######## flit_packer ########
**flit_packer: routing congestion map**

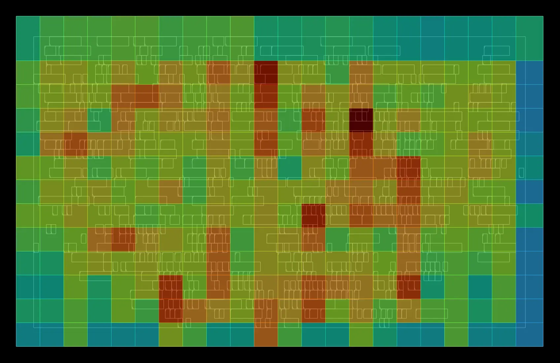

===== src/rtl/flit_packer.sv =====
// flit_packer: AXI4-Stream packet generator. Turns a (length, seed) command
// into a stream of TDATA_WIDTH flits carrying an incrementing byte pattern,
// with a low-aligned tkeep and tlast on the final flit.
module flit_packer #(
  parameter int unsigned TDATA_WIDTH = 32,
  parameter int unsigned TKEEP_WIDTH = TDATA_WIDTH / 8,
  parameter int unsigned LEN_WIDTH   = 16
) (
  input  logic                   clk,
  input  logic                   areset,
  input  logic                   cmd_valid,
  output logic                   cmd_ready,
  input  logic [LEN_WIDTH-1:0]   cmd_len,
  input  logic [7:0]             cmd_seed,
  output logic [TDATA_WIDTH-1:0] m_axis_tdata,
  output logic [TKEEP_WIDTH-1:0] m_axis_tkeep,
  output logic                   m_axis_tlast,
  output logic                   m_axis_tvalid,
  input  logic                   m_axis_tready,
  output logic                   busy,
  output logic                   zero_len_drop,
  output logic [31:0]            pkt_count
);

  typedef enum logic [0:0] {
    IDLE = 1'b0,
    SEND = 1'b1
  } state_e;

  state_e                 state_q;
  logic [LEN_WIDTH-1:0]   rem_q;
  logic [7:0]             off_q;
  logic [TDATA_WIDTH-1:0] tdata_q;
  logic [TKEEP_WIDTH-1:0] tkeep_q;
  logic                   tlast_q;
  logic                   tvalid_q;
  logic                   busy_q;
  logic                   cmd_ready_q;
  logic                   zero_drop_q;
  logic [31:0]            pkt_count_q;

  logic [LEN_WIDTH-1:0]   rem_d;
  logic [7:0]             off_d;
  logic [TDATA_WIDTH-1:0] tdata_d;
  logic [TKEEP_WIDTH-1:0] tkeep_d;
  logic                   tlast_d;

  // Remaining count / byte offset of the flit to load next, and that flit's contents.
  // The final flit never subtracts, so the count cannot underflow.
  always_comb begin
    if (state_q == IDLE) begin
      rem_d = cmd_len;
      off_d = cmd_seed;
    end else if (tlast_q) begin
      rem_d = '0;
      off_d = off_q;
    end else begin
      rem_d = rem_q - LEN_WIDTH'(TKEEP_WIDTH);
      off_d = off_q + 8'(TKEEP_WIDTH);
    end
    tdata_d = '0;
    tkeep_d = '0;
    for (int unsigned k = 0; k < TKEEP_WIDTH; k++) begin
      if (rem_d > LEN_WIDTH'(k)) begin
        tkeep_d[k]        = 1'b1;
        tdata_d[8*k +: 8] = off_d + 8'(k);
      end
    end
    tlast_d = (rem_d <= LEN_WIDTH'(TKEEP_WIDTH));
  end

  // Control FSM with registered stream and status outputs.
  always_ff @(posedge clk or posedge areset) begin
    if (areset) begin
      state_q     <= IDLE;
      rem_q       <= '0;
      off_q       <= '0;
      tdata_q     <= '0;
      tkeep_q     <= '0;
      tlast_q     <= 1'b0;
      tvalid_q    <= 1'b0;
      busy_q      <= 1'b0;
      cmd_ready_q <= 1'b1;
      zero_drop_q <= 1'b0;
      pkt_count_q <= '0;
    end else begin
      zero_drop_q <= 1'b0;
      case (state_q)
        IDLE: begin
          if (cmd_valid && cmd_ready_q) begin
            if (cmd_len == '0) begin
              zero_drop_q <= 1'b1;
            end else begin
              state_q     <= SEND;
              rem_q       <= rem_d;
              off_q       <= off_d;
              tdata_q     <= tdata_d;
              tkeep_q     <= tkeep_d;
              tlast_q     <= tlast_d;
              tvalid_q    <= 1'b1;
              busy_q      <= 1'b1;
              cmd_ready_q <= 1'b0;
            end
          end
        end
        SEND: begin
          if (m_axis_tready) begin
            if (tlast_q) begin
              state_q     <= IDLE;
              tdata_q     <= '0;
              tkeep_q     <= '0;
              tlast_q     <= 1'b0;
              tvalid_q    <= 1'b0;
              busy_q      <= 1'b0;
              cmd_ready_q <= 1'b1;
              pkt_count_q <= pkt_count_q + 32'd1;
            end else begin
              rem_q   <= rem_d;
              off_q   <= off_d;
              tdata_q <= tdata_d;
              tkeep_q <= tkeep_d;
              tlast_q <= tlast_d;
            end
          end
        end
        default: state_q <= IDLE;
      endcase
    end
  end

  assign cmd_ready     = cmd_ready_q;
  assign m_axis_tdata  = tdata_q;
  assign m_axis_tkeep  = tkeep_q;
  assign m_axis_tlast  = tlast_q;
  assign m_axis_tvalid = tvalid_q;
  assign busy          = busy_q;
  assign zero_len_drop = zero_drop_q;
  assign pkt_count     = pkt_count_q;

endmodule


===== config.mk =====
export PLATFORM = sky130hd
export DESIGN_NAME = flit_packer
export DESIGN_NICKNAME = d
export VERILOG_FILES = /design/src/rtl/flit_packer.sv
export SDC_FILE = /design/constraint.sdc
export NUM_CORES = 1
export LEC_CHECK = 0
export ABC_AREA = 1
export CAP_MARGIN = 0
export CORE_ASPECT_RATIO = 0.6
export CORE_MARGIN = 5
export CORE_UTILIZATION = 45
export DETAILED_ROUTE_END_ITERATION = 10
export DONT_BUFFER_PORTS = 1
export REMOVE_ABC_BUFFERS = 1
export SLEW_MARGIN = 10
export SYNTH_ARGS = -nofsm -noshare
export SYNTH_HDL_FRONTEND = slang
export SYNTH_SLANG_ARGS = --single-unit

===== constraint.sdc =====
create_clock -name clk -period 3.1 [get_ports clk]
set_input_delay 0.62 -clock clk [delete_from_list [all_inputs] [get_ports clk]]
set_output_delay 0.62 -clock clk [all_outputs]
set_load 0.02 [all_outputs]

######## spi_cfg_master ########
File: config.mk
export PLATFORM = sky130hd
export DESIGN_NAME = spi_cfg_master
export DESIGN_NICKNAME = d
export VERILOG_FILES = /design/src/rtl/spi_cfg_master.sv
export SDC_FILE = /design/constraint.sdc
export NUM_CORES = 1
export LEC_CHECK = 0
export ABC_AREA = 1
export ABC_CLOCK_PERIOD_IN_PS = 1700
export CAP_MARGIN = 20
export CORE_ASPECT_RATIO = 0.5
export CORE_MARGIN = 2
export CORE_UTILIZATION = 30
export CTS_CLUSTER_DIAMETER = 50
export DETAILED_ROUTE_END_ITERATION = 8
export PLACE_DENSITY = 0.52
export SYNTH_ARGS = -nofsm -noshare
export SYNTH_HDL_FRONTEND = slang
export SYNTH_SLANG_ARGS = --single-unit
File: constraint.sdc
create_clock -name clk -period 1.7 [get_ports clk]
set_input_delay 0.34 -clock clk [delete_from_list [all_inputs] [get_ports clk]]
set_output_delay 0.34 -clock clk [all_outputs]
set_load 0.02 [all_outputs]
File: src/rtl/spi_cfg_master.sv
// SPI write master for the config register file.
// Two requesters, round-robin; each write is an address frame then a data frame.
module spi_cfg_master #(
  parameter int CLK_DIV  = 4,
  parameter int NCS_GAP  = 8,
  parameter int MAX_ADDR = 4
) (
  input  logic       clk,
  input  logic       rst_n,
  input  logic       req0_valid,
  input  logic [3:0] req0_addr,
  input  logic [7:0] req0_data,
  output logic       req0_ready,
  input  logic       req1_valid,
  input  logic [3:0] req1_addr,
  input  logic [7:0] req1_data,
  output logic       req1_ready,
  output logic       sclk,
  output logic       copi,
  output logic       ncs,
  output logic       busy,
  output logic       done,
  output logic       err,
  output logic       done_id
);

  typedef enum logic [2:0] {
    S_IDLE,
    S_LEAD,
    S_SHIFT,
    S_TRAIL,
    S_GAP
  } state_t;

  localparam int MAXC = (CLK_DIV > NCS_GAP) ? CLK_DIV : NCS_GAP;
  localparam int CW = $clog2(MAXC);
  localparam logic [CW-1:0] DIV_L = CW'(CLK_DIV - 1);
  localparam logic [CW-1:0] GAP_L = CW'(NCS_GAP - 1);
  localparam logic [4:0] MAXA =
    (MAX_ADDR > 15) ? 5'd15 : 5'(MAX_ADDR);

  state_t          r_state;
  logic [CW-1:0]   r_cnt;
  logic [2:0]      r_bit;
  logic            r_hi;
  logic            r_frame;
  logic [3:0]      r_addr;
  logic [7:0]      r_data;
  logic            r_last;
  logic            r_rej;

  logic            r_sclk;
  logic            r_copi;
  logic            r_ncs;
  logic            r_rdy0;
  logic            r_rdy1;
  logic            r_busy;
  logic            r_done;
  logic            r_err;
  logic            r_done_id;

  state_t          w_nxt;
  logic [CW-1:0]   w_cnt;
  logic [2:0]      w_bit;
  logic            w_hi;
  logic            w_frame;
  logic [3:0]      w_addr;
  logic [7:0]      w_data;
  logic            w_last;
  logic            w_fin;
  logic            w_idle;
  logic            w_pick;
  logic            w_grant;
  logic            w_bad;
  logic [3:0]      w_sel_addr;
  logic [7:0]      w_sel_data;
  logic [7:0]      w_byte;

  logic            w_sclk_d;
  logic            w_copi_d;
  logic            w_ncs_d;
  logic            w_rdy0_d;
  logic            w_rdy1_d;
  logic            w_busy_d;
  logic            w_done_d;
  logic            w_err_d;
  logic            w_did_d;

  assign w_last = (r_cnt == ((r_state == S_GAP) ? GAP_L : DIV_L));
  assign w_fin  = (r_state == S_GAP) && r_frame && w_last;
  // Last data-frame gap cycle arbitrates like IDLE: no dead cycle between writes.
  assign w_idle = (r_state == S_IDLE) || w_fin;

  assign w_pick = (req0_valid && req1_valid) ? ~r_last : req1_valid;
  assign w_grant = w_idle && !r_rej && (req0_valid || req1_valid);
  assign w_sel_addr = w_pick ? req1_addr : req0_addr;
  assign w_sel_data = w_pick ? req1_data : req0_data;
  assign w_bad = {1'b0, w_sel_addr} > MAXA;

  always_ff @(posedge clk or negedge rst_n) begin
    if (!rst_n) begin
      r_state <= S_IDLE;
      r_cnt   <= '0;
      r_bit   <= '0;
      r_hi    <= 1'b0;
      r_frame <= 1'b0;
      r_addr  <= '0;
      r_data  <= '0;
      r_last  <= 1'b1;
      r_rej   <= 1'b0;
    end else begin
      r_state <= w_nxt;
      r_cnt   <= w_cnt;
      r_bit   <= w_bit;
      r_hi    <= w_hi;
      r_frame <= w_frame;
      r_addr  <= w_addr;
      r_data  <= w_data;
      r_last  <= w_grant ? w_pick : r_last;
      r_rej   <= w_grant && w_bad;
    end
  end

  always_comb begin
    w_nxt   = r_state;
    w_cnt   = r_cnt + CW'(1);
    w_bit   = r_bit;
    w_hi    = r_hi;
    w_frame = r_frame;
    w_addr  = r_addr;
    w_data  = r_data;
    if (w_idle) begin
      w_nxt = S_IDLE;
      w_cnt = '0;
      if (w_grant) begin
        w_addr = w_sel_addr;
        w_data = w_sel_data;
        if (!w_bad) begin
          w_nxt   = S_LEAD;
          w_frame = 1'b0;
        end
      end
    end else begin
      unique case (r_state)
        S_LEAD: begin
          if (w_last) begin
            w_nxt = S_SHIFT;
            w_cnt = '0;
            w_hi  = 1'b0;
            w_bit = '0;
          end
        end
        S_SHIFT: begin
          if (w_last) begin
            w_cnt = '0;
            if (!r_hi) begin
              w_hi = 1'b1;
            end else if (r_bit == 3'd7) begin
              w_nxt = S_TRAIL;
            end else begin
              w_hi  = 1'b0;
              w_bit = r_bit + 3'd1;
            end
          end
        end
        S_TRAIL: begin
          if (w_last) begin
            w_nxt = S_GAP;
            w_cnt = '0;
          end
        end
        S_GAP: begin
          if (w_last) begin
            w_nxt   = S_LEAD;
            w_frame = 1'b1;
            w_cnt   = '0;
          end
        end
        default: w_nxt = S_IDLE;
      endcase
    end
  end

  assign w_byte = w_frame ? w_data : {4'b1000, w_addr};

  always_comb begin
    w_ncs_d  = !((w_nxt == S_LEAD) || (w_nxt == S_SHIFT) ||
                 (w_nxt == S_TRAIL));
    w_sclk_d = (w_nxt == S_SHIFT) && w_hi;
    w_copi_d = r_copi;
    if (w_nxt == S_LEAD) begin
      w_copi_d = w_byte[7];
    end else if (w_nxt == S_SHIFT) begin
      w_copi_d = w_byte[3'd7 - w_bit];
    end
    w_rdy0_d = w_grant && !w_pick;
    w_rdy1_d = w_grant && w_pick;
    w_busy_d = (w_nxt != S_IDLE) || w_grant;
    w_done_d = w_fin;
    w_err_d  = r_rej;
    w_did_d  = (w_fin || r_rej) ? r_last : r_done_id;
  end

  always_ff @(posedge clk or negedge rst_n) begin
    if (!rst_n) begin
      r_sclk    <= 1'b0;
      r_copi    <= 1'b0;
      r_ncs     <= 1'b1;
      r_rdy0    <= 1'b0;
      r_rdy1    <= 1'b0;
      r_busy    <= 1'b0;
      r_done    <= 1'b0;
      r_err     <= 1'b0;
      r_done_id <= 1'b0;
    end else begin
      r_sclk    <= w_sclk_d;
      r_copi    <= w_copi_d;
      r_ncs     <= w_ncs_d;
      r_rdy0    <= w_rdy0_d;
      r_rdy1    <= w_rdy1_d;
      r_busy    <= w_busy_d;
      r_done    <= w_done_d;
      r_err     <= w_err_d;
      r_done_id <= w_did_d;
    end
  end

  assign sclk       = r_sclk;
  assign copi       = r_copi;
  assign ncs        = r_ncs;
  assign req0_ready = r_rdy0;
  assign req1_ready = r_rdy1;
  assign busy       = r_busy;
  assign done       = r_done;
  assign err        = r_err;
  assign done_id    = r_done_id;

endmodule

######## demux_4_flat ########
$ cat config.mk
export PLATFORM = sky130hd
export DESIGN_NAME = demux_4_flat
export DESIGN_NICKNAME = d
export VERILOG_FILES = /design/src/rtl/demux_4_if.sv /design/src/rtl/demux_4.sv /design/src/flat_wrapper.sv
export SDC_FILE = /design/constraint.sdc
export NUM_CORES = 1
export LEC_CHECK = 0
export ABC_AREA = 1
export CORE_ASPECT_RATIO = 0.75
export CORE_MARGIN = 5
export CORE_UTILIZATION = 30
export DETAILED_ROUTE_END_ITERATION = 12
export PLACE_DENSITY_LB_ADDON = 0.3
export SYNTH_ARGS = -nofsm -noshare
export SYNTH_HDL_FRONTEND = slang
export SYNTH_SLANG_ARGS = --single-unit
$ cat constraint.sdc
create_clock -name clk -period 1.7 [get_ports clk]
set_clock_uncertainty 0.05 [all_clocks]
set_input_delay 0.34 -clock clk [delete_from_list [all_inputs] [get_ports clk]]
set_output_delay 0.34 -clock clk [all_outputs]
set_load 0.1 [all_outputs]
$ cat src/rtl/demux_4_if.sv
`default_nettype none
// ----------------------------------------------------------------------------
// demux_4_if : source + four consumer ports of the 1-to-4 stream demux
// Rev 1.0
// ----------------------------------------------------------------------------
interface demux_4_if #(
   parameter int DATA_WIDTH = 32
);
   logic                  in_valid;
   logic [1:0]            in_sel;
   logic [DATA_WIDTH-1:0] in_data;
   logic                  in_ready;
   logic [3:0]            out_valid;
   logic [3:0]            out_ready;
   logic [DATA_WIDTH-1:0] out_data0;
   logic [DATA_WIDTH-1:0] out_data1;
   logic [DATA_WIDTH-1:0] out_data2;
   logic [DATA_WIDTH-1:0] out_data3;

   // master: the environment (source and consumers); slave: the demux itself
   modport master (
      output in_valid, in_sel, in_data, out_ready,
      input  in_ready, out_valid, out_data0, out_data1, out_data2, out_data3
   );
   modport slave (
      input  in_valid, in_sel, in_data, out_ready,
      output in_ready, out_valid, out_data0, out_data1, out_data2, out_data3
   );
endinterface
`default_nettype wire

$ cat src/rtl/demux_4.sv
`default_nettype none
// ----------------------------------------------------------------------------
// demux_4 : registered 1-to-4 stream demux, one 2-entry buffer per channel
// Rev 1.0
// ----------------------------------------------------------------------------
module demux_4 #(
   parameter int DATA_WIDTH = 32
) (
   input  wire        clk,
   input  wire        reset,
   demux_4_if.slave   bus
);
   localparam int C_CHANNELS = 4;

   logic [C_CHANNELS-1:0]                 w_full;
   logic [C_CHANNELS-1:0]                 w_nempty;
   logic [C_CHANNELS-1:0][DATA_WIDTH-1:0] w_head;

   genvar n;
   generate
      for (n = 0; n < C_CHANNELS; n++) begin : g_ch
         logic [1:0]            r_cnt;
         logic                  r_rp;
         logic [DATA_WIDTH-1:0] r_mem0;
         logic [DATA_WIDTH-1:0] r_mem1;
         logic                  w_push;
         logic                  w_pop;
         logic                  w_wslot;

         // A full channel refuses even when it pops this cycle, so in_ready
         // never depends on out_ready.
         assign w_push  = bus.in_valid && (bus.in_sel == 2'(n)) && (r_cnt != 2'd2);
         assign w_pop   = (r_cnt != 2'd0) && bus.out_ready[n];
         assign w_wslot = r_rp ^ (r_cnt == 2'd1);

         always_ff @(posedge clk) begin
            if (reset) begin
               r_cnt  <= 2'd0;
               r_rp   <= 1'b0;
               r_mem0 <= '0;
               r_mem1 <= '0;
            end else begin
               if (w_push) begin
                  if (w_wslot) r_mem1 <= bus.in_data;
                  else         r_mem0 <= bus.in_data;
               end
               case ({w_push, w_pop})
                  2'b10:   r_cnt <= r_cnt + 2'd1;
                  2'b01:   r_cnt <= r_cnt - 2'd1;
                  default: r_cnt <= r_cnt;
               endcase
               if (w_pop) r_rp <= ~r_rp;
            end
         end

         assign w_full[n]   = (r_cnt == 2'd2);
         assign w_nempty[n] = (r_cnt != 2'd0);
         assign w_head[n]   = r_rp ? r_mem1 : r_mem0;
      end
   endgenerate

   assign bus.in_ready  = ~w_full[bus.in_sel];
   assign bus.out_valid = w_nempty;
   assign bus.out_data0 = w_head[0];
   assign bus.out_data1 = w_head[1];
   assign bus.out_data2 = w_head[2];
   assign bus.out_data3 = w_head[3];
endmodule
`default_nettype wire

$ cat src/flat_wrapper.sv
// flat-port wrapper written by rule: the top's interface ports become plain ports
module demux_4_flat 
#(
   parameter int DATA_WIDTH = 32
)
  (clk, reset, bus_in_valid, bus_in_sel, bus_in_data, bus_out_ready, bus_in_ready, bus_out_valid, bus_out_data0, bus_out_data1, bus_out_data2, bus_out_data3);
  demux_4_if #(.DATA_WIDTH(DATA_WIDTH)) bus_i ();
  input  wire clk;
  input  wire reset;
  input wire logic [$bits(bus_i.in_valid)-1:0] bus_in_valid;
  input wire logic [$bits(bus_i.in_sel)-1:0] bus_in_sel;
  input wire logic [$bits(bus_i.in_data)-1:0] bus_in_data;
  input wire logic [$bits(bus_i.out_ready)-1:0] bus_out_ready;
  output wire logic [$bits(bus_i.in_ready)-1:0] bus_in_ready;
  output wire logic [$bits(bus_i.out_valid)-1:0] bus_out_valid;
  output wire logic [$bits(bus_i.out_data0)-1:0] bus_out_data0;
  output wire logic [$bits(bus_i.out_data1)-1:0] bus_out_data1;
  output wire logic [$bits(bus_i.out_data2)-1:0] bus_out_data2;
  output wire logic [$bits(bus_i.out_data3)-1:0] bus_out_data3;
  assign bus_i.in_valid = bus_in_valid;
  assign bus_i.in_sel = bus_in_sel;
  assign bus_i.in_data = bus_in_data;
  assign bus_i.out_ready = bus_out_ready;
  assign bus_in_ready = bus_i.in_ready;
  assign bus_out_valid = bus_i.out_valid;
  assign bus_out_data0 = bus_i.out_data0;
  assign bus_out_data1 = bus_i.out_data1;
  assign bus_out_data2 = bus_i.out_data2;
  assign bus_out_data3 = bus_i.out_data3;
  demux_4 #(.DATA_WIDTH(DATA_WIDTH)) u_core (.clk(clk), .reset(reset), .bus(bus_i));
endmodule

==> layout pictures side by side <==
M1 wires.
(a)
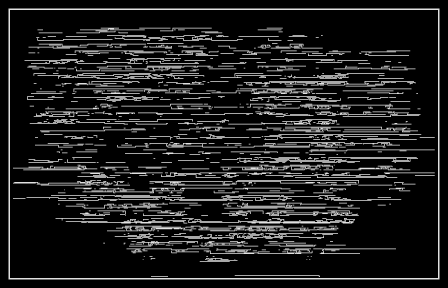
(b)
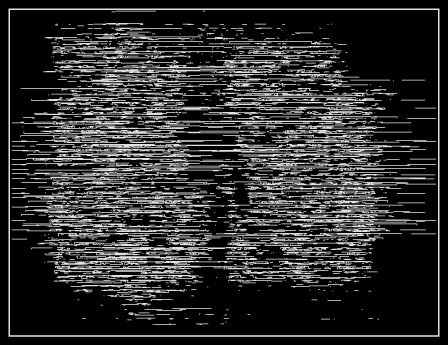
(c)
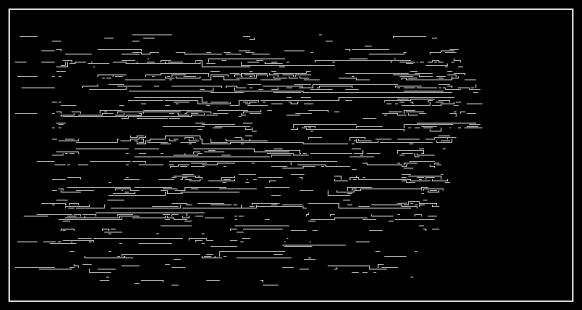
(a) comes from flit_packer.
(c) comes from spi_cfg_master.
(b) comes from demux_4_flat.

Key to (c):
longest straight run: 35.4 um
nets with wire on the layer: 360
share of all routed wire: 50%
wire length on this layer: 2440 um
main direction: horizontal

**spi_cfg_master: sequential cells colored by netlist name**

The bar under the picture is 20 um long. Other sequential cells in the stronger gray, the rest of the logic in the fainter gray.
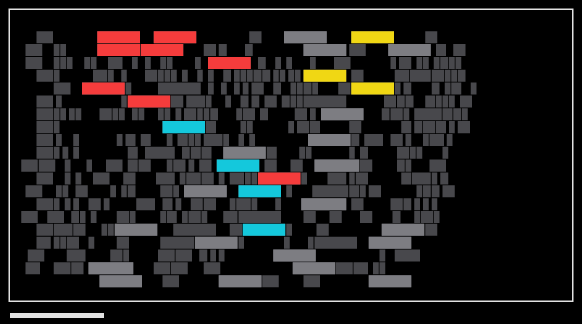
legend:
  cyan:
    netlist_name: r_addr
    sequential_cells: 4
    where: center
  yellow:
    netlist_name: r_bit
    sequential_cells: 3
  red:
    netlist_name: r_data
    sequential_cells: 8
    where: upper left
not colored: 19

**spi_cfg_master: signal wires on met3**

The bar under the picture is 20 um long. Cells faint in the background.
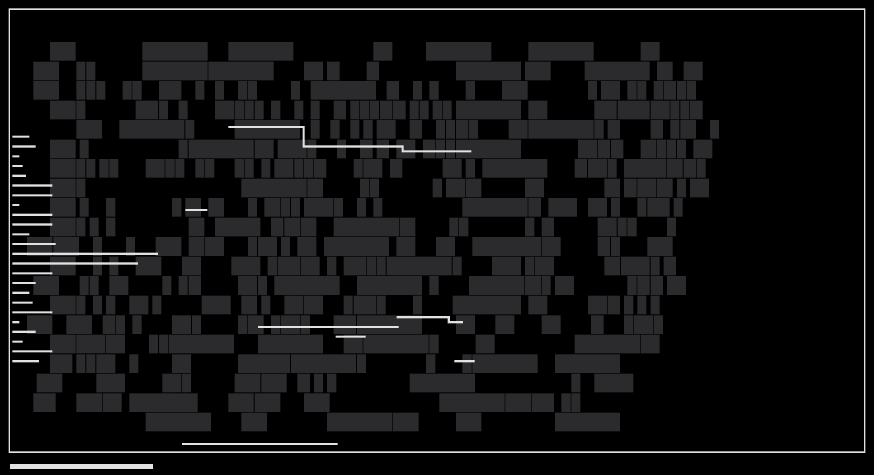
longest straight run: 21.4 um
share of all routed wire: 4.2%
nets with wire on the layer: 27

==> metrics.cfg, spi_cfg_master <==
[critical_path]
crit_path_max_delay_cell_type=sky130_fd_sc_hd__dfstp_2
reg2regPathDepth=18
worstSetupPathType=reg2reg

[routing]
antenna_violating_nets_post_route=0

[yosys]
yosysUniqueCellTypes=29
basic_gates_by_area=0.365
top_logic_kind=simple AND/OR/NAND/NOR gates

[timing]
setup_violations=4
maxSlewHeadroom=0.768
final.setup.worst_slack_ps=-214
period_needed_ps=1910

[clock_network]
tritoncts.num_buffers=5

[placement]
place.port_buffers=36
gpl.final_weighted_congestion=0.843
numPlacedInstances=443

[cells_and_area]
postLayoutCellArea_um2=3050

[pwr]
power_combinational_w=0.000170
clockNetworkPower_w=0.000857
sequentialPower_w=0.000811

[outcome]
violations=setup timing
run_status=complete, but fails checks

[flow_run]
openroad.warnings=29

[worst_hold_path]
min-delay-start=r_rej$_DFF_PN0_

[floorplanning]
die_area_um2=7330

[spi_cfg_master: metrics by stage]
stage | TNS, ps | hold WS, ps | util | power, W
after global routing | -1450 | 430 | 0.489 | 0.00191
after floorplan | -88.1 | 44.4 | - | 0.000876
after global placement | -3310 | 413 | 0.454 | 0.000986
after detailed placement | -3970 | 417 | 0.454 | 0.000988
after CTS | -433 | 427 | 0.487 | 0.00186
final | -390 | 422 | 0.489 | 0.00184
[spi_cfg_master: sequential cells by signal, indices dropped and copies added, names as in the netlist, 3 cells and up]
name	flops
r_cnt	3
r_state	3
r_addr	4
r_data	8
r_bit	3
[spi_cfg_master: per-layer routing]
| metal | up-vias | track usage | share of wire |
|---|---|---|---|
| li1 | 1037 | - | - |
| met1 | 849 | 0.184 | 0.50 |
| met2 | 34 | 0.253 | 0.45 |
| met3 | 5 | 0.0398 | 0.042 |
| met4 | 0 | 0.0357 | 0.0093 |
| met5 | - | 0 | 0 |
[spi_cfg_master: cell type report]
type | instances | area [um^2] | share of cell area
flip-flops and latches | 34 | 855 | 0.280
well taps | 88 | 110 | 0.0361
repair buffers | 90 | 786 | 0.258
clock buffers | 8 | 136 | 0.0448
inverters | 51 | 194 | 0.0637
multi-input cells | 185 | 966 | 0.317
**demux_4_flat: the metal 2 layer**

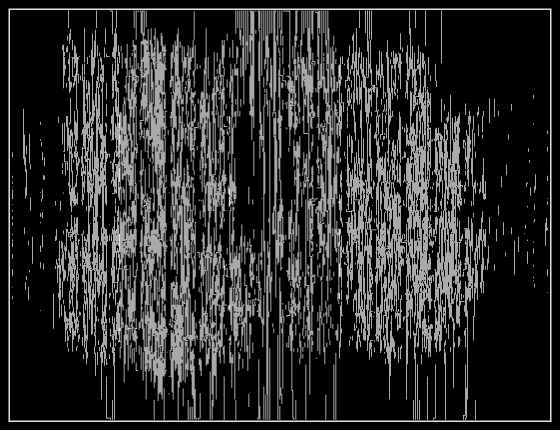
wire length on this layer: 27.4 mm
longest straight run: 73.4 um
nets with wire on the layer: 1868
share of all routed wire: 47%
main direction: vertical

==> metrics.cfg, demux_4_flat <==
[outcome]
run_status=complete, but fails checks
violations=setup timing

[yosys]
flop_cell=sky130_fd_sc_hd__dfxtp_1
synth-edff-count=0
synth_stat.cells=1995
yosysUniqueCellTypes=18

[routing]
wl_met3_um=3920
wl_met1_um=24100

[pwr]
switching_part_of_the_total_power=0.449

[cells_and_area]
stdcell_count=2864
flop_share_of_the_area=0.223

[placement]
place.port_buffers=173
postPlaceCellArea_um2=17900

[critical_path]
worst-endpoint-arrival_ps=1710
worstSetupPathType=in2out

[timing]
setup_violations=268
grt_setup_unrepaired=true
final.setup.worst_slack_ps=-402

[global_route]
initial_antenna_violation_count=0
grt_remaining_overflow=0

[flow_run]
cap_violations=0

-- demux_4_flat: power by group through the flow --
stage               registers (W)  clock network, W  logic [W]
floorplan                 0.00741                 0    0.00842
global placement          0.00749                 0     0.0133
detailed placement        0.00751                 0     0.0134
CTS                       0.00760           0.00627     0.0165
global route              0.00786           0.00655     0.0207
finish                    0.00780           0.00625     0.0200
-- demux_4_flat: final timing paths --
| check | startpoint | endpoint | cells past startpoint |
|---|---|---|---|
| worst min-delay path | bus_out_ready[3] | u_core.g_ch[3].r_rp$_SDFFE_PP0P_ | 5 |
| worst max register to register | u_core.g_ch[0].r_rp$_SDFFE_PP0P_ | u_core.g_ch[0].r_mem1[13]$_SDFFE_PP0P_ | 11 |
| worst max-delay path | bus_in_sel[0] | bus_in_ready | 7 |
| worst min register to register | u_core.g_ch[3].r_mem1[17]$_SDFFE_PP0P_ | u_core.g_ch[3].r_mem1[17]$_SDFFE_PP0P_ | 2 |
-- demux_4_flat: logic make-up (layout without fill, tap and decap cells) --
logic type      after synthesis  count (layout)  synth area share
compound gates              213             213            0.0830
simple gates               1268            1269             0.398
xor+xnor                      6               6           0.00409
buf+inv                     224             523            0.0815
fa+ha+maj                    16              16            0.0156
flops                       268             268             0.418
**flit_packer: signal wires on met3**

The bar under the picture is 50 um long. Cells faint in the background.
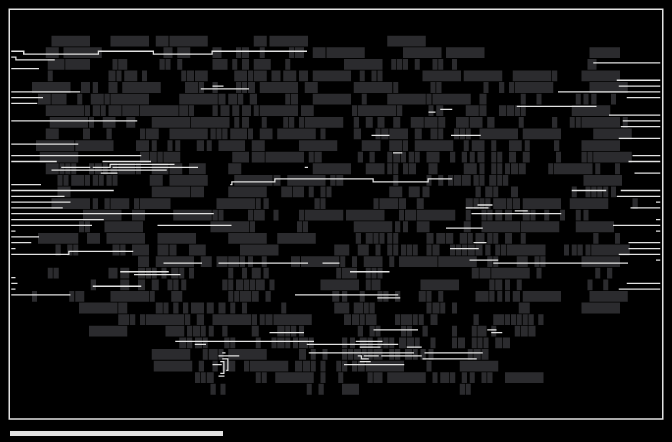
longest straight run: 47.1 um
nets with wire on the layer: 100
main direction: horizontal
wire length on this layer: 1210 um
share of all routed wire: 8.6%

## Picture notes: 'routing congestion map' of flit_packer
global routing usage on met3: 0.0644
fin util: 0.495
wire per inst: 15.9 um
global-route usage over all layers: 0.197
met1 capacity usage during global routing: 0.296

==> metrics.cfg, flit_packer <==
[outcome]
run_status=finished, final reports clean

[cells_and_area]
comb_cells=514
stdcell_count=890
area.growth.synth_to_final_pct=8.18
clkbuf_count=9
top_area_cell_class=multi-input combinational cells
postLayoutCellArea_um2=5960
non_clock_buffer_count=6

[critical_path]
critical_path.n_buffers_inverters=1
critPathTopFamily=simple AND/OR/NAND/NOR gates
cp-end-kind=flip-flop
crit_path_frequent_cell=sky130_fd_sc_hd__nand2_1
cp_cell_sequence=nand2_1 -> nand2_1 -> o21a_1 -> nand2_1 -> nor2_4 -> buf_4 -> nand2_1 -> o21ai_0 -> nand3_1 -> nand2_1

[timing]
setup_violations=0
final.setup.worst_slack_ps=427
grt_setup_unrepaired=false
hold_viol=0

[global_route]
grt_remaining_overflow=0
grt_first_pass_wirelength_um=23100

[routing]
via_count=4551
via_to_cell_ratio=5.11
antenna_violating_nets_post_route=0
drt-total-wl_um=14100

[yosys]
yosysChipArea_um2=5510
post_synth_mux_area_share=0
synth_sequential_area_ratio=0.441
synth_flops=97
ys_warn_count=0

[clock_network]
clkSlewWorstSetupHoldPaths_ps=70
clkLatencyLatePin_ps=340
cts_setup_buffers=0
maximum_count_of_clock_buffers_along_a_single_path=2

[placement]
place.port_buffers=0
dp_hpwl_um=10700

[floorplanning]
die_area_um2=14600
well_tap_count=165
fp_util=0.458

[pwr]
clock_power_share=0.194
netSwitchingPower_w=0.00250
power.largest_group=sequential cells

-- flit_packer: cell usage after synthesis (all sizes together) --
cell type,n,area (um^2)
nor3,12,65.1
nand3b,1,7.51
or2,2,12.5
o22ai,5,31.3
o21a,2,15.0
xor2,30,263
o21bai,9,67.6
nand3,60,333
inv,91,342
clkbuf,7,26.3
dfstp,1,26.3
nand4,10,62.6
and2,1,6.26
nand2,231,907
dfrtp,96,2400
clkinv,1,8.76
ha,7,87.6
o21ai,34,170
nor2,86,414
buf,10,73.8
nor4,4,25.0
xnor2,14,130
a21oi,6,30.0
-- flit_packer: flip-flops by register name, summed over array words and instances (netlist names) --
| signal | flops |
|---|---|
| m_axis_tdata | 32 |
| state_q | 1 |
| m_axis_tlast | 1 |
| pkt_count | 32 |
| busy | 1 |
| zero_len_drop | 1 |
| rem_q | 16 |
| cmd_ready | 1 |
| off_q | 8 |
| m_axis_tkeep | 4 |
-- flit_packer: layer usage --
layer	GRT usage	wire (um)	vias up
li1	-	-	2259
met1	0.296	7200	2104
met2	0.278	5640	178
met3	0.0644	1210	10
met4	0.0326	92	0
met5	0	0	-

######## bytewrite_bram_ctrl ########
**bytewrite_bram_ctrl: the metal 2 layer**

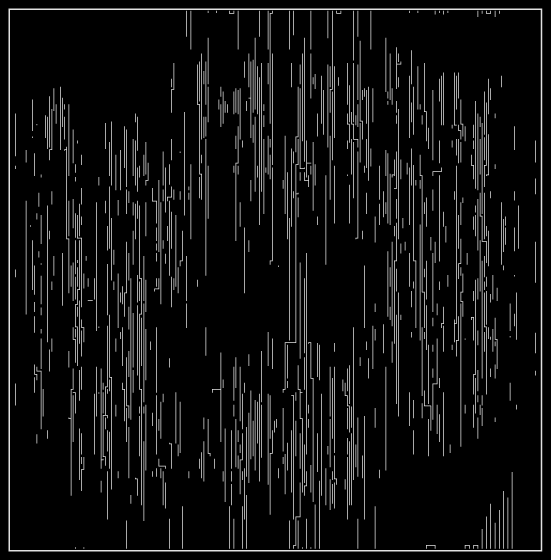

$ cat config.mk
export PLATFORM = sky130hd
export DESIGN_NAME = bytewrite_bram_ctrl
export DESIGN_NICKNAME = d
export VERILOG_FILES = /design/src/rtl/bytewrite_bram_pkg.sv /design/src/rtl/bram_resp_fifo.sv /design/src/rtl/bytewrite_bram_ctrl.sv
export SDC_FILE = /design/constraint.sdc
export NUM_CORES = 1
export LEC_CHECK = 0
export CORE_AREA = 3 3 111 113
export CTS_BUF_LIST = sky130_fd_sc_hd__clkbuf_16
export CTS_CLUSTER_SIZE = 25
export DETAILED_ROUTE_END_ITERATION = 6
export DIE_AREA = 0 0 114 116
export PLACE_DENSITY = 0.8
export SYNTH_ARGS = -nofsm -noshare
export SYNTH_HDL_FRONTEND = slang
export SYNTH_SLANG_ARGS = --single-unit
$ cat constraint.sdc
create_clock -name clk -period 2.3 [get_ports clk]
set_clock_uncertainty 0.1 [all_clocks]
set_input_delay 0.46 -clock clk [delete_from_list [all_inputs] [get_ports clk]]
set_output_delay 0.46 -clock clk [all_outputs]
set_load 0.05 [all_outputs]
$ cat src/rtl/bytewrite_bram_pkg.sv
// Shared types for the byte-write BRAM controller: response entry layout and
// occupancy-counter sizing. The response data field is sized for the default 32-bit word.
package bytewrite_bram_pkg;

  localparam int unsigned BRAM_DW = 32;

  typedef struct packed {
    logic               write;
    logic [BRAM_DW-1:0] data;
  } resp_entry_t;

  function automatic int unsigned occ_width(input int unsigned depth);
    return $clog2(depth + 1);
  endfunction

endpackage

$ cat src/rtl/bram_resp_fifo.sv
// Response buffer for bytewrite_bram_ctrl: synchronous FIFO of DEPTH entries
// (any DEPTH >= 2) with head-entry outputs and an occupancy count.
module bram_resp_fifo
  import bytewrite_bram_pkg::*;
#(
  parameter int unsigned DEPTH = 3,
  parameter int unsigned OCC_W = occ_width(DEPTH)
) (
  input  logic             clk,
  input  logic             rst_n,
  input  logic             i_push,
  input  resp_entry_t      i_entry,
  input  logic             i_pop,
  output resp_entry_t      o_head,
  output logic [OCC_W-1:0] o_occ
);

  localparam int unsigned PTR_W = $clog2(DEPTH);

  resp_entry_t      r_mem [DEPTH];
  logic [PTR_W-1:0] r_rd_ptr;
  logic [PTR_W-1:0] r_wr_ptr;
  logic [OCC_W-1:0] r_occ;
  logic             w_do_push;
  logic             w_do_pop;

  // Pointers wrap explicitly so DEPTH need not be a power of two.
  function automatic logic [PTR_W-1:0] ptr_inc(input logic [PTR_W-1:0] p);
    return (p == PTR_W'(DEPTH - 1)) ? '0 : p + 1'b1;
  endfunction

  assign w_do_pop  = i_pop & (r_occ != '0);
  assign w_do_push = i_push & ((r_occ != OCC_W'(DEPTH)) | w_do_pop);

  always_ff @(posedge clk or negedge rst_n) begin
    if (!rst_n) begin
      r_rd_ptr <= '0;
      r_wr_ptr <= '0;
      r_occ    <= '0;
      for (int i = 0; i < DEPTH; i++) r_mem[i] <= '0;
    end else begin
      if (w_do_push) begin
        r_mem[r_wr_ptr] <= i_entry;
        r_wr_ptr        <= ptr_inc(r_wr_ptr);
      end
      if (w_do_pop) r_rd_ptr <= ptr_inc(r_rd_ptr);
      case ({w_do_push, w_do_pop})
        2'b10:   r_occ <= r_occ + 1'b1;
        2'b01:   r_occ <= r_occ - 1'b1;
        default: r_occ <= r_occ;
      endcase
    end
  end

  assign o_head = r_mem[r_rd_ptr];
  assign o_occ  = r_occ;

endmodule

$ cat src/rtl/bytewrite_bram_ctrl.sv
// Valid/ready front end for a one-cycle-latency byte-write BRAM with a credited
// response buffer. Define BYTEWRITE_BRAM_CTRL_WRITE_ACK_EN to make writes return a
// response; otherwise writes are posted. NB_COL*COL_WIDTH must equal BRAM_DW.
module bytewrite_bram_ctrl
  import bytewrite_bram_pkg::*;
#(
  parameter  int unsigned ADDR_WIDTH = 10,
  parameter  int unsigned COL_WIDTH  = 8,
  parameter  int unsigned NB_COL     = 4,
  parameter  int unsigned RESP_DEPTH = 3,
  localparam int unsigned DW         = NB_COL * COL_WIDTH
) (
  input  logic                  clk,
  input  logic                  reset_n,
  input  logic                  req_v_i,
  output logic                  req_ready_o,
  input  logic [NB_COL-1:0]     req_we_i,
  input  logic [ADDR_WIDTH-1:0] req_addr_i,
  input  logic [DW-1:0]         req_data_i,
  output logic                  resp_v_o,
  input  logic                  resp_ready_i,
  output logic                  resp_write_o,
  output logic [DW-1:0]         resp_data_o,
  output logic [NB_COL-1:0]     mem_we_o,
  output logic [ADDR_WIDTH-1:0] mem_addr_o,
  output logic [DW-1:0]         mem_data_o,
  input  logic [DW-1:0]         mem_data_i
);

  localparam int unsigned OCC_W = occ_width(RESP_DEPTH);
  localparam int unsigned CNT_W = OCC_W + 1;

  logic             w_acc;
  logic             w_is_wr;
  logic             w_need_resp;
  logic             w_credit_ok;
  logic [OCC_W-1:0] w_occ;
  logic             r_inflight;
  logic             r_inflight_wr;
  resp_entry_t      w_push_entry;
  resp_entry_t      w_head;

  assign w_is_wr = |req_we_i;

  // Credits count buffered plus in-flight responses; both are registered, so
  // resp_ready_i never reaches req_ready_o combinationally.
  assign w_credit_ok = ({1'b0, w_occ} + {{OCC_W{1'b0}}, r_inflight}) < CNT_W'(RESP_DEPTH);

`ifdef BYTEWRITE_BRAM_CTRL_WRITE_ACK_EN
  assign w_need_resp = 1'b1;
  assign req_ready_o = reset_n & w_credit_ok;
`else
  assign w_need_resp = ~w_is_wr;
  assign req_ready_o = reset_n & (w_is_wr | w_credit_ok);
`endif

  assign w_acc      = req_v_i & req_ready_o;
  assign mem_we_o   = w_acc ? req_we_i : '0;
  assign mem_addr_o = req_addr_i;
  assign mem_data_o = req_data_i;

  always_ff @(posedge clk or negedge reset_n) begin
    if (!reset_n) begin
      r_inflight    <= 1'b0;
      r_inflight_wr <= 1'b0;
    end else begin
      r_inflight    <= w_acc & w_need_resp;
      r_inflight_wr <= w_acc & w_need_resp & w_is_wr;
    end
  end

  // RAM read data lands the cycle after acceptance and is buffered right away.
  assign w_push_entry = '{write: r_inflight_wr, data: mem_data_i};

  bram_resp_fifo #(
    .DEPTH (RESP_DEPTH),
    .OCC_W (OCC_W)
  ) u_resp_fifo (
    .clk     (clk),
    .rst_n   (reset_n),
    .i_push  (r_inflight),
    .i_entry (w_push_entry),
    .i_pop   (resp_ready_i),
    .o_head  (w_head),
    .o_occ   (w_occ)
  );

  assign resp_v_o     = (w_occ != '0);
  assign resp_data_o  = w_head.data;
  assign resp_write_o = w_head.write;

endmodule
######## fetch_unit ########
File: src/rtl/fetch_pkg.sv
// Shared fetch-path defaults and the prefetch-queue entry layout.
package fetch_pkg;

    localparam int FETCH_ADDR_W   = 8;
    localparam int FETCH_DATA_W   = 32;
    localparam int FETCH_PC_INC   = 4;
    localparam int FETCH_RESET_PC = 0;

    typedef struct packed {
        logic [FETCH_ADDR_W-1:0] pc;
        logic [FETCH_DATA_W-1:0] instr;
    } fetch_entry_t;

endpackage

File: src/rtl/fetch_queue.sv
// Circular prefetch FIFO of DEPTH entries with synchronous flush.
// Latency: a pushed entry is visible at the head on the following cycle.
// Backpressure: caller must never push when full; flush wins over push.
module fetch_queue #(
    parameter int DEPTH = 4,
    parameter int W     = 40
) (
    input  logic                         clk,
    input  logic                         rst_n,
    input  logic                         flush,
    input  logic                         push,
    input  logic [W-1:0]                 push_dat,
    input  logic                         pop,
    output logic [W-1:0]                 head_dat,
    output logic                         head_vld,
    output logic [$clog2(DEPTH+1)-1:0]   count
);

    localparam int PTR_W = $clog2(DEPTH);
    localparam int CNT_W = $clog2(DEPTH+1);

    logic [W-1:0]     mem [DEPTH];
    logic [PTR_W-1:0] wr_ptr;
    logic [PTR_W-1:0] rd_ptr;
    logic             do_push;
    logic             do_pop;

    assign do_push  = push && !flush;
    assign do_pop   = pop && (count != '0);
    assign head_vld = (count != '0);
    assign head_dat = mem[rd_ptr];

    // DEPTH is a power of two, so pointers wrap by natural overflow.
    always_ff @(posedge clk or negedge rst_n) begin
        if (!rst_n) begin
            wr_ptr <= '0;
            rd_ptr <= '0;
            count  <= '0;
        end else if (flush) begin
            wr_ptr <= '0;
            rd_ptr <= '0;
            count  <= '0;
        end else begin
            if (do_push) begin
                wr_ptr <= wr_ptr + PTR_W'(1);
            end
            if (do_pop) begin
                rd_ptr <= rd_ptr + PTR_W'(1);
            end
            count <= count + CNT_W'(do_push) - CNT_W'(do_pop);
        end
    end

    always_ff @(posedge clk) begin
        if (do_push) begin
            mem[wr_ptr] <= push_dat;
        end
    end

endmodule

File: src/rtl/fetch_unit.sv
// Instruction fetch: single-outstanding imem requests feeding a prefetch queue.
// Latency: response enters the queue on rvalid and is at the head one cycle later.
// Backpressure: requests stop while queue plus in-flight would exceed DEPTH.
module fetch_unit
    import fetch_pkg::*;
#(
    parameter int ADDR_W   = FETCH_ADDR_W,
    parameter int DATA_W   = FETCH_DATA_W,
    parameter int DEPTH    = 4,
    parameter int PC_INC   = FETCH_PC_INC,
    parameter int RESET_PC = FETCH_RESET_PC
) (
    input  logic                        clk_CPU,
    input  logic                        rst_n_CPU,
    output logic                        imem_req,
    output logic [ADDR_W-1:0]           imem_addr,
    input  logic                        imem_gnt,
    input  logic                        imem_rvalid,
    input  logic [DATA_W-1:0]           imem_rdata,
    input  logic                        redirect_valid,
    input  logic [ADDR_W-1:0]           redirect_pc,
    output logic                        out_valid,
    input  logic                        out_ready,
    output logic [DATA_W-1:0]           out_instr,
    output logic [ADDR_W-1:0]           out_pc,
    output logic [ADDR_W-1:0]           out_next_pc,
    output logic [$clog2(DEPTH+1)-1:0]  count
);

    localparam int                CNT_W      = $clog2(DEPTH+1);
    localparam int                ENT_W      = ADDR_W + DATA_W;
    localparam logic [ADDR_W-1:0] INC        = ADDR_W'(PC_INC);
    localparam logic [ADDR_W-1:0] ALIGN_MASK = ~(ADDR_W'(PC_INC - 1));

    logic [ADDR_W-1:0] fetch_pc;
    logic [ADDR_W-1:0] req_pc;
    logic              outstanding;
    logic              discard;
    logic [CNT_W:0]    occupancy;
    logic              grant;
    logic              rsp_done;
    logic              push;
    logic              pop;
    logic [ENT_W-1:0]  head_dat;
    logic              head_vld;
    logic [ADDR_W-1:0] head_pc;

    // The in-flight request already owns a queue slot, so it counts as occupancy.
    assign occupancy = {1'b0, count} + {{CNT_W{1'b0}}, outstanding};
    assign imem_req  = rst_n_CPU && (!outstanding || imem_rvalid)
                       && (occupancy < (CNT_W+1)'(DEPTH)) && !redirect_valid;
    assign imem_addr = fetch_pc;
    assign grant     = imem_req && imem_gnt;
    assign rsp_done  = imem_rvalid && outstanding;
    assign push      = rsp_done && !discard && !redirect_valid;
    assign pop       = out_valid && out_ready;

    always_ff @(posedge clk_CPU or negedge rst_n_CPU) begin
        if (!rst_n_CPU) begin
            fetch_pc    <= ADDR_W'(RESET_PC);
            req_pc      <= '0;
            outstanding <= 1'b0;
            discard     <= 1'b0;
        end else if (redirect_valid) begin
            fetch_pc <= redirect_pc & ALIGN_MASK;
            // A response landing in the redirect cycle is the stale one; drop it now.
            if (outstanding && !imem_rvalid) begin
                discard <= 1'b1;
            end else begin
                outstanding <= 1'b0;
                discard     <= 1'b0;
            end
        end else begin
            if (rsp_done) begin
                outstanding <= 1'b0;
                discard     <= 1'b0;
            end
            if (grant) begin
                outstanding <= 1'b1;
                req_pc      <= fetch_pc;
                fetch_pc    <= fetch_pc + INC;
            end
        end
    end

    fetch_queue #(
        .DEPTH (DEPTH),
        .W     (ENT_W)
    ) u_queue (
        .clk      (clk_CPU),
        .rst_n    (rst_n_CPU),
        .flush    (redirect_valid),
        .push     (push),
        .push_dat ({req_pc, imem_rdata}),
        .pop      (pop),
        .head_dat (head_dat),
        .head_vld (head_vld),
        .count    (count)
    );

    assign head_pc     = head_dat[ENT_W-1:DATA_W];
    assign out_valid   = head_vld;
    assign out_pc      = head_vld ? head_pc : '0;
    assign out_instr   = head_vld ? head_dat[DATA_W-1:0] : '0;
    assign out_next_pc = head_vld ? head_pc + INC : '0;

endmodule

File: config.mk
export PLATFORM = sky130hd
export DESIGN_NAME = fetch_unit
export DESIGN_NICKNAME = d
export VERILOG_FILES = /design/src/rtl/fetch_pkg.sv /design/src/rtl/fetch_queue.sv /design/src/rtl/fetch_unit.sv
export SDC_FILE = /design/constraint.sdc
export NUM_CORES = 1
export LEC_CHECK = 0
export CAP_MARGIN = 40
export CORE_MARGIN = 5
export CORE_UTILIZATION = 58
export DETAILED_ROUTE_END_ITERATION = 8
export PLACE_DENSITY = 0.85
export SLEW_MARGIN = 5
export SYNTH_ARGS = -nofsm -noshare
export SYNTH_HDL_FRONTEND = slang
export SYNTH_SLANG_ARGS = --single-unit
File: constraint.sdc
create_clock -name clk_CPU -period 3.6 [get_ports clk_CPU]
set_input_delay 0.36 -clock clk_CPU [delete_from_list [all_inputs] [get_ports clk_CPU]]
set_output_delay 0.36 -clock clk_CPU [all_outputs]
set_load 0.01 [all_outputs]
**bytewrite_bram_ctrl: M1 wires**

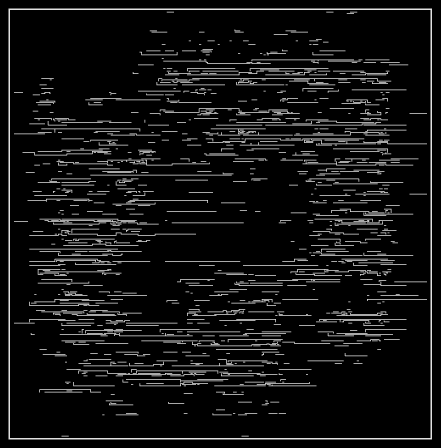
nets with wire on the layer: 431
main direction: horizontal

Notes on 'the metal 2 layer' of bytewrite_bram_ctrl above:
share of all routed wire: 50%
wire length on this layer: 5400 um
longest straight run: 43.2 um

==> metrics.cfg, bytewrite_bram_ctrl <==
[clock_network]
post_cts_resize_count=6
master_cell_of_the_clock_root_buffer=sky130_fd_sc_hd__clkbuf_16
cts_hold_buf=0
tritoncts_clock_tree=yes
maximum_count_of_clock_buffers_along_a_single_path=2

[cells_and_area]
nFillCells=915
layout.area.seq_um2=2680
numSequentialCells=107

[placement]
gpl.final_weighted_congestion=0.745
numPlacedInstances=574
dpl_worst_slack_ps=-54.6

[timing]
max_freq_ghz=0.444
max_slew.worst_pin.slew_ps=573
final.setup.worst_slack_ps=48.4
period_needed_ps=2250
setup_violations=0
hold_viol=0

[yosys]
yosysUniqueCellTypes=28
flop_cell=sky130_fd_sc_hd__dfrtp_1
ys_sh_xor=0.00491
synth_stat.cells=404
synth_sequential_area_ratio=0.501
post_synth.cell_area_avg_um2=13.2
basic_gates_by_area=0.0445
synth_flops=107

[critical_path]
timing.critical_path.fanout_max=18
cp-end-kind=output port
crit_path_max_delay_cell_type=sky130_fd_sc_hd__dfrtp_2
critical_path.n_buffers_inverters=2
worstSetupStartpoint=u_resp_fifo.r_rd_ptr[0]$_DFFE_PN0P_

[routing]
wire_per_inst_um=18.3
detailedRoute.firstIterationViolations=198

[outcome]
run_status=finished, final reports clean

[pwr]
ir_drop_worst_case_vdd_v=0.000583
comb_pwr_share=0.443
sequential_power_share=0.351
power_density_nw_per_um2=1020

[worst_hold_path]
timing.hold.worst.class=in2async

[floorplanning]
die_y_um=116
design.core.area_um2=11400
fp_util=0.468

[global_route]
grt_max_degree=109
grt_remaining_overflow=0

==> bytewrite_bram_ctrl: placed cells by master, fill, tap and decap left out, drive strengths merged, types with 2 or more instances in the layout <==
cell type,instances
dfrtp,107
mux2,99
buf,56
nand2,36
clkdlybuf4s50,35
o21ai,35
mux2i,33
clkbuf,9
and3,4
clkinv,4
nor2,3
ha,3
inv,3
and4b,2
xnor2,2
a21o,2
dlymetal6s2s,2
dlygate4sd2,2
nand3,2
==> bytewrite_bram_ctrl: power groups by stage <==
stage / clock (W) / combinational (W) / sequential, W
final: 0.00142 / 0.00304 / 0.00241
after global placement: 0 / 0.00298 / 0.00243
after floorplan: 0 / 0.00191 / 0.00236
after global routing: 0.00154 / 0.00320 / 0.00246
after CTS: 0.00146 / 0.00306 / 0.00241
after detailed placement: 0 / 0.00302 / 0.00245
==> bytewrite_bram_ctrl: per-layer routing <==
metal / track usage / wire length, um / up-vias
met4: 0.0507 / 134 / 0
met5: 0 / 0 / -
met2: 0.283 / 5400 / 85
met1: 0.219 / 4610 / 1603
li1: - / - / 1434
met3: 0.0580 / 731 / 19
**fetch_unit: M1 wires**

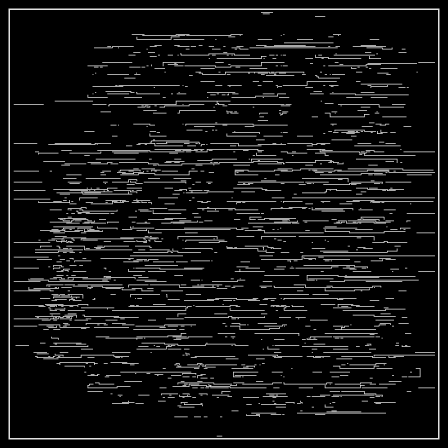
wire length on this layer: 5450 um
nets with wire on the layer: 495
share of all routed wire: 41%
longest straight run: 40.0 um

==> metrics.cfg, fetch_unit <==
[cells_and_area]
non_clock_buffer_count=111
finalCoreUtilization=0.739
comb_cells=178
clkbuf_count=19
final_net_count=545
post_route_cells_drive_above_1_share=0.175

[outcome]
run_status=finished, final reports clean

[placement]
numPlacedInstances=617

[timing]
drv_slew=0
hold_viol=0
final.setup.worst_slack_ps=400
grt_setup_unrepaired=false
clock_skew_ps=6.30

[clock_network]
cts_num_sinks=173
ctsHtreeMaxLevel=4
cts_setup_buffers=0

[critical_path]
worstSetupPathType=reg2out
critical_path.n_buffers_inverters=1
cp-end-kind=output port

[yosys]
synth_stat.cells=375
synth_flops=173
post_synth.cell_area_avg_um2=18.8
async_flop_share=0.121

[floorplanning]
core.rowCount=40
well_tap_count=147
fp_util=0.590

[global_route]
grt_remaining_overflow=0
gr-usage-all-layers=0.194
number_of_global_route_vias_before_repair=3972

[routing]
detailedRoute.firstIterationViolations=283
maxUsedRoutingLayer=met4
route.met2.wl_um=6880
residual_drc_count=0

[worst_hold_path]
timing.hold.worst.class=in2async

[pwr]
cellLeakagePower_nw=3.02

[fetch_unit: cell families after synthesis]
kind of cell / synth area share
DFF: 0.722
xor gates and xnor gates: 0.00869
and+or+nand+nor: 0.0734
other: 0.000532
muxes: 0.135
AOI/OAI and AO/OA: 0.0188
buffers and inverters: 0.0231
adders and majority gates: 0.0188
[fetch_unit: routing by layer]
metal,vias to the layer above,GRT usage
met5,-,0
met2,139,0.320
li1,1701,-
met1,1922,0.254
met4,0,0.0588
met3,17,0.0589
[fetch_unit: power by group]
part	internal [W]	leakage, nW	switching, W
logic	0.00110	1.09	0.000815
clock network	0.00122	0.302	0.000697
registers	0.00229	1.63	0.000131
[fetch_unit: flip-flops by register name, indices dropped and copies added (netlist names)]
signal          cells
u_queue.mem       152
req_pc              6
outstanding         1
u_queue.wr_ptr      2
imem_addr           6
u_queue.count       3
discard             1
u_queue.rd_ptr      2

## Gallery

Routing congestion map.
shot_01.png
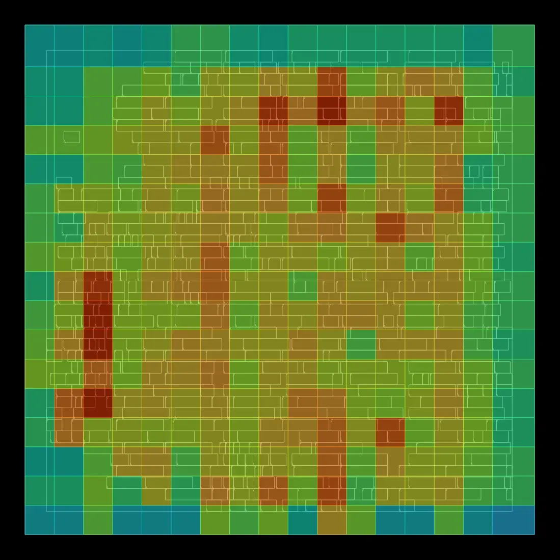
shot_02.png
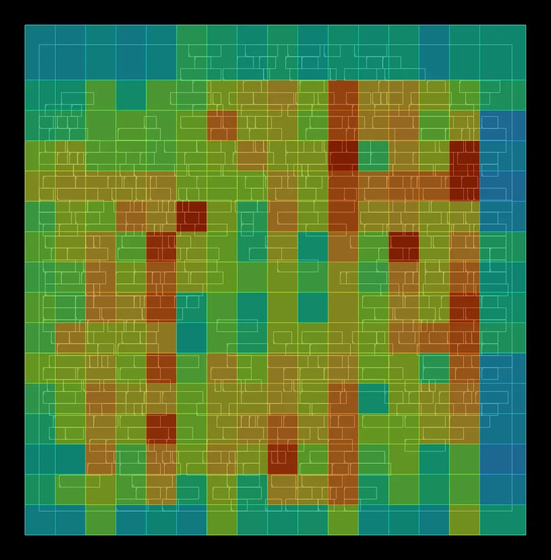
- shot_02.png = bytewrite_bram_ctrl
- shot_01.png = fetch_unit
The one with the highest utilization is shot_01.png.


######## mem_req_ctrl_flat ########
## config.mk

```make
export PLATFORM = sky130hd
export DESIGN_NAME = mem_req_ctrl_flat
export DESIGN_NICKNAME = d
export VERILOG_FILES = /design/src/rtl/mem_req_ctrl_if.sv /design/src/rtl/mem_req_ctrl.sv /design/src/flat_wrapper.sv
export SDC_FILE = /design/constraint.sdc
export NUM_CORES = 1
export LEC_CHECK = 0
export CELL_PAD_IN_SITES_DETAIL_PLACEMENT = 1
export CELL_PAD_IN_SITES_GLOBAL_PLACEMENT = 1
export CORE_MARGIN = 2
export CORE_UTILIZATION = 34
export CTS_CLUSTER_DIAMETER = 150
export DETAILED_ROUTE_END_ITERATION = 8
export PLACE_DENSITY_LB_ADDON = 0.1
export SLEW_MARGIN = 15
export SYNTH_ARGS = -nofsm -noshare
export SYNTH_HDL_FRONTEND = slang
export SYNTH_SLANG_ARGS = --single-unit
```

## constraint.sdc

```tcl
create_clock -name clk -period 2.15 [get_ports clk]
set_input_delay 0.645 -clock clk [delete_from_list [all_inputs] [get_ports clk]]
set_output_delay 0.645 -clock clk [all_outputs]
set_load 0.005 [all_outputs]
```

## src/rtl/mem_req_ctrl_if.sv

```systemverilog
// Bundle of request, response and memory-pin signals for mem_req_ctrl.
// The slave modport is the controller's view; master is the surrounding system's.
interface mem_req_ctrl_if #(
    parameter int ADDR_WIDTH = 5,
    parameter int DATA_WIDTH = 8,
    parameter int LEN_WIDTH  = 2
);
    logic                  req_valid;
    logic                  req_ready;
    logic                  req_write;
    logic [ADDR_WIDTH-1:0] req_addr;
    logic [LEN_WIDTH-1:0]  req_len;
    logic [DATA_WIDTH-1:0] req_wdata;

    logic                  rsp_valid;
    logic                  rsp_ready;
    logic [DATA_WIDTH-1:0] rsp_data;
    logic [ADDR_WIDTH-1:0] rsp_addr;
    logic                  rsp_last;

    logic                  mem_read;
    logic                  mem_write;
    logic [ADDR_WIDTH-1:0] mem_addr;
    logic [DATA_WIDTH-1:0] mem_data_in;
    logic [DATA_WIDTH-1:0] mem_data_out;

    modport slave (
        input  req_valid, req_write, req_addr, req_len, req_wdata,
        input  rsp_ready, mem_data_out,
        output req_ready,
        output rsp_valid, rsp_data, rsp_addr, rsp_last,
        output mem_read, mem_write, mem_addr, mem_data_in
    );

    modport master (
        output req_valid, req_write, req_addr, req_len, req_wdata,
        output rsp_ready, mem_data_out,
        input  req_ready,
        input  rsp_valid, rsp_data, rsp_addr, rsp_last,
        input  mem_read, mem_write, mem_addr, mem_data_in
    );
endinterface

```

## src/rtl/mem_req_ctrl.sv

```systemverilog
// Request sequencer in front of a synchronous single-port memory: turns single
// and burst read/fill commands into one-cycle memory strobes and read responses.
module mem_req_ctrl #(
    parameter int ADDR_WIDTH = 5,
    parameter int DATA_WIDTH = 8,
    parameter int LEN_WIDTH  = 2
) (
    input  logic           clk,
    input  logic           reset,
    mem_req_ctrl_if.slave  bus
);
    typedef enum logic [2:0] {
        IDLE  = 3'd0,
        WR    = 3'd1,
        RD    = 3'd2,
        RWAIT = 3'd3,
        RESP  = 3'd4
    } state_t;

    state_t                state_q, state_d;
    logic [ADDR_WIDTH-1:0] cur_q, cur_d;
    logic [LEN_WIDTH-1:0]  left_q, left_d;
    logic [DATA_WIDTH-1:0] wdata_q, wdata_d;

    logic                  mem_read_q, mem_read_d;
    logic                  mem_write_q, mem_write_d;
    logic [ADDR_WIDTH-1:0] mem_addr_q, mem_addr_d;
    logic [DATA_WIDTH-1:0] mem_data_in_q, mem_data_in_d;

    logic                  rsp_valid_q, rsp_valid_d;
    logic                  rsp_last_q, rsp_last_d;
    logic [DATA_WIDTH-1:0] rsp_data_q, rsp_data_d;
    logic [ADDR_WIDTH-1:0] rsp_addr_q, rsp_addr_d;

    logic                  accept;
    logic                  last_beat;
    logic [ADDR_WIDTH-1:0] cur_inc;

    assign bus.req_ready   = (state_q == IDLE) && !reset;
    assign accept          = bus.req_valid && bus.req_ready;
    assign last_beat       = (left_q == '0);
    assign cur_inc         = cur_q + ADDR_WIDTH'(1);

    assign bus.mem_read    = mem_read_q;
    assign bus.mem_write   = mem_write_q;
    assign bus.mem_addr    = mem_addr_q;
    assign bus.mem_data_in = mem_data_in_q;
    assign bus.rsp_valid   = rsp_valid_q;
    assign bus.rsp_last    = rsp_last_q;
    assign bus.rsp_data    = rsp_data_q;
    assign bus.rsp_addr    = rsp_addr_q;

    // Strobes default low so each beat's read or write lasts exactly one cycle.
    always_comb begin
        state_d       = state_q;
        cur_d         = cur_q;
        left_d        = left_q;
        wdata_d       = wdata_q;
        mem_read_d    = 1'b0;
        mem_write_d   = 1'b0;
        mem_addr_d    = mem_addr_q;
        mem_data_in_d = mem_data_in_q;
        rsp_valid_d   = rsp_valid_q;
        rsp_last_d    = rsp_last_q;
        rsp_data_d    = rsp_data_q;
        rsp_addr_d    = rsp_addr_q;

        case (state_q)
            IDLE: begin
                if (accept) begin
                    cur_d      = bus.req_addr;
                    left_d     = bus.req_len;
                    wdata_d    = bus.req_wdata;
                    mem_addr_d = bus.req_addr;
                    if (bus.req_write) begin
                        state_d       = WR;
                        mem_write_d   = 1'b1;
                        mem_data_in_d = bus.req_wdata;
                    end else begin
                        state_d    = RD;
                        mem_read_d = 1'b1;
                    end
                end
            end
            WR: begin
                if (last_beat) begin
                    state_d = IDLE;
                end else begin
                    left_d        = left_q - LEN_WIDTH'(1);
                    cur_d         = cur_inc;
                    mem_write_d   = 1'b1;
                    mem_addr_d    = cur_inc;
                    mem_data_in_d = wdata_q;
                end
            end
            RD: begin
                state_d = RWAIT;
            end
            // Memory output is valid during this cycle and is captured at its end.
            RWAIT: begin
                state_d     = RESP;
                rsp_valid_d = 1'b1;
                rsp_data_d  = bus.mem_data_out;
                rsp_addr_d  = cur_q;
                rsp_last_d  = last_beat;
            end
            RESP: begin
                if (bus.rsp_ready) begin
                    rsp_valid_d = 1'b0;
                    rsp_last_d  = 1'b0;
                    if (last_beat) begin
                        state_d = IDLE;
                    end else begin
                        state_d    = RD;
                        left_d     = left_q - LEN_WIDTH'(1);
                        cur_d      = cur_inc;
                        mem_read_d = 1'b1;
                        mem_addr_d = cur_inc;
                    end
                end
            end
            default: begin
                state_d = IDLE;
            end
        endcase
    end

    always_ff @(posedge clk) begin
        if (reset) begin
            state_q       <= IDLE;
            cur_q         <= '0;
            left_q        <= '0;
            wdata_q       <= '0;
            mem_read_q    <= 1'b0;
            mem_write_q   <= 1'b0;
            mem_addr_q    <= '0;
            mem_data_in_q <= '0;
            rsp_valid_q   <= 1'b0;
            rsp_last_q    <= 1'b0;
            rsp_data_q    <= '0;
            rsp_addr_q    <= '0;
        end else begin
            state_q       <= state_d;
            cur_q         <= cur_d;
            left_q        <= left_d;
            wdata_q       <= wdata_d;
            mem_read_q    <= mem_read_d;
            mem_write_q   <= mem_write_d;
            mem_addr_q    <= mem_addr_d;
            mem_data_in_q <= mem_data_in_d;
            rsp_valid_q   <= rsp_valid_d;
            rsp_last_q    <= rsp_last_d;
            rsp_data_q    <= rsp_data_d;
            rsp_addr_q    <= rsp_addr_d;
        end
    end

    // The memory must never see read and write together, nor a strobe outside its beat.
    assert property (@(posedge clk) !(mem_read_q && mem_write_q));
    assert property (@(posedge clk) mem_write_q |-> (state_q == WR));
    assert property (@(posedge clk) mem_read_q |-> (state_q == RD));
endmodule

```

## src/flat_wrapper.sv

```systemverilog
// flat-port wrapper written by rule: the top's interface ports become plain ports
module mem_req_ctrl_flat 
#(
    parameter int ADDR_WIDTH = 5,
    parameter int DATA_WIDTH = 8,
    parameter int LEN_WIDTH  = 2
)
  (clk, reset, bus_req_valid, bus_req_write, bus_req_addr, bus_req_len, bus_req_wdata, bus_rsp_ready, bus_mem_data_out, bus_req_ready, bus_rsp_valid, bus_rsp_data, bus_rsp_addr, bus_rsp_last, bus_mem_read, bus_mem_write, bus_mem_addr, bus_mem_data_in);
  mem_req_ctrl_if #(.ADDR_WIDTH(ADDR_WIDTH), .DATA_WIDTH(DATA_WIDTH), .LEN_WIDTH(LEN_WIDTH)) bus_i ();
  input  logic clk;
  input  logic reset;
  input wire logic [$bits(bus_i.req_valid)-1:0] bus_req_valid;
  input wire logic [$bits(bus_i.req_write)-1:0] bus_req_write;
  input wire logic [$bits(bus_i.req_addr)-1:0] bus_req_addr;
  input wire logic [$bits(bus_i.req_len)-1:0] bus_req_len;
  input wire logic [$bits(bus_i.req_wdata)-1:0] bus_req_wdata;
  input wire logic [$bits(bus_i.rsp_ready)-1:0] bus_rsp_ready;
  input wire logic [$bits(bus_i.mem_data_out)-1:0] bus_mem_data_out;
  output wire logic [$bits(bus_i.req_ready)-1:0] bus_req_ready;
  output wire logic [$bits(bus_i.rsp_valid)-1:0] bus_rsp_valid;
  output wire logic [$bits(bus_i.rsp_data)-1:0] bus_rsp_data;
  output wire logic [$bits(bus_i.rsp_addr)-1:0] bus_rsp_addr;
  output wire logic [$bits(bus_i.rsp_last)-1:0] bus_rsp_last;
  output wire logic [$bits(bus_i.mem_read)-1:0] bus_mem_read;
  output wire logic [$bits(bus_i.mem_write)-1:0] bus_mem_write;
  output wire logic [$bits(bus_i.mem_addr)-1:0] bus_mem_addr;
  output wire logic [$bits(bus_i.mem_data_in)-1:0] bus_mem_data_in;
  assign bus_i.req_valid = bus_req_valid;
  assign bus_i.req_write = bus_req_write;
  assign bus_i.req_addr = bus_req_addr;
  assign bus_i.req_len = bus_req_len;
  assign bus_i.req_wdata = bus_req_wdata;
  assign bus_i.rsp_ready = bus_rsp_ready;
  assign bus_i.mem_data_out = bus_mem_data_out;
  assign bus_req_ready = bus_i.req_ready;
  assign bus_rsp_valid = bus_i.rsp_valid;
  assign bus_rsp_data = bus_i.rsp_data;
  assign bus_rsp_addr = bus_i.rsp_addr;
  assign bus_rsp_last = bus_i.rsp_last;
  assign bus_mem_read = bus_i.mem_read;
  assign bus_mem_write = bus_i.mem_write;
  assign bus_mem_addr = bus_i.mem_addr;
  assign bus_mem_data_in = bus_i.mem_data_in;
  mem_req_ctrl #(.ADDR_WIDTH(ADDR_WIDTH), .DATA_WIDTH(DATA_WIDTH), .LEN_WIDTH(LEN_WIDTH)) u_core (.clk(clk), .reset(reset), .bus(bus_i));
endmodule
```

######## i2c_byte_decoder_flat ########
===== config.mk =====
export PLATFORM = sky130hd
export DESIGN_NAME = i2c_byte_decoder_flat
export DESIGN_NICKNAME = d
export VERILOG_FILES = /design/src/rtl/i2c_pkg.sv /design/src/rtl/i2c_byte_decoder_if.sv /design/src/rtl/i2c_line_filter.sv /design/src/rtl/i2c_byte_decoder.sv /design/src/flat_wrapper.sv
export SDC_FILE = /design/constraint.sdc
export NUM_CORES = 1
export LEC_CHECK = 0
export CORE_MARGIN = 2
export CORE_UTILIZATION = 32
export CTS_BUF_LIST = sky130_fd_sc_hd__clkbuf_2 sky130_fd_sc_hd__clkbuf_4 sky130_fd_sc_hd__clkbuf_8
export DETAILED_ROUTE_END_ITERATION = 10
export SYNTH_ARGS = -nofsm -noshare
export SYNTH_HDL_FRONTEND = slang
export SYNTH_SLANG_ARGS = --single-unit

===== constraint.sdc =====
create_clock -name clk -period 2.6 [get_ports clk]
set_input_delay 0.39 -clock clk [delete_from_list [all_inputs] [get_ports clk]]
set_output_delay 0.39 -clock clk [all_outputs]
set_load 0.02 [all_outputs]

===== src/rtl/i2c_pkg.sv =====
// Shared types and constants for the I2C bus-watching chain.
package i2c_pkg;

    typedef enum logic [1:0] {
        IDLE = 2'd0,
        DATA = 2'd1,
        ACK  = 2'd2
    } i2c_state_t;

    localparam int   I2C_DATA_BITS = 8;
    localparam logic I2C_ACK       = 1'b0;

endpackage


===== src/rtl/i2c_byte_decoder_if.sv =====
// Token stream from the byte decoder to the downstream pattern-matching FSM.
interface i2c_byte_decoder_if;
    import i2c_pkg::*;

    logic                     out_valid;
    logic                     out_ready;
    logic [I2C_DATA_BITS-1:0] byte_data;
    logic                     byte_ack;
    logic                     byte_first;
    logic                     start_evt;
    logic                     stop_evt;
    logic                     bus_busy;
    logic                     overrun;
    logic                     overrun_clr;

    modport master (
        output out_valid, byte_data, byte_ack, byte_first,
        output start_evt, stop_evt, bus_busy, overrun,
        input  out_ready, overrun_clr
    );

    modport slave (
        input  out_valid, byte_data, byte_ack, byte_first,
        input  start_evt, stop_evt, bus_busy, overrun,
        output out_ready, overrun_clr
    );

endinterface


===== src/rtl/i2c_line_filter.sv =====
// Synchroniser plus consecutive-sample glitch filter for one open-drain line.
module i2c_line_filter #(
    parameter int SYNC_STAGES = 2,
    parameter int FILTER_LEN  = 3
) (
    input  logic clk,
    input  logic reset,
    input  logic din,
    output logic f,
    output logic f_prev
);

    localparam int CNT_W = (FILTER_LEN > 1) ? $clog2(FILTER_LEN) : 1;
    localparam logic [CNT_W-1:0] CNT_LAST = CNT_W'(FILTER_LEN - 1);

    logic [SYNC_STAGES-1:0] sync_reg;
    logic [CNT_W-1:0]       diff_cnt_reg;
    logic                   f_reg;
    logic                   f_prev_reg;
    logic                   s;

    genvar gi;
    generate
        for (gi = 0; gi < SYNC_STAGES; gi++) begin : g_sync
            if (gi == 0) begin : g_first
                always_ff @(posedge clk) begin
                    if (reset) sync_reg[gi] <= 1'b1;
                    else       sync_reg[gi] <= din;
                end
            end else begin : g_rest
                always_ff @(posedge clk) begin
                    if (reset) sync_reg[gi] <= 1'b1;
                    else       sync_reg[gi] <= sync_reg[gi-1];
                end
            end
        end
    endgenerate

    assign s = sync_reg[SYNC_STAGES-1];

    // The counter tracks how many consecutive cycles s has disagreed with f;
    // any agreeing cycle restarts the count, so short glitches never pass.
    always_ff @(posedge clk) begin
        if (reset) begin
            diff_cnt_reg <= '0;
            f_reg        <= 1'b1;
            f_prev_reg   <= 1'b1;
        end else begin
            f_prev_reg <= f_reg;
            if (s != f_reg) begin
                if (diff_cnt_reg == CNT_LAST) begin
                    f_reg        <= s;
                    diff_cnt_reg <= '0;
                end else begin
                    diff_cnt_reg <= diff_cnt_reg + 1'b1;
                end
            end else begin
                diff_cnt_reg <= '0;
            end
        end
    end

    assign f      = f_reg;
    assign f_prev = f_prev_reg;

endmodule


===== src/rtl/i2c_byte_decoder.sv =====
// Decodes START/STOP and 8-bit+ACK bytes from filtered SDA/SCL into a valid/ready token stream.
module i2c_byte_decoder
    import i2c_pkg::*;
#(
    parameter int SYNC_STAGES = 2,
    parameter int FILTER_LEN  = 3
) (
    input  logic                clk,
    input  logic                reset,
    input  logic                sda_in,
    input  logic                scl_in,
    i2c_byte_decoder_if.master  bus
);

    localparam int CNT_W = $clog2(I2C_DATA_BITS);
    localparam logic [CNT_W-1:0] CNT_LAST = CNT_W'(I2C_DATA_BITS - 1);

    logic sda_f, sda_prev, scl_f, scl_prev;

    i2c_line_filter #(.SYNC_STAGES(SYNC_STAGES), .FILTER_LEN(FILTER_LEN)) u_sda_filter (
        .clk    (clk),
        .reset  (reset),
        .din    (sda_in),
        .f      (sda_f),
        .f_prev (sda_prev)
    );

    i2c_line_filter #(.SYNC_STAGES(SYNC_STAGES), .FILTER_LEN(FILTER_LEN)) u_scl_filter (
        .clk    (clk),
        .reset  (reset),
        .din    (scl_in),
        .f      (scl_f),
        .f_prev (scl_prev)
    );

    // START/STOP need SCL high on both samples, so an SDA change coincident
    // with an SCL rise is treated purely as a data bit.
    logic start_det, stop_det, rise_det;
    assign start_det = scl_f & scl_prev & sda_prev & ~sda_f;
    assign stop_det  = scl_f & scl_prev & ~sda_prev & sda_f;
    assign rise_det  = scl_f & ~scl_prev;

    i2c_state_t               state_reg;
    logic [CNT_W-1:0]         cnt_reg;
    logic [I2C_DATA_BITS-1:0] shift_reg;
    logic                     first_reg;
    logic                     busy_reg;
    logic                     start_evt_reg;
    logic                     stop_evt_reg;

    always_ff @(posedge clk) begin
        if (reset) begin
            state_reg     <= IDLE;
            cnt_reg       <= '0;
            shift_reg     <= '0;
            first_reg     <= 1'b0;
            busy_reg      <= 1'b0;
            start_evt_reg <= 1'b0;
            stop_evt_reg  <= 1'b0;
        end else begin
            start_evt_reg <= start_det;
            stop_evt_reg  <= stop_det;
            if (start_det) begin
                state_reg <= DATA;
                cnt_reg   <= '0;
                first_reg <= 1'b1;
                busy_reg  <= 1'b1;
            end else if (stop_det) begin
                state_reg <= IDLE;
                cnt_reg   <= '0;
                busy_reg  <= 1'b0;
            end else if (rise_det) begin
                case (state_reg)
                    DATA: begin
                        shift_reg <= {shift_reg[I2C_DATA_BITS-2:0], sda_f};
                        cnt_reg   <= cnt_reg + 1'b1;
                        if (cnt_reg == CNT_LAST) state_reg <= ACK;
                    end
                    ACK: begin
                        state_reg <= DATA;
                        cnt_reg   <= '0;
                        first_reg <= 1'b0;
                    end
                    default: ;
                endcase
            end
        end
    end

    logic byte_done, load;
    assign byte_done = (state_reg == ACK) & rise_det;
    assign load      = byte_done & (~bus.out_valid | bus.out_ready);

    logic                     out_valid_reg;
    logic [I2C_DATA_BITS-1:0] byte_data_reg;
    logic                     byte_ack_reg;
    logic                     byte_first_reg;
    logic                     overrun_reg;

    // The completed byte goes straight from the shift register and the live
    // ACK sample into the output stage, saving a cycle of latency.
    always_ff @(posedge clk) begin
        if (reset) begin
            out_valid_reg  <= 1'b0;
            byte_data_reg  <= '0;
            byte_ack_reg   <= 1'b0;
            byte_first_reg <= 1'b0;
            overrun_reg    <= 1'b0;
        end else begin
            if (load) begin
                out_valid_reg  <= 1'b1;
                byte_data_reg  <= shift_reg;
                byte_ack_reg   <= sda_f;
                byte_first_reg <= first_reg;
            end else if (out_valid_reg && bus.out_ready) begin
                out_valid_reg <= 1'b0;
            end
            if (byte_done && !load) overrun_reg <= 1'b1;
            else if (bus.overrun_clr) overrun_reg <= 1'b0;
        end
    end

    assign bus.out_valid  = out_valid_reg;
    assign bus.byte_data  = byte_data_reg;
    assign bus.byte_ack   = byte_ack_reg;
    assign bus.byte_first = byte_first_reg;
    assign bus.start_evt  = start_evt_reg;
    assign bus.stop_evt   = stop_evt_reg;
    assign bus.bus_busy   = busy_reg;
    assign bus.overrun    = overrun_reg;

endmodule


===== src/flat_wrapper.sv =====
// flat-port wrapper written by rule: the top's interface ports become plain ports
module i2c_byte_decoder_flat import i2c_pkg::*;
#(
    parameter int SYNC_STAGES = 2,
    parameter int FILTER_LEN  = 3
)
  (clk, reset, sda_in, scl_in, bus_out_valid, bus_byte_data, bus_byte_ack, bus_byte_first, bus_start_evt, bus_stop_evt, bus_bus_busy, bus_overrun, bus_out_ready, bus_overrun_clr);
  i2c_byte_decoder_if bus_i ();
  input  logic clk;
  input  logic reset;
  input  logic sda_in;
  input  logic scl_in;
  output wire logic [$bits(bus_i.out_valid)-1:0] bus_out_valid;
  output wire logic [$bits(bus_i.byte_data)-1:0] bus_byte_data;
  output wire logic [$bits(bus_i.byte_ack)-1:0] bus_byte_ack;
  output wire logic [$bits(bus_i.byte_first)-1:0] bus_byte_first;
  output wire logic [$bits(bus_i.start_evt)-1:0] bus_start_evt;
  output wire logic [$bits(bus_i.stop_evt)-1:0] bus_stop_evt;
  output wire logic [$bits(bus_i.bus_busy)-1:0] bus_bus_busy;
  output wire logic [$bits(bus_i.overrun)-1:0] bus_overrun;
  input wire logic [$bits(bus_i.out_ready)-1:0] bus_out_ready;
  input wire logic [$bits(bus_i.overrun_clr)-1:0] bus_overrun_clr;
  assign bus_out_valid = bus_i.out_valid;
  assign bus_byte_data = bus_i.byte_data;
  assign bus_byte_ack = bus_i.byte_ack;
  assign bus_byte_first = bus_i.byte_first;
  assign bus_start_evt = bus_i.start_evt;
  assign bus_stop_evt = bus_i.stop_evt;
  assign bus_bus_busy = bus_i.bus_busy;
  assign bus_overrun = bus_i.overrun;
  assign bus_i.out_ready = bus_out_ready;
  assign bus_i.overrun_clr = bus_overrun_clr;
  i2c_byte_decoder #(.SYNC_STAGES(SYNC_STAGES), .FILTER_LEN(FILTER_LEN)) u_core (.clk(clk), .reset(reset), .sda_in(sda_in), .scl_in(scl_in), .bus(bus_i));
endmodule

######## approx_mul_pipe ########
[src/rtl/approx_mul_pkg.sv]
// Shared constants and helpers for the approximate multiplier pipeline.
// Holds the legal parameter ranges and the truncation compensation constant.
package approx_mul_pkg;

    localparam int WIDTH_MIN  = 4;
    localparam int WIDTH_MAX  = 16;
    localparam int TRUNC_MIN  = 0;
    localparam int STAGES_MIN = 1;
    localparam int STAGES_MAX = 4;

    // Half the weight of the lowest kept column. This recentres the error
    // introduced by dropping the low columns.
    function automatic logic [31:0] comp_const(input int trunc_cols);
        return (trunc_cols > 0) ? (32'd1 << (trunc_cols - 1)) : 32'd0;
    endfunction

endpackage

[src/rtl/approx_pp_compress.sv]
// Partial-product generator with optional low-column truncation, reduced to a
// redundant sum/carry pair by a chain of 3:2 carry-save adders.
module approx_pp_compress
    import approx_mul_pkg::*;
#(
    parameter int WIDTH      = 8,
    parameter int TRUNC_COLS = 4
) (
    input  logic [WIDTH-1:0]   a,
    input  logic [WIDTH-1:0]   b,
    input  logic               approx,
    output logic [2*WIDTH-1:0] sum_row,
    output logic [2*WIDTH-1:0] carry_row
);

    localparam int PW = 2 * WIDTH;
    localparam logic [PW-1:0] KEEP_MASK = ~((PW'(1) << TRUNC_COLS) - PW'(1));
    localparam logic [PW-1:0] COMP      = PW'(comp_const(TRUNC_COLS));

    logic [PW-1:0] mask;
    logic [PW-1:0] row;
    logic [PW-1:0] s;
    logic [PW-1:0] c;
    logic [PW-1:0] maj;

    // The compensation constant seeds the sum row, so it costs no extra adder.
    // Carries leaving the top bit are dropped: the true total fits in PW bits.
    always_comb begin
        mask = approx ? KEEP_MASK : '1;
        s    = approx ? COMP : '0;
        c    = '0;
        row  = '0;
        maj  = '0;
        for (int i = 0; i < WIDTH; i++) begin
            row = a[i] ? ((PW'(b) << i) & mask) : '0;
            maj = (s & c) | (s & row) | (c & row);
            s   = s ^ c ^ row;
            c   = maj << 1;
        end
    end

    assign sum_row   = s;
    assign carry_row = c;

endmodule

[src/rtl/approx_mul_pipe.sv]
// Pipelined unsigned multiplier with a per-beat exact/approximate mode and a
// valid/ready handshake. Stage 1 compresses, the last stage does the final add.
module approx_mul_pipe
    import approx_mul_pkg::*;
#(
    parameter int WIDTH      = 8,
    parameter int TRUNC_COLS = 4,
    parameter int STAGES     = 2
) (
    input  logic               clk,
    input  logic               rst,
    input  logic               in_valid,
    output logic               in_ready,
    input  logic [WIDTH-1:0]   in_a,
    input  logic [WIDTH-1:0]   in_b,
    input  logic               in_approx,
    output logic               out_valid,
    input  logic               out_ready,
    output logic [2*WIDTH-1:0] out_p,
    output logic               out_approx,
    output logic [31:0]        approx_cnt
);

    localparam int PW = 2 * WIDTH;

    if (WIDTH < WIDTH_MIN || WIDTH > WIDTH_MAX) begin : g_bad_width
        $error("approx_mul_pipe: WIDTH out of range");
    end
    if (TRUNC_COLS < TRUNC_MIN || TRUNC_COLS > WIDTH) begin : g_bad_trunc
        $error("approx_mul_pipe: TRUNC_COLS out of range");
    end
    if (STAGES < STAGES_MIN || STAGES > STAGES_MAX) begin : g_bad_stages
        $error("approx_mul_pipe: STAGES out of range");
    end

    typedef struct packed {
        logic [PW-1:0] s;
        logic [PW-1:0] c;
        logic          m;
    } rows_t;

    logic              adv;
    logic              accept;
    logic [STAGES:0]   vld_pipe;
    logic [STAGES:1]   vld_q;
    logic [PW-1:0]     cs_s;
    logic [PW-1:0]     cs_c;
    rows_t             rows_in;
    rows_t             rows_fin;
    logic [PW-1:0]     p_q;
    logic              m_q;
    logic [31:0]       cnt_q;

    // The whole pipeline moves as one; it only stalls on a blocked output.
    assign adv      = !vld_pipe[STAGES] || out_ready;
    assign in_ready = adv;
    assign accept   = in_valid && adv;
    assign vld_pipe = {vld_q, accept};

    approx_pp_compress #(
        .WIDTH      (WIDTH),
        .TRUNC_COLS (TRUNC_COLS)
    ) u_compress (
        .a         (in_a),
        .b         (in_b),
        .approx    (in_approx),
        .sum_row   (cs_s),
        .carry_row (cs_c)
    );

    assign rows_in = {cs_s, cs_c, in_approx};

    always_ff @(posedge clk) begin
        if (rst) begin
            vld_q <= '0;
        end else if (adv) begin
            vld_q <= vld_pipe[STAGES-1:0];
        end
    end

    if (STAGES == 1) begin : g_direct
        assign rows_fin = rows_in;
    end else begin : g_rows
        rows_t [STAGES-2:0] rows_q;

        always_ff @(posedge clk) begin
            if (rst) begin
                rows_q <= '0;
            end else if (adv) begin
                rows_q[0] <= rows_in;
                for (int k = 1; k < STAGES - 1; k++) begin
                    rows_q[k] <= rows_q[k-1];
                end
            end
        end

        assign rows_fin = rows_q[STAGES-2];
    end

    // Final carry-propagate add into the output register.
    always_ff @(posedge clk) begin
        if (rst) begin
            p_q <= '0;
            m_q <= 1'b0;
        end else if (adv) begin
            p_q <= rows_fin.s + rows_fin.c;
            m_q <= rows_fin.m;
        end
    end

    always_ff @(posedge clk) begin
        if (rst) begin
            cnt_q <= '0;
        end else if (accept && in_approx) begin
            cnt_q <= cnt_q + 32'd1;
        end
    end

    assign out_valid  = vld_pipe[STAGES];
    assign out_p      = p_q;
    assign out_approx = m_q;
    assign approx_cnt = cnt_q;

endmodule

[config.mk]
export PLATFORM = sky130hd
export DESIGN_NAME = approx_mul_pipe
export DESIGN_NICKNAME = d
export VERILOG_FILES = /design/src/rtl/approx_mul_pkg.sv /design/src/rtl/approx_pp_compress.sv /design/src/rtl/approx_mul_pipe.sv
export SDC_FILE = /design/constraint.sdc
export NUM_CORES = 1
export LEC_CHECK = 0
export ABC_CLOCK_PERIOD_IN_PS = 8000
export CORE_ASPECT_RATIO = 0.75
export CORE_MARGIN = 1.5
export CORE_UTILIZATION = 59
export CTS_BUF_LIST = sky130_fd_sc_hd__clkbuf_16
export CTS_CLUSTER_DIAMETER = 40
export DETAILED_ROUTE_END_ITERATION = 12
export GPL_TIMING_DRIVEN = 1
export PLACE_DENSITY = 0.88
export SETUP_SLACK_MARGIN = 0.3
export SKIP_CTS_REPAIR_TIMING = 1
export SLEW_MARGIN = 20
export SYNTH_ARGS = -nofsm -noshare
export SYNTH_HDL_FRONTEND = slang
export SYNTH_SLANG_ARGS = --single-unit
[constraint.sdc]
create_clock -name clk -period 8 [get_ports clk]
set_clock_uncertainty 0.15 [all_clocks]
set_input_delay 1.2 -clock clk [delete_from_list [all_inputs] [get_ports clk]]
set_output_delay 1.2 -clock clk [all_outputs]
set_load 0.02 [all_outputs]
######## uart_rx_buffer ########
`src/rtl/uart_rx_buffer.sv`:
```
// UART receive buffer: packs received bytes little-endian into 32-bit words, queues them in a FIFO
// and serves DATA/STATUS registers on the peripheral read bus. Optional partial-word flush: UART_RX_TIMEOUT_EN.
module uart_rx_buffer #(
  parameter int          DEPTH       = 16,
  parameter logic [31:0] BASE_ADDR   = 32'h0000_0100,
  parameter int          TIMEOUT_CYC = 1250
) (
  input  logic        clk_125,
  input  logic        rst_125,
  input  logic        uart_mon_rx_en,
  input  logic [7:0]  uart_rx_data,
  input  logic        uart_rx_valid,
  input  logic [31:0] peripheral_addr_in,
  input  logic        peripheral_read_en,
  output logic [31:0] peripheral_data_out,
  output logic        peripheral_data_out_en,
  output logic        uart_rx_overflow
);

  localparam int AW = $clog2(DEPTH);
  localparam logic [AW:0] LVL_FULL = (AW+1)'(DEPTH);

  if (DEPTH < 4 || (DEPTH & (DEPTH - 1)) != 0 || TIMEOUT_CYC < 1) begin : g_param_check
    $error("uart_rx_buffer: DEPTH must be a power of 2 >= 4 and TIMEOUT_CYC >= 1");
  end

  typedef struct packed {
    logic [2:0]  cnt;
    logic [31:0] word;
  } entry_t;

  entry_t        mem [DEPTH];
  logic [AW-1:0] wr_ptr, rd_ptr;
  logic [AW:0]   level;
  logic [23:0]   pack;      // the 4th byte never lands here: it is pushed straight into the FIFO
  logic [1:0]    pack_cnt;
  logic          overflow;

  logic   byte_in, flush, push_req, push_ok, pop;
  logic   rd_data, rd_status, empty, full;
  entry_t push_entry, head;
  logic [31:0] status_word;

  assign byte_in   = uart_mon_rx_en && uart_rx_valid;
  assign rd_data   = peripheral_read_en && (peripheral_addr_in == BASE_ADDR);
  assign rd_status = peripheral_read_en && (peripheral_addr_in == BASE_ADDR + 32'd4);
  assign empty     = (level == '0);
  assign full      = (level == LVL_FULL);
  assign head      = mem[rd_ptr];
  assign pop       = rd_data && !empty;
  // A pop in the same cycle frees the slot the push needs.
  assign push_ok   = push_req && (!full || pop);

  assign status_word = {overflow, empty, full, 2'b00, (empty ? 3'd0 : head.cnt), 8'h00, 16'(level)};
  assign uart_rx_overflow = overflow;

  // NOTE: every always_comb output gets a default first so no path leaves it unassigned (no latch).
  always_comb begin
    push_req   = 1'b0;
    push_entry = '0;
    if (byte_in && pack_cnt == 2'd3) begin
      push_req   = 1'b1;
      push_entry = '{cnt: 3'd4, word: {uart_rx_data, pack}};
    end else if (flush) begin
      push_req   = 1'b1;
      push_entry = '{cnt: {1'b0, pack_cnt}, word: {8'h00, pack}};
    end
  end

`ifdef UART_RX_TIMEOUT_EN
  localparam int TW = $clog2(TIMEOUT_CYC + 1);
  localparam logic [TW-1:0] IDLE_LAST = TW'(TIMEOUT_CYC - 1);

  logic [TW-1:0] idle_cnt;
  logic          idle;

  // A byte in the expiry cycle makes the cycle non-idle, so appending wins over flushing.
  assign idle  = uart_mon_rx_en && !uart_rx_valid && (pack_cnt != 2'd0);
  assign flush = idle && (idle_cnt == IDLE_LAST);

  always_ff @(posedge clk_125) begin
    if (rst_125 || !idle || flush) idle_cnt <= '0;
    else                           idle_cnt <= idle_cnt + 1'b1;
  end
`else
  assign flush = 1'b0;
`endif

  // NOTE: the storage array has no reset; only pointers and level define which entries are valid.
  always_ff @(posedge clk_125) begin
    if (push_ok && !rst_125) mem[wr_ptr] <= push_entry;
  end

  // NOTE: sequential state uses non-blocking assignments so every register samples pre-edge values.
  always_ff @(posedge clk_125) begin
    if (rst_125) begin
      pack                   <= '0;
      pack_cnt               <= '0;
      wr_ptr                 <= '0;
      rd_ptr                 <= '0;
      level                  <= '0;
      overflow               <= 1'b0;
      peripheral_data_out    <= '0;
      peripheral_data_out_en <= 1'b0;
    end else begin
      if (!uart_mon_rx_en || flush || (byte_in && pack_cnt == 2'd3)) begin
        pack     <= '0;
        pack_cnt <= '0;
      end else if (byte_in) begin
        pack[{pack_cnt, 3'b000} +: 8] <= uart_rx_data;
        pack_cnt                      <= pack_cnt + 2'd1;
      end

      if (push_ok) wr_ptr <= wr_ptr + 1'b1;
      if (pop)     rd_ptr <= rd_ptr + 1'b1;
      case ({push_ok, pop})
        2'b10:   level <= level + 1'b1;
        2'b01:   level <= level - 1'b1;
        default: level <= level;
      endcase

      // Setting takes priority over the clear-on-read of STATUS.
      if (push_req && !push_ok) overflow <= 1'b1;
      else if (rd_status)       overflow <= 1'b0;

      if (rd_data) begin
        peripheral_data_out    <= empty ? 32'h0 : head.word;
        peripheral_data_out_en <= 1'b1;
      end else if (rd_status) begin
        peripheral_data_out    <= status_word;
        peripheral_data_out_en <= 1'b1;
      end else begin
        peripheral_data_out_en <= 1'b0;
      end
    end
  end

endmodule
```
`config.mk`:
```
export PLATFORM = sky130hd
export DESIGN_NAME = uart_rx_buffer
export DESIGN_NICKNAME = d
export VERILOG_FILES = /design/src/rtl/uart_rx_buffer.sv
export SDC_FILE = /design/constraint.sdc
export NUM_CORES = 1
export LEC_CHECK = 0
export CORE_MARGIN = 5
export CORE_UTILIZATION = 35
export CTS_CLUSTER_DIAMETER = 50
export DETAILED_ROUTE_END_ITERATION = 10
export GPL_TIMING_DRIVEN = 0
export PLACE_DENSITY = 0.61
export SETUP_SLACK_MARGIN = 0.15
export SYNTH_ARGS = -nofsm -noshare
export SYNTH_HDL_FRONTEND = slang
export SYNTH_SLANG_ARGS = --single-unit
```
`constraint.sdc`:
```
create_clock -name clk_125 -period 6.87 [get_ports clk_125]
set_clock_uncertainty 0.05 [all_clocks]
set_input_delay 1.374 -clock clk_125 [delete_from_list [all_inputs] [get_ports clk_125]]
set_output_delay 1.374 -clock clk_125 [all_outputs]
set_load 0.02 [all_outputs]
```
**uart_rx_buffer: the metal 2 layer**

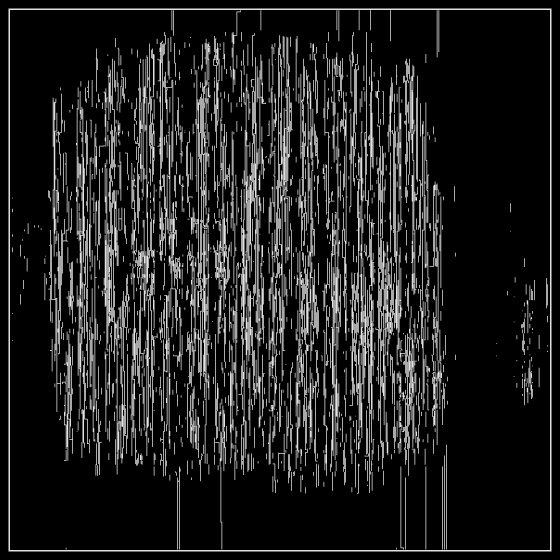
main direction: vertical
wire length on this layer: 27.1 mm

==> metrics.cfg, uart_rx_buffer <==
[pwr]
cellLeakagePower_nw=9.06
comb_pwr_share=0.008
clockNetworkPower_w=0.00331
switching_part_of_the_total_power=0.193
netSwitchingPower_w=0.00141
power_combinational_w=0.0000570

[timing]
hold_ws_ps=418
period_needed_ps=4530
layout_worst_path_cycle_share=0.660
drv_slew=0
final.setup.worst_slack_ps=2340

[yosys]
mappedNetlistArea_um2=23300
synth_flops=605
yosysUniqueCellTypes=50
postSynthCellCount=1137
common_cells=sky130_fd_sc_hd__edfxtp_1 (528), sky130_fd_sc_hd__mux4_2 (163), sky130_fd_sc_hd__nor2_1 (94)

[clock_network]
clkSlewWorstSetupHoldPaths_ps=60
clkLatencyLatePin_ps=610
tritoncts_clock_tree=yes
cts_setup_buffers=0

[floorplanning]
core.rowCount=94
design.core.area_um2=65900
well_tap_count=864

[cells_and_area]
n_antenna_cell=1
combAreaFraction=0.205
clockNetworkAreaShare=0.0730
area.growth.synth_to_final_pct=18.7

[placement]
place.port_buffers=75

[routing]
wl_met3_um=3700
via_to_cell_ratio=5.34
wl_met1_um=24500

[global_route]
global_route.usage.met3=0.0268
number_of_global_route_vias_before_repair=12100

[outcome]
run_status=finished, final reports clean

uart_rx_buffer: stage by stage:
stage          TNS [ps]  power (W)  cells
2_1_floorplan         0    0.00403   1137
3_3_place_gp    -213690    0.00407   2076
3_5_place_dp          0    0.00407   2094
4_1_cts               0    0.00736   2206
5_1_grt               0    0.00751   2206
6_report              0    0.00730   2207
uart_rx_buffer: registers in the layout, indices dropped and copies added, names as in the netlist, named ones only:
name	flops
peripheral_data_out_en	1
rd_ptr	4
mem	528
uart_rx_overflow	1
level	5
peripheral_data_out	32
pack_cnt	2
pack	24
wr_ptr	4
uart_rx_buffer: worst paths after layout:
| kind | start | slack, ps | cells after the start | end |
|---|---|---|---|---|
| hold / removal | peripheral_data_out[26]$_SDFFE_PP0P_ | 420 | 2 | peripheral_data_out[26]$_SDFFE_PP0P_ |
| setup / recovery | peripheral_addr_in[16] | 2340 | 9 | mem[4][21]$_DFFE_PP_ |
| setup reg to reg | pack_cnt[0]$_SDFFE_PP0P_ | 2980 | 9 | mem[4][21]$_DFFE_PP_ |
| hold reg to reg | peripheral_data_out[26]$_SDFFE_PP0P_ | 420 | 2 | peripheral_data_out[26]$_SDFFE_PP0P_ |
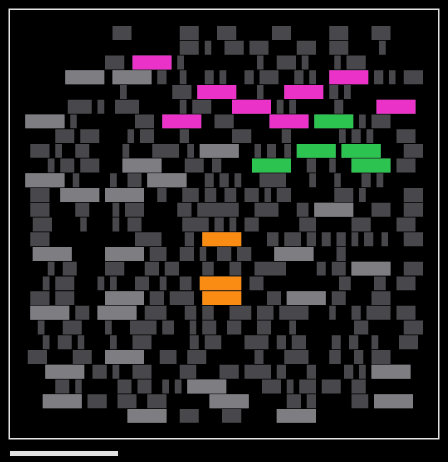
**Above:** mem_req_ctrl_flat (sequential cells colored by netlist name).
The bar under the picture is 20 um long. Other sequential cells in the stronger gray, the rest of the logic in the fainter gray.
legend:
  orange:
    netlist_name: u_core.state_q
    sequential_cells: 3
  green:
    netlist_name: u_core.bus.rsp_addr
    sequential_cells: 5
  magenta:
    netlist_name: u_core.bus.rsp_data
    sequential_cells: 8

==> metrics.cfg, mem_req_ctrl_flat <==
[timing]
clock_skew_ps=3.94
maxSlewHeadroom=0.649

[outcome]
run_status=finished, final reports clean

[critical_path]
start_kind=input port

[routing]
route.met2.wl_um=2450
wl_met1_um=2310

[yosys]
synth.area.top_cells=sky130_fd_sc_hd__dfxtp_1 (45%), sky130_fd_sc_hd__nand2_1 (9.2%), sky130_fd_sc_hd__mux2i_1 (5.7%)
synth-edff-count=0
post_synth_mux_area_share=0.0575

[pwr]
netSwitchingPower_w=0.000502

[global_route]
initial_antenna_violation_count=0

[floorplanning]
die_y_um=79.1

[worst_hold_path]
min-delay-start=u_core.left_q[0]$_SDFFE_PP0P_

[clock_network]
cts_num_sinks=43

[placement]
dpl_worst_slack_ps=-217

## mem_req_ctrl_flat: placed cells by master, fill, tap and decap left out, types with 3 or more instances in the layout
cell type	n
sky130_fd_sc_hd__nor2_1	12
sky130_fd_sc_hd__buf_4	16
sky130_fd_sc_hd__a211oi_2	4
sky130_fd_sc_hd__o31ai_1	4
sky130_fd_sc_hd__a211o_1	3
sky130_fd_sc_hd__nor4_1	3
sky130_fd_sc_hd__nand3b_1	8
sky130_fd_sc_hd__clkdlybuf4s50_1	56
sky130_fd_sc_hd__a211oi_1	7
sky130_fd_sc_hd__inv_1	5
sky130_fd_sc_hd__clkbuf_8	6
sky130_fd_sc_hd__o21ai_0	7
sky130_fd_sc_hd__o21ai_1	3
sky130_fd_sc_hd__mux2i_1	11
sky130_fd_sc_hd__dfxtp_1	42
sky130_fd_sc_hd__nand2_1	47
sky130_fd_sc_hd__a21oi_1	20
sky130_fd_sc_hd__nor2b_1	3
## mem_req_ctrl_flat: layout make-up
cell class	count	area [um^2]	area share
well taps	72	90.1	0.0331
inverters	5	18.8	0.00690
clock buffers	6	82.6	0.0304
flip-flops and latches	43	862	0.317
clock inverters	1	5.00	0.00184
repair buffers	74	694	0.255
multi-input cells	157	967	0.356
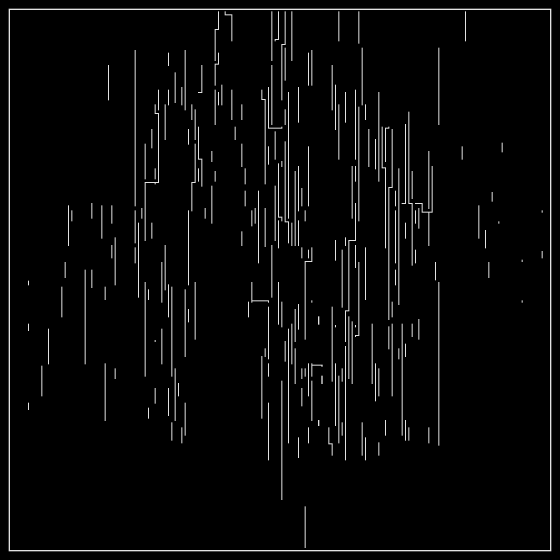
**Above:** i2c_byte_decoder_flat (the metal 2 layer).
longest straight run: 22.4 um
share of all routed wire: 43%
nets with wire on the layer: 157

==> metrics.cfg, i2c_byte_decoder_flat <==
[critical_path]
critical_path_depth=5
regToRegStartpoint=u_core.state_reg[0]$_SDFFE_PP0P_
critical_path.reg2reg.endpoint=u_core.cnt_reg[0]$_SDFFE_PP0P_
cp-endpoint=u_core.cnt_reg[0]$_SDFFE_PP0P_

[timing]
layout_worst_path_cycle_share=0.625
final.setup.worst_slack_ps=976
max_slew.worst_pin.slew_ps=641
hold_ws_ps=409
fin_setup_tns_ps=0

[yosys]
synth_stat.cells=166
synth-compound-area-share=0.117

[floorplanning]
core.rowCount=25

[worst_hold_path]
min-delay-start=u_core.u_scl_filter.sync_reg[0]$_SDFF_PP1_

[routing]
first_pass_iters=4
residual_drc_count=0
drt-total-wl_um=2740
detailedRoute.firstIterationViolations=72
antenna_violating_nets_post_route=0

[cells_and_area]
post_route_cells_drive_above_1_share=0.103
stdcell_count=251

[global_route]
number_of_global_route_vias_before_repair=1065
grt_first_pass_wirelength_um=4700

[clock_network]
maximum_count_of_clock_buffers_along_a_single_path=2

[outcome]
run_status=finished, final reports clean

[pwr]
power_density_nw_per_um2=565

-- i2c_byte_decoder_flat: routing by layer --
| layer | global-route usage | vias to the layer above | wire [um] |
|---|---|---|---|
| li1 | - | 598 | - |
| met1 | 0.151 | 524 | 1390 |
| met2 | 0.160 | 17 | 1190 |
| met3 | 0.0366 | 6 | 108 |
| met4 | 0.0536 | 0 | 49 |
| met5 | 0 | - | 0 |
-- i2c_byte_decoder_flat: cells in the mapped netlist (all sizes together) --
library cell,n,area share
a211oi,1,0.0047
nand2,4,0.0095
xor2,1,0.0055
or2,6,0.024
a21oi,17,0.054
o22ai,1,0.0039
or3,3,0.012
or3b,2,0.013
nand4b,2,0.011
o21ai,11,0.035
a31oi,1,0.0039
nand3,10,0.032
dfxtp,41,0.52
nor2b,5,0.020
buf,6,0.023
ha,6,0.047
a31o,1,0.0055
mux2i,8,0.050
inv,5,0.012
nand2b,3,0.012
nor4b,1,0.0055
and3b,1,0.0063
nor2,15,0.035
clkbuf,6,0.014
nand3b,4,0.019
nor3b,1,0.0047
a211o,2,0.011
xnor2,2,0.011
**approx_mul_pipe: routing congestion map**

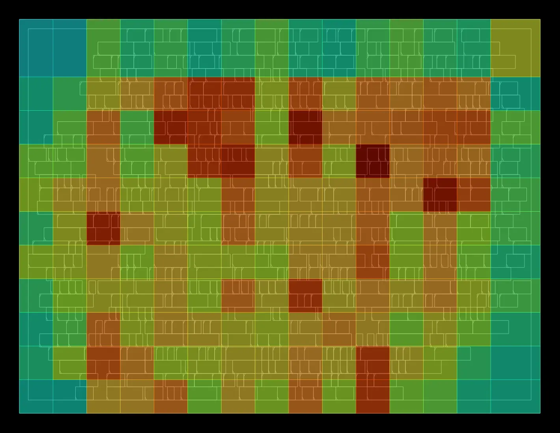
global-route layer with the greatest usage: met2
fin util: 0.737
routing usage on met2: 0.468
wire per inst: 14.8 um

==> metrics.cfg, approx_mul_pipe <==
[routing]
via_count=4056
detailedRoute.firstIterationViolations=205
antenna_violating_nets_post_route=0
residual_drc_count=0

[critical_path]
critical_path_rt_ps=8110
critPathTopFamily=adder cells
worstSetupPathType=in2reg
crit_path_frequent_cell=sky130_fd_sc_hd__fa_1
regToRegStartpoint=approx_cnt[12]$_SDFFE_PP0P_
cp-end-kind=flip-flop

[clock_network]
tritoncts_clock_tree=yes
clkSlewWorstSetupHoldPaths_ps=60
cts_num_sinks=74

[cells_and_area]
final_net_count=686
postLayoutCellArea_um2=5790
n_antenna_cell=0

[global_route]
global_route.usage.met3=0.0514
grt_remaining_overflow=0
grt_first_pass_wirelength_um=18200
grt_max_degree=85
number_of_global_route_vias_before_repair=3996

[yosys]
synth_stat.cells=557
post_synth_mux_area_share=0.0213
synth_largest_type_area_fraction=0.311
syn-num-nets=636
flop_cell=sky130_fd_sc_hd__dfxtp_1
yosysUniqueCellTypes=42
synth.area.top_cells=sky130_fd_sc_hd__dfxtp_1 (31%), sky130_fd_sc_hd__fa_1 (18%), sky130_fd_sc_hd__nand2_1 (8.3%)
synth_top_cell_by_area=sky130_fd_sc_hd__dfxtp_1
synth_flops=74
synth-compound-area-share=0.111

[pwr]
comb_pwr_share=0.289
power.largest_group=sequential cells
internal_power_w=0.000837
clockNetworkPower_w=0.000419
power_w=0.00120
sequential_power_share=0.363

[flow_run]
cap_violations=0
openroad.warnings=26

[worst_hold_path]
hold_path_depth=2
min-delay-start=g_rows.rows_q[0]$_SDFFE_PP0N_
timing.hold.worst.class=reg2reg

[placement]
postPlaceCellArea_um2=5480

[floorplanning]
fp_util=0.607
die_y_um=80.8

[timing]
setup_violations=0

[outcome]
run_status=finished, final reports clean

approx_mul_pipe: state kept, by name, indices dropped and copies added (netlist names):
register,flops
approx_cnt,32
g_rows.rows_q,23
out_p,16
vld_q,2
out_approx,1
approx_mul_pipe: metal layers:
layer	wire length [um]	share of wire	up-vias
met3	461	0.043	15
met2	5330	0.50	110
met5	0	0	-
met1	4650	0.44	1963
met4	167	0.016	0
li1	-	-	1968
approx_mul_pipe: metrics by stage:
| stage | instances | setup WS [ps] | hold slack (ps) |
|---|---|---|---|
| floorplan | 557 | 2610 | 282 |
| global placement | 701 | 1980 | 292 |
| global route | 716 | 1880 | 326 |
| detailed placement | 701 | 1860 | 297 |
| finish | 716 | 2190 | 303 |
| CTS | 716 | 2200 | 303 |
approx_mul_pipe: layout make-up:
class / count / area (um^2)
Clock buffer: 9 / 225
Timing Repair Buffer: 74 / 728
Tap cell: 105 / 131
Fill cell: 569 / 2060
Sequential cell: 74 / 1480
Multi-Input combinational cell: 410 / 3000
Inverter: 38 / 143
Clock inverter: 6 / 81.3

==> notes/layouts.md <==
Pictures saved along the way, in no particular order.

Signal wires on met3.
panel A
The bar under the picture is 20 um long. Cells faint in the background.
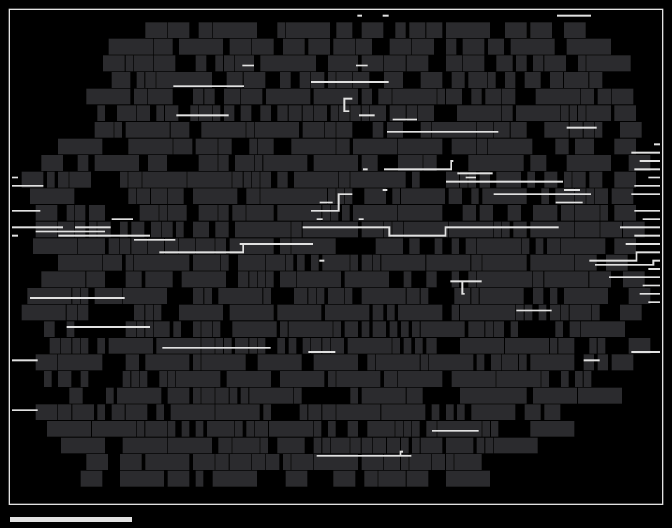
panel B
The bar under the picture is 20 um long. Cells faint in the background.
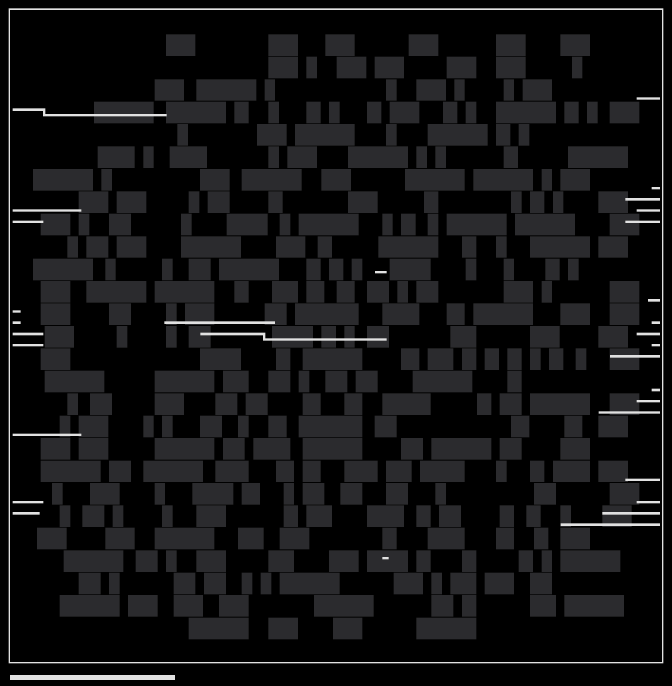
panel C
The bar under the picture is 100 um long. Cells faint in the background.
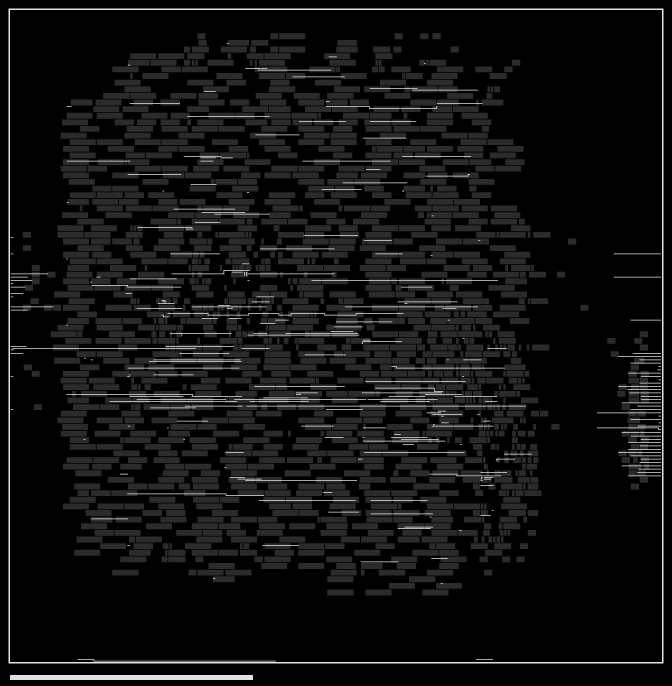
panel D
The bar under the picture is 20 um long. Cells faint in the background.
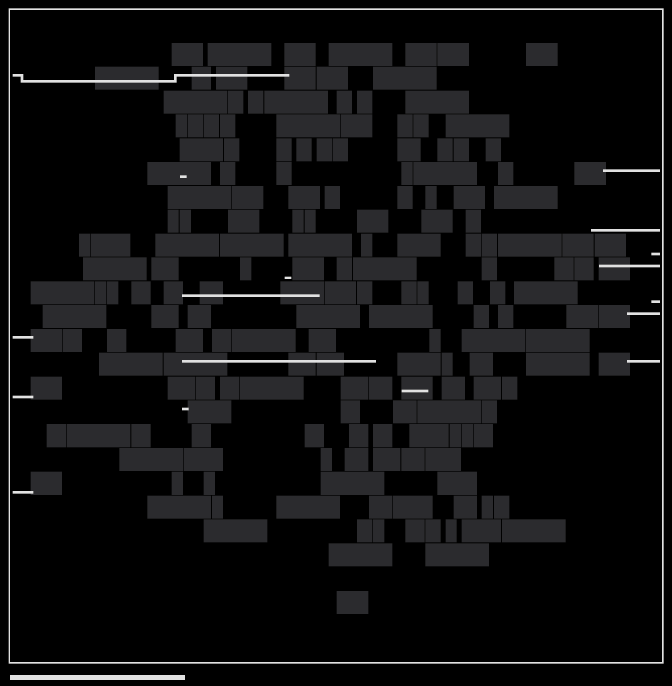
| picture | from |
|---|---|
| panel D | i2c_byte_decoder_flat |
| panel C | uart_rx_buffer |
| panel B | mem_req_ctrl_flat |
| panel A | approx_mul_pipe |


######## iterative_karatsuba_hs ########
**iterative_karatsuba_hs: routing congestion map**

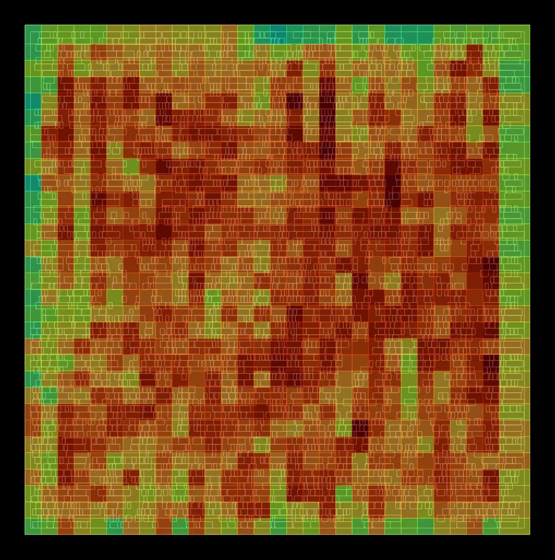

$ cat src/rtl/karatsuba_pkg.sv
// Shared definitions for the iterative Karatsuba multiplier: FSM encoding,
// half-width helper and an elaboration-time operand width check.
`ifndef KARATSUBA_PKG_SV
`define KARATSUBA_PKG_SV

// Rejects odd or too-narrow operand widths, and an overridden half width.
`define KARATSUBA_WIDTH_CHECK(n, h) \
    if ((((n) % 2) != 0) || ((n) < 4) || ((h) != ((n) / 2))) begin : g_width_error \
        $error("iterative_karatsuba_hs: N must be even and >= 4, H must equal N/2"); \
    end

package karatsuba_pkg;

    typedef enum logic [2:0] {
        IDLE = 3'd0,
        LL   = 3'd1,
        HH   = 3'd2,
        MID  = 3'd3,
        COMB = 3'd4,
        DONE = 3'd5
    } state_e;

    function automatic int unsigned half_w(input int unsigned n);
        return n / 2;
    endfunction

endpackage

`endif

$ cat src/rtl/karatsuba_half_mul.sv
// Combinational W x W -> 2W unsigned multiplier shared by the three Karatsuba
// partial products.
module karatsuba_half_mul #(
    parameter int unsigned W = 17
) (
    input  logic [W-1:0]   a,
    input  logic [W-1:0]   b,
    output logic [2*W-1:0] p
);

    assign p = {{W{1'b0}}, a} * {{W{1'b0}}, b};

endmodule

$ cat src/rtl/iterative_karatsuba_hs.sv
// Iterative Karatsuba multiplier with valid/ready handshakes and a global stall:
// three partial products on one shared half multiplier, then a combine step.
module iterative_karatsuba_hs
    import karatsuba_pkg::*;
#(
    parameter int unsigned N = 32,
    parameter int unsigned H = half_w(N)
) (
    input  logic           clk,
    input  logic           rst,
    input  logic           enable,
    input  logic           in_valid,
    output logic           in_ready,
    input  logic           signed_mode,
    input  logic [N-1:0]   A,
    input  logic [N-1:0]   B,
    output logic           out_valid,
    input  logic           out_ready,
    output logic [2*N-1:0] C,
    output logic           busy
);

    `KARATSUBA_WIDTH_CHECK(N, H)

    localparam int unsigned W  = H + 1;
    localparam int unsigned RW = 2 * N + 2;

    state_e state_q, state_d;

    logic [N-1:0]   xa_q, xb_q;
    logic           neg_q;
    logic [2*H-1:0] p0_q, p2_q;
    logic [2*W-1:0] p1_q;
    logic [2*N-1:0] c_q;
    logic           out_valid_q;

    logic [N-1:0]   mag_a, mag_b;
    logic [W-1:0]   sum_x, sum_y;
    logic [W-1:0]   mul_a, mul_b;
    logic [2*W-1:0] mul_p;
    logic [RW-1:0]  mid_wide, r_wide;
    logic [2*N-1:0] r, c_next;
    logic           unused_r_hi;

    // |-2^(N-1)| wraps to 2^(N-1), which is still correct as an unsigned magnitude.
    assign mag_a = (signed_mode && A[N-1]) ? -A : A;
    assign mag_b = (signed_mode && B[N-1]) ? -B : B;

    assign sum_x = {1'b0, xa_q[N-1:H]} + {1'b0, xa_q[H-1:0]};
    assign sum_y = {1'b0, xb_q[N-1:H]} + {1'b0, xb_q[H-1:0]};

    always_comb begin
        mul_a = '0;
        mul_b = '0;
        case (state_q)
            LL: begin
                mul_a = {1'b0, xa_q[H-1:0]};
                mul_b = {1'b0, xb_q[H-1:0]};
            end
            HH: begin
                mul_a = {1'b0, xa_q[N-1:H]};
                mul_b = {1'b0, xb_q[N-1:H]};
            end
            MID: begin
                mul_a = sum_x;
                mul_b = sum_y;
            end
            default: begin
                mul_a = '0;
                mul_b = '0;
            end
        endcase
    end

    karatsuba_half_mul #(
        .W(W)
    ) u_half_mul (
        .a(mul_a),
        .b(mul_b),
        .p(mul_p)
    );

    // Combine step; the middle term p1-p2-p0 is never negative.
    always_comb begin
        mid_wide = RW'(p1_q) - RW'(p2_q) - RW'(p0_q);
        r_wide   = (RW'(p2_q) << N) + (mid_wide << H) + RW'(p0_q);
        r        = r_wide[2*N-1:0];
        c_next   = neg_q ? -r : r;
    end

    assign unused_r_hi = ^r_wide[RW-1:2*N];

    always_comb begin
        state_d = state_q;
        case (state_q)
            IDLE:    if (in_valid) state_d = LL;
            LL:      state_d = HH;
            HH:      state_d = MID;
            MID:     state_d = COMB;
            COMB:    state_d = DONE;
            DONE:    if (out_ready) state_d = IDLE;
            default: state_d = IDLE;
        endcase
    end

    always_ff @(posedge clk) begin
        if (rst) begin
            state_q     <= IDLE;
            xa_q        <= '0;
            xb_q        <= '0;
            neg_q       <= 1'b0;
            p0_q        <= '0;
            p1_q        <= '0;
            p2_q        <= '0;
            c_q         <= '0;
            out_valid_q <= 1'b0;
        end else if (enable) begin
            state_q <= state_d;
            case (state_q)
                IDLE: begin
                    if (in_valid) begin
                        xa_q  <= mag_a;
                        xb_q  <= mag_b;
                        neg_q <= signed_mode & (A[N-1] ^ B[N-1]);
                    end
                end
                LL:   p0_q <= mul_p[2*H-1:0];
                HH:   p2_q <= mul_p[2*H-1:0];
                MID:  p1_q <= mul_p;
                COMB: begin
                    c_q         <= c_next;
                    out_valid_q <= 1'b1;
                end
                DONE: if (out_ready) out_valid_q <= 1'b0;
                default: ;
            endcase
        end
    end

    assign in_ready  = (state_q == IDLE);
    assign busy      = (state_q != IDLE);
    assign out_valid = out_valid_q;
    assign C         = c_q;

endmodule

$ cat config.mk
export PLATFORM = sky130hd
export DESIGN_NAME = iterative_karatsuba_hs
export DESIGN_NICKNAME = d
export VERILOG_FILES = /design/src/rtl/karatsuba_pkg.sv /design/src/rtl/karatsuba_half_mul.sv /design/src/rtl/iterative_karatsuba_hs.sv
export SDC_FILE = /design/constraint.sdc
export NUM_CORES = 2
export LEC_CHECK = 0
export CAP_MARGIN = 20
export CORE_AREA = 2 2 211 213
export DETAILED_ROUTE_END_ITERATION = 10
export DIE_AREA = 0 0 213 215
export DONT_BUFFER_PORTS = 1
export GPL_TIMING_DRIVEN = 0
export PLACE_DENSITY_LB_ADDON = 0.08
export SLEW_MARGIN = 15
export SYNTH_ARGS = -nofsm -noshare
export SYNTH_HDL_FRONTEND = slang
export SYNTH_SLANG_ARGS = --single-unit
$ cat constraint.sdc
create_clock -name clk -period 20.6 [get_ports clk]
set_input_delay 6.18 -clock clk [delete_from_list [all_inputs] [get_ports clk]]
set_output_delay 6.18 -clock clk [all_outputs]
set_load 0.1 [all_outputs]
######## alu_result_fifo ########
[config.mk]
export PLATFORM = sky130hd
export DESIGN_NAME = alu_result_fifo
export DESIGN_NICKNAME = d
export VERILOG_FILES = /design/src/rtl/alu_result_fifo.sv
export SDC_FILE = /design/constraint.sdc
export NUM_CORES = 1
export LEC_CHECK = 0
export ABC_AREA = 1
export CAP_MARGIN = 15
export CORE_MARGIN = 2
export CORE_UTILIZATION = 58
export DETAILED_ROUTE_END_ITERATION = 8
export HOLD_SLACK_MARGIN = 0.05
export PLACE_DENSITY = 0.94
export SYNTH_ARGS = -nofsm -noshare
export SYNTH_HDL_FRONTEND = slang
export SYNTH_SLANG_ARGS = --single-unit
[constraint.sdc]
create_clock -name clk -period 3.1 [get_ports clk]
set_clock_uncertainty 0.2 [all_clocks]
set_input_delay 0.62 -clock clk [delete_from_list [all_inputs] [get_ports clk]]
set_output_delay 0.62 -clock clk [all_outputs]
set_load 0.01 [all_outputs]
[src/rtl/alu_result_fifo.sv]
// Capture FIFO for ALU results with valid/ready handshake, drop counting and flag checks.
// Optional ovf_cnt output is enabled by defining ALU_FIFO_OVF_STATS_EN.
module alu_result_fifo #(
  parameter int DEPTH = 4,
  parameter int CNT_W = 8
) (
  input  logic                     clk,
  input  logic                     rst_n,
  input  logic                     in_valid,
  output logic                     in_ready,
  input  logic [1:0]               in_op,
  input  logic [7:0]               in_y,
  input  logic [4:0]               in_flags,
  output logic                     out_valid,
  input  logic                     out_ready,
  output logic [1:0]               out_op,
  output logic [7:0]               out_y,
  output logic [4:0]               out_flags,
  output logic [$clog2(DEPTH):0]   count,
  output logic [CNT_W-1:0]         drop_cnt,
  output logic                     flag_err
`ifdef ALU_FIFO_OVF_STATS_EN
  ,
  output logic [CNT_W-1:0]         ovf_cnt
`endif
);

  localparam int AW = $clog2(DEPTH);
  localparam int CW = AW + 1;

  logic [14:0]   mem [DEPTH];
  logic [AW-1:0] wr_ptr;
  logic [AW-1:0] rd_ptr;
  logic          full;
  logic          empty;
  logic          push;
  logic          pop;
  logic          cmp_ok;
  logic [14:0]   head;

  assign full      = (count == CW'(DEPTH));
  assign empty     = (count == '0);
  assign in_ready  = !full;
  assign out_valid = !empty;
  assign push      = in_valid && in_ready;
  assign pop       = out_valid && out_ready;

  assign cmp_ok = (in_flags[2:0] == 3'b100) ||
                  (in_flags[2:0] == 3'b010) ||
                  (in_flags[2:0] == 3'b001);

  // Mask the head so unwritten storage never reaches the consumer
  assign head = empty ? '0 : mem[rd_ptr];
  assign {out_op, out_flags, out_y} = head;

  always_ff @(posedge clk) begin
    if (push) mem[wr_ptr] <= {in_op, in_flags, in_y};
  end

  always_ff @(posedge clk or negedge rst_n) begin
    if (!rst_n) begin
      wr_ptr <= '0;
      rd_ptr <= '0;
      count  <= '0;
    end else begin
      if (push) wr_ptr <= wr_ptr + 1'b1;
      if (pop)  rd_ptr <= rd_ptr + 1'b1;
      unique case ({push, pop})
        2'b10:   count <= count + CW'(1);
        2'b01:   count <= count - CW'(1);
        default: count <= count;
      endcase
    end
  end

  always_ff @(posedge clk or negedge rst_n) begin
    if (!rst_n) begin
      drop_cnt <= '0;
      flag_err <= 1'b0;
    end else begin
      if (in_valid && full && drop_cnt != '1)
        drop_cnt <= drop_cnt + 1'b1;
      if (push && !cmp_ok)
        flag_err <= 1'b1;
    end
  end

`ifdef ALU_FIFO_OVF_STATS_EN
  always_ff @(posedge clk or negedge rst_n) begin
    if (!rst_n) begin
      ovf_cnt <= '0;
    end else if (push && in_flags[3] && ovf_cnt != '1) begin
      ovf_cnt <= ovf_cnt + 1'b1;
    end
  end
`endif

endmodule
######## mii_net ########
**config.mk**
```make
export PLATFORM = sky130hd
export DESIGN_NAME = mii_net
export DESIGN_NICKNAME = d
export VERILOG_FILES = /design/src/rtl/mii_net.sv
export SDC_FILE = /design/constraint.sdc
export NUM_CORES = 1
export LEC_CHECK = 0
export CAP_MARGIN = 20
export CORE_MARGIN = 1.5
export CORE_UTILIZATION = 50
export DETAILED_ROUTE_END_ITERATION = 10
export HOLD_SLACK_MARGIN = 0.02
export PLACE_DENSITY = 0.7
export SYNTH_ARGS = -nofsm -noshare
export SYNTH_HDL_FRONTEND = slang
export SYNTH_SLANG_ARGS = --single-unit
```
**constraint.sdc**
```tcl
create_clock -name i_sys_clk -period 4.44 [get_ports i_sys_clk]
set_input_delay 0.666 -clock i_sys_clk [delete_from_list [all_inputs] [get_ports i_sys_clk]]
set_output_delay 0.666 -clock i_sys_clk [all_outputs]
set_load 0.05 [all_outputs]
```
**src/rtl/mii_net.sv**
```systemverilog
// MII transmit test-frame generator: periodically sends a minimum-size broadcast
// frame carrying the switch state. Optional sequence number under MII_NET_SEQNUM_EN.
module mii_net #(
  parameter int          FRAME_PERIOD = 1000,
  parameter logic [47:0] SRC_MAC      = 48'h02_00_00_00_00_01,
  parameter logic [15:0] ETHERTYPE    = 16'h88B5
) (
  input  logic        i_sys_clk,
  input  logic        i_nreset,
  input  logic [16:0] i_switches,
  output logic [3:0]  o_mii_txd,
  output logic        o_mii_tx_en,
  output logic        o_busy,
  output logic [15:0] o_frame_count
);

  localparam logic [1:0] S_IDLE     = 2'd0;
  localparam logic [1:0] S_PREAMBLE = 2'd1;
  localparam logic [1:0] S_DATA     = 2'd2;
  localparam logic [1:0] S_FCS      = 2'd3;

  localparam int             CW         = (FRAME_PERIOD > 2) ? $clog2(FRAME_PERIOD) : 1;
  localparam logic [CW-1:0]  CNT_LAST   = CW'(FRAME_PERIOD - 1);
  localparam logic [7:0]     LAST_NIB   = 8'd143;
  localparam logic [7:0]     FIRST_DATA = 8'd16;
  localparam logic [7:0]     FIRST_FCS  = 8'd136;
  localparam logic [31:0]    CRC_POLY   = 32'hEDB88320;
  localparam logic [31:0]    CRC_INIT   = 32'hFFFFFFFF;

  // Reflected CRC-32 advanced by one nibble, bit 0 first.
  function automatic logic [31:0] crc_nibble(input logic [31:0] c, input logic [3:0] d);
    logic [31:0] r;
    r = c;
    for (int i = 0; i < 4; i++) begin
      if (r[0] ^ d[i]) begin
        r = {1'b0, r[31:1]} ^ CRC_POLY;
      end else begin
        r = {1'b0, r[31:1]};
      end
    end
    return r;
  endfunction

  // Nibble k of the wire frame up to the end of the pad; low nibble of each byte first.
  function automatic logic [3:0] frame_nibble(input logic [7:0] k, input logic [16:0] sw,
                                              input logic [15:0] seq);
    logic [7:0] b;
    case (k[7:1])
      7'd0, 7'd1, 7'd2, 7'd3, 7'd4, 7'd5, 7'd6: b = 8'h55;
      7'd7:  b = 8'hD5;
      7'd8, 7'd9, 7'd10, 7'd11, 7'd12, 7'd13: b = 8'hFF;
      7'd14: b = SRC_MAC[47:40];
      7'd15: b = SRC_MAC[39:32];
      7'd16: b = SRC_MAC[31:24];
      7'd17: b = SRC_MAC[23:16];
      7'd18: b = SRC_MAC[15:8];
      7'd19: b = SRC_MAC[7:0];
      7'd20: b = ETHERTYPE[15:8];
      7'd21: b = ETHERTYPE[7:0];
      7'd22: b = {7'b0000000, sw[16]};
      7'd23: b = sw[15:8];
      7'd24: b = sw[7:0];
      7'd25: b = seq[15:8];
      7'd26: b = seq[7:0];
      default: b = 8'h00;
    endcase
    return k[0] ? b[7:4] : b[3:0];
  endfunction

  logic [1:0]    state;
  logic [7:0]    nib_idx;
  logic [CW-1:0] period_cnt;
  logic [16:0]   sw_lat;
  logic [31:0]   crc;
  logic [15:0]   seq_word;

  logic [1:0]    state_nx;
  logic [7:0]    idx_nx;
  logic [7:0]    idx_inc;
  logic [31:0]   crc_nx;
  logic [3:0]    txd_nx;
  logic          en_nx;
  logic [15:0]   count_nx;
  logic [16:0]   sw_nx;
  logic [3:0]    data_nib;
  logic          frame_start;

  assign frame_start = (state == S_IDLE) && (period_cnt == '0);

`ifdef MII_NET_SEQNUM_EN
  logic [15:0] seq_lat;

  // Sequence number is the completed-frame count at the moment this frame starts.
  always_ff @(posedge i_sys_clk or negedge i_nreset) begin
    if (!i_nreset) begin
      seq_lat <= 16'h0000;
    end else if (frame_start) begin
      seq_lat <= o_frame_count;
    end else begin
      seq_lat <= seq_lat;
    end
  end

  assign seq_word = seq_lat;
`else
  assign seq_word = 16'h0000;
`endif

  // Next-state and next-output decode; outputs are loaded one nibble ahead of the index.
  always_comb begin
    state_nx = state;
    idx_nx   = nib_idx;
    crc_nx   = crc;
    txd_nx   = 4'h0;
    en_nx    = 1'b0;
    count_nx = o_frame_count;
    sw_nx    = sw_lat;
    idx_inc  = nib_idx + 8'd1;
    data_nib = frame_nibble(idx_inc, sw_lat, seq_word);
    case (state)
      S_IDLE: begin
        if (frame_start) begin
          state_nx = S_PREAMBLE;
          idx_nx   = 8'd0;
          crc_nx   = CRC_INIT;
          sw_nx    = i_switches;
          txd_nx   = frame_nibble(8'd0, i_switches, 16'h0000);
          en_nx    = 1'b1;
        end else begin
          state_nx = S_IDLE;
        end
      end
      S_PREAMBLE, S_DATA, S_FCS: begin
        if (nib_idx == LAST_NIB) begin
          state_nx = S_IDLE;
          count_nx = o_frame_count + 16'd1;
        end else begin
          idx_nx = idx_inc;
          en_nx  = 1'b1;
          if (idx_inc >= FIRST_FCS) begin
            state_nx = S_FCS;
            txd_nx   = ~crc[3:0];
            crc_nx   = {4'h0, crc[31:4]};
          end else if (idx_inc >= FIRST_DATA) begin
            state_nx = S_DATA;
            txd_nx   = data_nib;
            crc_nx   = crc_nibble(crc, data_nib);
          end else begin
            state_nx = S_PREAMBLE;
            txd_nx   = data_nib;
          end
        end
      end
      default: begin
        state_nx = S_IDLE;
      end
    endcase
  end

  // Free-running period counter; frames start only when it reads zero.
  always_ff @(posedge i_sys_clk or negedge i_nreset) begin
    if (!i_nreset) begin
      period_cnt <= '0;
    end else if (period_cnt == CNT_LAST) begin
      period_cnt <= '0;
    end else begin
      period_cnt <= period_cnt + CW'(1);
    end
  end

  // Frame state and registered MII outputs; reset aborts any frame in flight.
  always_ff @(posedge i_sys_clk or negedge i_nreset) begin
    if (!i_nreset) begin
      state         <= S_IDLE;
      nib_idx       <= 8'd0;
      crc           <= CRC_INIT;
      sw_lat        <= 17'd0;
      o_mii_txd     <= 4'h0;
      o_mii_tx_en   <= 1'b0;
      o_busy        <= 1'b0;
      o_frame_count <= 16'd0;
    end else begin
      state         <= state_nx;
      nib_idx       <= idx_nx;
      crc           <= crc_nx;
      sw_lat        <= sw_nx;
      o_mii_txd     <= txd_nx;
      o_mii_tx_en   <= en_nx;
      o_busy        <= en_nx;
      o_frame_count <= count_nx;
    end
  end

endmodule

```
######## move_walker ########
File: config.mk
export PLATFORM = sky130hd
export DESIGN_NAME = move_walker
export DESIGN_NICKNAME = d
export VERILOG_FILES = /design/src/rtl/chess_pkg.sv /design/src/rtl/move_walker_cmd_encoder.sv /design/src/rtl/move_walker.sv
export SDC_FILE = /design/constraint.sdc
export NUM_CORES = 1
export LEC_CHECK = 0
export ABC_AREA = 1
export CORE_MARGIN = 2
export CORE_UTILIZATION = 56
export DETAILED_ROUTE_END_ITERATION = 10
export GPL_TIMING_DRIVEN = 1
export PLACE_DENSITY = 0.83
export SLEW_MARGIN = 20
export SYNTH_ARGS = -nofsm -noshare
export SYNTH_HDL_FRONTEND = slang
export SYNTH_HIERARCHICAL = 1
export SYNTH_SLANG_ARGS = --single-unit
File: constraint.sdc
create_clock -name clk -period 4.25 [get_ports clk]
set_clock_uncertainty 0.05 [all_clocks]
set_input_delay 1.275 -clock clk [delete_from_list [all_inputs] [get_ports clk]]
set_output_delay 1.275 -clock clk [all_outputs]
set_load 0.01 [all_outputs]
File: src/rtl/chess_pkg.sv
// Shared definitions for the move-generator sequencer.
// Contents:
//   square_t   - 6-bit board square index
//   cmd_op_e   - abstract command opcodes, turned into bus bytes by cmd_encoder
//   state_e    - move_walker FSM states
//   RSP_*      - bit positions inside the core's result byte
//   is_find()  - true for the commands that start a core scan
package chess_pkg;

    typedef logic [5:0] square_t;

    typedef enum logic [2:0] {
        CMD_NOP,
        CMD_EN_ALL,
        CMD_FIND_DST,
        CMD_FIND_SRC,
        CMD_SET_EN,
        CMD_EN_FRIENDLY
    } cmd_op_e;

    typedef enum logic [3:0] {
        ST_IDLE,
        ST_EN_ALL,
        ST_DST_CMD,
        ST_DST_WAIT,
        ST_SRC_CMD,
        ST_SRC_WAIT,
        ST_EMIT,
        ST_KILL_SRC,
        ST_KILL_DST,
        ST_REFILL,
        ST_FINISH
    } state_e;

    localparam int RSP_ILLEGAL = 7;
    localparam int RSP_NONE    = 6;

    // Bus bytes; the square-carrying commands put sq[5:4] in the low
    // address bits and sq[3:0] in the data high nibble.
    localparam logic [7:0] ADDR_EN_ALL      = 8'hC0;
    localparam logic [7:0] ADDR_FIND_DST    = 8'hE0;
    localparam logic [7:0] ADDR_EN_FRIENDLY = 8'h80;
    localparam logic [5:0] PFX_FIND_SRC     = 6'b111100;
    localparam logic [5:0] PFX_SET_EN       = 6'b110100;

    function automatic logic is_find(input cmd_op_e op);
        return (op == CMD_FIND_DST) || (op == CMD_FIND_SRC);
    endfunction

endpackage

File: src/rtl/move_walker_cmd_encoder.sv
// cmd_encoder: combinational translation of (opcode, square) into the
// core's command address/data bytes.
// Ports:
//   i_op   in  3  opcode (chess_pkg::cmd_op_e value)
//   i_sq   in  6  square operand for FIND-SRC / SET-ENABLE
//   o_addr out 8  command address byte
//   o_data out 8  command data byte
module cmd_encoder
    import chess_pkg::*;
(
    input  logic [2:0] i_op,
    input  logic [5:0] i_sq,
    output logic [7:0] o_addr,
    output logic [7:0] o_data
);

    always_comb begin
        o_addr = 8'h00;
        o_data = 8'h00;
        case (cmd_op_e'(i_op))
            CMD_EN_ALL:      o_addr = ADDR_EN_ALL;
            CMD_FIND_DST:    o_addr = ADDR_FIND_DST;
            CMD_EN_FRIENDLY: o_addr = ADDR_EN_FRIENDLY;
            CMD_FIND_SRC: begin
                o_addr = {PFX_FIND_SRC, i_sq[5:4]};
                o_data = {i_sq[3:0], 4'h0};
            end
            CMD_SET_EN: begin
                o_addr = {PFX_SET_EN, i_sq[5:4]};
                o_data = {i_sq[3:0], 4'h0};
            end
            default: begin
                o_addr = 8'h00;
                o_data = 8'h00;
            end
        endcase
    end

endmodule

File: src/rtl/move_walker.sv
// move_walker: drives the move-generator core to enumerate every
// pseudo-legal move in MVV/LVA order and hands each (src, dst) pair to the
// search logic.
// Ports:
//   clk, rst              clock, synchronous active-high reset
//   start, abort          begin enumeration (IDLE only) / return to IDLE
//   cmd_addr, cmd_data    registered command bytes to the core
//   rsp                   core result: [7] illegal, [6] none-found, [5:0] square
//   move_valid/ready      move handshake; move_src/move_dst hold the move
//   busy, done, illegal   status; illegal is valid with done
//   move_count            moves emitted since start, saturating at 255
//   dbg_state             current FSM state (chess_pkg::state_e)
// Handshake: a move transfers at the rising edge where move_valid and
// move_ready are both high; move_src/move_dst do not change while
// move_valid is high, and move_valid never drops before that edge.
module move_walker
    import chess_pkg::*;
#(
    parameter int RSP_LAT = 9
) (
    input  logic       clk,
    input  logic       rst,
    input  logic       start,
    input  logic       abort,
    output logic [7:0] cmd_addr,
    output logic [7:0] cmd_data,
    input  logic [7:0] rsp,
    output logic       move_valid,
    input  logic       move_ready,
    output logic [5:0] move_src,
    output logic [5:0] move_dst,
    output logic       busy,
    output logic       done,
    output logic       illegal,
    output logic [7:0] move_count,
    output logic [3:0] dbg_state
);

    localparam logic [3:0] HOLD_INIT = 4'(RSP_LAT);
    localparam logic [3:0] WAIT_INIT = 4'(RSP_LAT - 1);

    state_e     r_state;
    cmd_op_e    r_op;          // command currently on the bus
    logic [7:0] r_cmd_addr;
    logic [7:0] r_cmd_data;
    logic [3:0] r_wait;
    logic [3:0] r_holdoff;     // cycles until the last FIND's scan is over
    logic       r_first_dst;
    square_t    r_move_src;
    square_t    r_move_dst;
    logic       r_move_valid;
    logic       r_busy;
    logic       r_done;
    logic       r_illegal;
    logic [7:0] r_move_count;

    state_e     w_state_n;
    cmd_op_e    w_op_n;
    square_t    w_sq_n;
    square_t    w_src_n;
    square_t    w_dst_n;
    logic       w_ill_n;
    logic       w_first_n;
    logic [7:0] w_count_n;
    logic [7:0] w_addr_n;
    logic [7:0] w_data_n;
    logic       w_hold_ok;
    logic       w_sample;

    // A value of 1 here means the scan ends during the cycle being
    // scheduled, so a command may already occupy that cycle.
    assign w_hold_ok = (r_holdoff <= 4'd1);
    assign w_sample  = (r_wait == 4'd0);

    // Next state and the command for the next cycle. The command is
    // registered together with the state, so the bus always shows the
    // command belonging to the state it is in.
    always_comb begin
        w_state_n = r_state;
        w_op_n    = CMD_NOP;
        w_sq_n    = r_move_dst;
        w_src_n   = r_move_src;
        w_dst_n   = r_move_dst;
        w_ill_n   = r_illegal;
        w_first_n = r_first_dst;
        w_count_n = r_move_count;
        if (abort) begin
            w_state_n = ST_IDLE;
        end else begin
            case (r_state)
                ST_IDLE: begin
                    if (start) begin
                        w_state_n = ST_EN_ALL;
                        w_count_n = 8'd0;
                        w_ill_n   = 1'b0;
                        w_first_n = 1'b1;
                        if (w_hold_ok) w_op_n = CMD_EN_ALL;
                    end
                end
                // Stays here issuing NO-OP until an aborted scan has drained.
                ST_EN_ALL: begin
                    if (r_op == CMD_EN_ALL) begin
                        w_state_n = ST_DST_CMD;
                        w_op_n    = CMD_FIND_DST;
                    end else if (w_hold_ok) begin
                        w_op_n = CMD_EN_ALL;
                    end
                end
                ST_DST_CMD: w_state_n = ST_DST_WAIT;
                ST_DST_WAIT: begin
                    if (w_sample) begin
                        w_first_n = 1'b0;
                        if (r_first_dst && rsp[RSP_ILLEGAL]) begin
                            w_ill_n   = 1'b1;
                            w_state_n = ST_FINISH;
                        end else if (rsp[RSP_NONE]) begin
                            w_state_n = ST_FINISH;
                        end else begin
                            w_dst_n   = rsp[5:0];
                            w_sq_n    = rsp[5:0];
                            w_state_n = ST_SRC_CMD;
                            w_op_n    = CMD_FIND_SRC;
                        end
                    end
                end
                ST_SRC_CMD: w_state_n = ST_SRC_WAIT;
                ST_SRC_WAIT: begin
                    if (w_sample) begin
                        if (rsp[RSP_NONE]) begin
                            w_state_n = ST_KILL_DST;
                            w_op_n    = CMD_SET_EN;
                            w_sq_n    = r_move_dst;
                        end else begin
                            w_src_n   = rsp[5:0];
                            w_state_n = ST_EMIT;
                        end
                    end
                end
                ST_EMIT: begin
                    if (move_ready) begin
                        if (r_move_count != 8'hFF) w_count_n = r_move_count + 8'd1;
                        w_state_n = ST_KILL_SRC;
                        w_op_n    = CMD_SET_EN;
                        w_sq_n    = r_move_src;
                    end
                end
                ST_KILL_SRC: begin
                    w_state_n = ST_SRC_CMD;
                    w_op_n    = CMD_FIND_SRC;
                    w_sq_n    = r_move_dst;
                end
                ST_KILL_DST: begin
                    w_state_n = ST_REFILL;
                    w_op_n    = CMD_EN_FRIENDLY;
                end
                ST_REFILL: begin
                    w_state_n = ST_DST_CMD;
                    w_op_n    = CMD_FIND_DST;
                end
                ST_FINISH: w_state_n = ST_IDLE;
                default:   w_state_n = ST_IDLE;
            endcase
        end
    end

    cmd_encoder u_cmd_encoder (
        .i_op   (w_op_n),
        .i_sq   (w_sq_n),
        .o_addr (w_addr_n),
        .o_data (w_data_n)
    );

    always_ff @(posedge clk) begin
        if (rst) begin
            r_state      <= ST_IDLE;
            r_op         <= CMD_NOP;
            r_cmd_addr   <= 8'h00;
            r_cmd_data   <= 8'h00;
            r_wait       <= 4'd0;
            r_holdoff    <= HOLD_INIT;
            r_first_dst  <= 1'b0;
            r_move_src   <= 6'd0;
            r_move_dst   <= 6'd0;
            r_move_valid <= 1'b0;
            r_busy       <= 1'b0;
            r_done       <= 1'b0;
            r_illegal    <= 1'b0;
            r_move_count <= 8'd0;
        end else begin
            r_state      <= w_state_n;
            r_op         <= w_op_n;
            r_cmd_addr   <= w_addr_n;
            r_cmd_data   <= w_data_n;
            r_first_dst  <= w_first_n;
            r_move_src   <= w_src_n;
            r_move_dst   <= w_dst_n;
            r_move_valid <= (w_state_n == ST_EMIT);
            r_busy       <= (w_state_n != ST_IDLE);
            r_done       <= (w_state_n == ST_FINISH);
            r_illegal    <= w_ill_n;
            r_move_count <= w_count_n;
            // Wait counter starts at RSP_LAT-1 in the first wait cycle so
            // the sample lands exactly RSP_LAT cycles after the FIND.
            if (r_state == ST_DST_CMD || r_state == ST_SRC_CMD)
                r_wait <= WAIT_INIT;
            else if (r_wait != 4'd0)
                r_wait <= r_wait - 4'd1;
            if (is_find(w_op_n))
                r_holdoff <= HOLD_INIT;
            else if (r_holdoff != 4'd0)
                r_holdoff <= r_holdoff - 4'd1;
        end
    end

    assign cmd_addr   = r_cmd_addr;
    assign cmd_data   = r_cmd_data;
    assign move_valid = r_move_valid;
    assign move_src   = r_move_src;
    assign move_dst   = r_move_dst;
    assign busy       = r_busy;
    assign done       = r_done;
    assign illegal    = r_illegal;
    assign move_count = r_move_count;
    assign dbg_state  = r_state;

endmodule

**move_walker: routing congestion map**

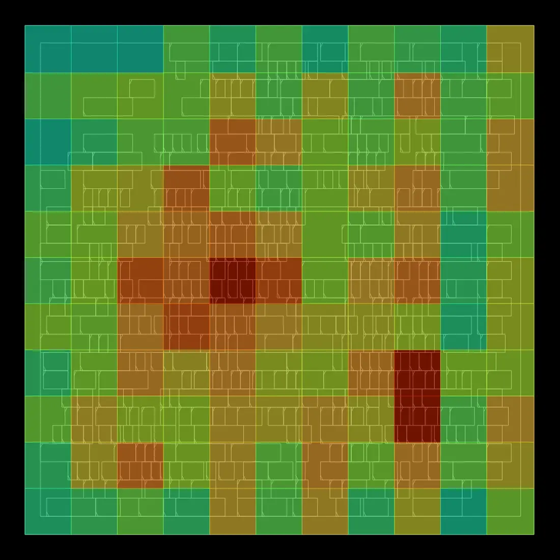
fin util: 0.704
global-route usage over all layers: 0.220
global-route layer with the greatest usage: met2
met1 capacity usage during global routing: 0.271

**move_walker: the metal 2 layer**

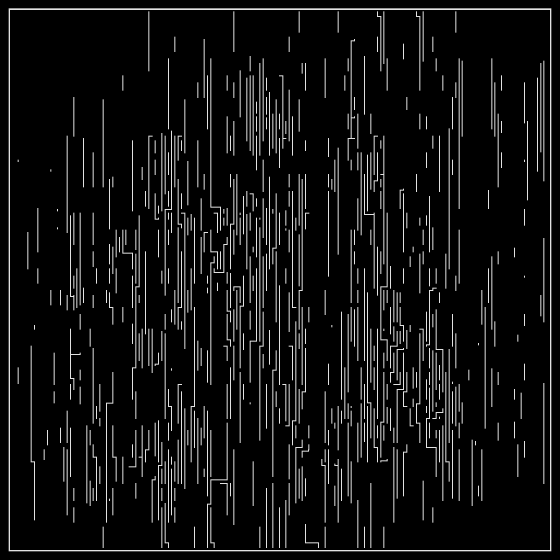
wire length on this layer: 2930 um
main direction: vertical
share of all routed wire: 48%
nets with wire on the layer: 395
longest straight run: 21.1 um

==> metrics.cfg, move_walker <==
[cells_and_area]
layout_top_cell=sky130_fd_sc_hd__nand2_1

[timing]
period_needed_ps=3100
layout_worst_path_cycle_share=0.729
hold_viol=0
final.setup.worst_slack_ps=1150
max_freq_ghz=0.323
drv_slew=0

[clock_network]
tritoncts_clock_tree=yes
tritoncts.num_buffers=5
cts_setup_buffers=0
maximum_count_of_clock_buffers_along_a_single_path=2
clkLatencyLatePin_ps=320

[placement]
numPlacedInstances=536
postPlaceCellArea_um2=3480

[critical_path]
ff2ff_setup_slack_ps=1840
crit_path_max_delay_cell_type=sky130_fd_sc_hd__clkdlybuf4s50_1
critPathTopFamily=simple AND/OR/NAND/NOR gates
cp-end-kind=flip-flop
worstSetupStartpoint=rsp[6]
worstSetupPathType=in2reg
regToRegStartpoint=r_wait[0]$_SDFFE_PP0N_
cp_slowest_stage_delay_ps=450

[yosys]
yosysChipArea_um2=2910
async_flop_share=0
synth.area.top_cells=sky130_fd_sc_hd__dfxtp_1 (39%), sky130_fd_sc_hd__nand2_1 (9.9%), sky130_fd_sc_hd__inv_1 (8.5%)
mappedNetlistArea_um2=2910
synth_largest_type_area_fraction=0.386
flop_cell=sky130_fd_sc_hd__dfxtp_1
postSynthCellCount=419
yosysUniqueCellTypes=43

[global_route]
groute.layer.met2.usage=0.379
number_of_global_route_vias_before_repair=2453
initial_antenna_violation_count=0

[worst_hold_path]
worst_hold_path.endpoint=r_wait[0]$_SDFFE_PP0N_
timing.hold.worst.class=reg2reg

[flow_run]
cap_violations=0
openroad.warnings=28

[floorplanning]
design.core.area_um2=5070
die_area_um2=5790
fp_util=0.573
core.rowCount=26

[routing]
maxUsedRoutingLayer=met4
route.met2.wl_um=2930
via_to_cell_ratio=4.97
wl_met1_um=2760
antenna_violating_nets_post_route=0

[outcome]
run_status=finished, final reports clean

[pwr]
power_density_nw_per_um2=310

[move_walker: cell families after synthesis]
logic type,after synthesis,share of synthesized area
muxes,1,0.00344
adders and majority gates,5,0.0215
other,1,0.00129
xor gates and xnor gates,4,0.0121
DFF,56,0.386
AOI/OAI and AO/OA,61,0.119
buffers and inverters,86,0.128
and+or+nand+nor,205,0.329
[move_walker: area by class of cell]
class                           instances  area, um^2
Clock buffer                            5        68.8
Clock inverter                          3        26.3
Fill cell                             433        1500
Inverter                               71         269
Multi-Input combinational cell        282        1430
Sequential cell                        56        1120
Tap cell                               70        87.6
Timing Repair Buffer                   57         568
[move_walker: report_power, final]
part	switching, W	leakage (nW)	total [W]	internal [W]
clock	0.000185	0.0491	0.000307	0.000122
combinational	0.000142	1.01	0.000232	0.0000902
sequential	0.0000172	0.455	0.000568	0.000551
[move_walker: registers in the layout, summed over array words and instances (netlist names)]
name,cells
illegal,1
move_count,8
move_src,6
cmd_addr,8
r_first_dst,1
r_wait,4
done,1
move_valid,1
move_dst,6
r_op,3
cmd_data,8
busy,1
r_holdoff,4
dbg_state,4
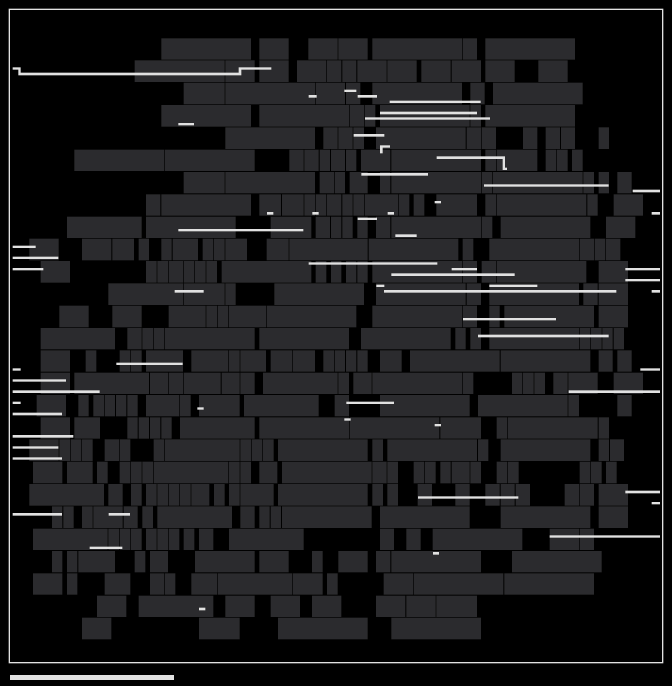
**Above:** alu_result_fifo (signal wires on met3).
The bar under the picture is 20 um long. Cells faint in the background.
main direction: horizontal
longest straight run: 28.1 um

**alu_result_fifo: the metal 2 layer**

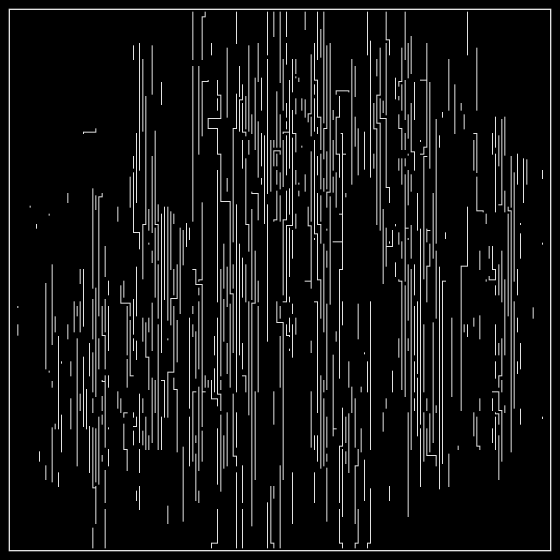
main direction: vertical
wire length on this layer: 3340 um
nets with wire on the layer: 310
share of all routed wire: 51%
longest straight run: 35.5 um

==> metrics.cfg, alu_result_fifo <==
[outcome]
run_status=finished, final reports clean

[placement]
dp_hpwl_um=4460
place.port_buffers=47

[yosys]
async_flop_share=0.211
syn-num-nets=327
synth_flops=76
postSynthCellCount=301
synth.area.top_cells=sky130_fd_sc_hd__edfxtp_1 (54%), sky130_fd_sc_hd__dfrtp_1 (12%), sky130_fd_sc_hd__nor2_1 (8.6%)
yosysUniqueCellTypes=27
yosysChipArea_um2=3310
post_synth_mux_area_share=0

[cells_and_area]
mi_logic_area_um2=935
layout.area.seq_um2=2200
n_antenna_cell=0
comb_cells=194
clockNetworkAreaShare=0.0536
post_route_cells_drive_above_1_share=0.0914
max_ffs_per_register=60
top_area_cell_class=sequential cells
area.growth.synth_to_final_pct=22.6

[clock_network]
clkLatencyLatePin_ps=340
maximum_count_of_clock_buffers_along_a_single_path=2
post_cts_resize_count=1
clkSlewWorstSetupHoldPaths_ps=70
ctsHtreeMaxLevel=3

[flow_run]
openroad.warnings=29

[routing]
wire_per_inst_um=15.2
wl_met1_um=2640

[timing]
period_needed_ps=2950
setup_violations=0
fin_setup_tns_ps=0
maxSlewHeadroom=0.495
grt_setup_unrepaired=false

[critical_path]
critical_path_rt_ps=2280
critPathTopFamily=buffers and inverters
critical_path.n_buffers_inverters=2
ff2ff_setup_slack_ps=890

[global_route]
global_route.usage.met3=0.0396
grt_max_degree=33
groute.layer.met2.usage=0.361
initial_antenna_violation_count=0

[pwr]
internal_power_w=0.00254
power_density_nw_per_um2=963
power_combinational_w=0.00160
cellLeakagePower_nw=1.54

[floorplanning]
well_tap_count=72
core.rowCount=27

[alu_result_fifo: cells in the mapped netlist (2+ instances only)]
cell type                  instances
sky130_fd_sc_hd__inv_2             2
sky130_fd_sc_hd__xor2_1            2
sky130_fd_sc_hd__ha_1              6
sky130_fd_sc_hd__buf_2             3
sky130_fd_sc_hd__o21ai_0          19
sky130_fd_sc_hd__o21ai_1          17
sky130_fd_sc_hd__inv_1            16
sky130_fd_sc_hd__nor2_1           76
sky130_fd_sc_hd__nand2_1          40
sky130_fd_sc_hd__inv_4             2
sky130_fd_sc_hd__nand2_2           3
sky130_fd_sc_hd__nand3_1           3
sky130_fd_sc_hd__buf_6             6
sky130_fd_sc_hd__dfrtp_1          16
sky130_fd_sc_hd__xnor2_1           4
sky130_fd_sc_hd__a21oi_1          16
sky130_fd_sc_hd__edfxtp_1         60
[alu_result_fifo: per-stage QoR]
stage	cell area [um^2]	instances	util	setup WS, ps	power, W
floorplan	3310	301	-	1070	0.00245
global placement	3830	417	0.696	552	0.00302
detailed placement	3830	417	0.696	380	0.00310
CTS	4060	433	0.736	48.5	0.00392
global route	4060	433	0.737	9.55	0.00413
finish	4060	433	0.737	149	0.00391
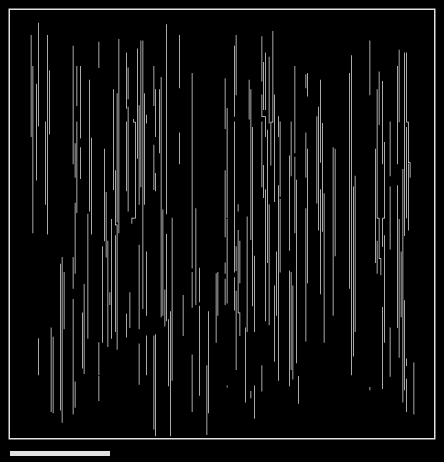
**Above:** iterative_karatsuba_hs (met4 routing).
The bar under the picture is 50 um long.
longest straight run: 161 um
nets with wire on the layer: 154

## Picture notes: 'routing congestion map' of iterative_karatsuba_hs
met1 capacity usage during global routing: 0.455
global routing usage on met3: 0.0621
wire per inst: 21.9 um

==> metrics.cfg, iterative_karatsuba_hs <==
[critical_path]
timing.critical_path.fanout_max=10
reg2regPathDepth=36
cp_slowest_stage_delay_ps=650

[routing]
antenna_violating_nets_post_route=0

[timing]
max_freq_ghz=0.0833

[cells_and_area]
mi_logic_area_um2=21300

[floorplanning]
floorplan.die.width_um=213
core.rowCount=77

[clock_network]
cts_num_sinks=231

[pwr]
ir_drop_worst_case_vdd_v=0.0000712
comb_pwr_share=0.468
cellLeakagePower_nw=12.9

[yosys]
synth_largest_type_area_fraction=0.165
synth.area.top_cells=sky130_fd_sc_hd__dfxtp_1 (16%), sky130_fd_sc_hd__fa_1 (16%), sky130_fd_sc_hd__ha_1 (11%)
postSynthCellCount=3616
mappedNetlistArea_um2=28100

[outcome]
run_status=finished, final reports clean

[global_route]
grt_remaining_overflow=0
grt_first_pass_wirelength_um=145000
groute.layer.met2.usage=0.700

## iterative_karatsuba_hs: kinds of logic after synthesis
| logic type | share of synthesized area |
|---|---|
| DFF | 0.165 |
| adders and majority gates | 0.277 |
| AOI/OAI and AO/OA | 0.196 |
| muxes | 0.0105 |
| xor gates and xnor gates | 0.0825 |
| and+or+nand+nor | 0.192 |
| buffers and inverters | 0.0767 |
## iterative_karatsuba_hs: placed cells by master, fill, tap and decap left out, types with 34 or more instances in the layout
cell	instances
sky130_fd_sc_hd__dfxtp_1	231
sky130_fd_sc_hd__xor2_1	113
sky130_fd_sc_hd__clkbuf_1	152
sky130_fd_sc_hd__a21o_1	62
sky130_fd_sc_hd__ha_1	255
sky130_fd_sc_hd__nor3_1	71
sky130_fd_sc_hd__fa_1	229
sky130_fd_sc_hd__xnor2_1	147
sky130_fd_sc_hd__and2_1	69
sky130_fd_sc_hd__o21bai_1	34
sky130_fd_sc_hd__nand2_1	533
sky130_fd_sc_hd__a211oi_1	125
sky130_fd_sc_hd__nand3_1	46
sky130_fd_sc_hd__nor2_1	280
sky130_fd_sc_hd__o21ai_0	125
sky130_fd_sc_hd__a21oi_1	286
sky130_fd_sc_hd__inv_1	406
**mii_net: M1 wires**

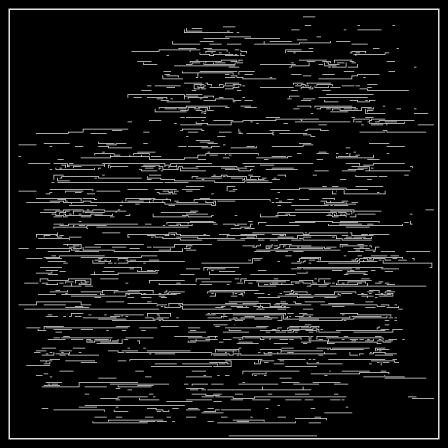
wire length on this layer: 4850 um
main direction: horizontal

==> metrics.cfg, mii_net <==
[yosys]
top_logic_kind=simple AND/OR/NAND/NOR gates
synth-compound-area-share=0.156
synth_sequential_area_ratio=0.477
yosysUniqueCellTypes=62
basic_gates_by_area=0.173

[clock_network]
cts_num_sinks=90
clkLatencyLatePin_ps=360
cts_setup_buffers=0

[timing]
setup_violations=0
grt_setup_unrepaired=false
drv_slew=0

[placement]
dp_hpwl_um=7090
place.port_buffers=40
gpl.final_weighted_congestion=0.834

[critical_path]
critical_path_depth=11
crit_path_max_delay_cell_type=sky130_fd_sc_hd__ha_1
ff2ff_setup_slack_ps=290
timing.critical_path.fanout_max=15
critPathTopFamily=simple AND/OR/NAND/NOR gates

[routing]
residual_drc_count=0
via_count=3604
drt-total-wl_um=10100
detailedRoute.firstIterationViolations=178

[pwr]
internal_power_w=0.00164
comb_pwr_share=0.270
ir_drop_worst_case_vdd_v=0.000395
cellLeakagePower_nw=2.24
sequential_power_share=0.503

[outcome]
run_status=finished, final reports clean

[cells_and_area]
n_antenna_cell=0
top_area_cell_class=multi-input combinational cells

[global_route]
global_route.usage.met3=0.0291

## mii_net: worst register-to-register path, delay by kind of cell (launching register included)
family          cells  cell delay, ps
fa+ha+maj           1             610
flops               1             560
compound gates      4             700
xor+xnor            2            1060
simple gates        4            1150
## mii_net: flip-flops by register name, indices dropped and copies added, names as in the netlist
| register | count |
|---|---|
| period_cnt | 10 |
| o_mii_txd | 4 |
| o_frame_count | 16 |
| sw_lat | 17 |
| o_busy | 1 |
| state | 2 |
| crc | 32 |
| nib_idx | 8 |
## mii_net: stage by stage
step           hold slack (ps)   util  cell area (um^2)
2_1_floorplan              370      -              4810
3_3_place_gp               461  0.572              5310
3_5_place_dp               465  0.572              5310
4_1_cts                    447  0.591              5490
5_1_grt                    492  0.591              5490
6_report                   417  0.591              5490
## mii_net: power groups by stage
stage,Combinational (W),Sequential [W],Clock [W]
after CTS,0.000647,0.00118,0.000547
after floorplan,0.000508,0.00118,0
after detailed placement,0.000643,0.00120,0
after global routing,0.000721,0.00121,0.000578
final,0.000635,0.00118,0.000536
after global placement,0.000622,0.00119,0

######## traffic_ctrl_n ########
**traffic_ctrl_n: sequential cells colored by netlist name**

The bar under the picture is 20 um long. Other sequential cells in the stronger gray, the rest of the logic in the fainter gray.
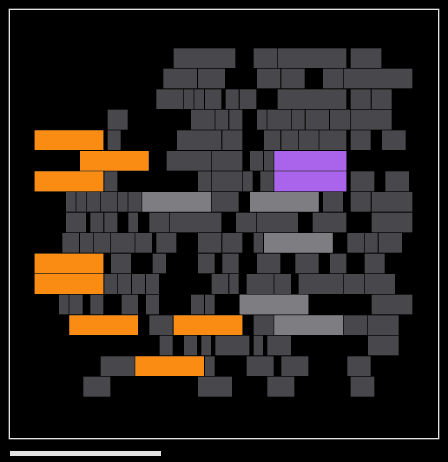

$ cat src/rtl/traffic_pkg.sv
// Shared definitions for the N-way traffic light controller.
//   light_t : per-way light code driven on o_light (R=00, G=01, Y=10)
//   state_t : main phase FSM states
//   hold_t  : manual/police hold sub-FSM states
package traffic_pkg;

  typedef enum logic [1:0] {
    L_R = 2'b00,
    L_G = 2'b01,
    L_Y = 2'b10
  } light_t;

  typedef enum logic [1:0] {
    ST_GREEN  = 2'd0,
    ST_YELLOW = 2'd1,
    ST_ALLRED = 2'd2
  } state_t;

  typedef enum logic {
    H_NORMAL = 1'b0,
    H_HOLD   = 1'b1
  } hold_t;

endpackage

$ cat src/rtl/traffic_rr_pick.sv
// Combinational round-robin picker.
// Finds the first set bit of i_req searching from i_cur+1 upward with wrap,
// never selecting i_cur itself.
//   i_req   : request vector, bit k = way k
//   i_cur   : index of the current owner (excluded from the search)
//   o_valid : a request other than i_cur exists
//   o_idx   : index of the chosen way (0 when o_valid=0)
module traffic_rr_pick
  import traffic_pkg::*;
#(
  parameter int N_WAY = 4
) (
  input  logic [N_WAY-1:0]         i_req,
  input  logic [$clog2(N_WAY)-1:0] i_cur,
  output logic                     o_valid,
  output logic [$clog2(N_WAY)-1:0] o_idx
);

  localparam int PW = $clog2(N_WAY);

  // Walk offsets from farthest to nearest so the nearest hit overwrites
  // any farther one, leaving the round-robin winner.
  always_comb begin
    int unsigned idx;
    idx     = 0;
    o_valid = 1'b0;
    o_idx   = '0;
    for (int unsigned off = N_WAY - 1; off >= 1; off--) begin
      idx = (32'(i_cur) + off) % N_WAY;
      if (i_req[idx[PW-1:0]]) begin
        o_valid = 1'b1;
        o_idx   = idx[PW-1:0];
      end
    end
  end

endmodule

$ cat src/rtl/traffic_ctrl_n.sv
// N-way traffic light controller with demand-driven green, min/max green,
// yellow, optional all-red clearance and a manual hold mode.
//   i_clk    : clock, rising edge
//   i_rstn   : asynchronous active-low reset
//   i_traff  : per-way vehicle-present flags
//   i_mode_p : enter hold (blocks green exit)
//   i_mode_r : release hold
//   o_light  : 2 bits per way, way k in [2k+1:2k]
//   o_phase  : way currently owning green/yellow
//   o_hold   : hold mode active
module traffic_ctrl_n
  import traffic_pkg::*;
#(
  parameter int N_WAY    = 4,
  parameter int CNT_W    = 8,
  parameter int T_GMIN   = 5,
  parameter int T_GMAX   = 20,
  parameter int T_YEL    = 3,
  parameter int T_ALLRED = 1
) (
  input  logic                     i_clk,
  input  logic                     i_rstn,
  input  logic [N_WAY-1:0]         i_traff,
  input  logic                     i_mode_p,
  input  logic                     i_mode_r,
  output logic [2*N_WAY-1:0]       o_light,
  output logic [$clog2(N_WAY)-1:0] o_phase,
  output logic                     o_hold
);

  localparam int PW = $clog2(N_WAY);

  // Timer value seen in the last cycle of each interval.
  localparam logic [CNT_W-1:0] GMIN_LAST = CNT_W'(T_GMIN - 1);
  localparam logic [CNT_W-1:0] GMAX_LAST = CNT_W'(T_GMAX - 1);
  localparam logic [CNT_W-1:0] YEL_LAST  = CNT_W'(T_YEL - 1);
  localparam logic [CNT_W-1:0] AR_LAST   = CNT_W'((T_ALLRED > 0) ? T_ALLRED - 1 : 0);

  state_t           state, state_nxt;
  hold_t            hold, hold_nxt;
  logic [CNT_W-1:0] timer;
  logic [PW-1:0]    phase, nxt_phase;
  logic             cand_valid;
  logic [PW-1:0]    cand_idx;
  logic             green_exit;

  traffic_rr_pick #(.N_WAY(N_WAY)) u_pick (
    .i_req   (i_traff),
    .i_cur   (phase),
    .o_valid (cand_valid),
    .o_idx   (cand_idx)
  );

  always_comb begin
    hold_nxt = hold;
    if (hold == H_NORMAL) begin
      if (i_mode_p) hold_nxt = H_HOLD;
    end else begin
      if (i_mode_r) hold_nxt = H_NORMAL;
    end
  end

  always_comb begin
    green_exit = (hold == H_NORMAL) && cand_valid && (timer >= GMIN_LAST) &&
                 (!i_traff[phase] || (timer >= GMAX_LAST));
  end

  always_comb begin
    state_nxt = state;
    case (state)
      ST_GREEN:  if (green_exit) state_nxt = ST_YELLOW;
      ST_YELLOW: if (timer == YEL_LAST)
                   state_nxt = (T_ALLRED > 0) ? ST_ALLRED : ST_GREEN;
      ST_ALLRED: if (timer == AR_LAST) state_nxt = ST_GREEN;
      default:   state_nxt = ST_GREEN;
    endcase
  end

  always_ff @(posedge i_clk or negedge i_rstn) begin
    if (!i_rstn) begin
      state     <= ST_GREEN;
      hold      <= H_NORMAL;
      timer     <= '0;
      phase     <= '0;
      nxt_phase <= '0;
    end else begin
      state <= state_nxt;
      hold  <= hold_nxt;
      if (state_nxt != state)
        timer <= '0;
      else if (timer != '1)
        timer <= timer + 1'b1;
      if (state == ST_GREEN && state_nxt == ST_YELLOW)
        nxt_phase <= cand_idx;
      if (state != ST_GREEN && state_nxt == ST_GREEN)
        phase <= nxt_phase;
    end
  end

  always_comb begin
    o_light = '0;
    for (int unsigned k = 0; k < N_WAY; k++) begin
      if (state != ST_ALLRED && phase == PW'(k))
        o_light[2*k +: 2] = (state == ST_YELLOW) ? L_Y : L_G;
    end
    o_phase = phase;
    o_hold  = (hold == H_HOLD);
  end

endmodule

$ cat config.mk
export PLATFORM = sky130hd
export DESIGN_NAME = traffic_ctrl_n
export DESIGN_NICKNAME = d
export VERILOG_FILES = /design/src/rtl/traffic_pkg.sv /design/src/rtl/traffic_rr_pick.sv /design/src/rtl/traffic_ctrl_n.sv
export SDC_FILE = /design/constraint.sdc
export NUM_CORES = 1
export LEC_CHECK = 0
export CORE_MARGIN = 3
export CORE_UTILIZATION = 41
export DETAILED_ROUTE_END_ITERATION = 8
export GPL_ROUTABILITY_DRIVEN = 0
export GPL_TIMING_DRIVEN = 0
export HOLD_SLACK_MARGIN = 0.1
export PLACE_DENSITY_LB_ADDON = 0.3
export SYNTH_ARGS = -nofsm -noshare
export SYNTH_HDL_FRONTEND = slang
export SYNTH_SLANG_ARGS = --single-unit
$ cat constraint.sdc
create_clock -name i_clk -period 2.1 [get_ports i_clk]
set_clock_uncertainty 0.05 [all_clocks]
set_input_delay 0.63 -clock i_clk [delete_from_list [all_inputs] [get_ports i_clk]]
set_output_delay 0.63 -clock i_clk [all_outputs]
set_load 0.05 [all_outputs]
######## cache_flush_seq_flat ########
**config.mk**
```make
export PLATFORM = sky130hd
export DESIGN_NAME = cache_flush_seq_flat
export DESIGN_NICKNAME = d
export VERILOG_FILES = /design/src/rtl/cache_flush_seq_if.sv /design/src/rtl/cache_flush_seq.sv /design/src/flat_wrapper.sv
export SDC_FILE = /design/constraint.sdc
export NUM_CORES = 1
export LEC_CHECK = 0
export ABC_AREA = 1
export CORE_AREA = 2 2 253 255
export CTS_BUF_LIST = sky130_fd_sc_hd__clkbuf_8
export DETAILED_ROUTE_END_ITERATION = 16
export DIE_AREA = 0 0 255 257
export PLACE_DENSITY = 0.54
export SYNTH_ARGS = -nofsm -noshare
export SYNTH_HDL_FRONTEND = slang
export SYNTH_SLANG_ARGS = --single-unit
```
**constraint.sdc**
```tcl
create_clock -name clk -period 4 [get_ports clk]
set_input_delay 0.8 -clock clk [delete_from_list [all_inputs] [get_ports clk]]
set_output_delay 0.8 -clock clk [all_outputs]
set_load 0.02 [all_outputs]
```
**src/rtl/cache_flush_seq_if.sv**
```systemverilog
// cache_flush_seq_if: tag/data array and main-memory ports of the flush sequencer
interface cache_flush_seq_if #(
  parameter int INDEX_BITS = 13,
  parameter int TAG_BITS   = 14
);
  logic                    st_rd;
  logic [INDEX_BITS-1:0]   st_idx;
  logic [3:0]              valid_in;
  logic [3:0]              dirty_in;
  logic [4*TAG_BITS-1:0]   tag_in;
  logic                    dary_rd;
  logic [1:0]              dary_way;
  logic [255:0]            dary_in;
  logic                    mm_req;
  logic [31:0]             mm_addr;
  logic [255:0]            mm_wd;
  logic                    mm_ack;
  logic                    clr;
  modport master (
    output st_rd, st_idx, dary_rd, dary_way, mm_req, mm_addr, mm_wd, clr,
    input  valid_in, dirty_in, tag_in, dary_in, mm_ack
  );
  modport slave (
    input  st_rd, st_idx, dary_rd, dary_way, mm_req, mm_addr, mm_wd, clr,
    output valid_in, dirty_in, tag_in, dary_in, mm_ack
  );
endinterface

```
**src/rtl/cache_flush_seq.sv**
```systemverilog
// cache_flush_seq: walks every set, writes back valid+dirty lines, then clears valid/dirty/LRU
module cache_flush_seq #(
  parameter int INDEX_BITS = 13,
  parameter int TAG_BITS   = 14
) (
  input  logic                  clk,
  input  logic                  rst_n,
  input  logic                  start_i,
  input  logic                  mode_i,
  input  logic                  cache_idle_i,
  output logic                  busy_o,
  output logic                  done_o,
  output logic [INDEX_BITS+2:0] wb_count_o,
  cache_flush_seq_if.master     bus
);
  typedef enum logic [3:0] {IDLE, RD_ST, CAP_ST, SCAN, RD_LN, CAP_LN, WB, CLR, DONE} state_e;
  state_e                state_q;
  logic                  mode_q;
  logic [3:0]            pend_q;
  logic [4*TAG_BITS-1:0] tag_q;
  logic                  busy_q, done_q, st_rd_q, dary_rd_q, mm_req_q, clr_q;
  logic [INDEX_BITS-1:0] idx_q;
  logic [1:0]            way_q, low_w;
  logic [31:0]           addr_q;
  logic [255:0]          wd_q;
  logic [INDEX_BITS+2:0] wb_q;
  always_comb low_w = pend_q[0] ? 2'd0 : pend_q[1] ? 2'd1 : pend_q[2] ? 2'd2 : 2'd3;
  assign busy_o       = busy_q;
  assign done_o       = done_q;
  assign wb_count_o   = wb_q;
  assign bus.st_rd    = st_rd_q;
  assign bus.st_idx   = idx_q;
  assign bus.dary_rd  = dary_rd_q;
  assign bus.dary_way = way_q;
  assign bus.mm_req   = mm_req_q;
  assign bus.mm_addr  = addr_q;
  assign bus.mm_wd    = wd_q;
  assign bus.clr      = clr_q;
  // outputs are set on entry to the state that owns them so each strobe lines up with its state
  always_ff @(posedge clk or negedge rst_n)
    if (!rst_n) begin
      state_q   <= IDLE;
      mode_q    <= 1'b0;
      pend_q    <= '0;
      tag_q     <= '0;
      busy_q    <= 1'b0;
      done_q    <= 1'b0;
      st_rd_q   <= 1'b0;
      dary_rd_q <= 1'b0;
      mm_req_q  <= 1'b0;
      clr_q     <= 1'b0;
      idx_q     <= '0;
      way_q     <= '0;
      addr_q    <= '0;
      wd_q      <= '0;
      wb_q      <= '0;
    end else begin
      case (state_q)
        IDLE: if (start_i && cache_idle_i) begin
          idx_q   <= '0;
          wb_q    <= '0;
          mode_q  <= mode_i;
          busy_q  <= 1'b1;
          st_rd_q <= 1'b1;
          state_q <= RD_ST;
        end
        RD_ST: begin
          st_rd_q <= 1'b0;
          state_q <= CAP_ST;
        end
        CAP_ST: begin
          pend_q  <= mode_q ? bus.valid_in & bus.dirty_in : 4'b0;
          tag_q   <= bus.tag_in;
          state_q <= SCAN;
        end
        SCAN: if (~|pend_q) begin
          clr_q   <= 1'b1;
          state_q <= CLR;
        end else begin
          dary_rd_q <= 1'b1;
          way_q     <= low_w;
          state_q   <= RD_LN;
        end
        RD_LN: begin
          dary_rd_q <= 1'b0;
          state_q   <= CAP_LN;
        end
        CAP_LN: begin
          wd_q     <= bus.dary_in;
          addr_q   <= {tag_q[way_q*TAG_BITS +: TAG_BITS], idx_q, 5'b0};
          mm_req_q <= 1'b1;
          state_q  <= WB;
        end
        WB: if (bus.mm_ack) begin
          mm_req_q      <= 1'b0;
          pend_q[way_q] <= 1'b0;
          wb_q          <= wb_q + (INDEX_BITS+3)'(1);
          state_q       <= SCAN;
        end
        CLR: begin
          clr_q <= 1'b0;
          if (idx_q == '1) begin
            done_q  <= 1'b1;
            state_q <= DONE;
          end else begin
            idx_q   <= idx_q + (INDEX_BITS)'(1);
            st_rd_q <= 1'b1;
            state_q <= RD_ST;
          end
        end
        DONE: begin
          done_q  <= 1'b0;
          busy_q  <= 1'b0;
          state_q <= IDLE;
        end
        default: state_q <= IDLE;
      endcase
    end
endmodule
```
**src/flat_wrapper.sv**
```systemverilog
// flat-port wrapper written by rule: the top's interface ports become plain ports
module cache_flush_seq_flat 
#(
  parameter int INDEX_BITS = 13,
  parameter int TAG_BITS   = 14
)
  (clk, rst_n, start_i, mode_i, cache_idle_i, busy_o, done_o, wb_count_o, bus_st_rd, bus_st_idx, bus_dary_rd, bus_dary_way, bus_mm_req, bus_mm_addr, bus_mm_wd, bus_clr, bus_valid_in, bus_dirty_in, bus_tag_in, bus_dary_in, bus_mm_ack);
  cache_flush_seq_if #(.INDEX_BITS(INDEX_BITS), .TAG_BITS(TAG_BITS)) bus_i ();
  input  logic clk;
  input  logic rst_n;
  input  logic start_i;
  input  logic mode_i;
  input  logic cache_idle_i;
  output logic busy_o;
  output logic done_o;
  output logic [INDEX_BITS+2:0] wb_count_o;
  output wire logic [$bits(bus_i.st_rd)-1:0] bus_st_rd;
  output wire logic [$bits(bus_i.st_idx)-1:0] bus_st_idx;
  output wire logic [$bits(bus_i.dary_rd)-1:0] bus_dary_rd;
  output wire logic [$bits(bus_i.dary_way)-1:0] bus_dary_way;
  output wire logic [$bits(bus_i.mm_req)-1:0] bus_mm_req;
  output wire logic [$bits(bus_i.mm_addr)-1:0] bus_mm_addr;
  output wire logic [$bits(bus_i.mm_wd)-1:0] bus_mm_wd;
  output wire logic [$bits(bus_i.clr)-1:0] bus_clr;
  input wire logic [$bits(bus_i.valid_in)-1:0] bus_valid_in;
  input wire logic [$bits(bus_i.dirty_in)-1:0] bus_dirty_in;
  input wire logic [$bits(bus_i.tag_in)-1:0] bus_tag_in;
  input wire logic [$bits(bus_i.dary_in)-1:0] bus_dary_in;
  input wire logic [$bits(bus_i.mm_ack)-1:0] bus_mm_ack;
  assign bus_st_rd = bus_i.st_rd;
  assign bus_st_idx = bus_i.st_idx;
  assign bus_dary_rd = bus_i.dary_rd;
  assign bus_dary_way = bus_i.dary_way;
  assign bus_mm_req = bus_i.mm_req;
  assign bus_mm_addr = bus_i.mm_addr;
  assign bus_mm_wd = bus_i.mm_wd;
  assign bus_clr = bus_i.clr;
  assign bus_i.valid_in = bus_valid_in;
  assign bus_i.dirty_in = bus_dirty_in;
  assign bus_i.tag_in = bus_tag_in;
  assign bus_i.dary_in = bus_dary_in;
  assign bus_i.mm_ack = bus_mm_ack;
  cache_flush_seq #(.INDEX_BITS(INDEX_BITS), .TAG_BITS(TAG_BITS)) u_core (.clk(clk), .rst_n(rst_n), .start_i(start_i), .mode_i(mode_i), .cache_idle_i(cache_idle_i), .busy_o(busy_o), .done_o(done_o), .wb_count_o(wb_count_o), .bus(bus_i));
endmodule
```
######## fp_div_seq ########
`src/rtl/fp_div_seq.sv`:
```
// Sequential IEEE-754 divider: radix-2 restoring mantissa division, one quotient bit per
// cycle, round-to-nearest-even, subnormals flushed to zero, valid/ready on both sides.
//
// state | meaning
// IDLE  | waiting for operands; special cases resolved at acceptance
// DIV   | one restoring division step per cycle
// ROUND | rounding, range check and result packing
// DONE  | result held until out_ready
module fp_div_seq #(
    parameter int EXP_W = 8,
    parameter int MAN_W = 23
) (
    input  logic                 clk,
    input  logic                 rst_n,
    input  logic                 in_valid,
    output logic                 in_ready,
    input  logic [EXP_W+MAN_W:0] a,
    input  logic [EXP_W+MAN_W:0] b,
    output logic                 out_valid,
    input  logic                 out_ready,
    output logic [EXP_W+MAN_W:0] q,
    output logic [4:0]           flags,
    output logic                 busy
);
    localparam int W     = 1 + EXP_W + MAN_W;
    localparam int EW    = EXP_W + 2;
    localparam int CNT_W = $clog2(MAN_W + 3);

    localparam logic [EW-1:0]        BIAS_E   = EW'((1 << (EXP_W - 1)) - 1);
    localparam logic signed [EW-1:0] EXP_OVF  = EW'((1 << EXP_W) - 1);
    localparam logic signed [EW-1:0] EXP_ZERO = '0;
    localparam logic [CNT_W-1:0]     CNT_LAST = CNT_W'(MAN_W + 1);
    localparam logic [W-1:0]         QNAN     = {1'b0, {EXP_W{1'b1}}, 1'b1, {(MAN_W-1){1'b0}}};

    typedef enum logic [1:0] {IDLE, DIV, ROUND, DONE} state_t;

    state_t                 state_q;
    logic                   in_ready_q, busy_q, out_valid_q, sign_q;
    logic [W-1:0]           res_q;
    logic [4:0]             flags_q;
    logic [MAN_W+1:0]       rem_q;
    logic [MAN_W:0]         mb_q, quot_q;
    logic signed [EW-1:0]   exp_q;
    logic [CNT_W-1:0]       cnt_q;

    logic                   sa, sb, sr;
    logic [EXP_W-1:0]       ea, eb;
    logic [MAN_W-1:0]       fa, fb;
    logic                   a_zero, b_zero, a_inf, b_inf, a_nan, b_nan, a_snan, b_snan;

    assign {sa, ea, fa} = a;
    assign {sb, eb, fb} = b;
    assign sr     = sa ^ sb;
    assign a_zero = (ea == '0);
    assign b_zero = (eb == '0);
    assign a_inf  = (&ea) && (fa == '0);
    assign b_inf  = (&eb) && (fb == '0);
    assign a_nan  = (&ea) && (fa != '0);
    assign b_nan  = (&eb) && (fb != '0);
    assign a_snan = a_nan && !fa[MAN_W-1];
    assign b_snan = b_nan && !fb[MAN_W-1];

    logic           sp_hit;
    logic [W-1:0]   sp_res;
    logic [4:0]     sp_flags;

    // inf/0 falls into the inf/finite case: infinite result without divzero
    always_comb begin
        sp_hit   = 1'b1;
        sp_res   = '0;
        sp_flags = '0;
        if (a_nan || b_nan) begin
            sp_res   = QNAN;
            sp_flags = {a_snan | b_snan, 4'b0000};
        end else if ((a_zero && b_zero) || (a_inf && b_inf)) begin
            sp_res   = QNAN;
            sp_flags = 5'b10000;
        end else if (a_inf) begin
            sp_res = {sr, {EXP_W{1'b1}}, {MAN_W{1'b0}}};
        end else if (b_zero) begin
            sp_res   = {sr, {EXP_W{1'b1}}, {MAN_W{1'b0}}};
            sp_flags = 5'b01000;
        end else if (a_zero || b_inf) begin
            sp_res = {sr, {(W-1){1'b0}}};
        end else begin
            sp_hit = 1'b0;
        end
    end

    logic [MAN_W:0]       ma, mb;
    logic                 ma_lt;
    logic [MAN_W+1:0]     rem_init;
    logic [EW-1:0]        e_diff;
    logic signed [EW-1:0] e_init;

    assign ma       = {1'b1, fa};
    assign mb       = {1'b1, fb};
    assign ma_lt    = (ma < mb);
    assign rem_init = ma_lt ? {ma, 1'b0} : {1'b0, ma};
    assign e_diff   = {2'b00, ea} - {2'b00, eb} + BIAS_E;
    assign e_init   = ma_lt ? e_diff - EW'(1) : e_diff;

    logic             rem_ge;
    logic [MAN_W+1:0] rem_sub;

    assign rem_ge  = (rem_q >= {1'b0, mb_q});
    assign rem_sub = rem_ge ? rem_q - {1'b0, mb_q} : rem_q;

    // quot_q keeps the last MAN_W+1 bits: fraction in [MAN_W:1], guard in [0]
    logic                 g_bit, sticky, rnd_up;
    logic [MAN_W:0]       frac_inc;
    logic signed [EW-1:0] e_rnd;

    assign g_bit    = quot_q[0];
    assign sticky   = |rem_q;
    assign rnd_up   = g_bit & (sticky | quot_q[1]);
    assign frac_inc = {1'b0, quot_q[MAN_W:1]} + {{MAN_W{1'b0}}, rnd_up};
    assign e_rnd    = exp_q + $signed({{(EW-1){1'b0}}, frac_inc[MAN_W]});

    always_ff @(posedge clk or negedge rst_n) begin
        if (!rst_n) begin
            state_q     <= IDLE;
            in_ready_q  <= 1'b0;
            busy_q      <= 1'b0;
            out_valid_q <= 1'b0;
            sign_q      <= 1'b0;
            res_q       <= '0;
            flags_q     <= '0;
            rem_q       <= '0;
            mb_q        <= '0;
            quot_q      <= '0;
            exp_q       <= '0;
            cnt_q       <= '0;
        end else begin
            case (state_q)
                IDLE: begin
                    in_ready_q <= 1'b1;
                    if (in_valid && in_ready_q) begin
                        in_ready_q <= 1'b0;
                        busy_q     <= 1'b1;
                        sign_q     <= sr;
                        if (sp_hit) begin
                            res_q       <= sp_res;
                            flags_q     <= sp_flags;
                            out_valid_q <= 1'b1;
                            state_q     <= DONE;
                        end else begin
                            rem_q   <= rem_init;
                            mb_q    <= mb;
                            exp_q   <= e_init;
                            quot_q  <= '0;
                            cnt_q   <= '0;
                            state_q <= DIV;
                        end
                    end
                end
                DIV: begin
                    rem_q  <= rem_sub << 1;
                    quot_q <= {quot_q[MAN_W-1:0], rem_ge};
                    cnt_q  <= cnt_q + CNT_W'(1);
                    if (cnt_q == CNT_LAST) begin
                        state_q <= ROUND;
                    end
                end
                ROUND: begin
                    if (e_rnd >= EXP_OVF) begin
                        res_q   <= {sign_q, {EXP_W{1'b1}}, {MAN_W{1'b0}}};
                        flags_q <= 5'b00101;
                    end else if (e_rnd <= EXP_ZERO) begin
                        res_q   <= {sign_q, {(W-1){1'b0}}};
                        flags_q <= 5'b00011;
                    end else begin
                        res_q   <= {sign_q, e_rnd[EXP_W-1:0], frac_inc[MAN_W-1:0]};
                        flags_q <= {4'b0000, g_bit | sticky};
                    end
                    out_valid_q <= 1'b1;
                    state_q     <= DONE;
                end
                DONE: begin
                    if (out_ready) begin
                        out_valid_q <= 1'b0;
                        in_ready_q  <= 1'b1;
                        busy_q      <= 1'b0;
                        state_q     <= IDLE;
                    end
                end
                default: state_q <= IDLE;
            endcase
        end
    end

    assign in_ready  = in_ready_q;
    assign busy      = busy_q;
    assign out_valid = out_valid_q;
    assign q         = res_q;
    assign flags     = flags_q;

endmodule

```
`config.mk`:
```
export PLATFORM = sky130hd
export DESIGN_NAME = fp_div_seq
export DESIGN_NICKNAME = d
export VERILOG_FILES = /design/src/rtl/fp_div_seq.sv
export SDC_FILE = /design/constraint.sdc
export NUM_CORES = 1
export LEC_CHECK = 0
export ABC_AREA = 1
export ABC_CLOCK_PERIOD_IN_PS = 3500
export CORE_ASPECT_RATIO = 1.4
export CORE_MARGIN = 4
export CORE_UTILIZATION = 30
export CTS_CLUSTER_SIZE = 14
export DETAILED_ROUTE_END_ITERATION = 7
export GPL_TIMING_DRIVEN = 0
export HOLD_SLACK_MARGIN = 0.05
export SLEW_MARGIN = 40
export SYNTH_ARGS = -nofsm -noshare
export SYNTH_HDL_FRONTEND = slang
export SYNTH_SLANG_ARGS = --single-unit
```
`constraint.sdc`:
```
create_clock -name clk -period 3.5 [get_ports clk]
set_clock_uncertainty 0.2 [all_clocks]
set_input_delay 0.7 -clock clk [delete_from_list [all_inputs] [get_ports clk]]
set_output_delay 0.7 -clock clk [all_outputs]
set_load 0.005 [all_outputs]
```
######## cnu_serial_min_sum ########
--- config.mk ---
export PLATFORM = sky130hd
export DESIGN_NAME = cnu_serial_min_sum
export DESIGN_NICKNAME = d
export VERILOG_FILES = /design/src/rtl/ldpc_pkg.sv /design/src/rtl/cnu_min2_update.sv /design/src/rtl/cnu_serial_min_sum.sv
export SDC_FILE = /design/constraint.sdc
export NUM_CORES = 1
export LEC_CHECK = 0
export ABC_AREA = 0
export CORE_UTILIZATION = 51
export CTS_CLUSTER_DIAMETER = 150
export DETAILED_ROUTE_END_ITERATION = 6
export PLACE_DENSITY_LB_ADDON = 0.08
export SYNTH_ARGS = -nofsm -noshare
export SYNTH_HDL_FRONTEND = slang
export SYNTH_HIERARCHICAL = 1
export SYNTH_SLANG_ARGS = --single-unit
--- constraint.sdc ---
create_clock -name clk -period 2.1 [get_ports clk]
set_clock_uncertainty 0.15 [all_clocks]
set_input_delay 0.63 -clock clk [delete_from_list [all_inputs] [get_ports clk]]
set_output_delay 0.63 -clock clk [all_outputs]
set_load 0.02 [all_outputs]
--- src/rtl/ldpc_pkg.sv ---
// Shared LDPC decoder definitions.
//   DEF_DATA_WIDTH : default two's-complement width on the VNU side
//   SM_WIDTH       : sign-magnitude message width (sign bit + magnitude)
//   sm_msg_t       : sign-magnitude message at the default width
//   cnu_state_t    : serial check node phase
//   MAG_MAX        : all-ones magnitude, the "no minimum yet" marker
package ldpc_pkg;

    localparam int unsigned DEF_DATA_WIDTH = 6;
    localparam int unsigned SM_WIDTH       = DEF_DATA_WIDTH + 1;

    typedef logic [SM_WIDTH-1:0] sm_msg_t;

    typedef enum logic {
        COLLECT,
        EMIT
    } cnu_state_t;

    localparam logic [DEF_DATA_WIDTH-1:0] MAG_MAX = {DEF_DATA_WIDTH{1'b1}};

endpackage

--- src/rtl/cnu_min2_update.sv ---
// Combinational two-smallest tracker: folds one new magnitude into the running
// (min1, min2, min_idx) triple. Comparisons are strict, so the earliest edge
// keeps min1 on a tie and the equal later magnitude lands in min2.
// Ports:
//   min1_i, min2_i, min_idx_i : current smallest, second smallest, index of smallest
//   mag_i, idx_i              : new magnitude and its edge index
//   min1_o, min2_o, min_idx_o : updated triple
module cnu_min2_update #(
    parameter int unsigned MAG_W = 6,
    parameter int unsigned IDX_W = 3
) (
    input  logic [MAG_W-1:0] min1_i,
    input  logic [MAG_W-1:0] min2_i,
    input  logic [IDX_W-1:0] min_idx_i,
    input  logic [MAG_W-1:0] mag_i,
    input  logic [IDX_W-1:0] idx_i,
    output logic [MAG_W-1:0] min1_o,
    output logic [MAG_W-1:0] min2_o,
    output logic [IDX_W-1:0] min_idx_o
);

    always_comb begin
        min1_o    = min1_i;
        min2_o    = min2_i;
        min_idx_o = min_idx_i;
        if (mag_i < min1_i) begin
            min2_o    = min1_i;
            min1_o    = mag_i;
            min_idx_o = idx_i;
        end else if (mag_i < min2_i) begin
            min2_o = mag_i;
        end
    end

endmodule

--- src/rtl/cnu_serial_min_sum.sv ---
// Serial min-sum check node unit. Collects DEGREE sign-magnitude V2C messages
// one per cycle, then emits DEGREE sign-magnitude C2V messages one per
// out_ready cycle, with optional offset correction.
// Ports:
//   clk, rst_n          : clock, asynchronous active-low reset
//   in_valid/in_ready   : input handshake (ready only while collecting)
//   in_data             : V2C message {sign, magnitude}
//   out_valid/out_ready : output handshake (valid only while emitting)
//   out_data            : C2V message {sign, magnitude}
//   out_last            : marks edge DEGREE-1 of a frame
module cnu_serial_min_sum
    import ldpc_pkg::*;
#(
    parameter int unsigned DATA_WIDTH = DEF_DATA_WIDTH,
    parameter int unsigned DEGREE     = 6,
    parameter int unsigned OFFSET     = 0
) (
    input  logic                  clk,
    input  logic                  rst_n,
    input  logic                  in_valid,
    output logic                  in_ready,
    input  logic [DATA_WIDTH:0]   in_data,
    output logic                  out_valid,
    input  logic                  out_ready,
    output logic [DATA_WIDTH:0]   out_data,
    output logic                  out_last
);

    localparam int unsigned            IDX_W    = $clog2(DEGREE);
    localparam logic [IDX_W-1:0]       LAST_IDX = IDX_W'(DEGREE - 1);
    localparam logic [DATA_WIDTH-1:0]  OFF      = DATA_WIDTH'(OFFSET);
    localparam logic [DATA_WIDTH-1:0]  ONES     = {DATA_WIDTH{1'b1}};

    cnu_state_t             state_q, state_d;
    logic [IDX_W-1:0]       idx_q, idx_d;
    logic                   sign_acc_q, sign_acc_d;
    logic [DEGREE-1:0]      sign_mem_q, sign_mem_d;
    logic [DATA_WIDTH-1:0]  min1_q, min1_d;
    logic [DATA_WIDTH-1:0]  min2_q, min2_d;
    logic [IDX_W-1:0]       min_idx_q, min_idx_d;

    logic                   in_sign;
    logic [DATA_WIDTH-1:0]  in_mag;
    logic [DATA_WIDTH-1:0]  upd_min1, upd_min2;
    logic [IDX_W-1:0]       upd_min_idx;
    logic [DATA_WIDTH-1:0]  sel_mag, emit_mag;
    logic                   emit_sign;

    assign in_sign = in_data[DATA_WIDTH];
    assign in_mag  = in_data[DATA_WIDTH-1:0];

    cnu_min2_update #(
        .MAG_W (DATA_WIDTH),
        .IDX_W (IDX_W)
    ) u_min2 (
        .min1_i    (min1_q),
        .min2_i    (min2_q),
        .min_idx_i (min_idx_q),
        .mag_i     (in_mag),
        .idx_i     (idx_q),
        .min1_o    (upd_min1),
        .min2_o    (upd_min2),
        .min_idx_o (upd_min_idx)
    );

    always_comb begin
        state_d    = state_q;
        idx_d      = idx_q;
        sign_acc_d = sign_acc_q;
        sign_mem_d = sign_mem_q;
        min1_d     = min1_q;
        min2_d     = min2_q;
        min_idx_d  = min_idx_q;
        in_ready   = 1'b0;
        out_valid  = 1'b0;
        unique case (state_q)
            COLLECT: begin
                in_ready = 1'b1;
                if (in_valid) begin
                    sign_acc_d        = sign_acc_q ^ in_sign;
                    sign_mem_d[idx_q] = in_sign;
                    min1_d            = upd_min1;
                    min2_d            = upd_min2;
                    min_idx_d         = upd_min_idx;
                    if (idx_q == LAST_IDX) begin
                        state_d = EMIT;
                        idx_d   = '0;
                    end else begin
                        idx_d = idx_q + IDX_W'(1);
                    end
                end
            end
            EMIT: begin
                out_valid = 1'b1;
                if (out_ready) begin
                    if (idx_q == LAST_IDX) begin
                        state_d    = COLLECT;
                        idx_d      = '0;
                        sign_acc_d = 1'b0;
                        min1_d     = ONES;
                        min2_d     = ONES;
                    end else begin
                        idx_d = idx_q + IDX_W'(1);
                    end
                end
            end
        endcase
    end

    // Outputs come only from registers, so they hold still under backpressure.
    always_comb begin
        sel_mag   = (idx_q == min_idx_q) ? min2_q : min1_q;
        emit_mag  = (sel_mag > OFF) ? (sel_mag - OFF) : '0;
        emit_sign = sign_acc_q ^ sign_mem_q[idx_q];
        out_data  = (state_q == EMIT) ? {emit_sign, emit_mag} : '0;
        out_last  = (state_q == EMIT) && (idx_q == LAST_IDX);
    end

    always_ff @(posedge clk or negedge rst_n) begin
        if (!rst_n) begin
            state_q    <= COLLECT;
            idx_q      <= '0;
            sign_acc_q <= 1'b0;
            sign_mem_q <= '0;
            min1_q     <= ONES;
            min2_q     <= ONES;
            min_idx_q  <= '0;
        end else begin
            state_q    <= state_d;
            idx_q      <= idx_d;
            sign_acc_q <= sign_acc_d;
            sign_mem_q <= sign_mem_d;
            min1_q     <= min1_d;
            min2_q     <= min2_d;
            min_idx_q  <= min_idx_d;
        end
    end

endmodule

**fp_div_seq: routing congestion map**

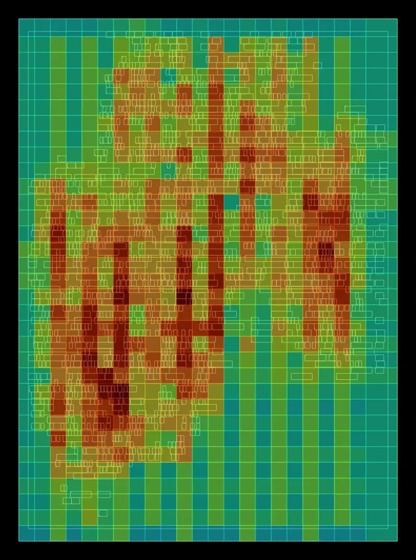
global routing usage on met3: 0.0244
fin util: 0.383

==> metrics.cfg, fp_div_seq <==
[critical_path]
timing.critical_path.fanout_max=5
critical_path_rt_ps=3660
worstSetupPathType=reg2reg
worstSetupStartpoint=quot_q[7]$_DFFE_PN0P_
cp_slowest_stage_delay_ps=370
critical_path.reg2reg.endpoint=q[9]$_DFFE_PN0P_
cp_cell_sequence=inv_2 -> nor4_4 -> nand3_2 -> nor3_4 -> nand2_2 -> nor4_4 -> ha_2 -> ha_4 -> nand3_4 -> inv_4 -> nand2_4 -> xor2_2 -> inv_2 -> nand2_4 -> nand2_2 -> nand3_4 -> nor2_4 -> buf_6 -> nand3b_1 -> nand2_1

[clock_network]
ctsHtreeMaxLevel=4
cts_num_sinks=131
clkLatencyLatePin_ps=430
tritoncts.num_buffers=17
clkSlewWorstSetupHoldPaths_ps=60

[global_route]
grt_max_degree=71
number_of_global_route_vias_before_repair=10500
grt_remaining_overflow=0

[yosys]
synth_flops=131
synth-compound-area-share=0.0935
synth_largest_type_area_fraction=0.314
top_logic_kind=simple AND/OR/NAND/NOR gates
postSynthCellCount=1572
synth_sequential_area_ratio=0.314
async_flop_share=1.00
ys_warn_count=0

[cells_and_area]
combAreaFraction=0.476
mi_logic_area_um2=6240
n_antenna_cell=0
area.growth.synth_to_final_pct=25.7
nFillCells=3651

[timing]
period_needed_ps=3450
grt_setup_unrepaired=true

[worst_hold_path]
timing.hold.worst.class=reg2reg
min-delay-start=q[13]$_DFFE_PN0P_
worst_hold_path.endpoint=q[13]$_DFFE_PN0P_

[pwr]
sequential_power_share=0.223
power_w=0.0106
cellLeakagePower_nw=6.65

[floorplanning]
well_tap_count=451

[outcome]
run_status=finished, final reports clean

[routing]
wire_per_inst_um=15.5

[flow_run]
openroad.warnings=33

fp_div_seq: layer usage:
metal,global-route usage,part of all wire,up-vias
met1,0.210,0.41,4888
li1,-,-,5388
met4,0.0825,0.043,2
met2,0.319,0.51,299
met3,0.0244,0.041,74
met5,0,0.00038,-
fp_div_seq: power groups by stage:
stage,Sequential (W),Clock [W],Combinational [W]
floorplan,0.00226,0,0.00446
global placement,0.00235,0,0.00618
detailed placement,0.00236,0,0.00624
CTS,0.00235,0.00176,0.00637
global route,0.00242,0.00183,0.00730
finish,0.00236,0.00173,0.00648
fp_div_seq: through the flow:
step	hold WS [ps]	utilization
CTS	283	0.378
finish	278	0.383
floorplan	204	-
detailed placement	267	0.353
global placement	262	0.352
global route	295	0.383
fp_div_seq: state kept, by name, summed over array words and instances (netlist names):
register and cells:
q 32, rem_q 25, mb_q 24, quot_q 24, exp_q 10, cnt_q 5
flags 5, state_q 2, busy 1, in_ready 1, out_valid 1, sign_q 1
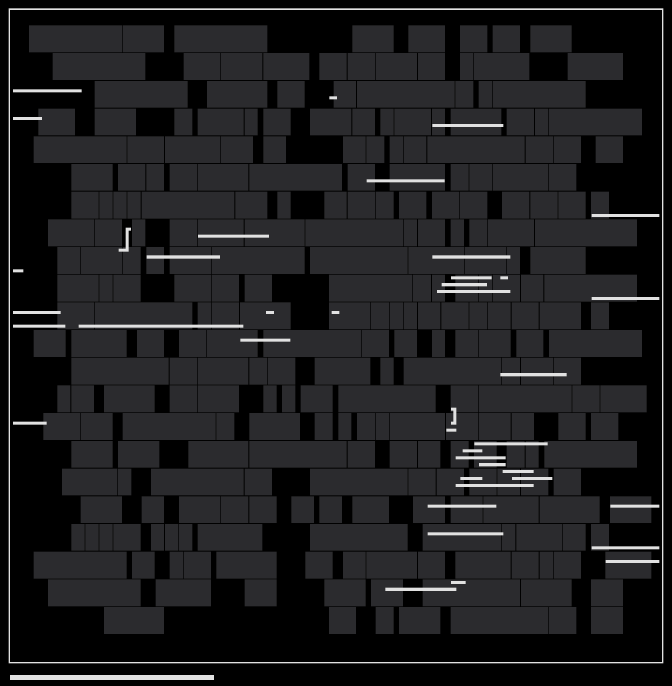
**Above:** cnu_serial_min_sum (signal wires on met3).
The bar under the picture is 20 um long. Cells faint in the background.
longest straight run: 15.9 um
main direction: horizontal
share of all routed wire: 3.5%
wire length on this layer: 186 um

**cnu_serial_min_sum: routing congestion map**

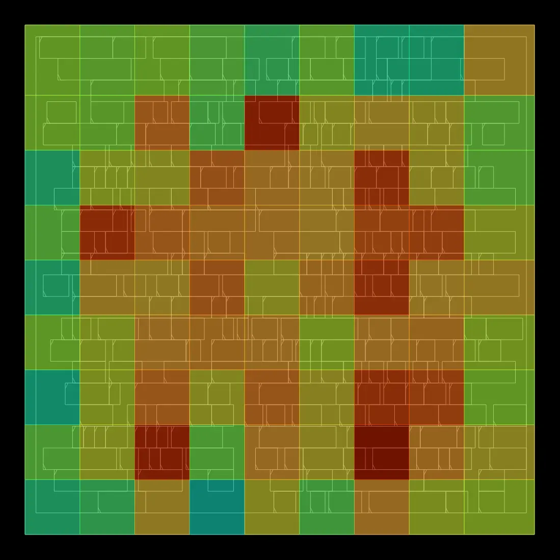
fin util: 0.775
global routing usage on met3: 0.0232

==> metrics.cfg, cnu_serial_min_sum <==
[yosys]
yosysMostFrequentCell=sky130_fd_sc_hd__nand2_1
synth_top_cell_by_area=sky130_fd_sc_hd__dfrtp_1
basic_gates_by_area=0.191
synth.area.top_cells=sky130_fd_sc_hd__dfrtp_1 (18%), sky130_fd_sc_hd__dfstp_2 (16%), sky130_fd_sc_hd__ha_1 (6.4%)

[critical_path]
cp-endpoint=out_data[0]
critical_path_depth=6
reg2regPathDepth=8
start_kind=flip-flop

[cells_and_area]
area.growth.synth_to_final_pct=45.6
stdcell_count=317
mi_logic_area_um2=1450
post_route_cells_drive_above_1_share=0.584

[clock_network]
tritoncts_clock_tree=yes
post_cts_resize_count=93

[timing]
final.setup.worst_slack_ps=-353
grt_setup_unrepaired=true
setup_violations=22
maxSlewHeadroom=0.737

[outcome]
violations=setup timing
run_status=complete, but fails checks

[routing]
wl_met1_um=2140

cnu_serial_min_sum: routing by layer:
layer / vias to the layer above / GRT usage
met3: 14 / 0.0232
met5: - / 0
met1: 864 / 0.324
met2: 59 / 0.507
met4: 0 / 0.0682
li1: 853 / -
cnu_serial_min_sum: layout make-up:
class,count,share of cell area
Clock buffer,4,0.0158
Timing Repair Buffer,73,0.209
Tap cell,48,0.0210
Inverter,11,0.0149
Sequential cell,26,0.234
Multi-Input combinational cell,155,0.506
cnu_serial_min_sum: registers in the layout, summed over array words and instances, names as in the netlist:
register    cells
sign_mem_q      6
state_q         1
min1_q          6
idx_q           3
min_idx_q       3
min2_q          6
sign_acc_q      1
cnu_serial_min_sum: power breakdown:
part | leakage [nW] | switching, W | internal (W)
Sequential | 0.297 | 0.000200 | 0.000833
Clock | 0.0228 | 0.000155 | 0.000136
Combinational | 0.986 | 0.00182 | 0.00196
cnu_serial_min_sum: stage by stage:
stage,TNS (ps),hold slack [ps],cell area [um^2]
final,-3250,366,2860
after global placement,-13310,312,2500
after detailed placement,-14460,318,2500
after floorplan,-497,184,2080
after CTS,-2820,373,2790
after global routing,-4640,386,2860
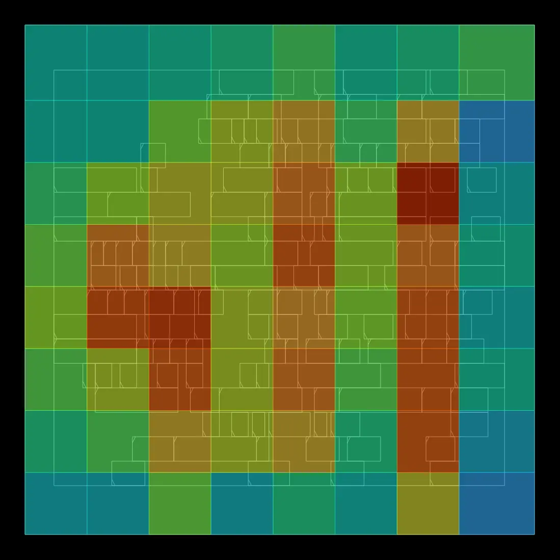
**Above:** traffic_ctrl_n (routing congestion map).
global routing usage on met3: 0.0460
fin util: 0.632
wire per inst: 15.0 um
routing usage on met2: 0.277

## Picture notes: 'sequential cells colored by netlist name' of traffic_ctrl_n
legend:
  orange:
    netlist_name: timer
    sequential_cells: 8
  purple:
    netlist_name: o_phase
    sequential_cells: 2
not colored: 5

==> metrics.cfg, traffic_ctrl_n <==
[outcome]
run_status=finished, final reports clean

[placement]
numPlacedInstances=159

[critical_path]
crit_path_max_delay_cell_type=sky130_fd_sc_hd__a2111oi_0
worstSetupPathType=reg2reg
cp-end-kind=flip-flop
critical_path.reg2reg.endpoint=nxt_phase[0]$_DFFE_PN0P_
critical_path.n_buffers_inverters=2
worstSetupStartpoint=o_phase[0]$_DFFE_PN0P_
cp-endpoint=nxt_phase[0]$_DFFE_PN0P_
start_kind=flip-flop

[pwr]
comb_pwr_share=0.712
clockNetworkPower_w=0.000163
power_w=0.00249
sequential_power_share=0.222
ir_drop_worst_case_vdd_v=0.00114

[clock_network]
tritoncts.num_buffers=3
clkLatencyLatePin_ps=280
post_cts_resize_count=66
tritoncts_clock_tree=yes

[timing]
max_freq_ghz=0.484
grt_setup_unrepaired=true
period_needed_ps=2070
setup_violations=0
max_slew.worst_pin.slew_ps=651

[yosys]
yosysChipArea_um2=1050
synth_largest_type_area_fraction=0.356
yosysUniqueCellTypes=40
ys_warn_count=0
async_flop_share=1.00
synth_sequential_area_ratio=0.356

[global_route]
number_of_global_route_vias_before_repair=939
initial_antenna_violation_count=0
gr-usage-met1=0.178

[routing]
via_count=959
drt-total-wl_um=2570
wl_met1_um=1100
residual_drc_count=0

[floorplanning]
die_y_um=56.7
boundaryPins=19
floorplan.die.width_um=56.7

[cells_and_area]
layout_top_cell=sky130_fd_sc_hd__dfrtp_1

[worst_hold_path]
min-delay-start=o_hold$_DFF_PN0_
timing.hold.worst.class=reg2reg

[flow_run]
openroad.warnings=34

-- traffic_ctrl_n: metrics by stage --
| stage | instance area [um^2] | hold slack (ps) | worst slack [ps] |
|---|---|---|---|
| after floorplan | 1090 | 284 | -17.8 |
| after global placement | 1300 | 417 | -432 |
| after detailed placement | 1300 | 417 | -459 |
| after CTS | 1380 | 448 | -4.75 |
| after global routing | 1470 | 490 | -111 |
| final | 1470 | 453 | 32.9 |
-- traffic_ctrl_n: cell type report --
class                      instances  area share
buffer                             2      0.0179
clock buffer                       4      0.0179
inverter                           6      0.0196
multi-input combinational         90       0.495
sequential                        15       0.258
tap                               28      0.0239
timing repair buffer              26       0.168
-- traffic_ctrl_n: logic make-up after synthesis --
logic type	Yosys count	synth area share
compound gates	28	0.197
xor+xnor	2	0.0166
fa+ha+maj	7	0.0831
buf+inv	8	0.0309
flops	15	0.356
mux	6	0.0701
simple gates	47	0.246
-- traffic_ctrl_n: state kept, by name (all words and copies together) (netlist names) --
| name | count |
|---|---|
| state | 2 |
| nxt_phase | 2 |
| timer | 8 |
| o_hold | 1 |
| o_phase | 2 |
**cache_flush_seq_flat: signal wires on met3**

The bar under the picture is 100 um long. Cells faint in the background.
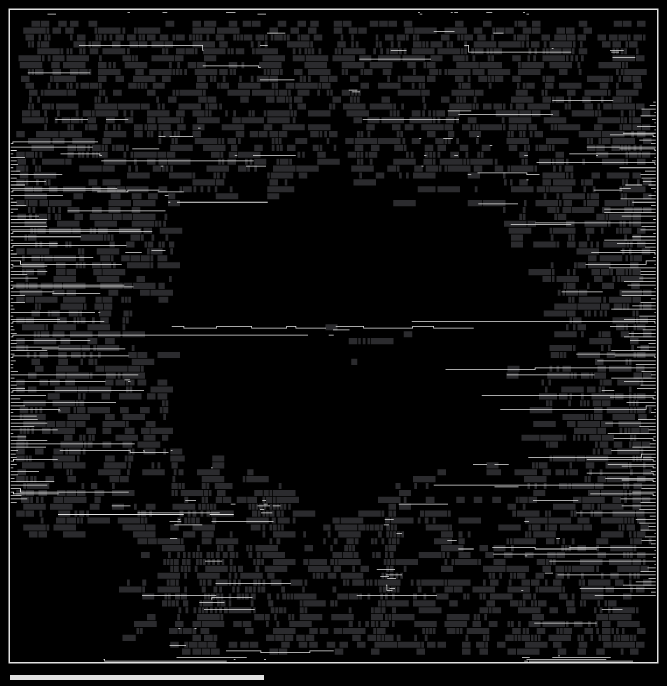
main direction: horizontal
longest straight run: 116 um
wire length on this layer: 5260 um
share of all routed wire: 9.3%

==> metrics.cfg, cache_flush_seq_flat <==
[outcome]
run_status=finished, final reports clean

[routing]
wl_met1_um=21300
antenna_violating_nets_post_route=0
detailedRoute.firstIterationViolations=732
residual_drc_count=0

[timing]
final.setup.worst_slack_ps=1350
clock_skew_ps=25.8
hold_ws_ps=245

[yosys]
synth_top_cell_by_area=sky130_fd_sc_hd__dfrtp_1
yosysChipArea_um2=15600
async_flop_share=1.00
synth-edff-count=0
yosysUniqueCellTypes=30
synth_stat.cells=1743

[clock_network]
clkSlewWorstSetupHoldPaths_ps=60
clkLatencyLatePin_ps=640
cts_hold_buf=0
master_cell_of_the_clock_root_buffer=sky130_fd_sc_hd__clkbuf_8

[floorplanning]
boundaryPins=651
die_area_um2=65500
well_tap_count=846

[global_route]
grt_first_pass_wirelength_um=84700
initial_antenna_violation_count=7

[critical_path]
critical_path_depth=1
worst-endpoint-arrival_ps=1850
worstSetupStartpoint=u_core.bus.st_idx[10]$_DFFE_PN0P_
critical_path.reg2reg.endpoint=u_core.bus.mm_wd[179]$_DFFE_PN0P_
critical_path_rt_ps=3200

[cells_and_area]
flop_share_of_the_area=0.395
numSequentialCells=385
final_net_count=2732
nFillCells=6283
most_frequent_logic_cells_in_the_routed_design=sky130_fd_sc_hd__nand2_1 (988), sky130_fd_sc_hd__clkdlybuf4s50_1 (644), sky130_fd_sc_hd__dfrtp_1 (385)
finalCoreUtilization=0.389
area.growth.synth_to_final_pct=56.2

[pwr]
power_density_nw_per_um2=803
power.largest_group=combinational logic
netSwitchingPower_w=0.00776
sequentialPower_w=0.00679

[flow_run]
cap_violations=0

cache_flush_seq_flat: registers in the layout (all words and copies together), names as in the netlist:
register and count:
u_core.bus.mm_addr 27, u_core.bus.dary_rd 1, u_core.tag_q 56, u_core.bus.clr 1, u_core.wb_count_o 16, u_core.mode_q 1
u_core.bus.mm_wd 256, u_core.pend_q 4, u_core.busy_o 1, u_core.done_o 1, u_core.bus.dary_way 2, u_core.bus.st_idx 13
u_core.state_q 4, u_core.bus.st_rd 1, u_core.bus.mm_req 1
cache_flush_seq_flat: cell families (layout without fill, tap and decap cells):
| logic type | after synthesis | in the layout | share of synthesized area |
|---|---|---|---|
| mux | 57 | 57 | 0.0411 |
| xor+xnor | 4 | 4 | 0.00224 |
| compound gates | 49 | 49 | 0.0173 |
| other cells | 1 | 8 | 0.000240 |
| fa+ha+maj | 2 | 2 | 0.00160 |
| flops | 385 | 385 | 0.617 |
| simple gates | 1113 | 1113 | 0.280 |
| buf+inv | 132 | 833 | 0.0402 |
cache_flush_seq_flat: layer usage:
metal,up-vias,GRT usage
li1,6713,-
met1,6553,0.183
met2,463,0.287
met3,103,0.0653
met4,10,0.0755
met5,-,0

==> screenshots <==
M1 wires.
picture 1
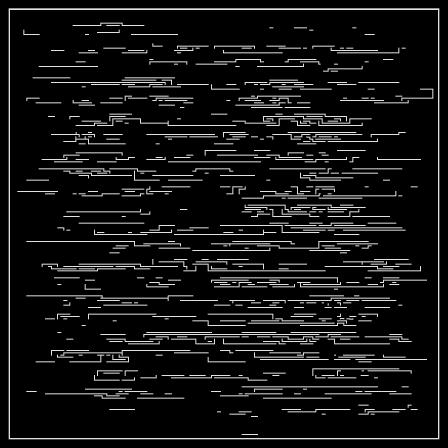
picture 2
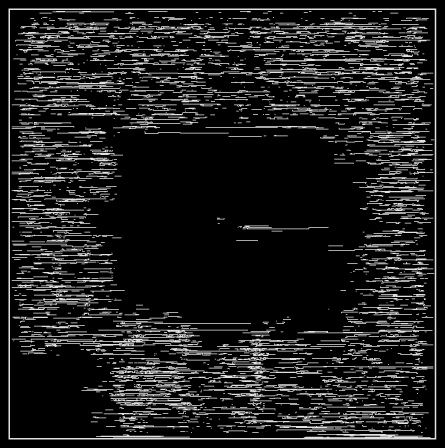
picture 3
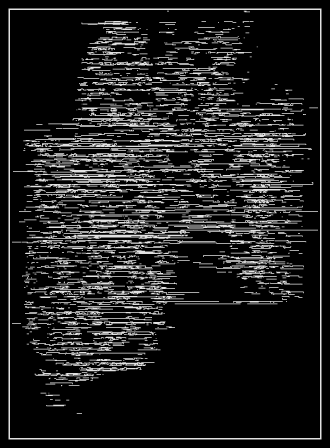
picture 4
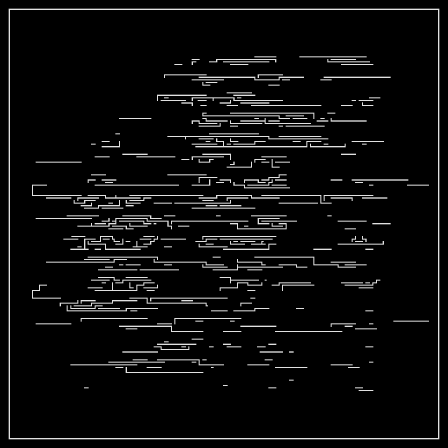
traffic_ctrl_n is picture 4.
fp_div_seq is picture 3.
cnu_serial_min_sum is picture 1.
cache_flush_seq_flat is picture 2.


######## sonic_vc_rx_width_down_adapter_flat ########
**src/rtl/sonic_vc_rx_width_down_adapter_pkg.sv**
```systemverilog
// sonic_vc_rx_pkg: packing constants, FSM states and beat formats for the RX width-down adapter.
package sonic_vc_rx_pkg;
    localparam int DATA_LSB  = 0;
    localparam int DATA_MSB  = 127;
    localparam int EMPTY_LSB = 128;
    localparam int ERR_BIT   = 130;
    localparam int SOP_BIT   = 131;
    localparam int EOP_BIT   = 132;
    localparam int IN_BEAT_W = 133;
    localparam int OUT_W     = 64;

    typedef enum logic [1:0] {EMPTY, HI, LO} state_e;

    typedef struct packed {
        logic                       eop;
        logic                       sop;
        logic                       err;
        logic [1:0]                 empty_w;
        logic [DATA_MSB:DATA_LSB]   data;
    } in_beat_t;

    typedef struct packed {
        logic [OUT_W-1:0] data;
        logic             sop;
        logic             eop;
        logic             err;
        logic             empty;
    } out_beat_t;
endpackage

```
**src/rtl/sonic_vc_rx_width_down_adapter_if.sv**
```systemverilog
// sonic_vc_rx_width_down_adapter_if: 133-bit packed input stream, 64-bit output stream and stats.
interface sonic_vc_rx_width_down_adapter_if #(
    parameter int IN_DATA_WIDTH  = 128,
    parameter int OUT_DATA_WIDTH = 64,
    parameter int STATS_WIDTH    = 32
);
    logic                      in_valid;
    logic                      in_ready;
    logic [IN_DATA_WIDTH+4:0]  in_data;
    logic                      out_valid;
    logic                      out_ready;
    logic [OUT_DATA_WIDTH-1:0] out_data;
    logic                      out_sop;
    logic                      out_eop;
    logic                      out_err;
    logic                      out_empty;
    logic [STATS_WIDTH-1:0]    stat_pkts;
    logic [STATS_WIDTH-1:0]    stat_errs;

    modport master (
        output in_valid, in_data, out_ready,
        input  in_ready, out_valid, out_data, out_sop, out_eop, out_err, out_empty, stat_pkts, stat_errs
    );
    modport slave (
        input  in_valid, in_data, out_ready,
        output in_ready, out_valid, out_data, out_sop, out_eop, out_err, out_empty, stat_pkts, stat_errs
    );
endinterface

```
**src/rtl/sonic_vc_rx_width_down_adapter_stats.sv**
```systemverilog
// sonic_vc_rx_adapter_stats: wrapping counters of emitted packets and errored packets.
module sonic_vc_rx_adapter_stats #(
    parameter int STATS_WIDTH = 32
) (
    input  logic                   clk,
    input  logic                   reset,
    input  logic                   pkt_done,
    input  logic                   pkt_err,
    output logic [STATS_WIDTH-1:0] stat_pkts,
    output logic [STATS_WIDTH-1:0] stat_errs
);
    logic [STATS_WIDTH-1:0] pkts_q, pkts_d, errs_q, errs_d;

    always_comb begin
        pkts_d = pkt_done ? pkts_q + 1'b1 : pkts_q;
        errs_d = pkt_done && pkt_err ? errs_q + 1'b1 : errs_q;
    end

    always_ff @(posedge clk) begin
        if (reset) begin
            pkts_q <= '0;
            errs_q <= '0;
        end else begin
            pkts_q <= pkts_d;
            errs_q <= errs_d;
        end
    end

    assign stat_pkts = pkts_q;
    assign stat_errs = errs_q;
endmodule

```
**src/rtl/sonic_vc_rx_width_down_adapter.sv**
```systemverilog
// sonic_vc_rx_width_down_adapter: splits 128-bit packed beats into 64-bit beats, MS half first.
// Define SONIC_VC_RX_ADAPTER_STATS_EN to enable the packet/error counters.
module sonic_vc_rx_width_down_adapter
    import sonic_vc_rx_pkg::*;
#(
    parameter int IN_DATA_WIDTH  = 128,
    parameter int OUT_DATA_WIDTH = 64,
    parameter int STATS_WIDTH    = 32
) (
    input logic clk,
    input logic reset,
    sonic_vc_rx_width_down_adapter_if.slave bus
);
    state_e    state_q, state_d;
    out_beat_t out_q, out_d, lo_q, lo_d;
    logic      two_q, two_d, sticky_q, sticky_d;
    in_beat_t  b;
    logic [1:0] ew;
    logic      two, pkt_err, last_shown, in_rdy, acc;

    // The eop beat's error is folded in at input acceptance, so sticky only spans non-eop beats.
    always_comb begin
        b          = in_beat_t'(bus.in_data);
        ew         = b.eop ? b.empty_w : 2'd0;
        two        = !ew[1];
        pkt_err    = sticky_q | b.err;
        last_shown = state_q == LO || (state_q == HI && !two_q);
        in_rdy     = state_q == EMPTY || (bus.out_ready && last_shown);
        acc        = bus.in_valid && in_rdy;
        state_d    = state_q;
        out_d      = out_q;
        lo_d       = lo_q;
        two_d      = two_q;
        sticky_d   = sticky_q;
        if (state_q == HI && two_q && bus.out_ready) begin
            state_d = LO;
            out_d   = lo_q;
        end else if (bus.out_ready && last_shown) begin
            state_d = EMPTY;
        end
        if (acc) begin
            state_d  = HI;
            two_d    = two;
            sticky_d = !b.eop && pkt_err;
            out_d    = '{data: b.data[IN_DATA_WIDTH-1:OUT_DATA_WIDTH], sop: b.sop,
                         eop: b.eop && !two, err: b.eop && !two && pkt_err, empty: !two && ew[0]};
            lo_d     = '{data: b.data[OUT_DATA_WIDTH-1:0], sop: 1'b0,
                         eop: b.eop, err: b.eop && pkt_err, empty: ew[0]};
        end
    end

    always_ff @(posedge clk) begin
        if (reset) begin
            state_q  <= EMPTY;
            out_q    <= '0;
            lo_q     <= '0;
            two_q    <= 1'b0;
            sticky_q <= 1'b0;
        end else begin
            state_q  <= state_d;
            out_q    <= out_d;
            lo_q     <= lo_d;
            two_q    <= two_d;
            sticky_q <= sticky_d;
        end
    end

    assign bus.in_ready  = in_rdy;
    assign bus.out_valid = state_q != EMPTY;
    assign bus.out_data  = out_q.data;
    assign bus.out_sop   = out_q.sop;
    assign bus.out_eop   = out_q.eop;
    assign bus.out_err   = out_q.err;
    assign bus.out_empty = out_q.empty;

`ifdef SONIC_VC_RX_ADAPTER_STATS_EN
    logic [STATS_WIDTH-1:0] pkts, errs;

    sonic_vc_rx_adapter_stats #(.STATS_WIDTH(STATS_WIDTH)) u_stats (
        .clk      (clk),
        .reset    (reset),
        .pkt_done (state_q != EMPTY && bus.out_ready && out_q.eop),
        .pkt_err  (out_q.err),
        .stat_pkts(pkts),
        .stat_errs(errs)
    );

    assign bus.stat_pkts = pkts;
    assign bus.stat_errs = errs;
`else
    assign bus.stat_pkts = {STATS_WIDTH{1'b0}};
    assign bus.stat_errs = {STATS_WIDTH{1'b0}};
`endif
endmodule

```
**src/flat_wrapper.sv**
```systemverilog
// flat-port wrapper written by rule: the top's interface ports become plain ports
module sonic_vc_rx_width_down_adapter_flat import sonic_vc_rx_pkg::*;
#(
    parameter int IN_DATA_WIDTH  = 128,
    parameter int OUT_DATA_WIDTH = 64,
    parameter int STATS_WIDTH    = 32
)
  (clk, reset, bus_in_valid, bus_in_data, bus_out_ready, bus_in_ready, bus_out_valid, bus_out_data, bus_out_sop, bus_out_eop, bus_out_err, bus_out_empty, bus_stat_pkts, bus_stat_errs);
  sonic_vc_rx_width_down_adapter_if #(.IN_DATA_WIDTH(IN_DATA_WIDTH), .OUT_DATA_WIDTH(OUT_DATA_WIDTH), .STATS_WIDTH(STATS_WIDTH)) bus_i ();
  input logic clk;
  input logic reset;
  input wire logic [$bits(bus_i.in_valid)-1:0] bus_in_valid;
  input wire logic [$bits(bus_i.in_data)-1:0] bus_in_data;
  input wire logic [$bits(bus_i.out_ready)-1:0] bus_out_ready;
  output wire logic [$bits(bus_i.in_ready)-1:0] bus_in_ready;
  output wire logic [$bits(bus_i.out_valid)-1:0] bus_out_valid;
  output wire logic [$bits(bus_i.out_data)-1:0] bus_out_data;
  output wire logic [$bits(bus_i.out_sop)-1:0] bus_out_sop;
  output wire logic [$bits(bus_i.out_eop)-1:0] bus_out_eop;
  output wire logic [$bits(bus_i.out_err)-1:0] bus_out_err;
  output wire logic [$bits(bus_i.out_empty)-1:0] bus_out_empty;
  output wire logic [$bits(bus_i.stat_pkts)-1:0] bus_stat_pkts;
  output wire logic [$bits(bus_i.stat_errs)-1:0] bus_stat_errs;
  assign bus_i.in_valid = bus_in_valid;
  assign bus_i.in_data = bus_in_data;
  assign bus_i.out_ready = bus_out_ready;
  assign bus_in_ready = bus_i.in_ready;
  assign bus_out_valid = bus_i.out_valid;
  assign bus_out_data = bus_i.out_data;
  assign bus_out_sop = bus_i.out_sop;
  assign bus_out_eop = bus_i.out_eop;
  assign bus_out_err = bus_i.out_err;
  assign bus_out_empty = bus_i.out_empty;
  assign bus_stat_pkts = bus_i.stat_pkts;
  assign bus_stat_errs = bus_i.stat_errs;
  sonic_vc_rx_width_down_adapter #(.IN_DATA_WIDTH(IN_DATA_WIDTH), .OUT_DATA_WIDTH(OUT_DATA_WIDTH), .STATS_WIDTH(STATS_WIDTH)) u_core (.clk(clk), .reset(reset), .bus(bus_i));
endmodule
```
**config.mk**
```make
export PLATFORM = sky130hd
export DESIGN_NAME = sonic_vc_rx_width_down_adapter_flat
export DESIGN_NICKNAME = d
export VERILOG_FILES = /design/src/rtl/sonic_vc_rx_width_down_adapter_pkg.sv /design/src/rtl/sonic_vc_rx_width_down_adapter_if.sv /design/src/rtl/sonic_vc_rx_width_down_adapter_stats.sv /design/src/rtl/sonic_vc_rx_width_down_adapter.sv /design/src/flat_wrapper.sv
export SDC_FILE = /design/constraint.sdc
export NUM_CORES = 1
export LEC_CHECK = 0
export CELL_PAD_IN_SITES_DETAIL_PLACEMENT = 1
export CELL_PAD_IN_SITES_GLOBAL_PLACEMENT = 1
export CORE_MARGIN = 10
export CORE_UTILIZATION = 23
export DETAILED_ROUTE_END_ITERATION = 8
export PLACE_DENSITY_LB_ADDON = 0.1
export SETUP_SLACK_MARGIN = 0.02
export SYNTH_ARGS = -nofsm -noshare
export SYNTH_HDL_FRONTEND = slang
export SYNTH_HIERARCHICAL = 1
export SYNTH_SLANG_ARGS = --single-unit
export TNS_END_PERCENT = 1
```
**constraint.sdc**
```tcl
create_clock -name clk -period 1.6 [get_ports clk]
set_input_delay 0.32 -clock clk [delete_from_list [all_inputs] [get_ports clk]]
set_output_delay 0.32 -clock clk [all_outputs]
set_load 0.01 [all_outputs]
```
######## csr_file ########
===== config.mk =====
export PLATFORM = sky130hd
export DESIGN_NAME = csr_file
export DESIGN_NICKNAME = d
export VERILOG_FILES = /design/src/rtl/csr_file.sv
export SDC_FILE = /design/constraint.sdc
export NUM_CORES = 2
export LEC_CHECK = 0
export CAP_MARGIN = 20
export CORE_MARGIN = 1
export CORE_UTILIZATION = 45
export CTS_CLUSTER_SIZE = 28
export DETAILED_ROUTE_END_ITERATION = 16
export PLACE_DENSITY = 0.72
export SYNTH_ARGS = -nofsm -noshare
export SYNTH_HDL_FRONTEND = slang
export SYNTH_SLANG_ARGS = --single-unit

===== constraint.sdc =====
create_clock -name clk -period 3.48 [get_ports clk]
set_input_delay 0.522 -clock clk [delete_from_list [all_inputs] [get_ports clk]]
set_output_delay 0.522 -clock clk [all_outputs]
set_load 0.02 [all_outputs]

===== src/rtl/csr_file.sv =====
// Machine-mode CSR file: read mux, RW/RS/RC writes, trap entry, mret return and mcycle.
// Trap and mret redirects are registered, so fetch sees a one-cycle pulse after the event edge.
module csr_file #(
  parameter int              XLEN          = 64,
  parameter logic [XLEN-1:0] MSTATUS_WMASK = 'h1888,
  parameter logic [XLEN-1:0] MIP_WMASK     = '0,
  parameter bit              VECTORED_EN   = 1'b1
) (
  input  logic            clk,
  input  logic            reset,
  input  logic [11:0]     csr_addr,
  output logic [XLEN-1:0] csr_rdata,
  input  logic [1:0]      csr_wop,
  input  logic [XLEN-1:0] csr_wsrc,
  input  logic            trap_valid,
  input  logic [XLEN-1:0] trap_pc,
  input  logic [XLEN-1:0] trap_cause,
  input  logic [XLEN-1:0] trap_tval,
  input  logic            mret_valid,
  output logic            redirect_valid,
  output logic [XLEN-1:0] redirect_pc,
  output logic [1:0]      priv_mode,
  output logic [XLEN-1:0] satp_out,
  output logic [XLEN-1:0] mstatus_out
);

  localparam logic [11:0] ADDR_SATP     = 12'h180;
  localparam logic [11:0] ADDR_MSTATUS  = 12'h300;
  localparam logic [11:0] ADDR_MIE      = 12'h304;
  localparam logic [11:0] ADDR_MTVEC    = 12'h305;
  localparam logic [11:0] ADDR_MSCRATCH = 12'h340;
  localparam logic [11:0] ADDR_MEPC     = 12'h341;
  localparam logic [11:0] ADDR_MCAUSE   = 12'h342;
  localparam logic [11:0] ADDR_MTVAL    = 12'h343;
  localparam logic [11:0] ADDR_MIP      = 12'h344;
  localparam logic [11:0] ADDR_MCYCLE   = 12'hB00;

  localparam logic [XLEN-1:0] MTVEC_CLR = VECTORED_EN ? XLEN'('h2) : XLEN'('h3);

  logic [1:0]      priv_q;
  logic [XLEN-1:0] satp_q, mstatus_q, mie_q, mtvec_q, mscratch_q;
  logic [XLEN-1:0] mepc_q, mcause_q, mtval_q, mip_q, mcycle_q;
  logic            redirect_valid_q;
  logic [XLEN-1:0] redirect_pc_q;

  logic [XLEN-1:0] wval;
  logic            wr_en;
  logic [XLEN-1:0] mstatus_trap, mstatus_mret, trap_base, trap_target;

  function automatic logic [XLEN-1:0] csr_op(input logic [1:0] op,
                                             input logic [XLEN-1:0] old,
                                             input logic [XLEN-1:0] src);
    case (op)
      2'b01:   csr_op = src;
      2'b10:   csr_op = old | src;
      2'b11:   csr_op = old & ~src;
      default: csr_op = old;
    endcase
  endfunction

  function automatic logic [XLEN-1:0] mask_merge(input logic [XLEN-1:0] old,
                                                 input logic [XLEN-1:0] nv,
                                                 input logic [XLEN-1:0] mask);
    mask_merge = (old & ~mask) | (nv & mask);
  endfunction

  always_comb begin
    csr_rdata = '0;
    case (csr_addr)
      ADDR_SATP:     csr_rdata = satp_q;
      ADDR_MSTATUS:  csr_rdata = mstatus_q;
      ADDR_MIE:      csr_rdata = mie_q;
      ADDR_MTVEC:    csr_rdata = mtvec_q;
      ADDR_MSCRATCH: csr_rdata = mscratch_q;
      ADDR_MEPC:     csr_rdata = mepc_q;
      ADDR_MCAUSE:   csr_rdata = mcause_q;
      ADDR_MTVAL:    csr_rdata = mtval_q;
      ADDR_MIP:      csr_rdata = mip_q;
      ADDR_MCYCLE:   csr_rdata = mcycle_q;
      default:       csr_rdata = '0;
    endcase
  end

  // Traps and mret pre-empt any CSR write issued in the same cycle.
  always_comb begin
    wval  = csr_op(csr_wop, csr_rdata, csr_wsrc);
    wr_en = (csr_wop != 2'b00) && !trap_valid && !mret_valid;

    mstatus_trap        = mstatus_q;
    mstatus_trap[7]     = mstatus_q[3];
    mstatus_trap[3]     = 1'b0;
    mstatus_trap[12:11] = priv_q;

    mstatus_mret        = mstatus_q;
    mstatus_mret[3]     = mstatus_q[7];
    mstatus_mret[7]     = 1'b1;
    mstatus_mret[12:11] = 2'b00;

    trap_base   = {mtvec_q[XLEN-1:2], 2'b00};
    trap_target = trap_base;
    if (mtvec_q[0] && trap_cause[XLEN-1])
      trap_target = trap_base + {trap_cause[XLEN-3:0], 2'b00};
  end

  always_ff @(posedge clk) begin
    if (!reset) begin
      priv_q           <= 2'b11;
      satp_q           <= '0;
      mstatus_q        <= '0;
      mie_q            <= '0;
      mtvec_q          <= '0;
      mscratch_q       <= '0;
      mepc_q           <= '0;
      mcause_q         <= '0;
      mtval_q          <= '0;
      mip_q            <= '0;
      mcycle_q         <= '0;
      redirect_valid_q <= 1'b0;
      redirect_pc_q    <= '0;
    end else begin
      redirect_valid_q <= 1'b0;
      mcycle_q         <= mcycle_q + XLEN'(1);
      if (trap_valid) begin
        mepc_q           <= trap_pc & ~XLEN'('h3);
        mcause_q         <= trap_cause;
        mtval_q          <= trap_tval;
        mstatus_q        <= mstatus_trap;
        priv_q           <= 2'b11;
        redirect_valid_q <= 1'b1;
        redirect_pc_q    <= trap_target;
      end else if (mret_valid) begin
        priv_q           <= mstatus_q[12:11];
        mstatus_q        <= mstatus_mret;
        redirect_valid_q <= 1'b1;
        redirect_pc_q    <= mepc_q;
      end else if (wr_en) begin
        case (csr_addr)
          ADDR_SATP:     satp_q     <= wval;
          ADDR_MSTATUS:  mstatus_q  <= mask_merge(mstatus_q, wval, MSTATUS_WMASK);
          ADDR_MIE:      mie_q      <= wval;
          ADDR_MTVEC:    mtvec_q    <= wval & ~MTVEC_CLR;
          ADDR_MSCRATCH: mscratch_q <= wval;
          ADDR_MEPC:     mepc_q     <= wval & ~XLEN'('h3);
          ADDR_MCAUSE:   mcause_q   <= wval;
          ADDR_MTVAL:    mtval_q    <= wval;
          ADDR_MIP:      mip_q      <= mask_merge(mip_q, wval, MIP_WMASK);
          ADDR_MCYCLE:   mcycle_q   <= wval;
          default:       ;
        endcase
      end
    end
  end

  assign redirect_valid = redirect_valid_q;
  assign redirect_pc    = redirect_pc_q;
  assign priv_mode      = priv_q;
  assign satp_out       = satp_q;
  assign mstatus_out    = mstatus_q;

endmodule



## Gallery

The metal 2 layer.
Plate I
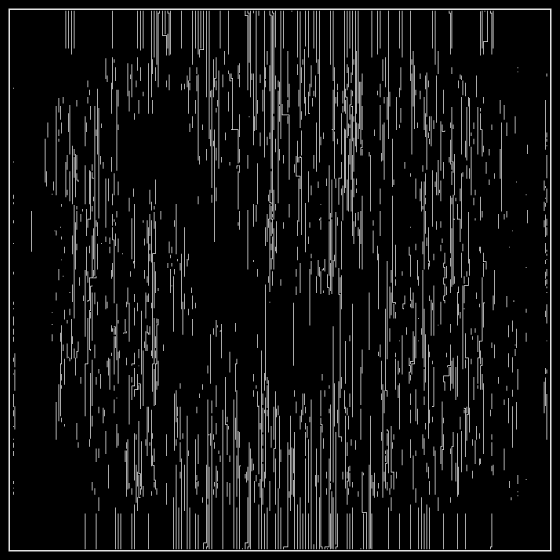
Plate II
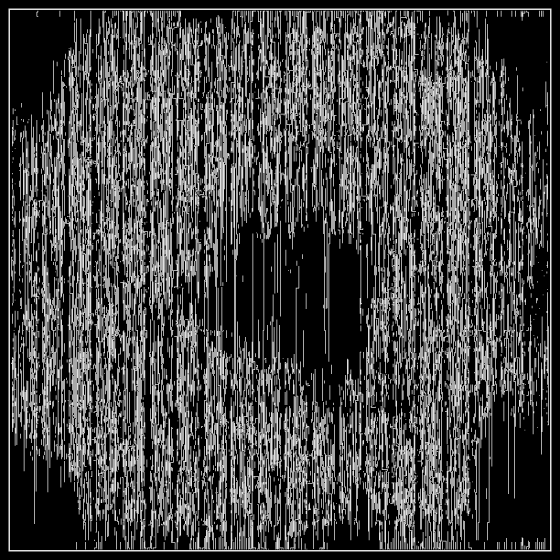
csr_file: Plate II
sonic_vc_rx_width_down_adapter_flat: Plate I

Key to Plate II:
share of all routed wire: 45%
nets with wire on the layer: 4210
wire length on this layer: 61.7 mm
main direction: vertical

**sonic_vc_rx_width_down_adapter_flat: signal wires on met3**

The bar under the picture is 50 um long. Cells faint in the background.
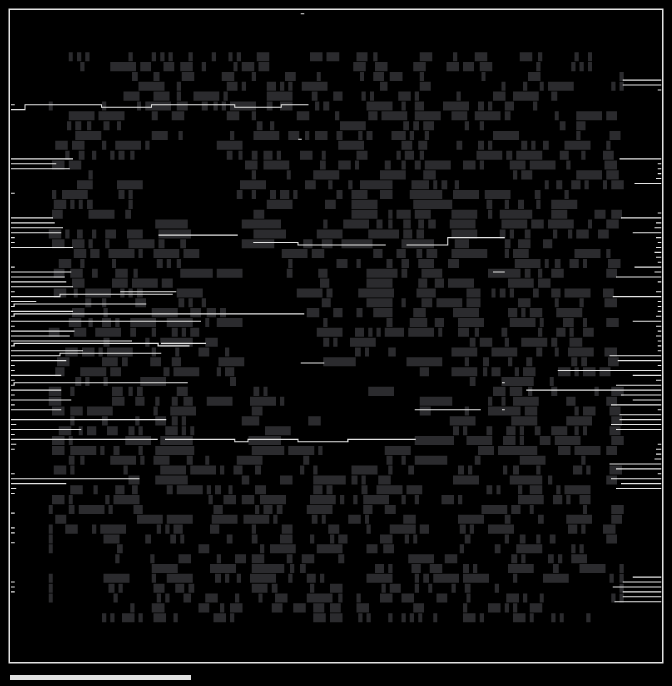
wire length on this layer: 1640 um
nets with wire on the layer: 134
main direction: horizontal
share of all routed wire: 7.2%

**sonic_vc_rx_width_down_adapter_flat: M1 wires**

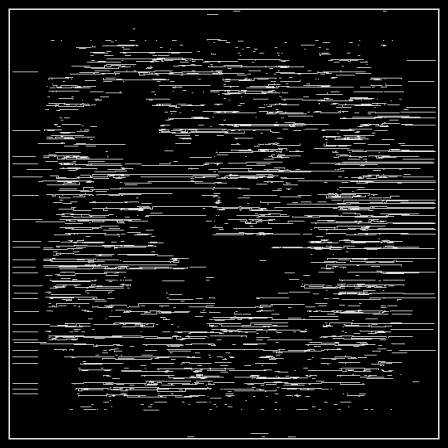
longest straight run: 58.0 um
main direction: horizontal

==> metrics.cfg, sonic_vc_rx_width_down_adapter_flat <==
[routing]
maxUsedRoutingLayer=met5
via_to_cell_ratio=4.33
first_pass_iters=4

[critical_path]
start_kind=flip-flop
cp-end-kind=output port

[yosys]
ys_warn_count=6
synth_stat.cells=759
yosysUniqueCellTypes=26
mappedNetlistArea_um2=5900
yosysChipArea_um2=5900
synth-edff-count=0

[clock_network]
ctsHtreeMaxLevel=4
tritoncts.num_buffers=17

[cells_and_area]
finalCoreUtilization=0.364
flop_share_of_the_area=0.304
post_route_cells_drive_above_1_share=0.112

[pwr]
internal_power_w=0.00764
switching_part_of_the_total_power=0.269
sequentialPower_w=0.00396

[placement]
postPlaceCellArea_um2=8260
dp_hpwl_um=15500
numPlacedInstances=1265

[floorplanning]
die_area_um2=32500
die_y_um=180

[global_route]
grt_first_pass_wirelength_um=34100
number_of_global_route_vias_before_repair=5815

[outcome]
run_status=finished, final reports clean

[sonic_vc_rx_width_down_adapter_flat: path summary, 6_finish.rpt]
| check | startpoint | to | slack [ps] | cells after the start |
|---|---|---|---|---|
| setup / recovery | u_core/state_q[1]$_SDFFE_PP0P_ | bus_in_ready | 50 | 3 |
| hold / removal | reset | u_core/lo_q[56]$_SDFFE_PP0P_ | 340 | 2 |
| hold reg to reg | u_core/lo_q[66]$_SDFFE_PP0P_ | u_core/bus.out_data[62]$_SDFFE_PP0P_ | 450 | 2 |
| setup reg to reg | u_core/state_q[1]$_SDFFE_PP0P_ | u_core/bus.out_data[4]$_SDFFE_PP0P_ | 70 | 6 |
[sonic_vc_rx_width_down_adapter_flat: registers in the layout (all words and copies together) (netlist names)]
signal	flops
u_core/lo_q	67
u_core/state_q	2
u_core/bus.out_err	1
u_core/bus.out_data	64
u_core/bus.out_sop	1
u_core/bus.out_eop	1
u_core/bus.out_empty	1
u_core/two_q	1
u_core/sticky_q	1
[sonic_vc_rx_width_down_adapter_flat: critical path, delay by kind of cell (launching register included)]
kind	cells	cell delay, ps
DFF	1	350
AOI/OAI and AO/OA	1	190
and+or+nand+nor	1	140
buffers and inverters	1	130
**csr_file: met4 routing**

The bar under the picture is 100 um long.
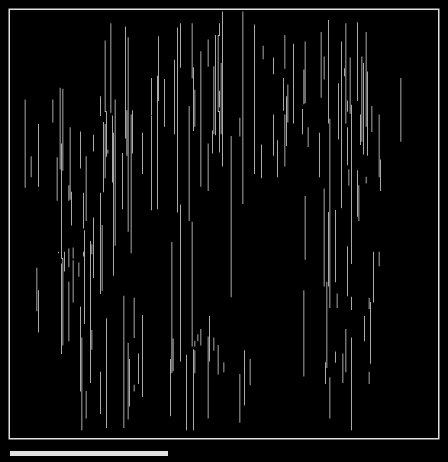
longest straight run: 123 um
nets with wire on the layer: 120

**csr_file: routing congestion map**

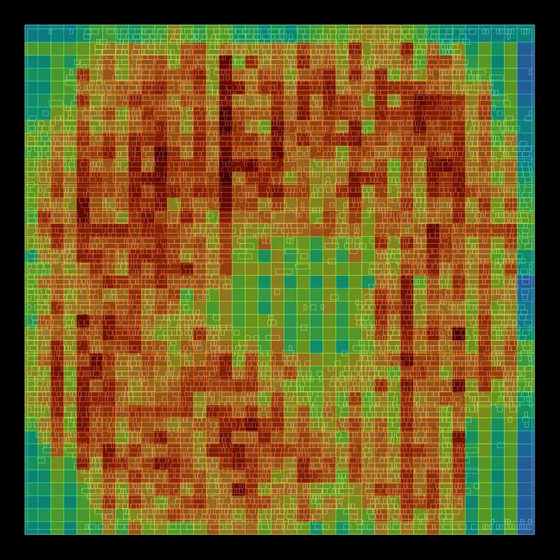
global-route usage over all layers: 0.354
global-route layer with the greatest usage: met2
wire per inst: 23.5 um
routing usage on met2: 0.570
fin util: 0.603

==> metrics.cfg, csr_file <==
[placement]
place.port_buffers=468

[outcome]
run_status=finished, final reports clean

[yosys]
common_cells=sky130_fd_sc_hd__nor2_1 (849), sky130_fd_sc_hd__dfxtp_1 (578), sky130_fd_sc_hd__a211oi_1 (458)
postSynthCellCount=4172
synth_flops=578
yosysMostFrequentCell=sky130_fd_sc_hd__nor2_1
ys_warn_count=0

[timing]
grt_setup_unrepaired=true
hold_ws_ps=157
drv_slew=0

[critical_path]
worstSetupPathType=in2out
timing.critical_path.fanout_max=30
start_kind=input port
ff2ff_setup_slack_ps=180

[routing]
route.met2.wl_um=61700

[clock_network]
cts_hold_buf=0
cts_num_sinks=578

[cells_and_area]
postLayoutCellArea_um2=43200

[global_route]
number_of_global_route_vias_before_repair=32900

csr_file: final timing paths:
kind | start | end | depth (start not counted)
worst max-delay path | csr_addr[11] | csr_rdata[12] | 9
worst min-delay path | trap_valid | redirect_pc[63]$_SDFFE_PN0N_ | 2
worst max register to register | mtvec_q[3]$_SDFFE_PN0P_ | redirect_pc[53]$_SDFFE_PN0N_ | 15
worst min register to register | satp_out[11]$_SDFFE_PN0P_ | satp_out[11]$_SDFFE_PN0P_ | 2
csr_file: cell families after synthesis:
kind of cell,synth area share
buffers and inverters,0.0660
XOR/XNOR,0.0330
AND/OR/NAND/NOR,0.179
multiplexers,0.0391
AND-OR/OR-AND,0.304
other,0.000115
flip-flops,0.354
adder cells (fa/ha/maj),0.0244
csr_file: registers in the layout, summed over array words and instances, names as in the netlist:
name            flops
mie_q              64
mstatus_out         4
mcause_q           64
mcycle_q           64
satp_out           64
mtval_q            64
priv_mode           2
redirect_pc        62
mepc_q             62
mtvec_q            63
redirect_valid      1
mscratch_q         64
csr_file: cell type report:
cell class	count	area share
clock inverters	24	0.00785
flip-flops and latches	578	0.268
diodes	3	0.000174
repair buffers	924	0.200
well taps	950	0.0275
multi-input cells	3183	0.450
inverters	31	0.00287
clock buffers	91	0.0432

######## ram_access_controller ########
**ram_access_controller: routing congestion map**

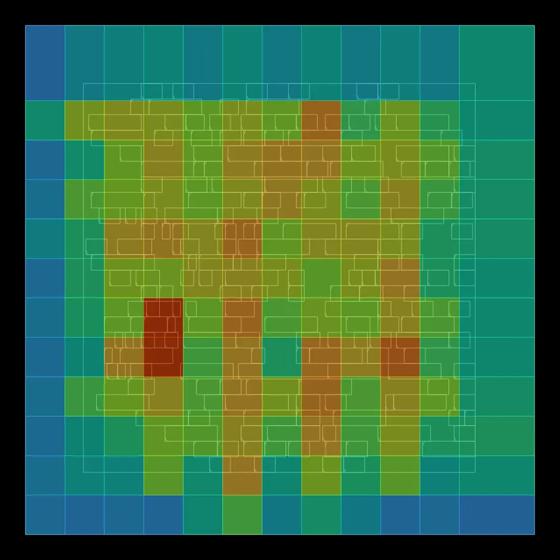

--- src/rtl/ram_ctrl_pkg.sv ---
// Shared types and constants for the RAM access controller.
package ram_ctrl_pkg;

  localparam int SIZE_DEFAULT  = 8;
  localparam int READ_WAIT_MAX = 15;

  typedef enum logic [2:0] {
    S_IDLE  = 3'd0,
    S_ADDR  = 3'd1,
    S_WRITE = 3'd2,
    S_READ  = 3'd3,
    S_RESP  = 3'd4
  } state_t;

endpackage

--- src/rtl/ram_access_controller.sv ---
// Single-transaction sequencer in front of the 8-bit RAM: latches the address,
// then strobes write or read-enable, then presents a response.
//
// Handshakes: a transfer happens on a rising edge where valid && ready are
// both high. The producer holds valid and its payload stable until that edge;
// ready never depends combinationally on valid.
//
// All outputs are registered. They are computed from the next state, so each
// output is valid during the state it belongs to.
module ram_access_controller
  import ram_ctrl_pkg::*;
#(
  parameter int SIZE      = SIZE_DEFAULT,
  parameter int READ_WAIT = 1
) (
  input  logic            clk,
  input  logic            rst_n,
  input  logic            req_valid,
  output logic            req_ready,
  input  logic            req_write,
  input  logic [SIZE-1:0] req_addr,
  input  logic [SIZE-1:0] req_wdata,
  output logic            rsp_valid,
  input  logic            rsp_ready,
  output logic            rsp_write,
  output logic [SIZE-1:0] rsp_rdata,
  output logic            busy,
  output logic [SIZE-1:0] ram_address,
  output logic            ram_set_address,
  output logic            ram_set,
  output logic            ram_enable,
  output logic [SIZE-1:0] ram_data_in,
  input  logic [SIZE-1:0] ram_data_out
);

  // Out-of-range wait values are clamped so the 4-bit counter always terminates.
  localparam int RW = (READ_WAIT < 1) ? 1 :
                      (READ_WAIT > READ_WAIT_MAX) ? READ_WAIT_MAX : READ_WAIT;
  localparam logic [3:0] LAST = 4'(RW - 1);

  state_t          state, state_nx;
  logic [3:0]      cnt, cnt_nx;
  logic            cap_write;
  logic [SIZE-1:0] cap_data;

  logic            req_ready_nx, busy_nx, rsp_valid_nx, rsp_write_nx;
  logic [SIZE-1:0] rsp_rdata_nx, ram_address_nx, ram_data_in_nx;
  logic            set_address_nx, set_nx, enable_nx;

  logic accept;
  assign accept = (state == S_IDLE) && req_valid && req_ready;

  // Next-state, wait counter and next registered output values.
  always_comb begin
    state_nx       = state;
    cnt_nx         = cnt;
    req_ready_nx   = 1'b0;
    busy_nx        = 1'b1;
    rsp_valid_nx   = 1'b0;
    rsp_write_nx   = rsp_write;
    rsp_rdata_nx   = rsp_rdata;
    ram_address_nx = ram_address;
    ram_data_in_nx = ram_data_in;
    set_address_nx = 1'b0;
    set_nx         = 1'b0;
    enable_nx      = 1'b0;

    case (state)
      S_IDLE:  if (accept) state_nx = S_ADDR;
      S_ADDR: begin
        state_nx = cap_write ? S_WRITE : S_READ;
        cnt_nx   = 4'd0;
      end
      S_WRITE: begin
        state_nx     = S_RESP;
        rsp_write_nx = 1'b1;
        rsp_rdata_nx = '0;
      end
      S_READ: begin
        if (cnt == LAST) begin
          state_nx     = S_RESP;
          rsp_write_nx = 1'b0;
          rsp_rdata_nx = ram_data_out;
          cnt_nx       = 4'd0;
        end else begin
          cnt_nx = cnt + 4'd1;
        end
      end
      S_RESP:  if (rsp_valid && rsp_ready) state_nx = S_IDLE;
      default: state_nx = S_IDLE;
    endcase

    case (state_nx)
      S_IDLE: begin
        req_ready_nx = 1'b1;
        busy_nx      = 1'b0;
      end
      S_ADDR: begin
        set_address_nx = 1'b1;
        ram_address_nx = req_addr;
        ram_data_in_nx = req_wdata;
      end
      S_WRITE: begin
        set_address_nx = 1'b1;
        set_nx         = 1'b1;
        enable_nx      = 1'b1;
        ram_data_in_nx = cap_data;
      end
      S_READ:  enable_nx    = 1'b1;
      S_RESP:  rsp_valid_nx = 1'b1;
      default: ;
    endcase
  end

  // State and wait counter register.
  always_ff @(posedge clk or negedge rst_n) begin
    if (!rst_n) begin
      state <= S_IDLE;
      cnt   <= 4'd0;
    end else begin
      state <= state_nx;
      cnt   <= cnt_nx;
    end
  end

  // Request capture, loaded only on the accepting edge.
  always_ff @(posedge clk or negedge rst_n) begin
    if (!rst_n) begin
      cap_write <= 1'b0;
      cap_data  <= '0;
    end else if (accept) begin
      cap_write <= req_write;
      cap_data  <= req_wdata;
    end
  end

  // Registered outputs; reset drops every strobe and any pending response.
  always_ff @(posedge clk or negedge rst_n) begin
    if (!rst_n) begin
      req_ready       <= 1'b0;
      busy            <= 1'b0;
      rsp_valid       <= 1'b0;
      rsp_write       <= 1'b0;
      rsp_rdata       <= '0;
      ram_address     <= '0;
      ram_set_address <= 1'b0;
      ram_set         <= 1'b0;
      ram_enable      <= 1'b0;
      ram_data_in     <= '0;
    end else begin
      req_ready       <= req_ready_nx;
      busy            <= busy_nx;
      rsp_valid       <= rsp_valid_nx;
      rsp_write       <= rsp_write_nx;
      rsp_rdata       <= rsp_rdata_nx;
      ram_address     <= ram_address_nx;
      ram_set_address <= set_address_nx;
      ram_set         <= set_nx;
      ram_enable      <= enable_nx;
      ram_data_in     <= ram_data_in_nx;
    end
  end

endmodule

--- config.mk ---
export PLATFORM = sky130hd
export DESIGN_NAME = ram_access_controller
export DESIGN_NICKNAME = d
export VERILOG_FILES = /design/src/rtl/ram_ctrl_pkg.sv /design/src/rtl/ram_access_controller.sv
export SDC_FILE = /design/constraint.sdc
export NUM_CORES = 1
export LEC_CHECK = 0
export CELL_PAD_IN_SITES_DETAIL_PLACEMENT = 0
export CELL_PAD_IN_SITES_GLOBAL_PLACEMENT = 1
export CORE_MARGIN = 10
export CORE_UTILIZATION = 41
export CTS_BUF_LIST = sky130_fd_sc_hd__clkbuf_4 sky130_fd_sc_hd__clkbuf_8
export CTS_CLUSTER_SIZE = 8
export DETAILED_ROUTE_END_ITERATION = 12
export HOLD_SLACK_MARGIN = 0.05
export PLACE_DENSITY_LB_ADDON = 0.25
export SLEW_MARGIN = 20
export SYNTH_ARGS = -nofsm -noshare
export SYNTH_HDL_FRONTEND = slang
export SYNTH_SLANG_ARGS = --single-unit
--- constraint.sdc ---
create_clock -name clk -period 2.5 [get_ports clk]
set_input_delay 0.75 -clock clk [delete_from_list [all_inputs] [get_ports clk]]
set_output_delay 0.75 -clock clk [all_outputs]
set_load 0.02 [all_outputs]
######## ace_master_port_flat ########
File: config.mk
export PLATFORM = sky130hd
export DESIGN_NAME = ace_master_port_flat
export DESIGN_NICKNAME = d
export VERILOG_FILES = /design/src/rtl/ace_master_port_pkg.sv /design/src/rtl/ace_master_port_if.sv /design/src/rtl/ace_master_port.sv /design/src/flat_wrapper.sv
export SDC_FILE = /design/constraint.sdc
export NUM_CORES = 1
export LEC_CHECK = 0
export CAP_MARGIN = 20
export CORE_AREA = 4 4 246 248
export CTS_BUF_LIST = sky130_fd_sc_hd__clkbuf_8
export CTS_CLUSTER_SIZE = 30
export DETAILED_ROUTE_END_ITERATION = 16
export DIE_AREA = 0 0 250 252
export GPL_ROUTABILITY_DRIVEN = 0
export HOLD_SLACK_MARGIN = 0.05
export PLACE_DENSITY = 0.57
export SYNTH_ARGS = -nofsm -noshare
export SYNTH_HDL_FRONTEND = slang
export SYNTH_SLANG_ARGS = --single-unit
File: constraint.sdc
create_clock -name clk -period 9.2 [get_ports clk]
set_input_delay 1.38 -clock clk [delete_from_list [all_inputs] [get_ports clk]]
set_output_delay 1.38 -clock clk [all_outputs]
set_load 0.05 [all_outputs]
File: src/rtl/ace_master_port_pkg.sv
// Shared types and encodings for the ACE master port.
// Holds the controller FSM state enum, the snoop opcodes and the response codes.
// Used by the port and its testbench. The package contains no logic.
package ace_master_port_pkg;

    typedef enum logic [2:0] {
        IDLE   = 3'd0,
        RD_AR  = 3'd1,
        RD_R   = 3'd2,
        INV_AR = 3'd3,
        INV_R  = 3'd4,
        WR_AWW = 3'd5,
        WR_B   = 3'd6,
        DONE   = 3'd7
    } state_t;

    // Snoop opcodes for the transactions this port issues
    localparam logic [3:0] ARSNOOP_READ_SHARED  = 4'b0001;
    localparam logic [3:0] ARSNOOP_CLEAN_UNIQUE = 4'b1011;
    localparam logic [2:0] AWSNOOP_WRITE_BACK   = 3'b011;

    // AXI response codes; bit 1 set means SLVERR or DECERR
    localparam logic [1:0] RESP_OKAY   = 2'b00;
    localparam logic [1:0] RESP_EXOKAY = 2'b01;
    localparam logic [1:0] RESP_SLVERR = 2'b10;
    localparam logic [1:0] RESP_DECERR = 2'b11;

    localparam int RESP_ERR_BIT   = 1;
    localparam int RRESP_SHARED_BIT = 3;

endpackage

File: src/rtl/ace_master_port_if.sv
// ACE channel bundle between the master port and the interconnect.
// Pure wiring, no latency.
// Each channel is valid/ready; rack/wack are one-cycle acknowledges from the master.
interface ace_master_port_if #(
    parameter int ADDR_WIDTH = 32,
    parameter int LINE_WIDTH = 128
);
    logic [ADDR_WIDTH-1:0] araddr;
    logic [3:0]            arsnoop;
    logic                  arvalid;
    logic                  arready;

    logic [LINE_WIDTH-1:0] rdata;
    logic [3:0]            rresp;
    logic                  rvalid;
    logic                  rready;
    logic                  rack;

    logic [ADDR_WIDTH-1:0] awaddr;
    logic [2:0]            awsnoop;
    logic                  awvalid;
    logic                  awready;

    logic [LINE_WIDTH-1:0] wdata;
    logic                  wvalid;
    logic                  wready;

    logic [1:0]            bresp;
    logic                  bvalid;
    logic                  bready;
    logic                  wack;

    modport master (
        output araddr, arsnoop, arvalid,
        input  arready,
        input  rdata, rresp, rvalid,
        output rready, rack,
        output awaddr, awsnoop, awvalid,
        input  awready,
        output wdata, wvalid,
        input  wready,
        input  bresp, bvalid,
        output bready, wack
    );

    modport slave (
        input  araddr, arsnoop, arvalid,
        output arready,
        output rdata, rresp, rvalid,
        input  rready, rack,
        input  awaddr, awsnoop, awvalid,
        output awready,
        input  wdata, wvalid,
        output wready,
        output bresp, bvalid,
        input  bready, wack
    );

endinterface

File: src/rtl/ace_master_port.sv
// Turns cache-controller level requests into single ACE ReadShared/CleanUnique/WriteBack transactions.
// Latency: address valid the cycle after a request is seen in IDLE; ace_ready one cycle after the final R/B handshake.
// Backpressure: valids are held until the matching ready; only one transaction is outstanding at a time.
module ace_master_port
    import ace_master_port_pkg::*;
#(
    parameter int ADDR_WIDTH = 32,
    parameter int LINE_WIDTH = 128
) (
    input  logic                  clk,
    input  logic                  rst,
    input  logic                  i_read_req,
    input  logic                  i_write_req,
    input  logic                  i_invalid_req,
    input  logic [ADDR_WIDTH-1:0] i_req_addr,
    input  logic [LINE_WIDTH-1:0] i_wb_data,
    output logic                  o_ace_ready,
    output logic [LINE_WIDTH-1:0] o_rd_data,
    output logic                  o_rd_shared,
    output logic                  o_resp_err,
    ace_master_port_if.master     ace
);

    state_t                r_state;
    state_t                w_state_nxt;
    logic [ADDR_WIDTH-1:0] r_addr;
    logic [LINE_WIDTH-1:0] r_wdata;
    logic [LINE_WIDTH-1:0] r_rd_data;
    logic                  r_rd_shared;
    logic                  r_resp_err;
    logic                  r_aw_done;
    logic                  r_w_done;
    logic                  r_rack;
    logic                  r_wack;

    logic                  w_arvalid;
    logic [3:0]            w_arsnoop;
    logic                  w_rready;
    logic                  w_awvalid;
    logic                  w_wvalid;
    logic                  w_bready;
    logic                  w_ace_ready;
    logic                  w_any_req;
    logic                  w_aw_hs;
    logic                  w_w_hs;
    logic                  w_unused;

    assign w_any_req = i_read_req | i_write_req | i_invalid_req;
    // Handshakes only count while the corresponding valid is still being presented
    assign w_aw_hs   = (r_state == WR_AWW) && !r_aw_done && ace.awready;
    assign w_w_hs    = (r_state == WR_AWW) && !r_w_done  && ace.wready;
    assign w_unused  = ^{ace.rresp[2], ace.rresp[0], ace.bresp[0]};

    // State register; reset drops straight back to IDLE, abandoning any transaction
    always_ff @(posedge clk or posedge rst) begin
        if (rst) r_state <= IDLE;
        else     r_state <= w_state_nxt;
    end

    // Next state and channel controls; valids decode from state and done flags only
    always_comb begin
        w_state_nxt = r_state;
        w_arvalid   = 1'b0;
        w_arsnoop   = ARSNOOP_READ_SHARED;
        w_rready    = 1'b0;
        w_awvalid   = 1'b0;
        w_wvalid    = 1'b0;
        w_bready    = 1'b0;
        w_ace_ready = 1'b0;
        case (r_state)
            IDLE: begin
                if (i_write_req)        w_state_nxt = WR_AWW;
                else if (i_read_req)    w_state_nxt = RD_AR;
                else if (i_invalid_req) w_state_nxt = INV_AR;
            end
            RD_AR: begin
                w_arvalid = 1'b1;
                w_arsnoop = ARSNOOP_READ_SHARED;
                if (ace.arready) w_state_nxt = RD_R;
            end
            INV_AR: begin
                w_arvalid = 1'b1;
                w_arsnoop = ARSNOOP_CLEAN_UNIQUE;
                if (ace.arready) w_state_nxt = INV_R;
            end
            RD_R, INV_R: begin
                w_rready = 1'b1;
                if (ace.rvalid) w_state_nxt = DONE;
            end
            WR_AWW: begin
                w_awvalid = !r_aw_done;
                w_wvalid  = !r_w_done;
                if ((r_aw_done || w_aw_hs) && (r_w_done || w_w_hs)) w_state_nxt = WR_B;
            end
            WR_B: begin
                w_bready = 1'b1;
                if (ace.bvalid) w_state_nxt = DONE;
            end
            DONE: begin
                w_ace_ready = 1'b1;
                w_state_nxt = IDLE;
            end
            default: w_state_nxt = IDLE;
        endcase
    end

    // Request capture, read results, error latch, write-side done flags and ack pulses
    always_ff @(posedge clk or posedge rst) begin
        if (rst) begin
            r_addr      <= '0;
            r_wdata     <= '0;
            r_rd_data   <= '0;
            r_rd_shared <= 1'b0;
            r_resp_err  <= 1'b0;
            r_aw_done   <= 1'b0;
            r_w_done    <= 1'b0;
            r_rack      <= 1'b0;
            r_wack      <= 1'b0;
        end else begin
            r_rack <= ((r_state == RD_R) || (r_state == INV_R)) && ace.rvalid;
            r_wack <= (r_state == WR_B) && ace.bvalid;
            case (r_state)
                IDLE: begin
                    if (w_any_req) begin
                        r_addr     <= i_req_addr;
                        r_wdata    <= i_wb_data;
                        r_resp_err <= 1'b0;
                        r_aw_done  <= 1'b0;
                        r_w_done   <= 1'b0;
                    end
                end
                RD_R: begin
                    if (ace.rvalid) begin
                        r_rd_data   <= ace.rdata;
                        r_rd_shared <= ace.rresp[RRESP_SHARED_BIT];
                        r_resp_err  <= ace.rresp[RESP_ERR_BIT];
                    end
                end
                INV_R: begin
                    if (ace.rvalid) r_resp_err <= ace.rresp[RESP_ERR_BIT];
                end
                WR_AWW: begin
                    if (w_aw_hs) r_aw_done <= 1'b1;
                    if (w_w_hs)  r_w_done  <= 1'b1;
                end
                WR_B: begin
                    if (ace.bvalid) r_resp_err <= ace.bresp[RESP_ERR_BIT];
                end
                default: ;
            endcase
        end
    end

    assign ace.araddr   = r_addr;
    assign ace.arsnoop  = w_arsnoop;
    assign ace.arvalid  = w_arvalid;
    assign ace.rready   = w_rready;
    assign ace.rack     = r_rack;
    assign ace.awaddr   = r_addr;
    assign ace.awsnoop  = AWSNOOP_WRITE_BACK;
    assign ace.awvalid  = w_awvalid;
    assign ace.wdata    = r_wdata;
    assign ace.wvalid   = w_wvalid;
    assign ace.bready   = w_bready;
    assign ace.wack     = r_wack;

    assign o_ace_ready  = w_ace_ready;
    assign o_rd_data    = r_rd_data;
    assign o_rd_shared  = r_rd_shared;
    assign o_resp_err   = r_resp_err;

endmodule

File: src/flat_wrapper.sv
// flat-port wrapper written by rule: the top's interface ports become plain ports
module ace_master_port_flat import ace_master_port_pkg::*;
#(
    parameter int ADDR_WIDTH = 32,
    parameter int LINE_WIDTH = 128
)
  (clk, rst, i_read_req, i_write_req, i_invalid_req, i_req_addr, i_wb_data, o_ace_ready, o_rd_data, o_rd_shared, o_resp_err, ace_araddr, ace_arsnoop, ace_arvalid, ace_arready, ace_rdata, ace_rresp, ace_rvalid, ace_rready, ace_rack, ace_awaddr, ace_awsnoop, ace_awvalid, ace_awready, ace_wdata, ace_wvalid, ace_wready, ace_bresp, ace_bvalid, ace_bready, ace_wack);
  ace_master_port_if #(.ADDR_WIDTH(ADDR_WIDTH), .LINE_WIDTH(LINE_WIDTH)) ace_i ();
  input  logic clk;
  input  logic rst;
  input  logic i_read_req;
  input  logic i_write_req;
  input  logic i_invalid_req;
  input  logic [ADDR_WIDTH-1:0] i_req_addr;
  input  logic [LINE_WIDTH-1:0] i_wb_data;
  output logic o_ace_ready;
  output logic [LINE_WIDTH-1:0] o_rd_data;
  output logic o_rd_shared;
  output logic o_resp_err;
  output wire logic [$bits(ace_i.araddr)-1:0] ace_araddr;
  output wire logic [$bits(ace_i.arsnoop)-1:0] ace_arsnoop;
  output wire logic [$bits(ace_i.arvalid)-1:0] ace_arvalid;
  input wire logic [$bits(ace_i.arready)-1:0] ace_arready;
  input wire logic [$bits(ace_i.rdata)-1:0] ace_rdata;
  input wire logic [$bits(ace_i.rresp)-1:0] ace_rresp;
  input wire logic [$bits(ace_i.rvalid)-1:0] ace_rvalid;
  output wire logic [$bits(ace_i.rready)-1:0] ace_rready;
  output wire logic [$bits(ace_i.rack)-1:0] ace_rack;
  output wire logic [$bits(ace_i.awaddr)-1:0] ace_awaddr;
  output wire logic [$bits(ace_i.awsnoop)-1:0] ace_awsnoop;
  output wire logic [$bits(ace_i.awvalid)-1:0] ace_awvalid;
  input wire logic [$bits(ace_i.awready)-1:0] ace_awready;
  output wire logic [$bits(ace_i.wdata)-1:0] ace_wdata;
  output wire logic [$bits(ace_i.wvalid)-1:0] ace_wvalid;
  input wire logic [$bits(ace_i.wready)-1:0] ace_wready;
  input wire logic [$bits(ace_i.bresp)-1:0] ace_bresp;
  input wire logic [$bits(ace_i.bvalid)-1:0] ace_bvalid;
  output wire logic [$bits(ace_i.bready)-1:0] ace_bready;
  output wire logic [$bits(ace_i.wack)-1:0] ace_wack;
  assign ace_araddr = ace_i.araddr;
  assign ace_arsnoop = ace_i.arsnoop;
  assign ace_arvalid = ace_i.arvalid;
  assign ace_i.arready = ace_arready;
  assign ace_i.rdata = ace_rdata;
  assign ace_i.rresp = ace_rresp;
  assign ace_i.rvalid = ace_rvalid;
  assign ace_rready = ace_i.rready;
  assign ace_rack = ace_i.rack;
  assign ace_awaddr = ace_i.awaddr;
  assign ace_awsnoop = ace_i.awsnoop;
  assign ace_awvalid = ace_i.awvalid;
  assign ace_i.awready = ace_awready;
  assign ace_wdata = ace_i.wdata;
  assign ace_wvalid = ace_i.wvalid;
  assign ace_i.wready = ace_wready;
  assign ace_i.bresp = ace_bresp;
  assign ace_i.bvalid = ace_bvalid;
  assign ace_bready = ace_i.bready;
  assign ace_wack = ace_i.wack;
  ace_master_port #(.ADDR_WIDTH(ADDR_WIDTH), .LINE_WIDTH(LINE_WIDTH)) u_core (.clk(clk), .rst(rst), .i_read_req(i_read_req), .i_write_req(i_write_req), .i_invalid_req(i_invalid_req), .i_req_addr(i_req_addr), .i_wb_data(i_wb_data), .o_ace_ready(o_ace_ready), .o_rd_data(o_rd_data), .o_rd_shared(o_rd_shared), .o_resp_err(o_resp_err), .ace(ace_i));
endmodule

==> gallery <==
Signal wires on met3.
image #1
The bar under the picture is 100 um long. Cells faint in the background.
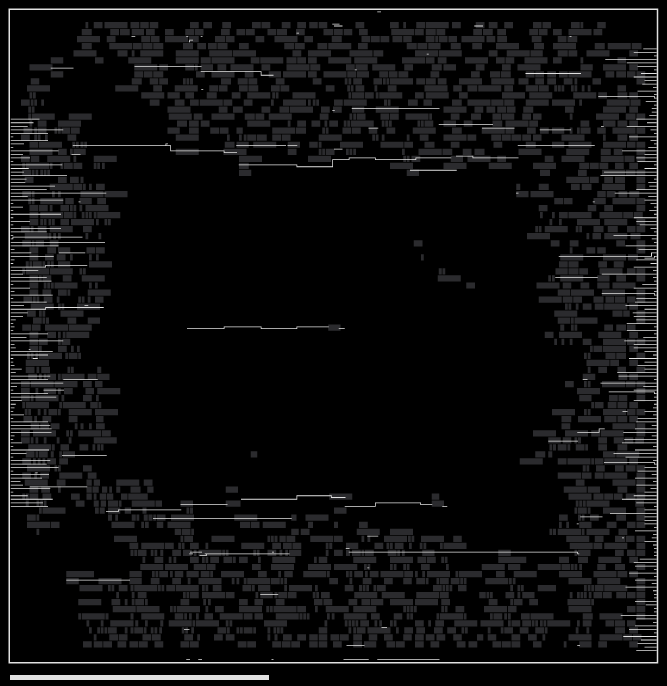
image #2
The bar under the picture is 20 um long. Cells faint in the background.
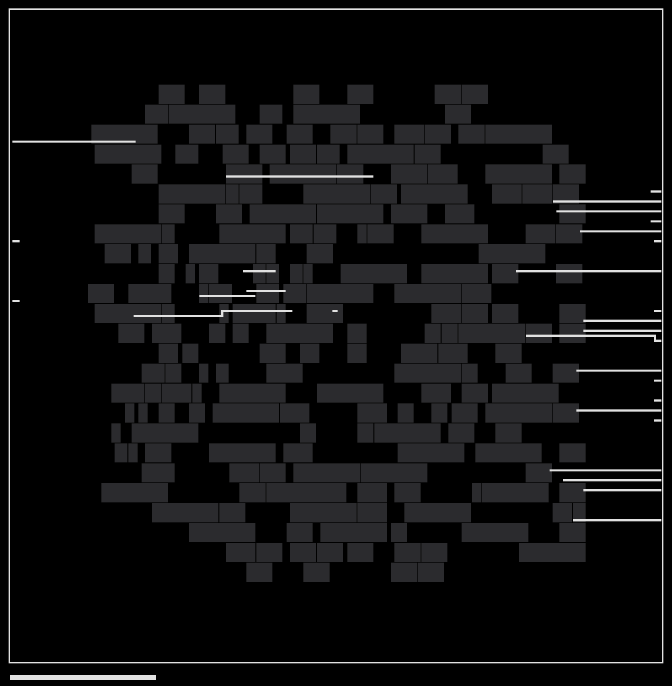
| from | picture |
|---|---|
| ram_access_controller | image #2 |
| ace_master_port_flat | image #1 |
- largest die: image #1

Key to image #1:
main direction: horizontal
nets with wire on the layer: 309

**ace_master_port_flat: M1 wires**

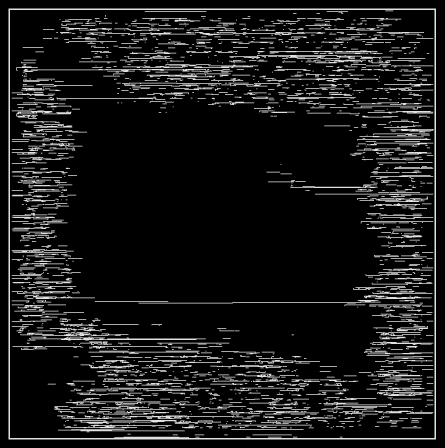
wire length on this layer: 16100 um
main direction: horizontal
nets with wire on the layer: 1734
longest straight run: 79.6 um

==> metrics.cfg, ace_master_port_flat <==
[clock_network]
ctsHtreeMaxLevel=2
cts_num_sinks=297

[yosys]
ys_warn_count=0
synth_largest_type_area_fraction=0.645
yosysUniqueCellTypes=30
top_logic_kind=simple AND/OR/NAND/NOR gates
yosysMostFrequentCell=sky130_fd_sc_hd__nand2_1

[placement]
dpl_worst_slack_ps=4690
place.port_buffers=632
numPlacedInstances=2367

[global_route]
gr-usage-all-layers=0.124
global_route.usage.met3=0.0381
number_of_global_route_vias_before_repair=10100

[critical_path]
regToRegStartpoint=u_core.r_state[1]$_DFFE_PP0P_
worstSetupStartpoint=u_core.r_state[1]$_DFFE_PP0P_
cp_slowest_stage_delay_ps=940
ff2ff_setup_slack_ps=6150
timing.critical_path.fanout_max=13
critical_path_depth=3
worstSetupPathType=reg2out
cp-end-kind=output port
critical_path.n_buffers_inverters=2

[pwr]
internal_power_w=0.00448
power_w=0.00898
power_density_nw_per_um2=459
ir_drop_worst_case_vdd_v=0.000242

[cells_and_area]
post_route_cells_drive_above_1_share=0.135
final_net_count=1953
layout.area.seq_um2=7430
non_clock_buffer_count=641
final-nonclk-buf-share=0.328

[flow_run]
openroad.warnings=31
cap_violations=0

[timing]
setup_violations=0
max_slew.worst_pin.slew_ps=1000

[floorplanning]
die_y_um=252

[routing]
via_count=9496
route.met2.wl_um=20500
wl_met3_um=3140
first_pass_iters=5

[worst_hold_path]
hold_path_depth=2

[outcome]
run_status=finished, final reports clean

ace_master_port_flat: worst min-delay path, cell delays in order (launching register included):
cell                      delay [ps]
sky130_fd_sc_hd__dfrtp_1         340
sky130_fd_sc_hd__nand2_1          50
sky130_fd_sc_hd__nand2_1          50
ace_master_port_flat: cell usage in the layout, fill, tap and decap left out, drive strengths merged:
| cell type | n |
|---|---|
| clkdlybuf4s50 | 632 |
| nand2 | 484 |
| dfrtp | 297 |
| mux2 | 130 |
| clkbuf | 72 |
| inv | 18 |
| buf | 9 |
| clkinv | 8 |
| conb | 5 |
| nor2 | 4 |
| o21ai | 4 |
| nand2b | 3 |
| and2 | 3 |
| a22o | 3 |
| a21oi | 2 |
| nand3b | 2 |
| clkinvlp | 2 |
| bufinv | 2 |
| nor3 | 2 |
| diode | 1 |
| nor4 | 1 |
| or4 | 1 |
| nor3b | 1 |
| and3 | 1 |
| nor2b | 1 |
| a21boi | 1 |
| a22oi | 1 |
| mux2i | 1 |
| o22a | 1 |
| o22ai | 1 |
| o21a | 1 |
| o221a | 1 |
**ram_access_controller: sequential cells colored by netlist name**

The bar under the picture is 20 um long. Other sequential cells in the stronger gray, the rest of the logic in the fainter gray.
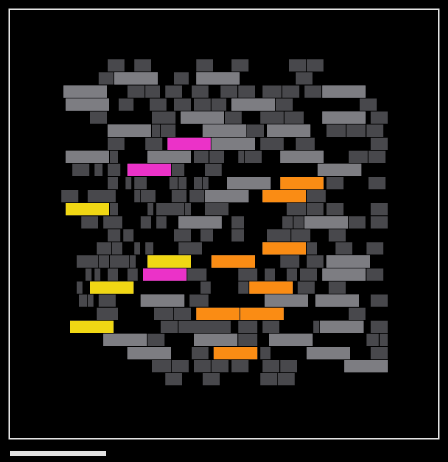
legend:
  orange:
    netlist_name: cap_data
    sequential_cells: 8
  magenta:
    netlist_name: state
    sequential_cells: 3
  yellow:
    netlist_name: cnt
    sequential_cells: 4

**ram_access_controller: the metal 2 layer**

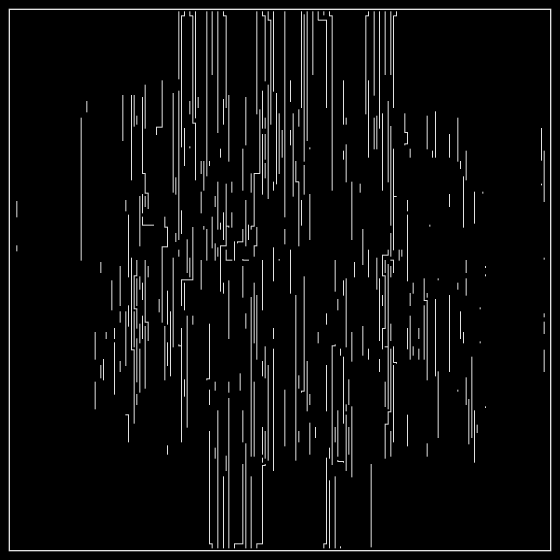
share of all routed wire: 49%
main direction: vertical

Notes on 'routing congestion map' of ram_access_controller above:
global routing usage on met3: 0.0328
routing usage on met2: 0.179

==> metrics.cfg, ram_access_controller <==
[clock_network]
post_cts_resize_count=0
maximum_count_of_clock_buffers_along_a_single_path=2
cts_setup_buffers=0

[floorplanning]
die_y_um=89.0

[yosys]
synth_sequential_area_ratio=0.602
flop_cell=sky130_fd_sc_hd__dfrtp_1
yosysUniqueCellTypes=36

[critical_path]
worstSetupPathType=reg2out

[cells_and_area]
layout.area.seq_um2=1180
n_antenna_cell=0
post_route_cells_drive_above_1_share=0.151

[routing]
detailedRoute.firstIterationViolations=62

[outcome]
run_status=finished, final reports clean

[pwr]
cellLeakagePower_nw=1.15
switching_part_of_the_total_power=0.341
clock_power_share=0.177

[placement]
dpl_worst_slack_ps=247

==> ram_access_controller: sequential cells by signal (all words and copies together), names as in the netlist <==
signal,flops
cap_data,8
ram_address,8
ram_data_in,8
rsp_rdata,8
cnt,4
state,3
busy,1
cap_write,1
ram_enable,1
ram_set,1
ram_set_address,1
req_ready,1
rsp_valid,1
rsp_write,1
==> ram_access_controller: power groups by stage <==
stage / Clock (W) / Sequential [W] / Combinational (W)
2_1_floorplan: 0 / 0.00147 / 0.000599
3_3_place_gp: 0 / 0.00127 / 0.00136
3_5_place_dp: 0 / 0.00128 / 0.00140
4_1_cts: 0.000589 / 0.00127 / 0.00140
5_1_grt: 0.000625 / 0.00131 / 0.00148
6_report: 0.000565 / 0.00126 / 0.00137
==> ram_access_controller: kinds of logic (layout without fill, tap and decap cells) <==
kind of cell               after synthesis  count (layout)
buffers and inverters                   15              77
muxes                                   18              18
DFF                                     47              47
and+or+nand+nor                         27              27
adders and majority gates                2               2
AOI/OAI and AO/OA                       34              34


==> screenshots <==
M1 wires.
image #1
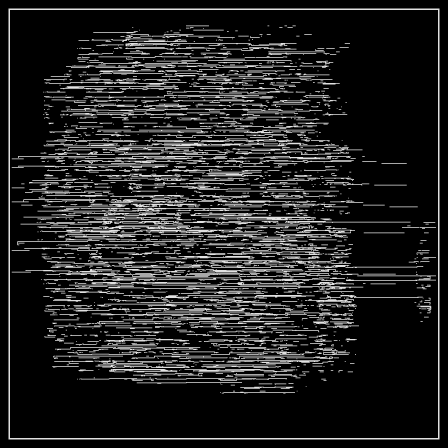
image #2
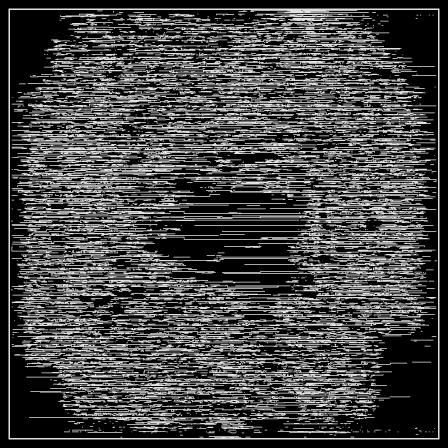
image #3
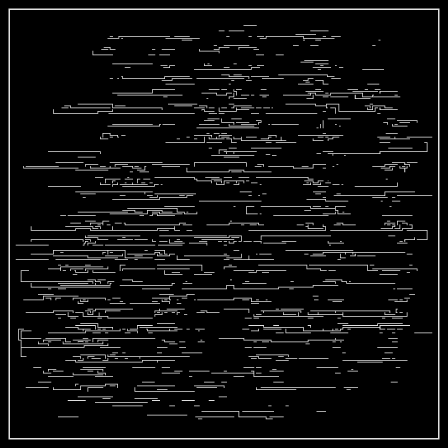
image #4
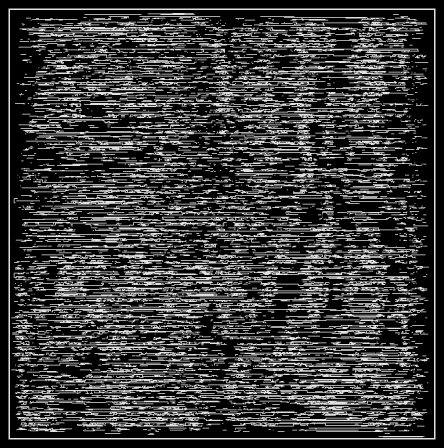
image #5
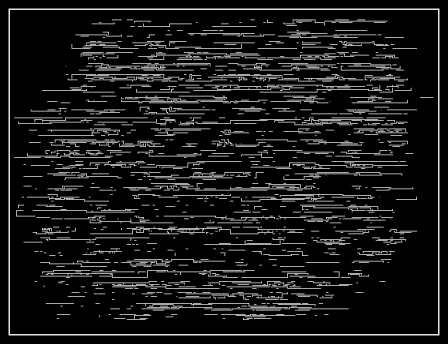
image #6
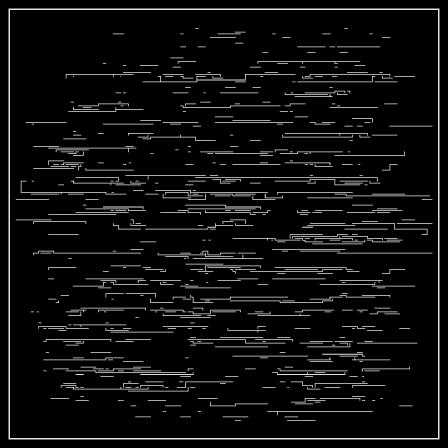
csr_file: image #2
alu_result_fifo: image #3
uart_rx_buffer: image #1
mem_req_ctrl_flat: image #6
iterative_karatsuba_hs: image #4
approx_mul_pipe: image #5


==> screenshots <==
M1 wires.
image #1
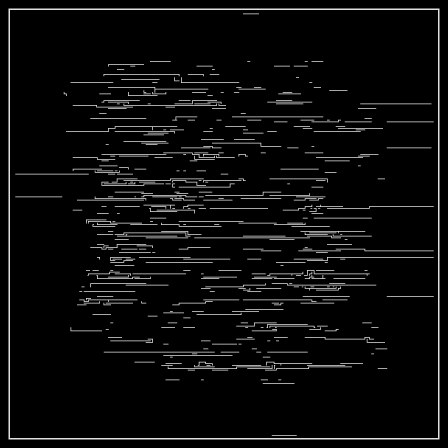
image #2
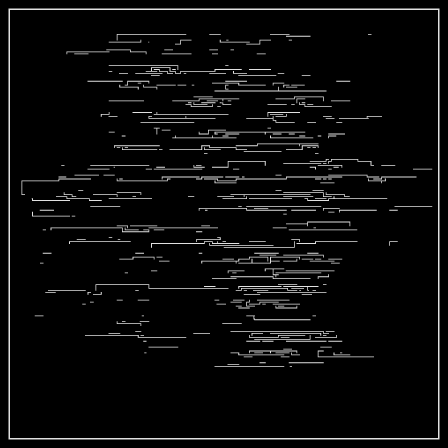
image #3
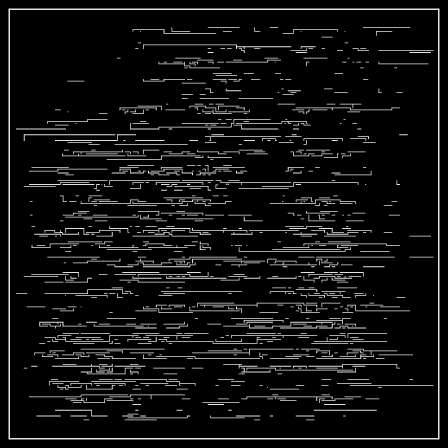
ram_access_controller -> image #1
move_walker -> image #3
i2c_byte_decoder_flat -> image #2

Power and IR drop assume default switching activity.
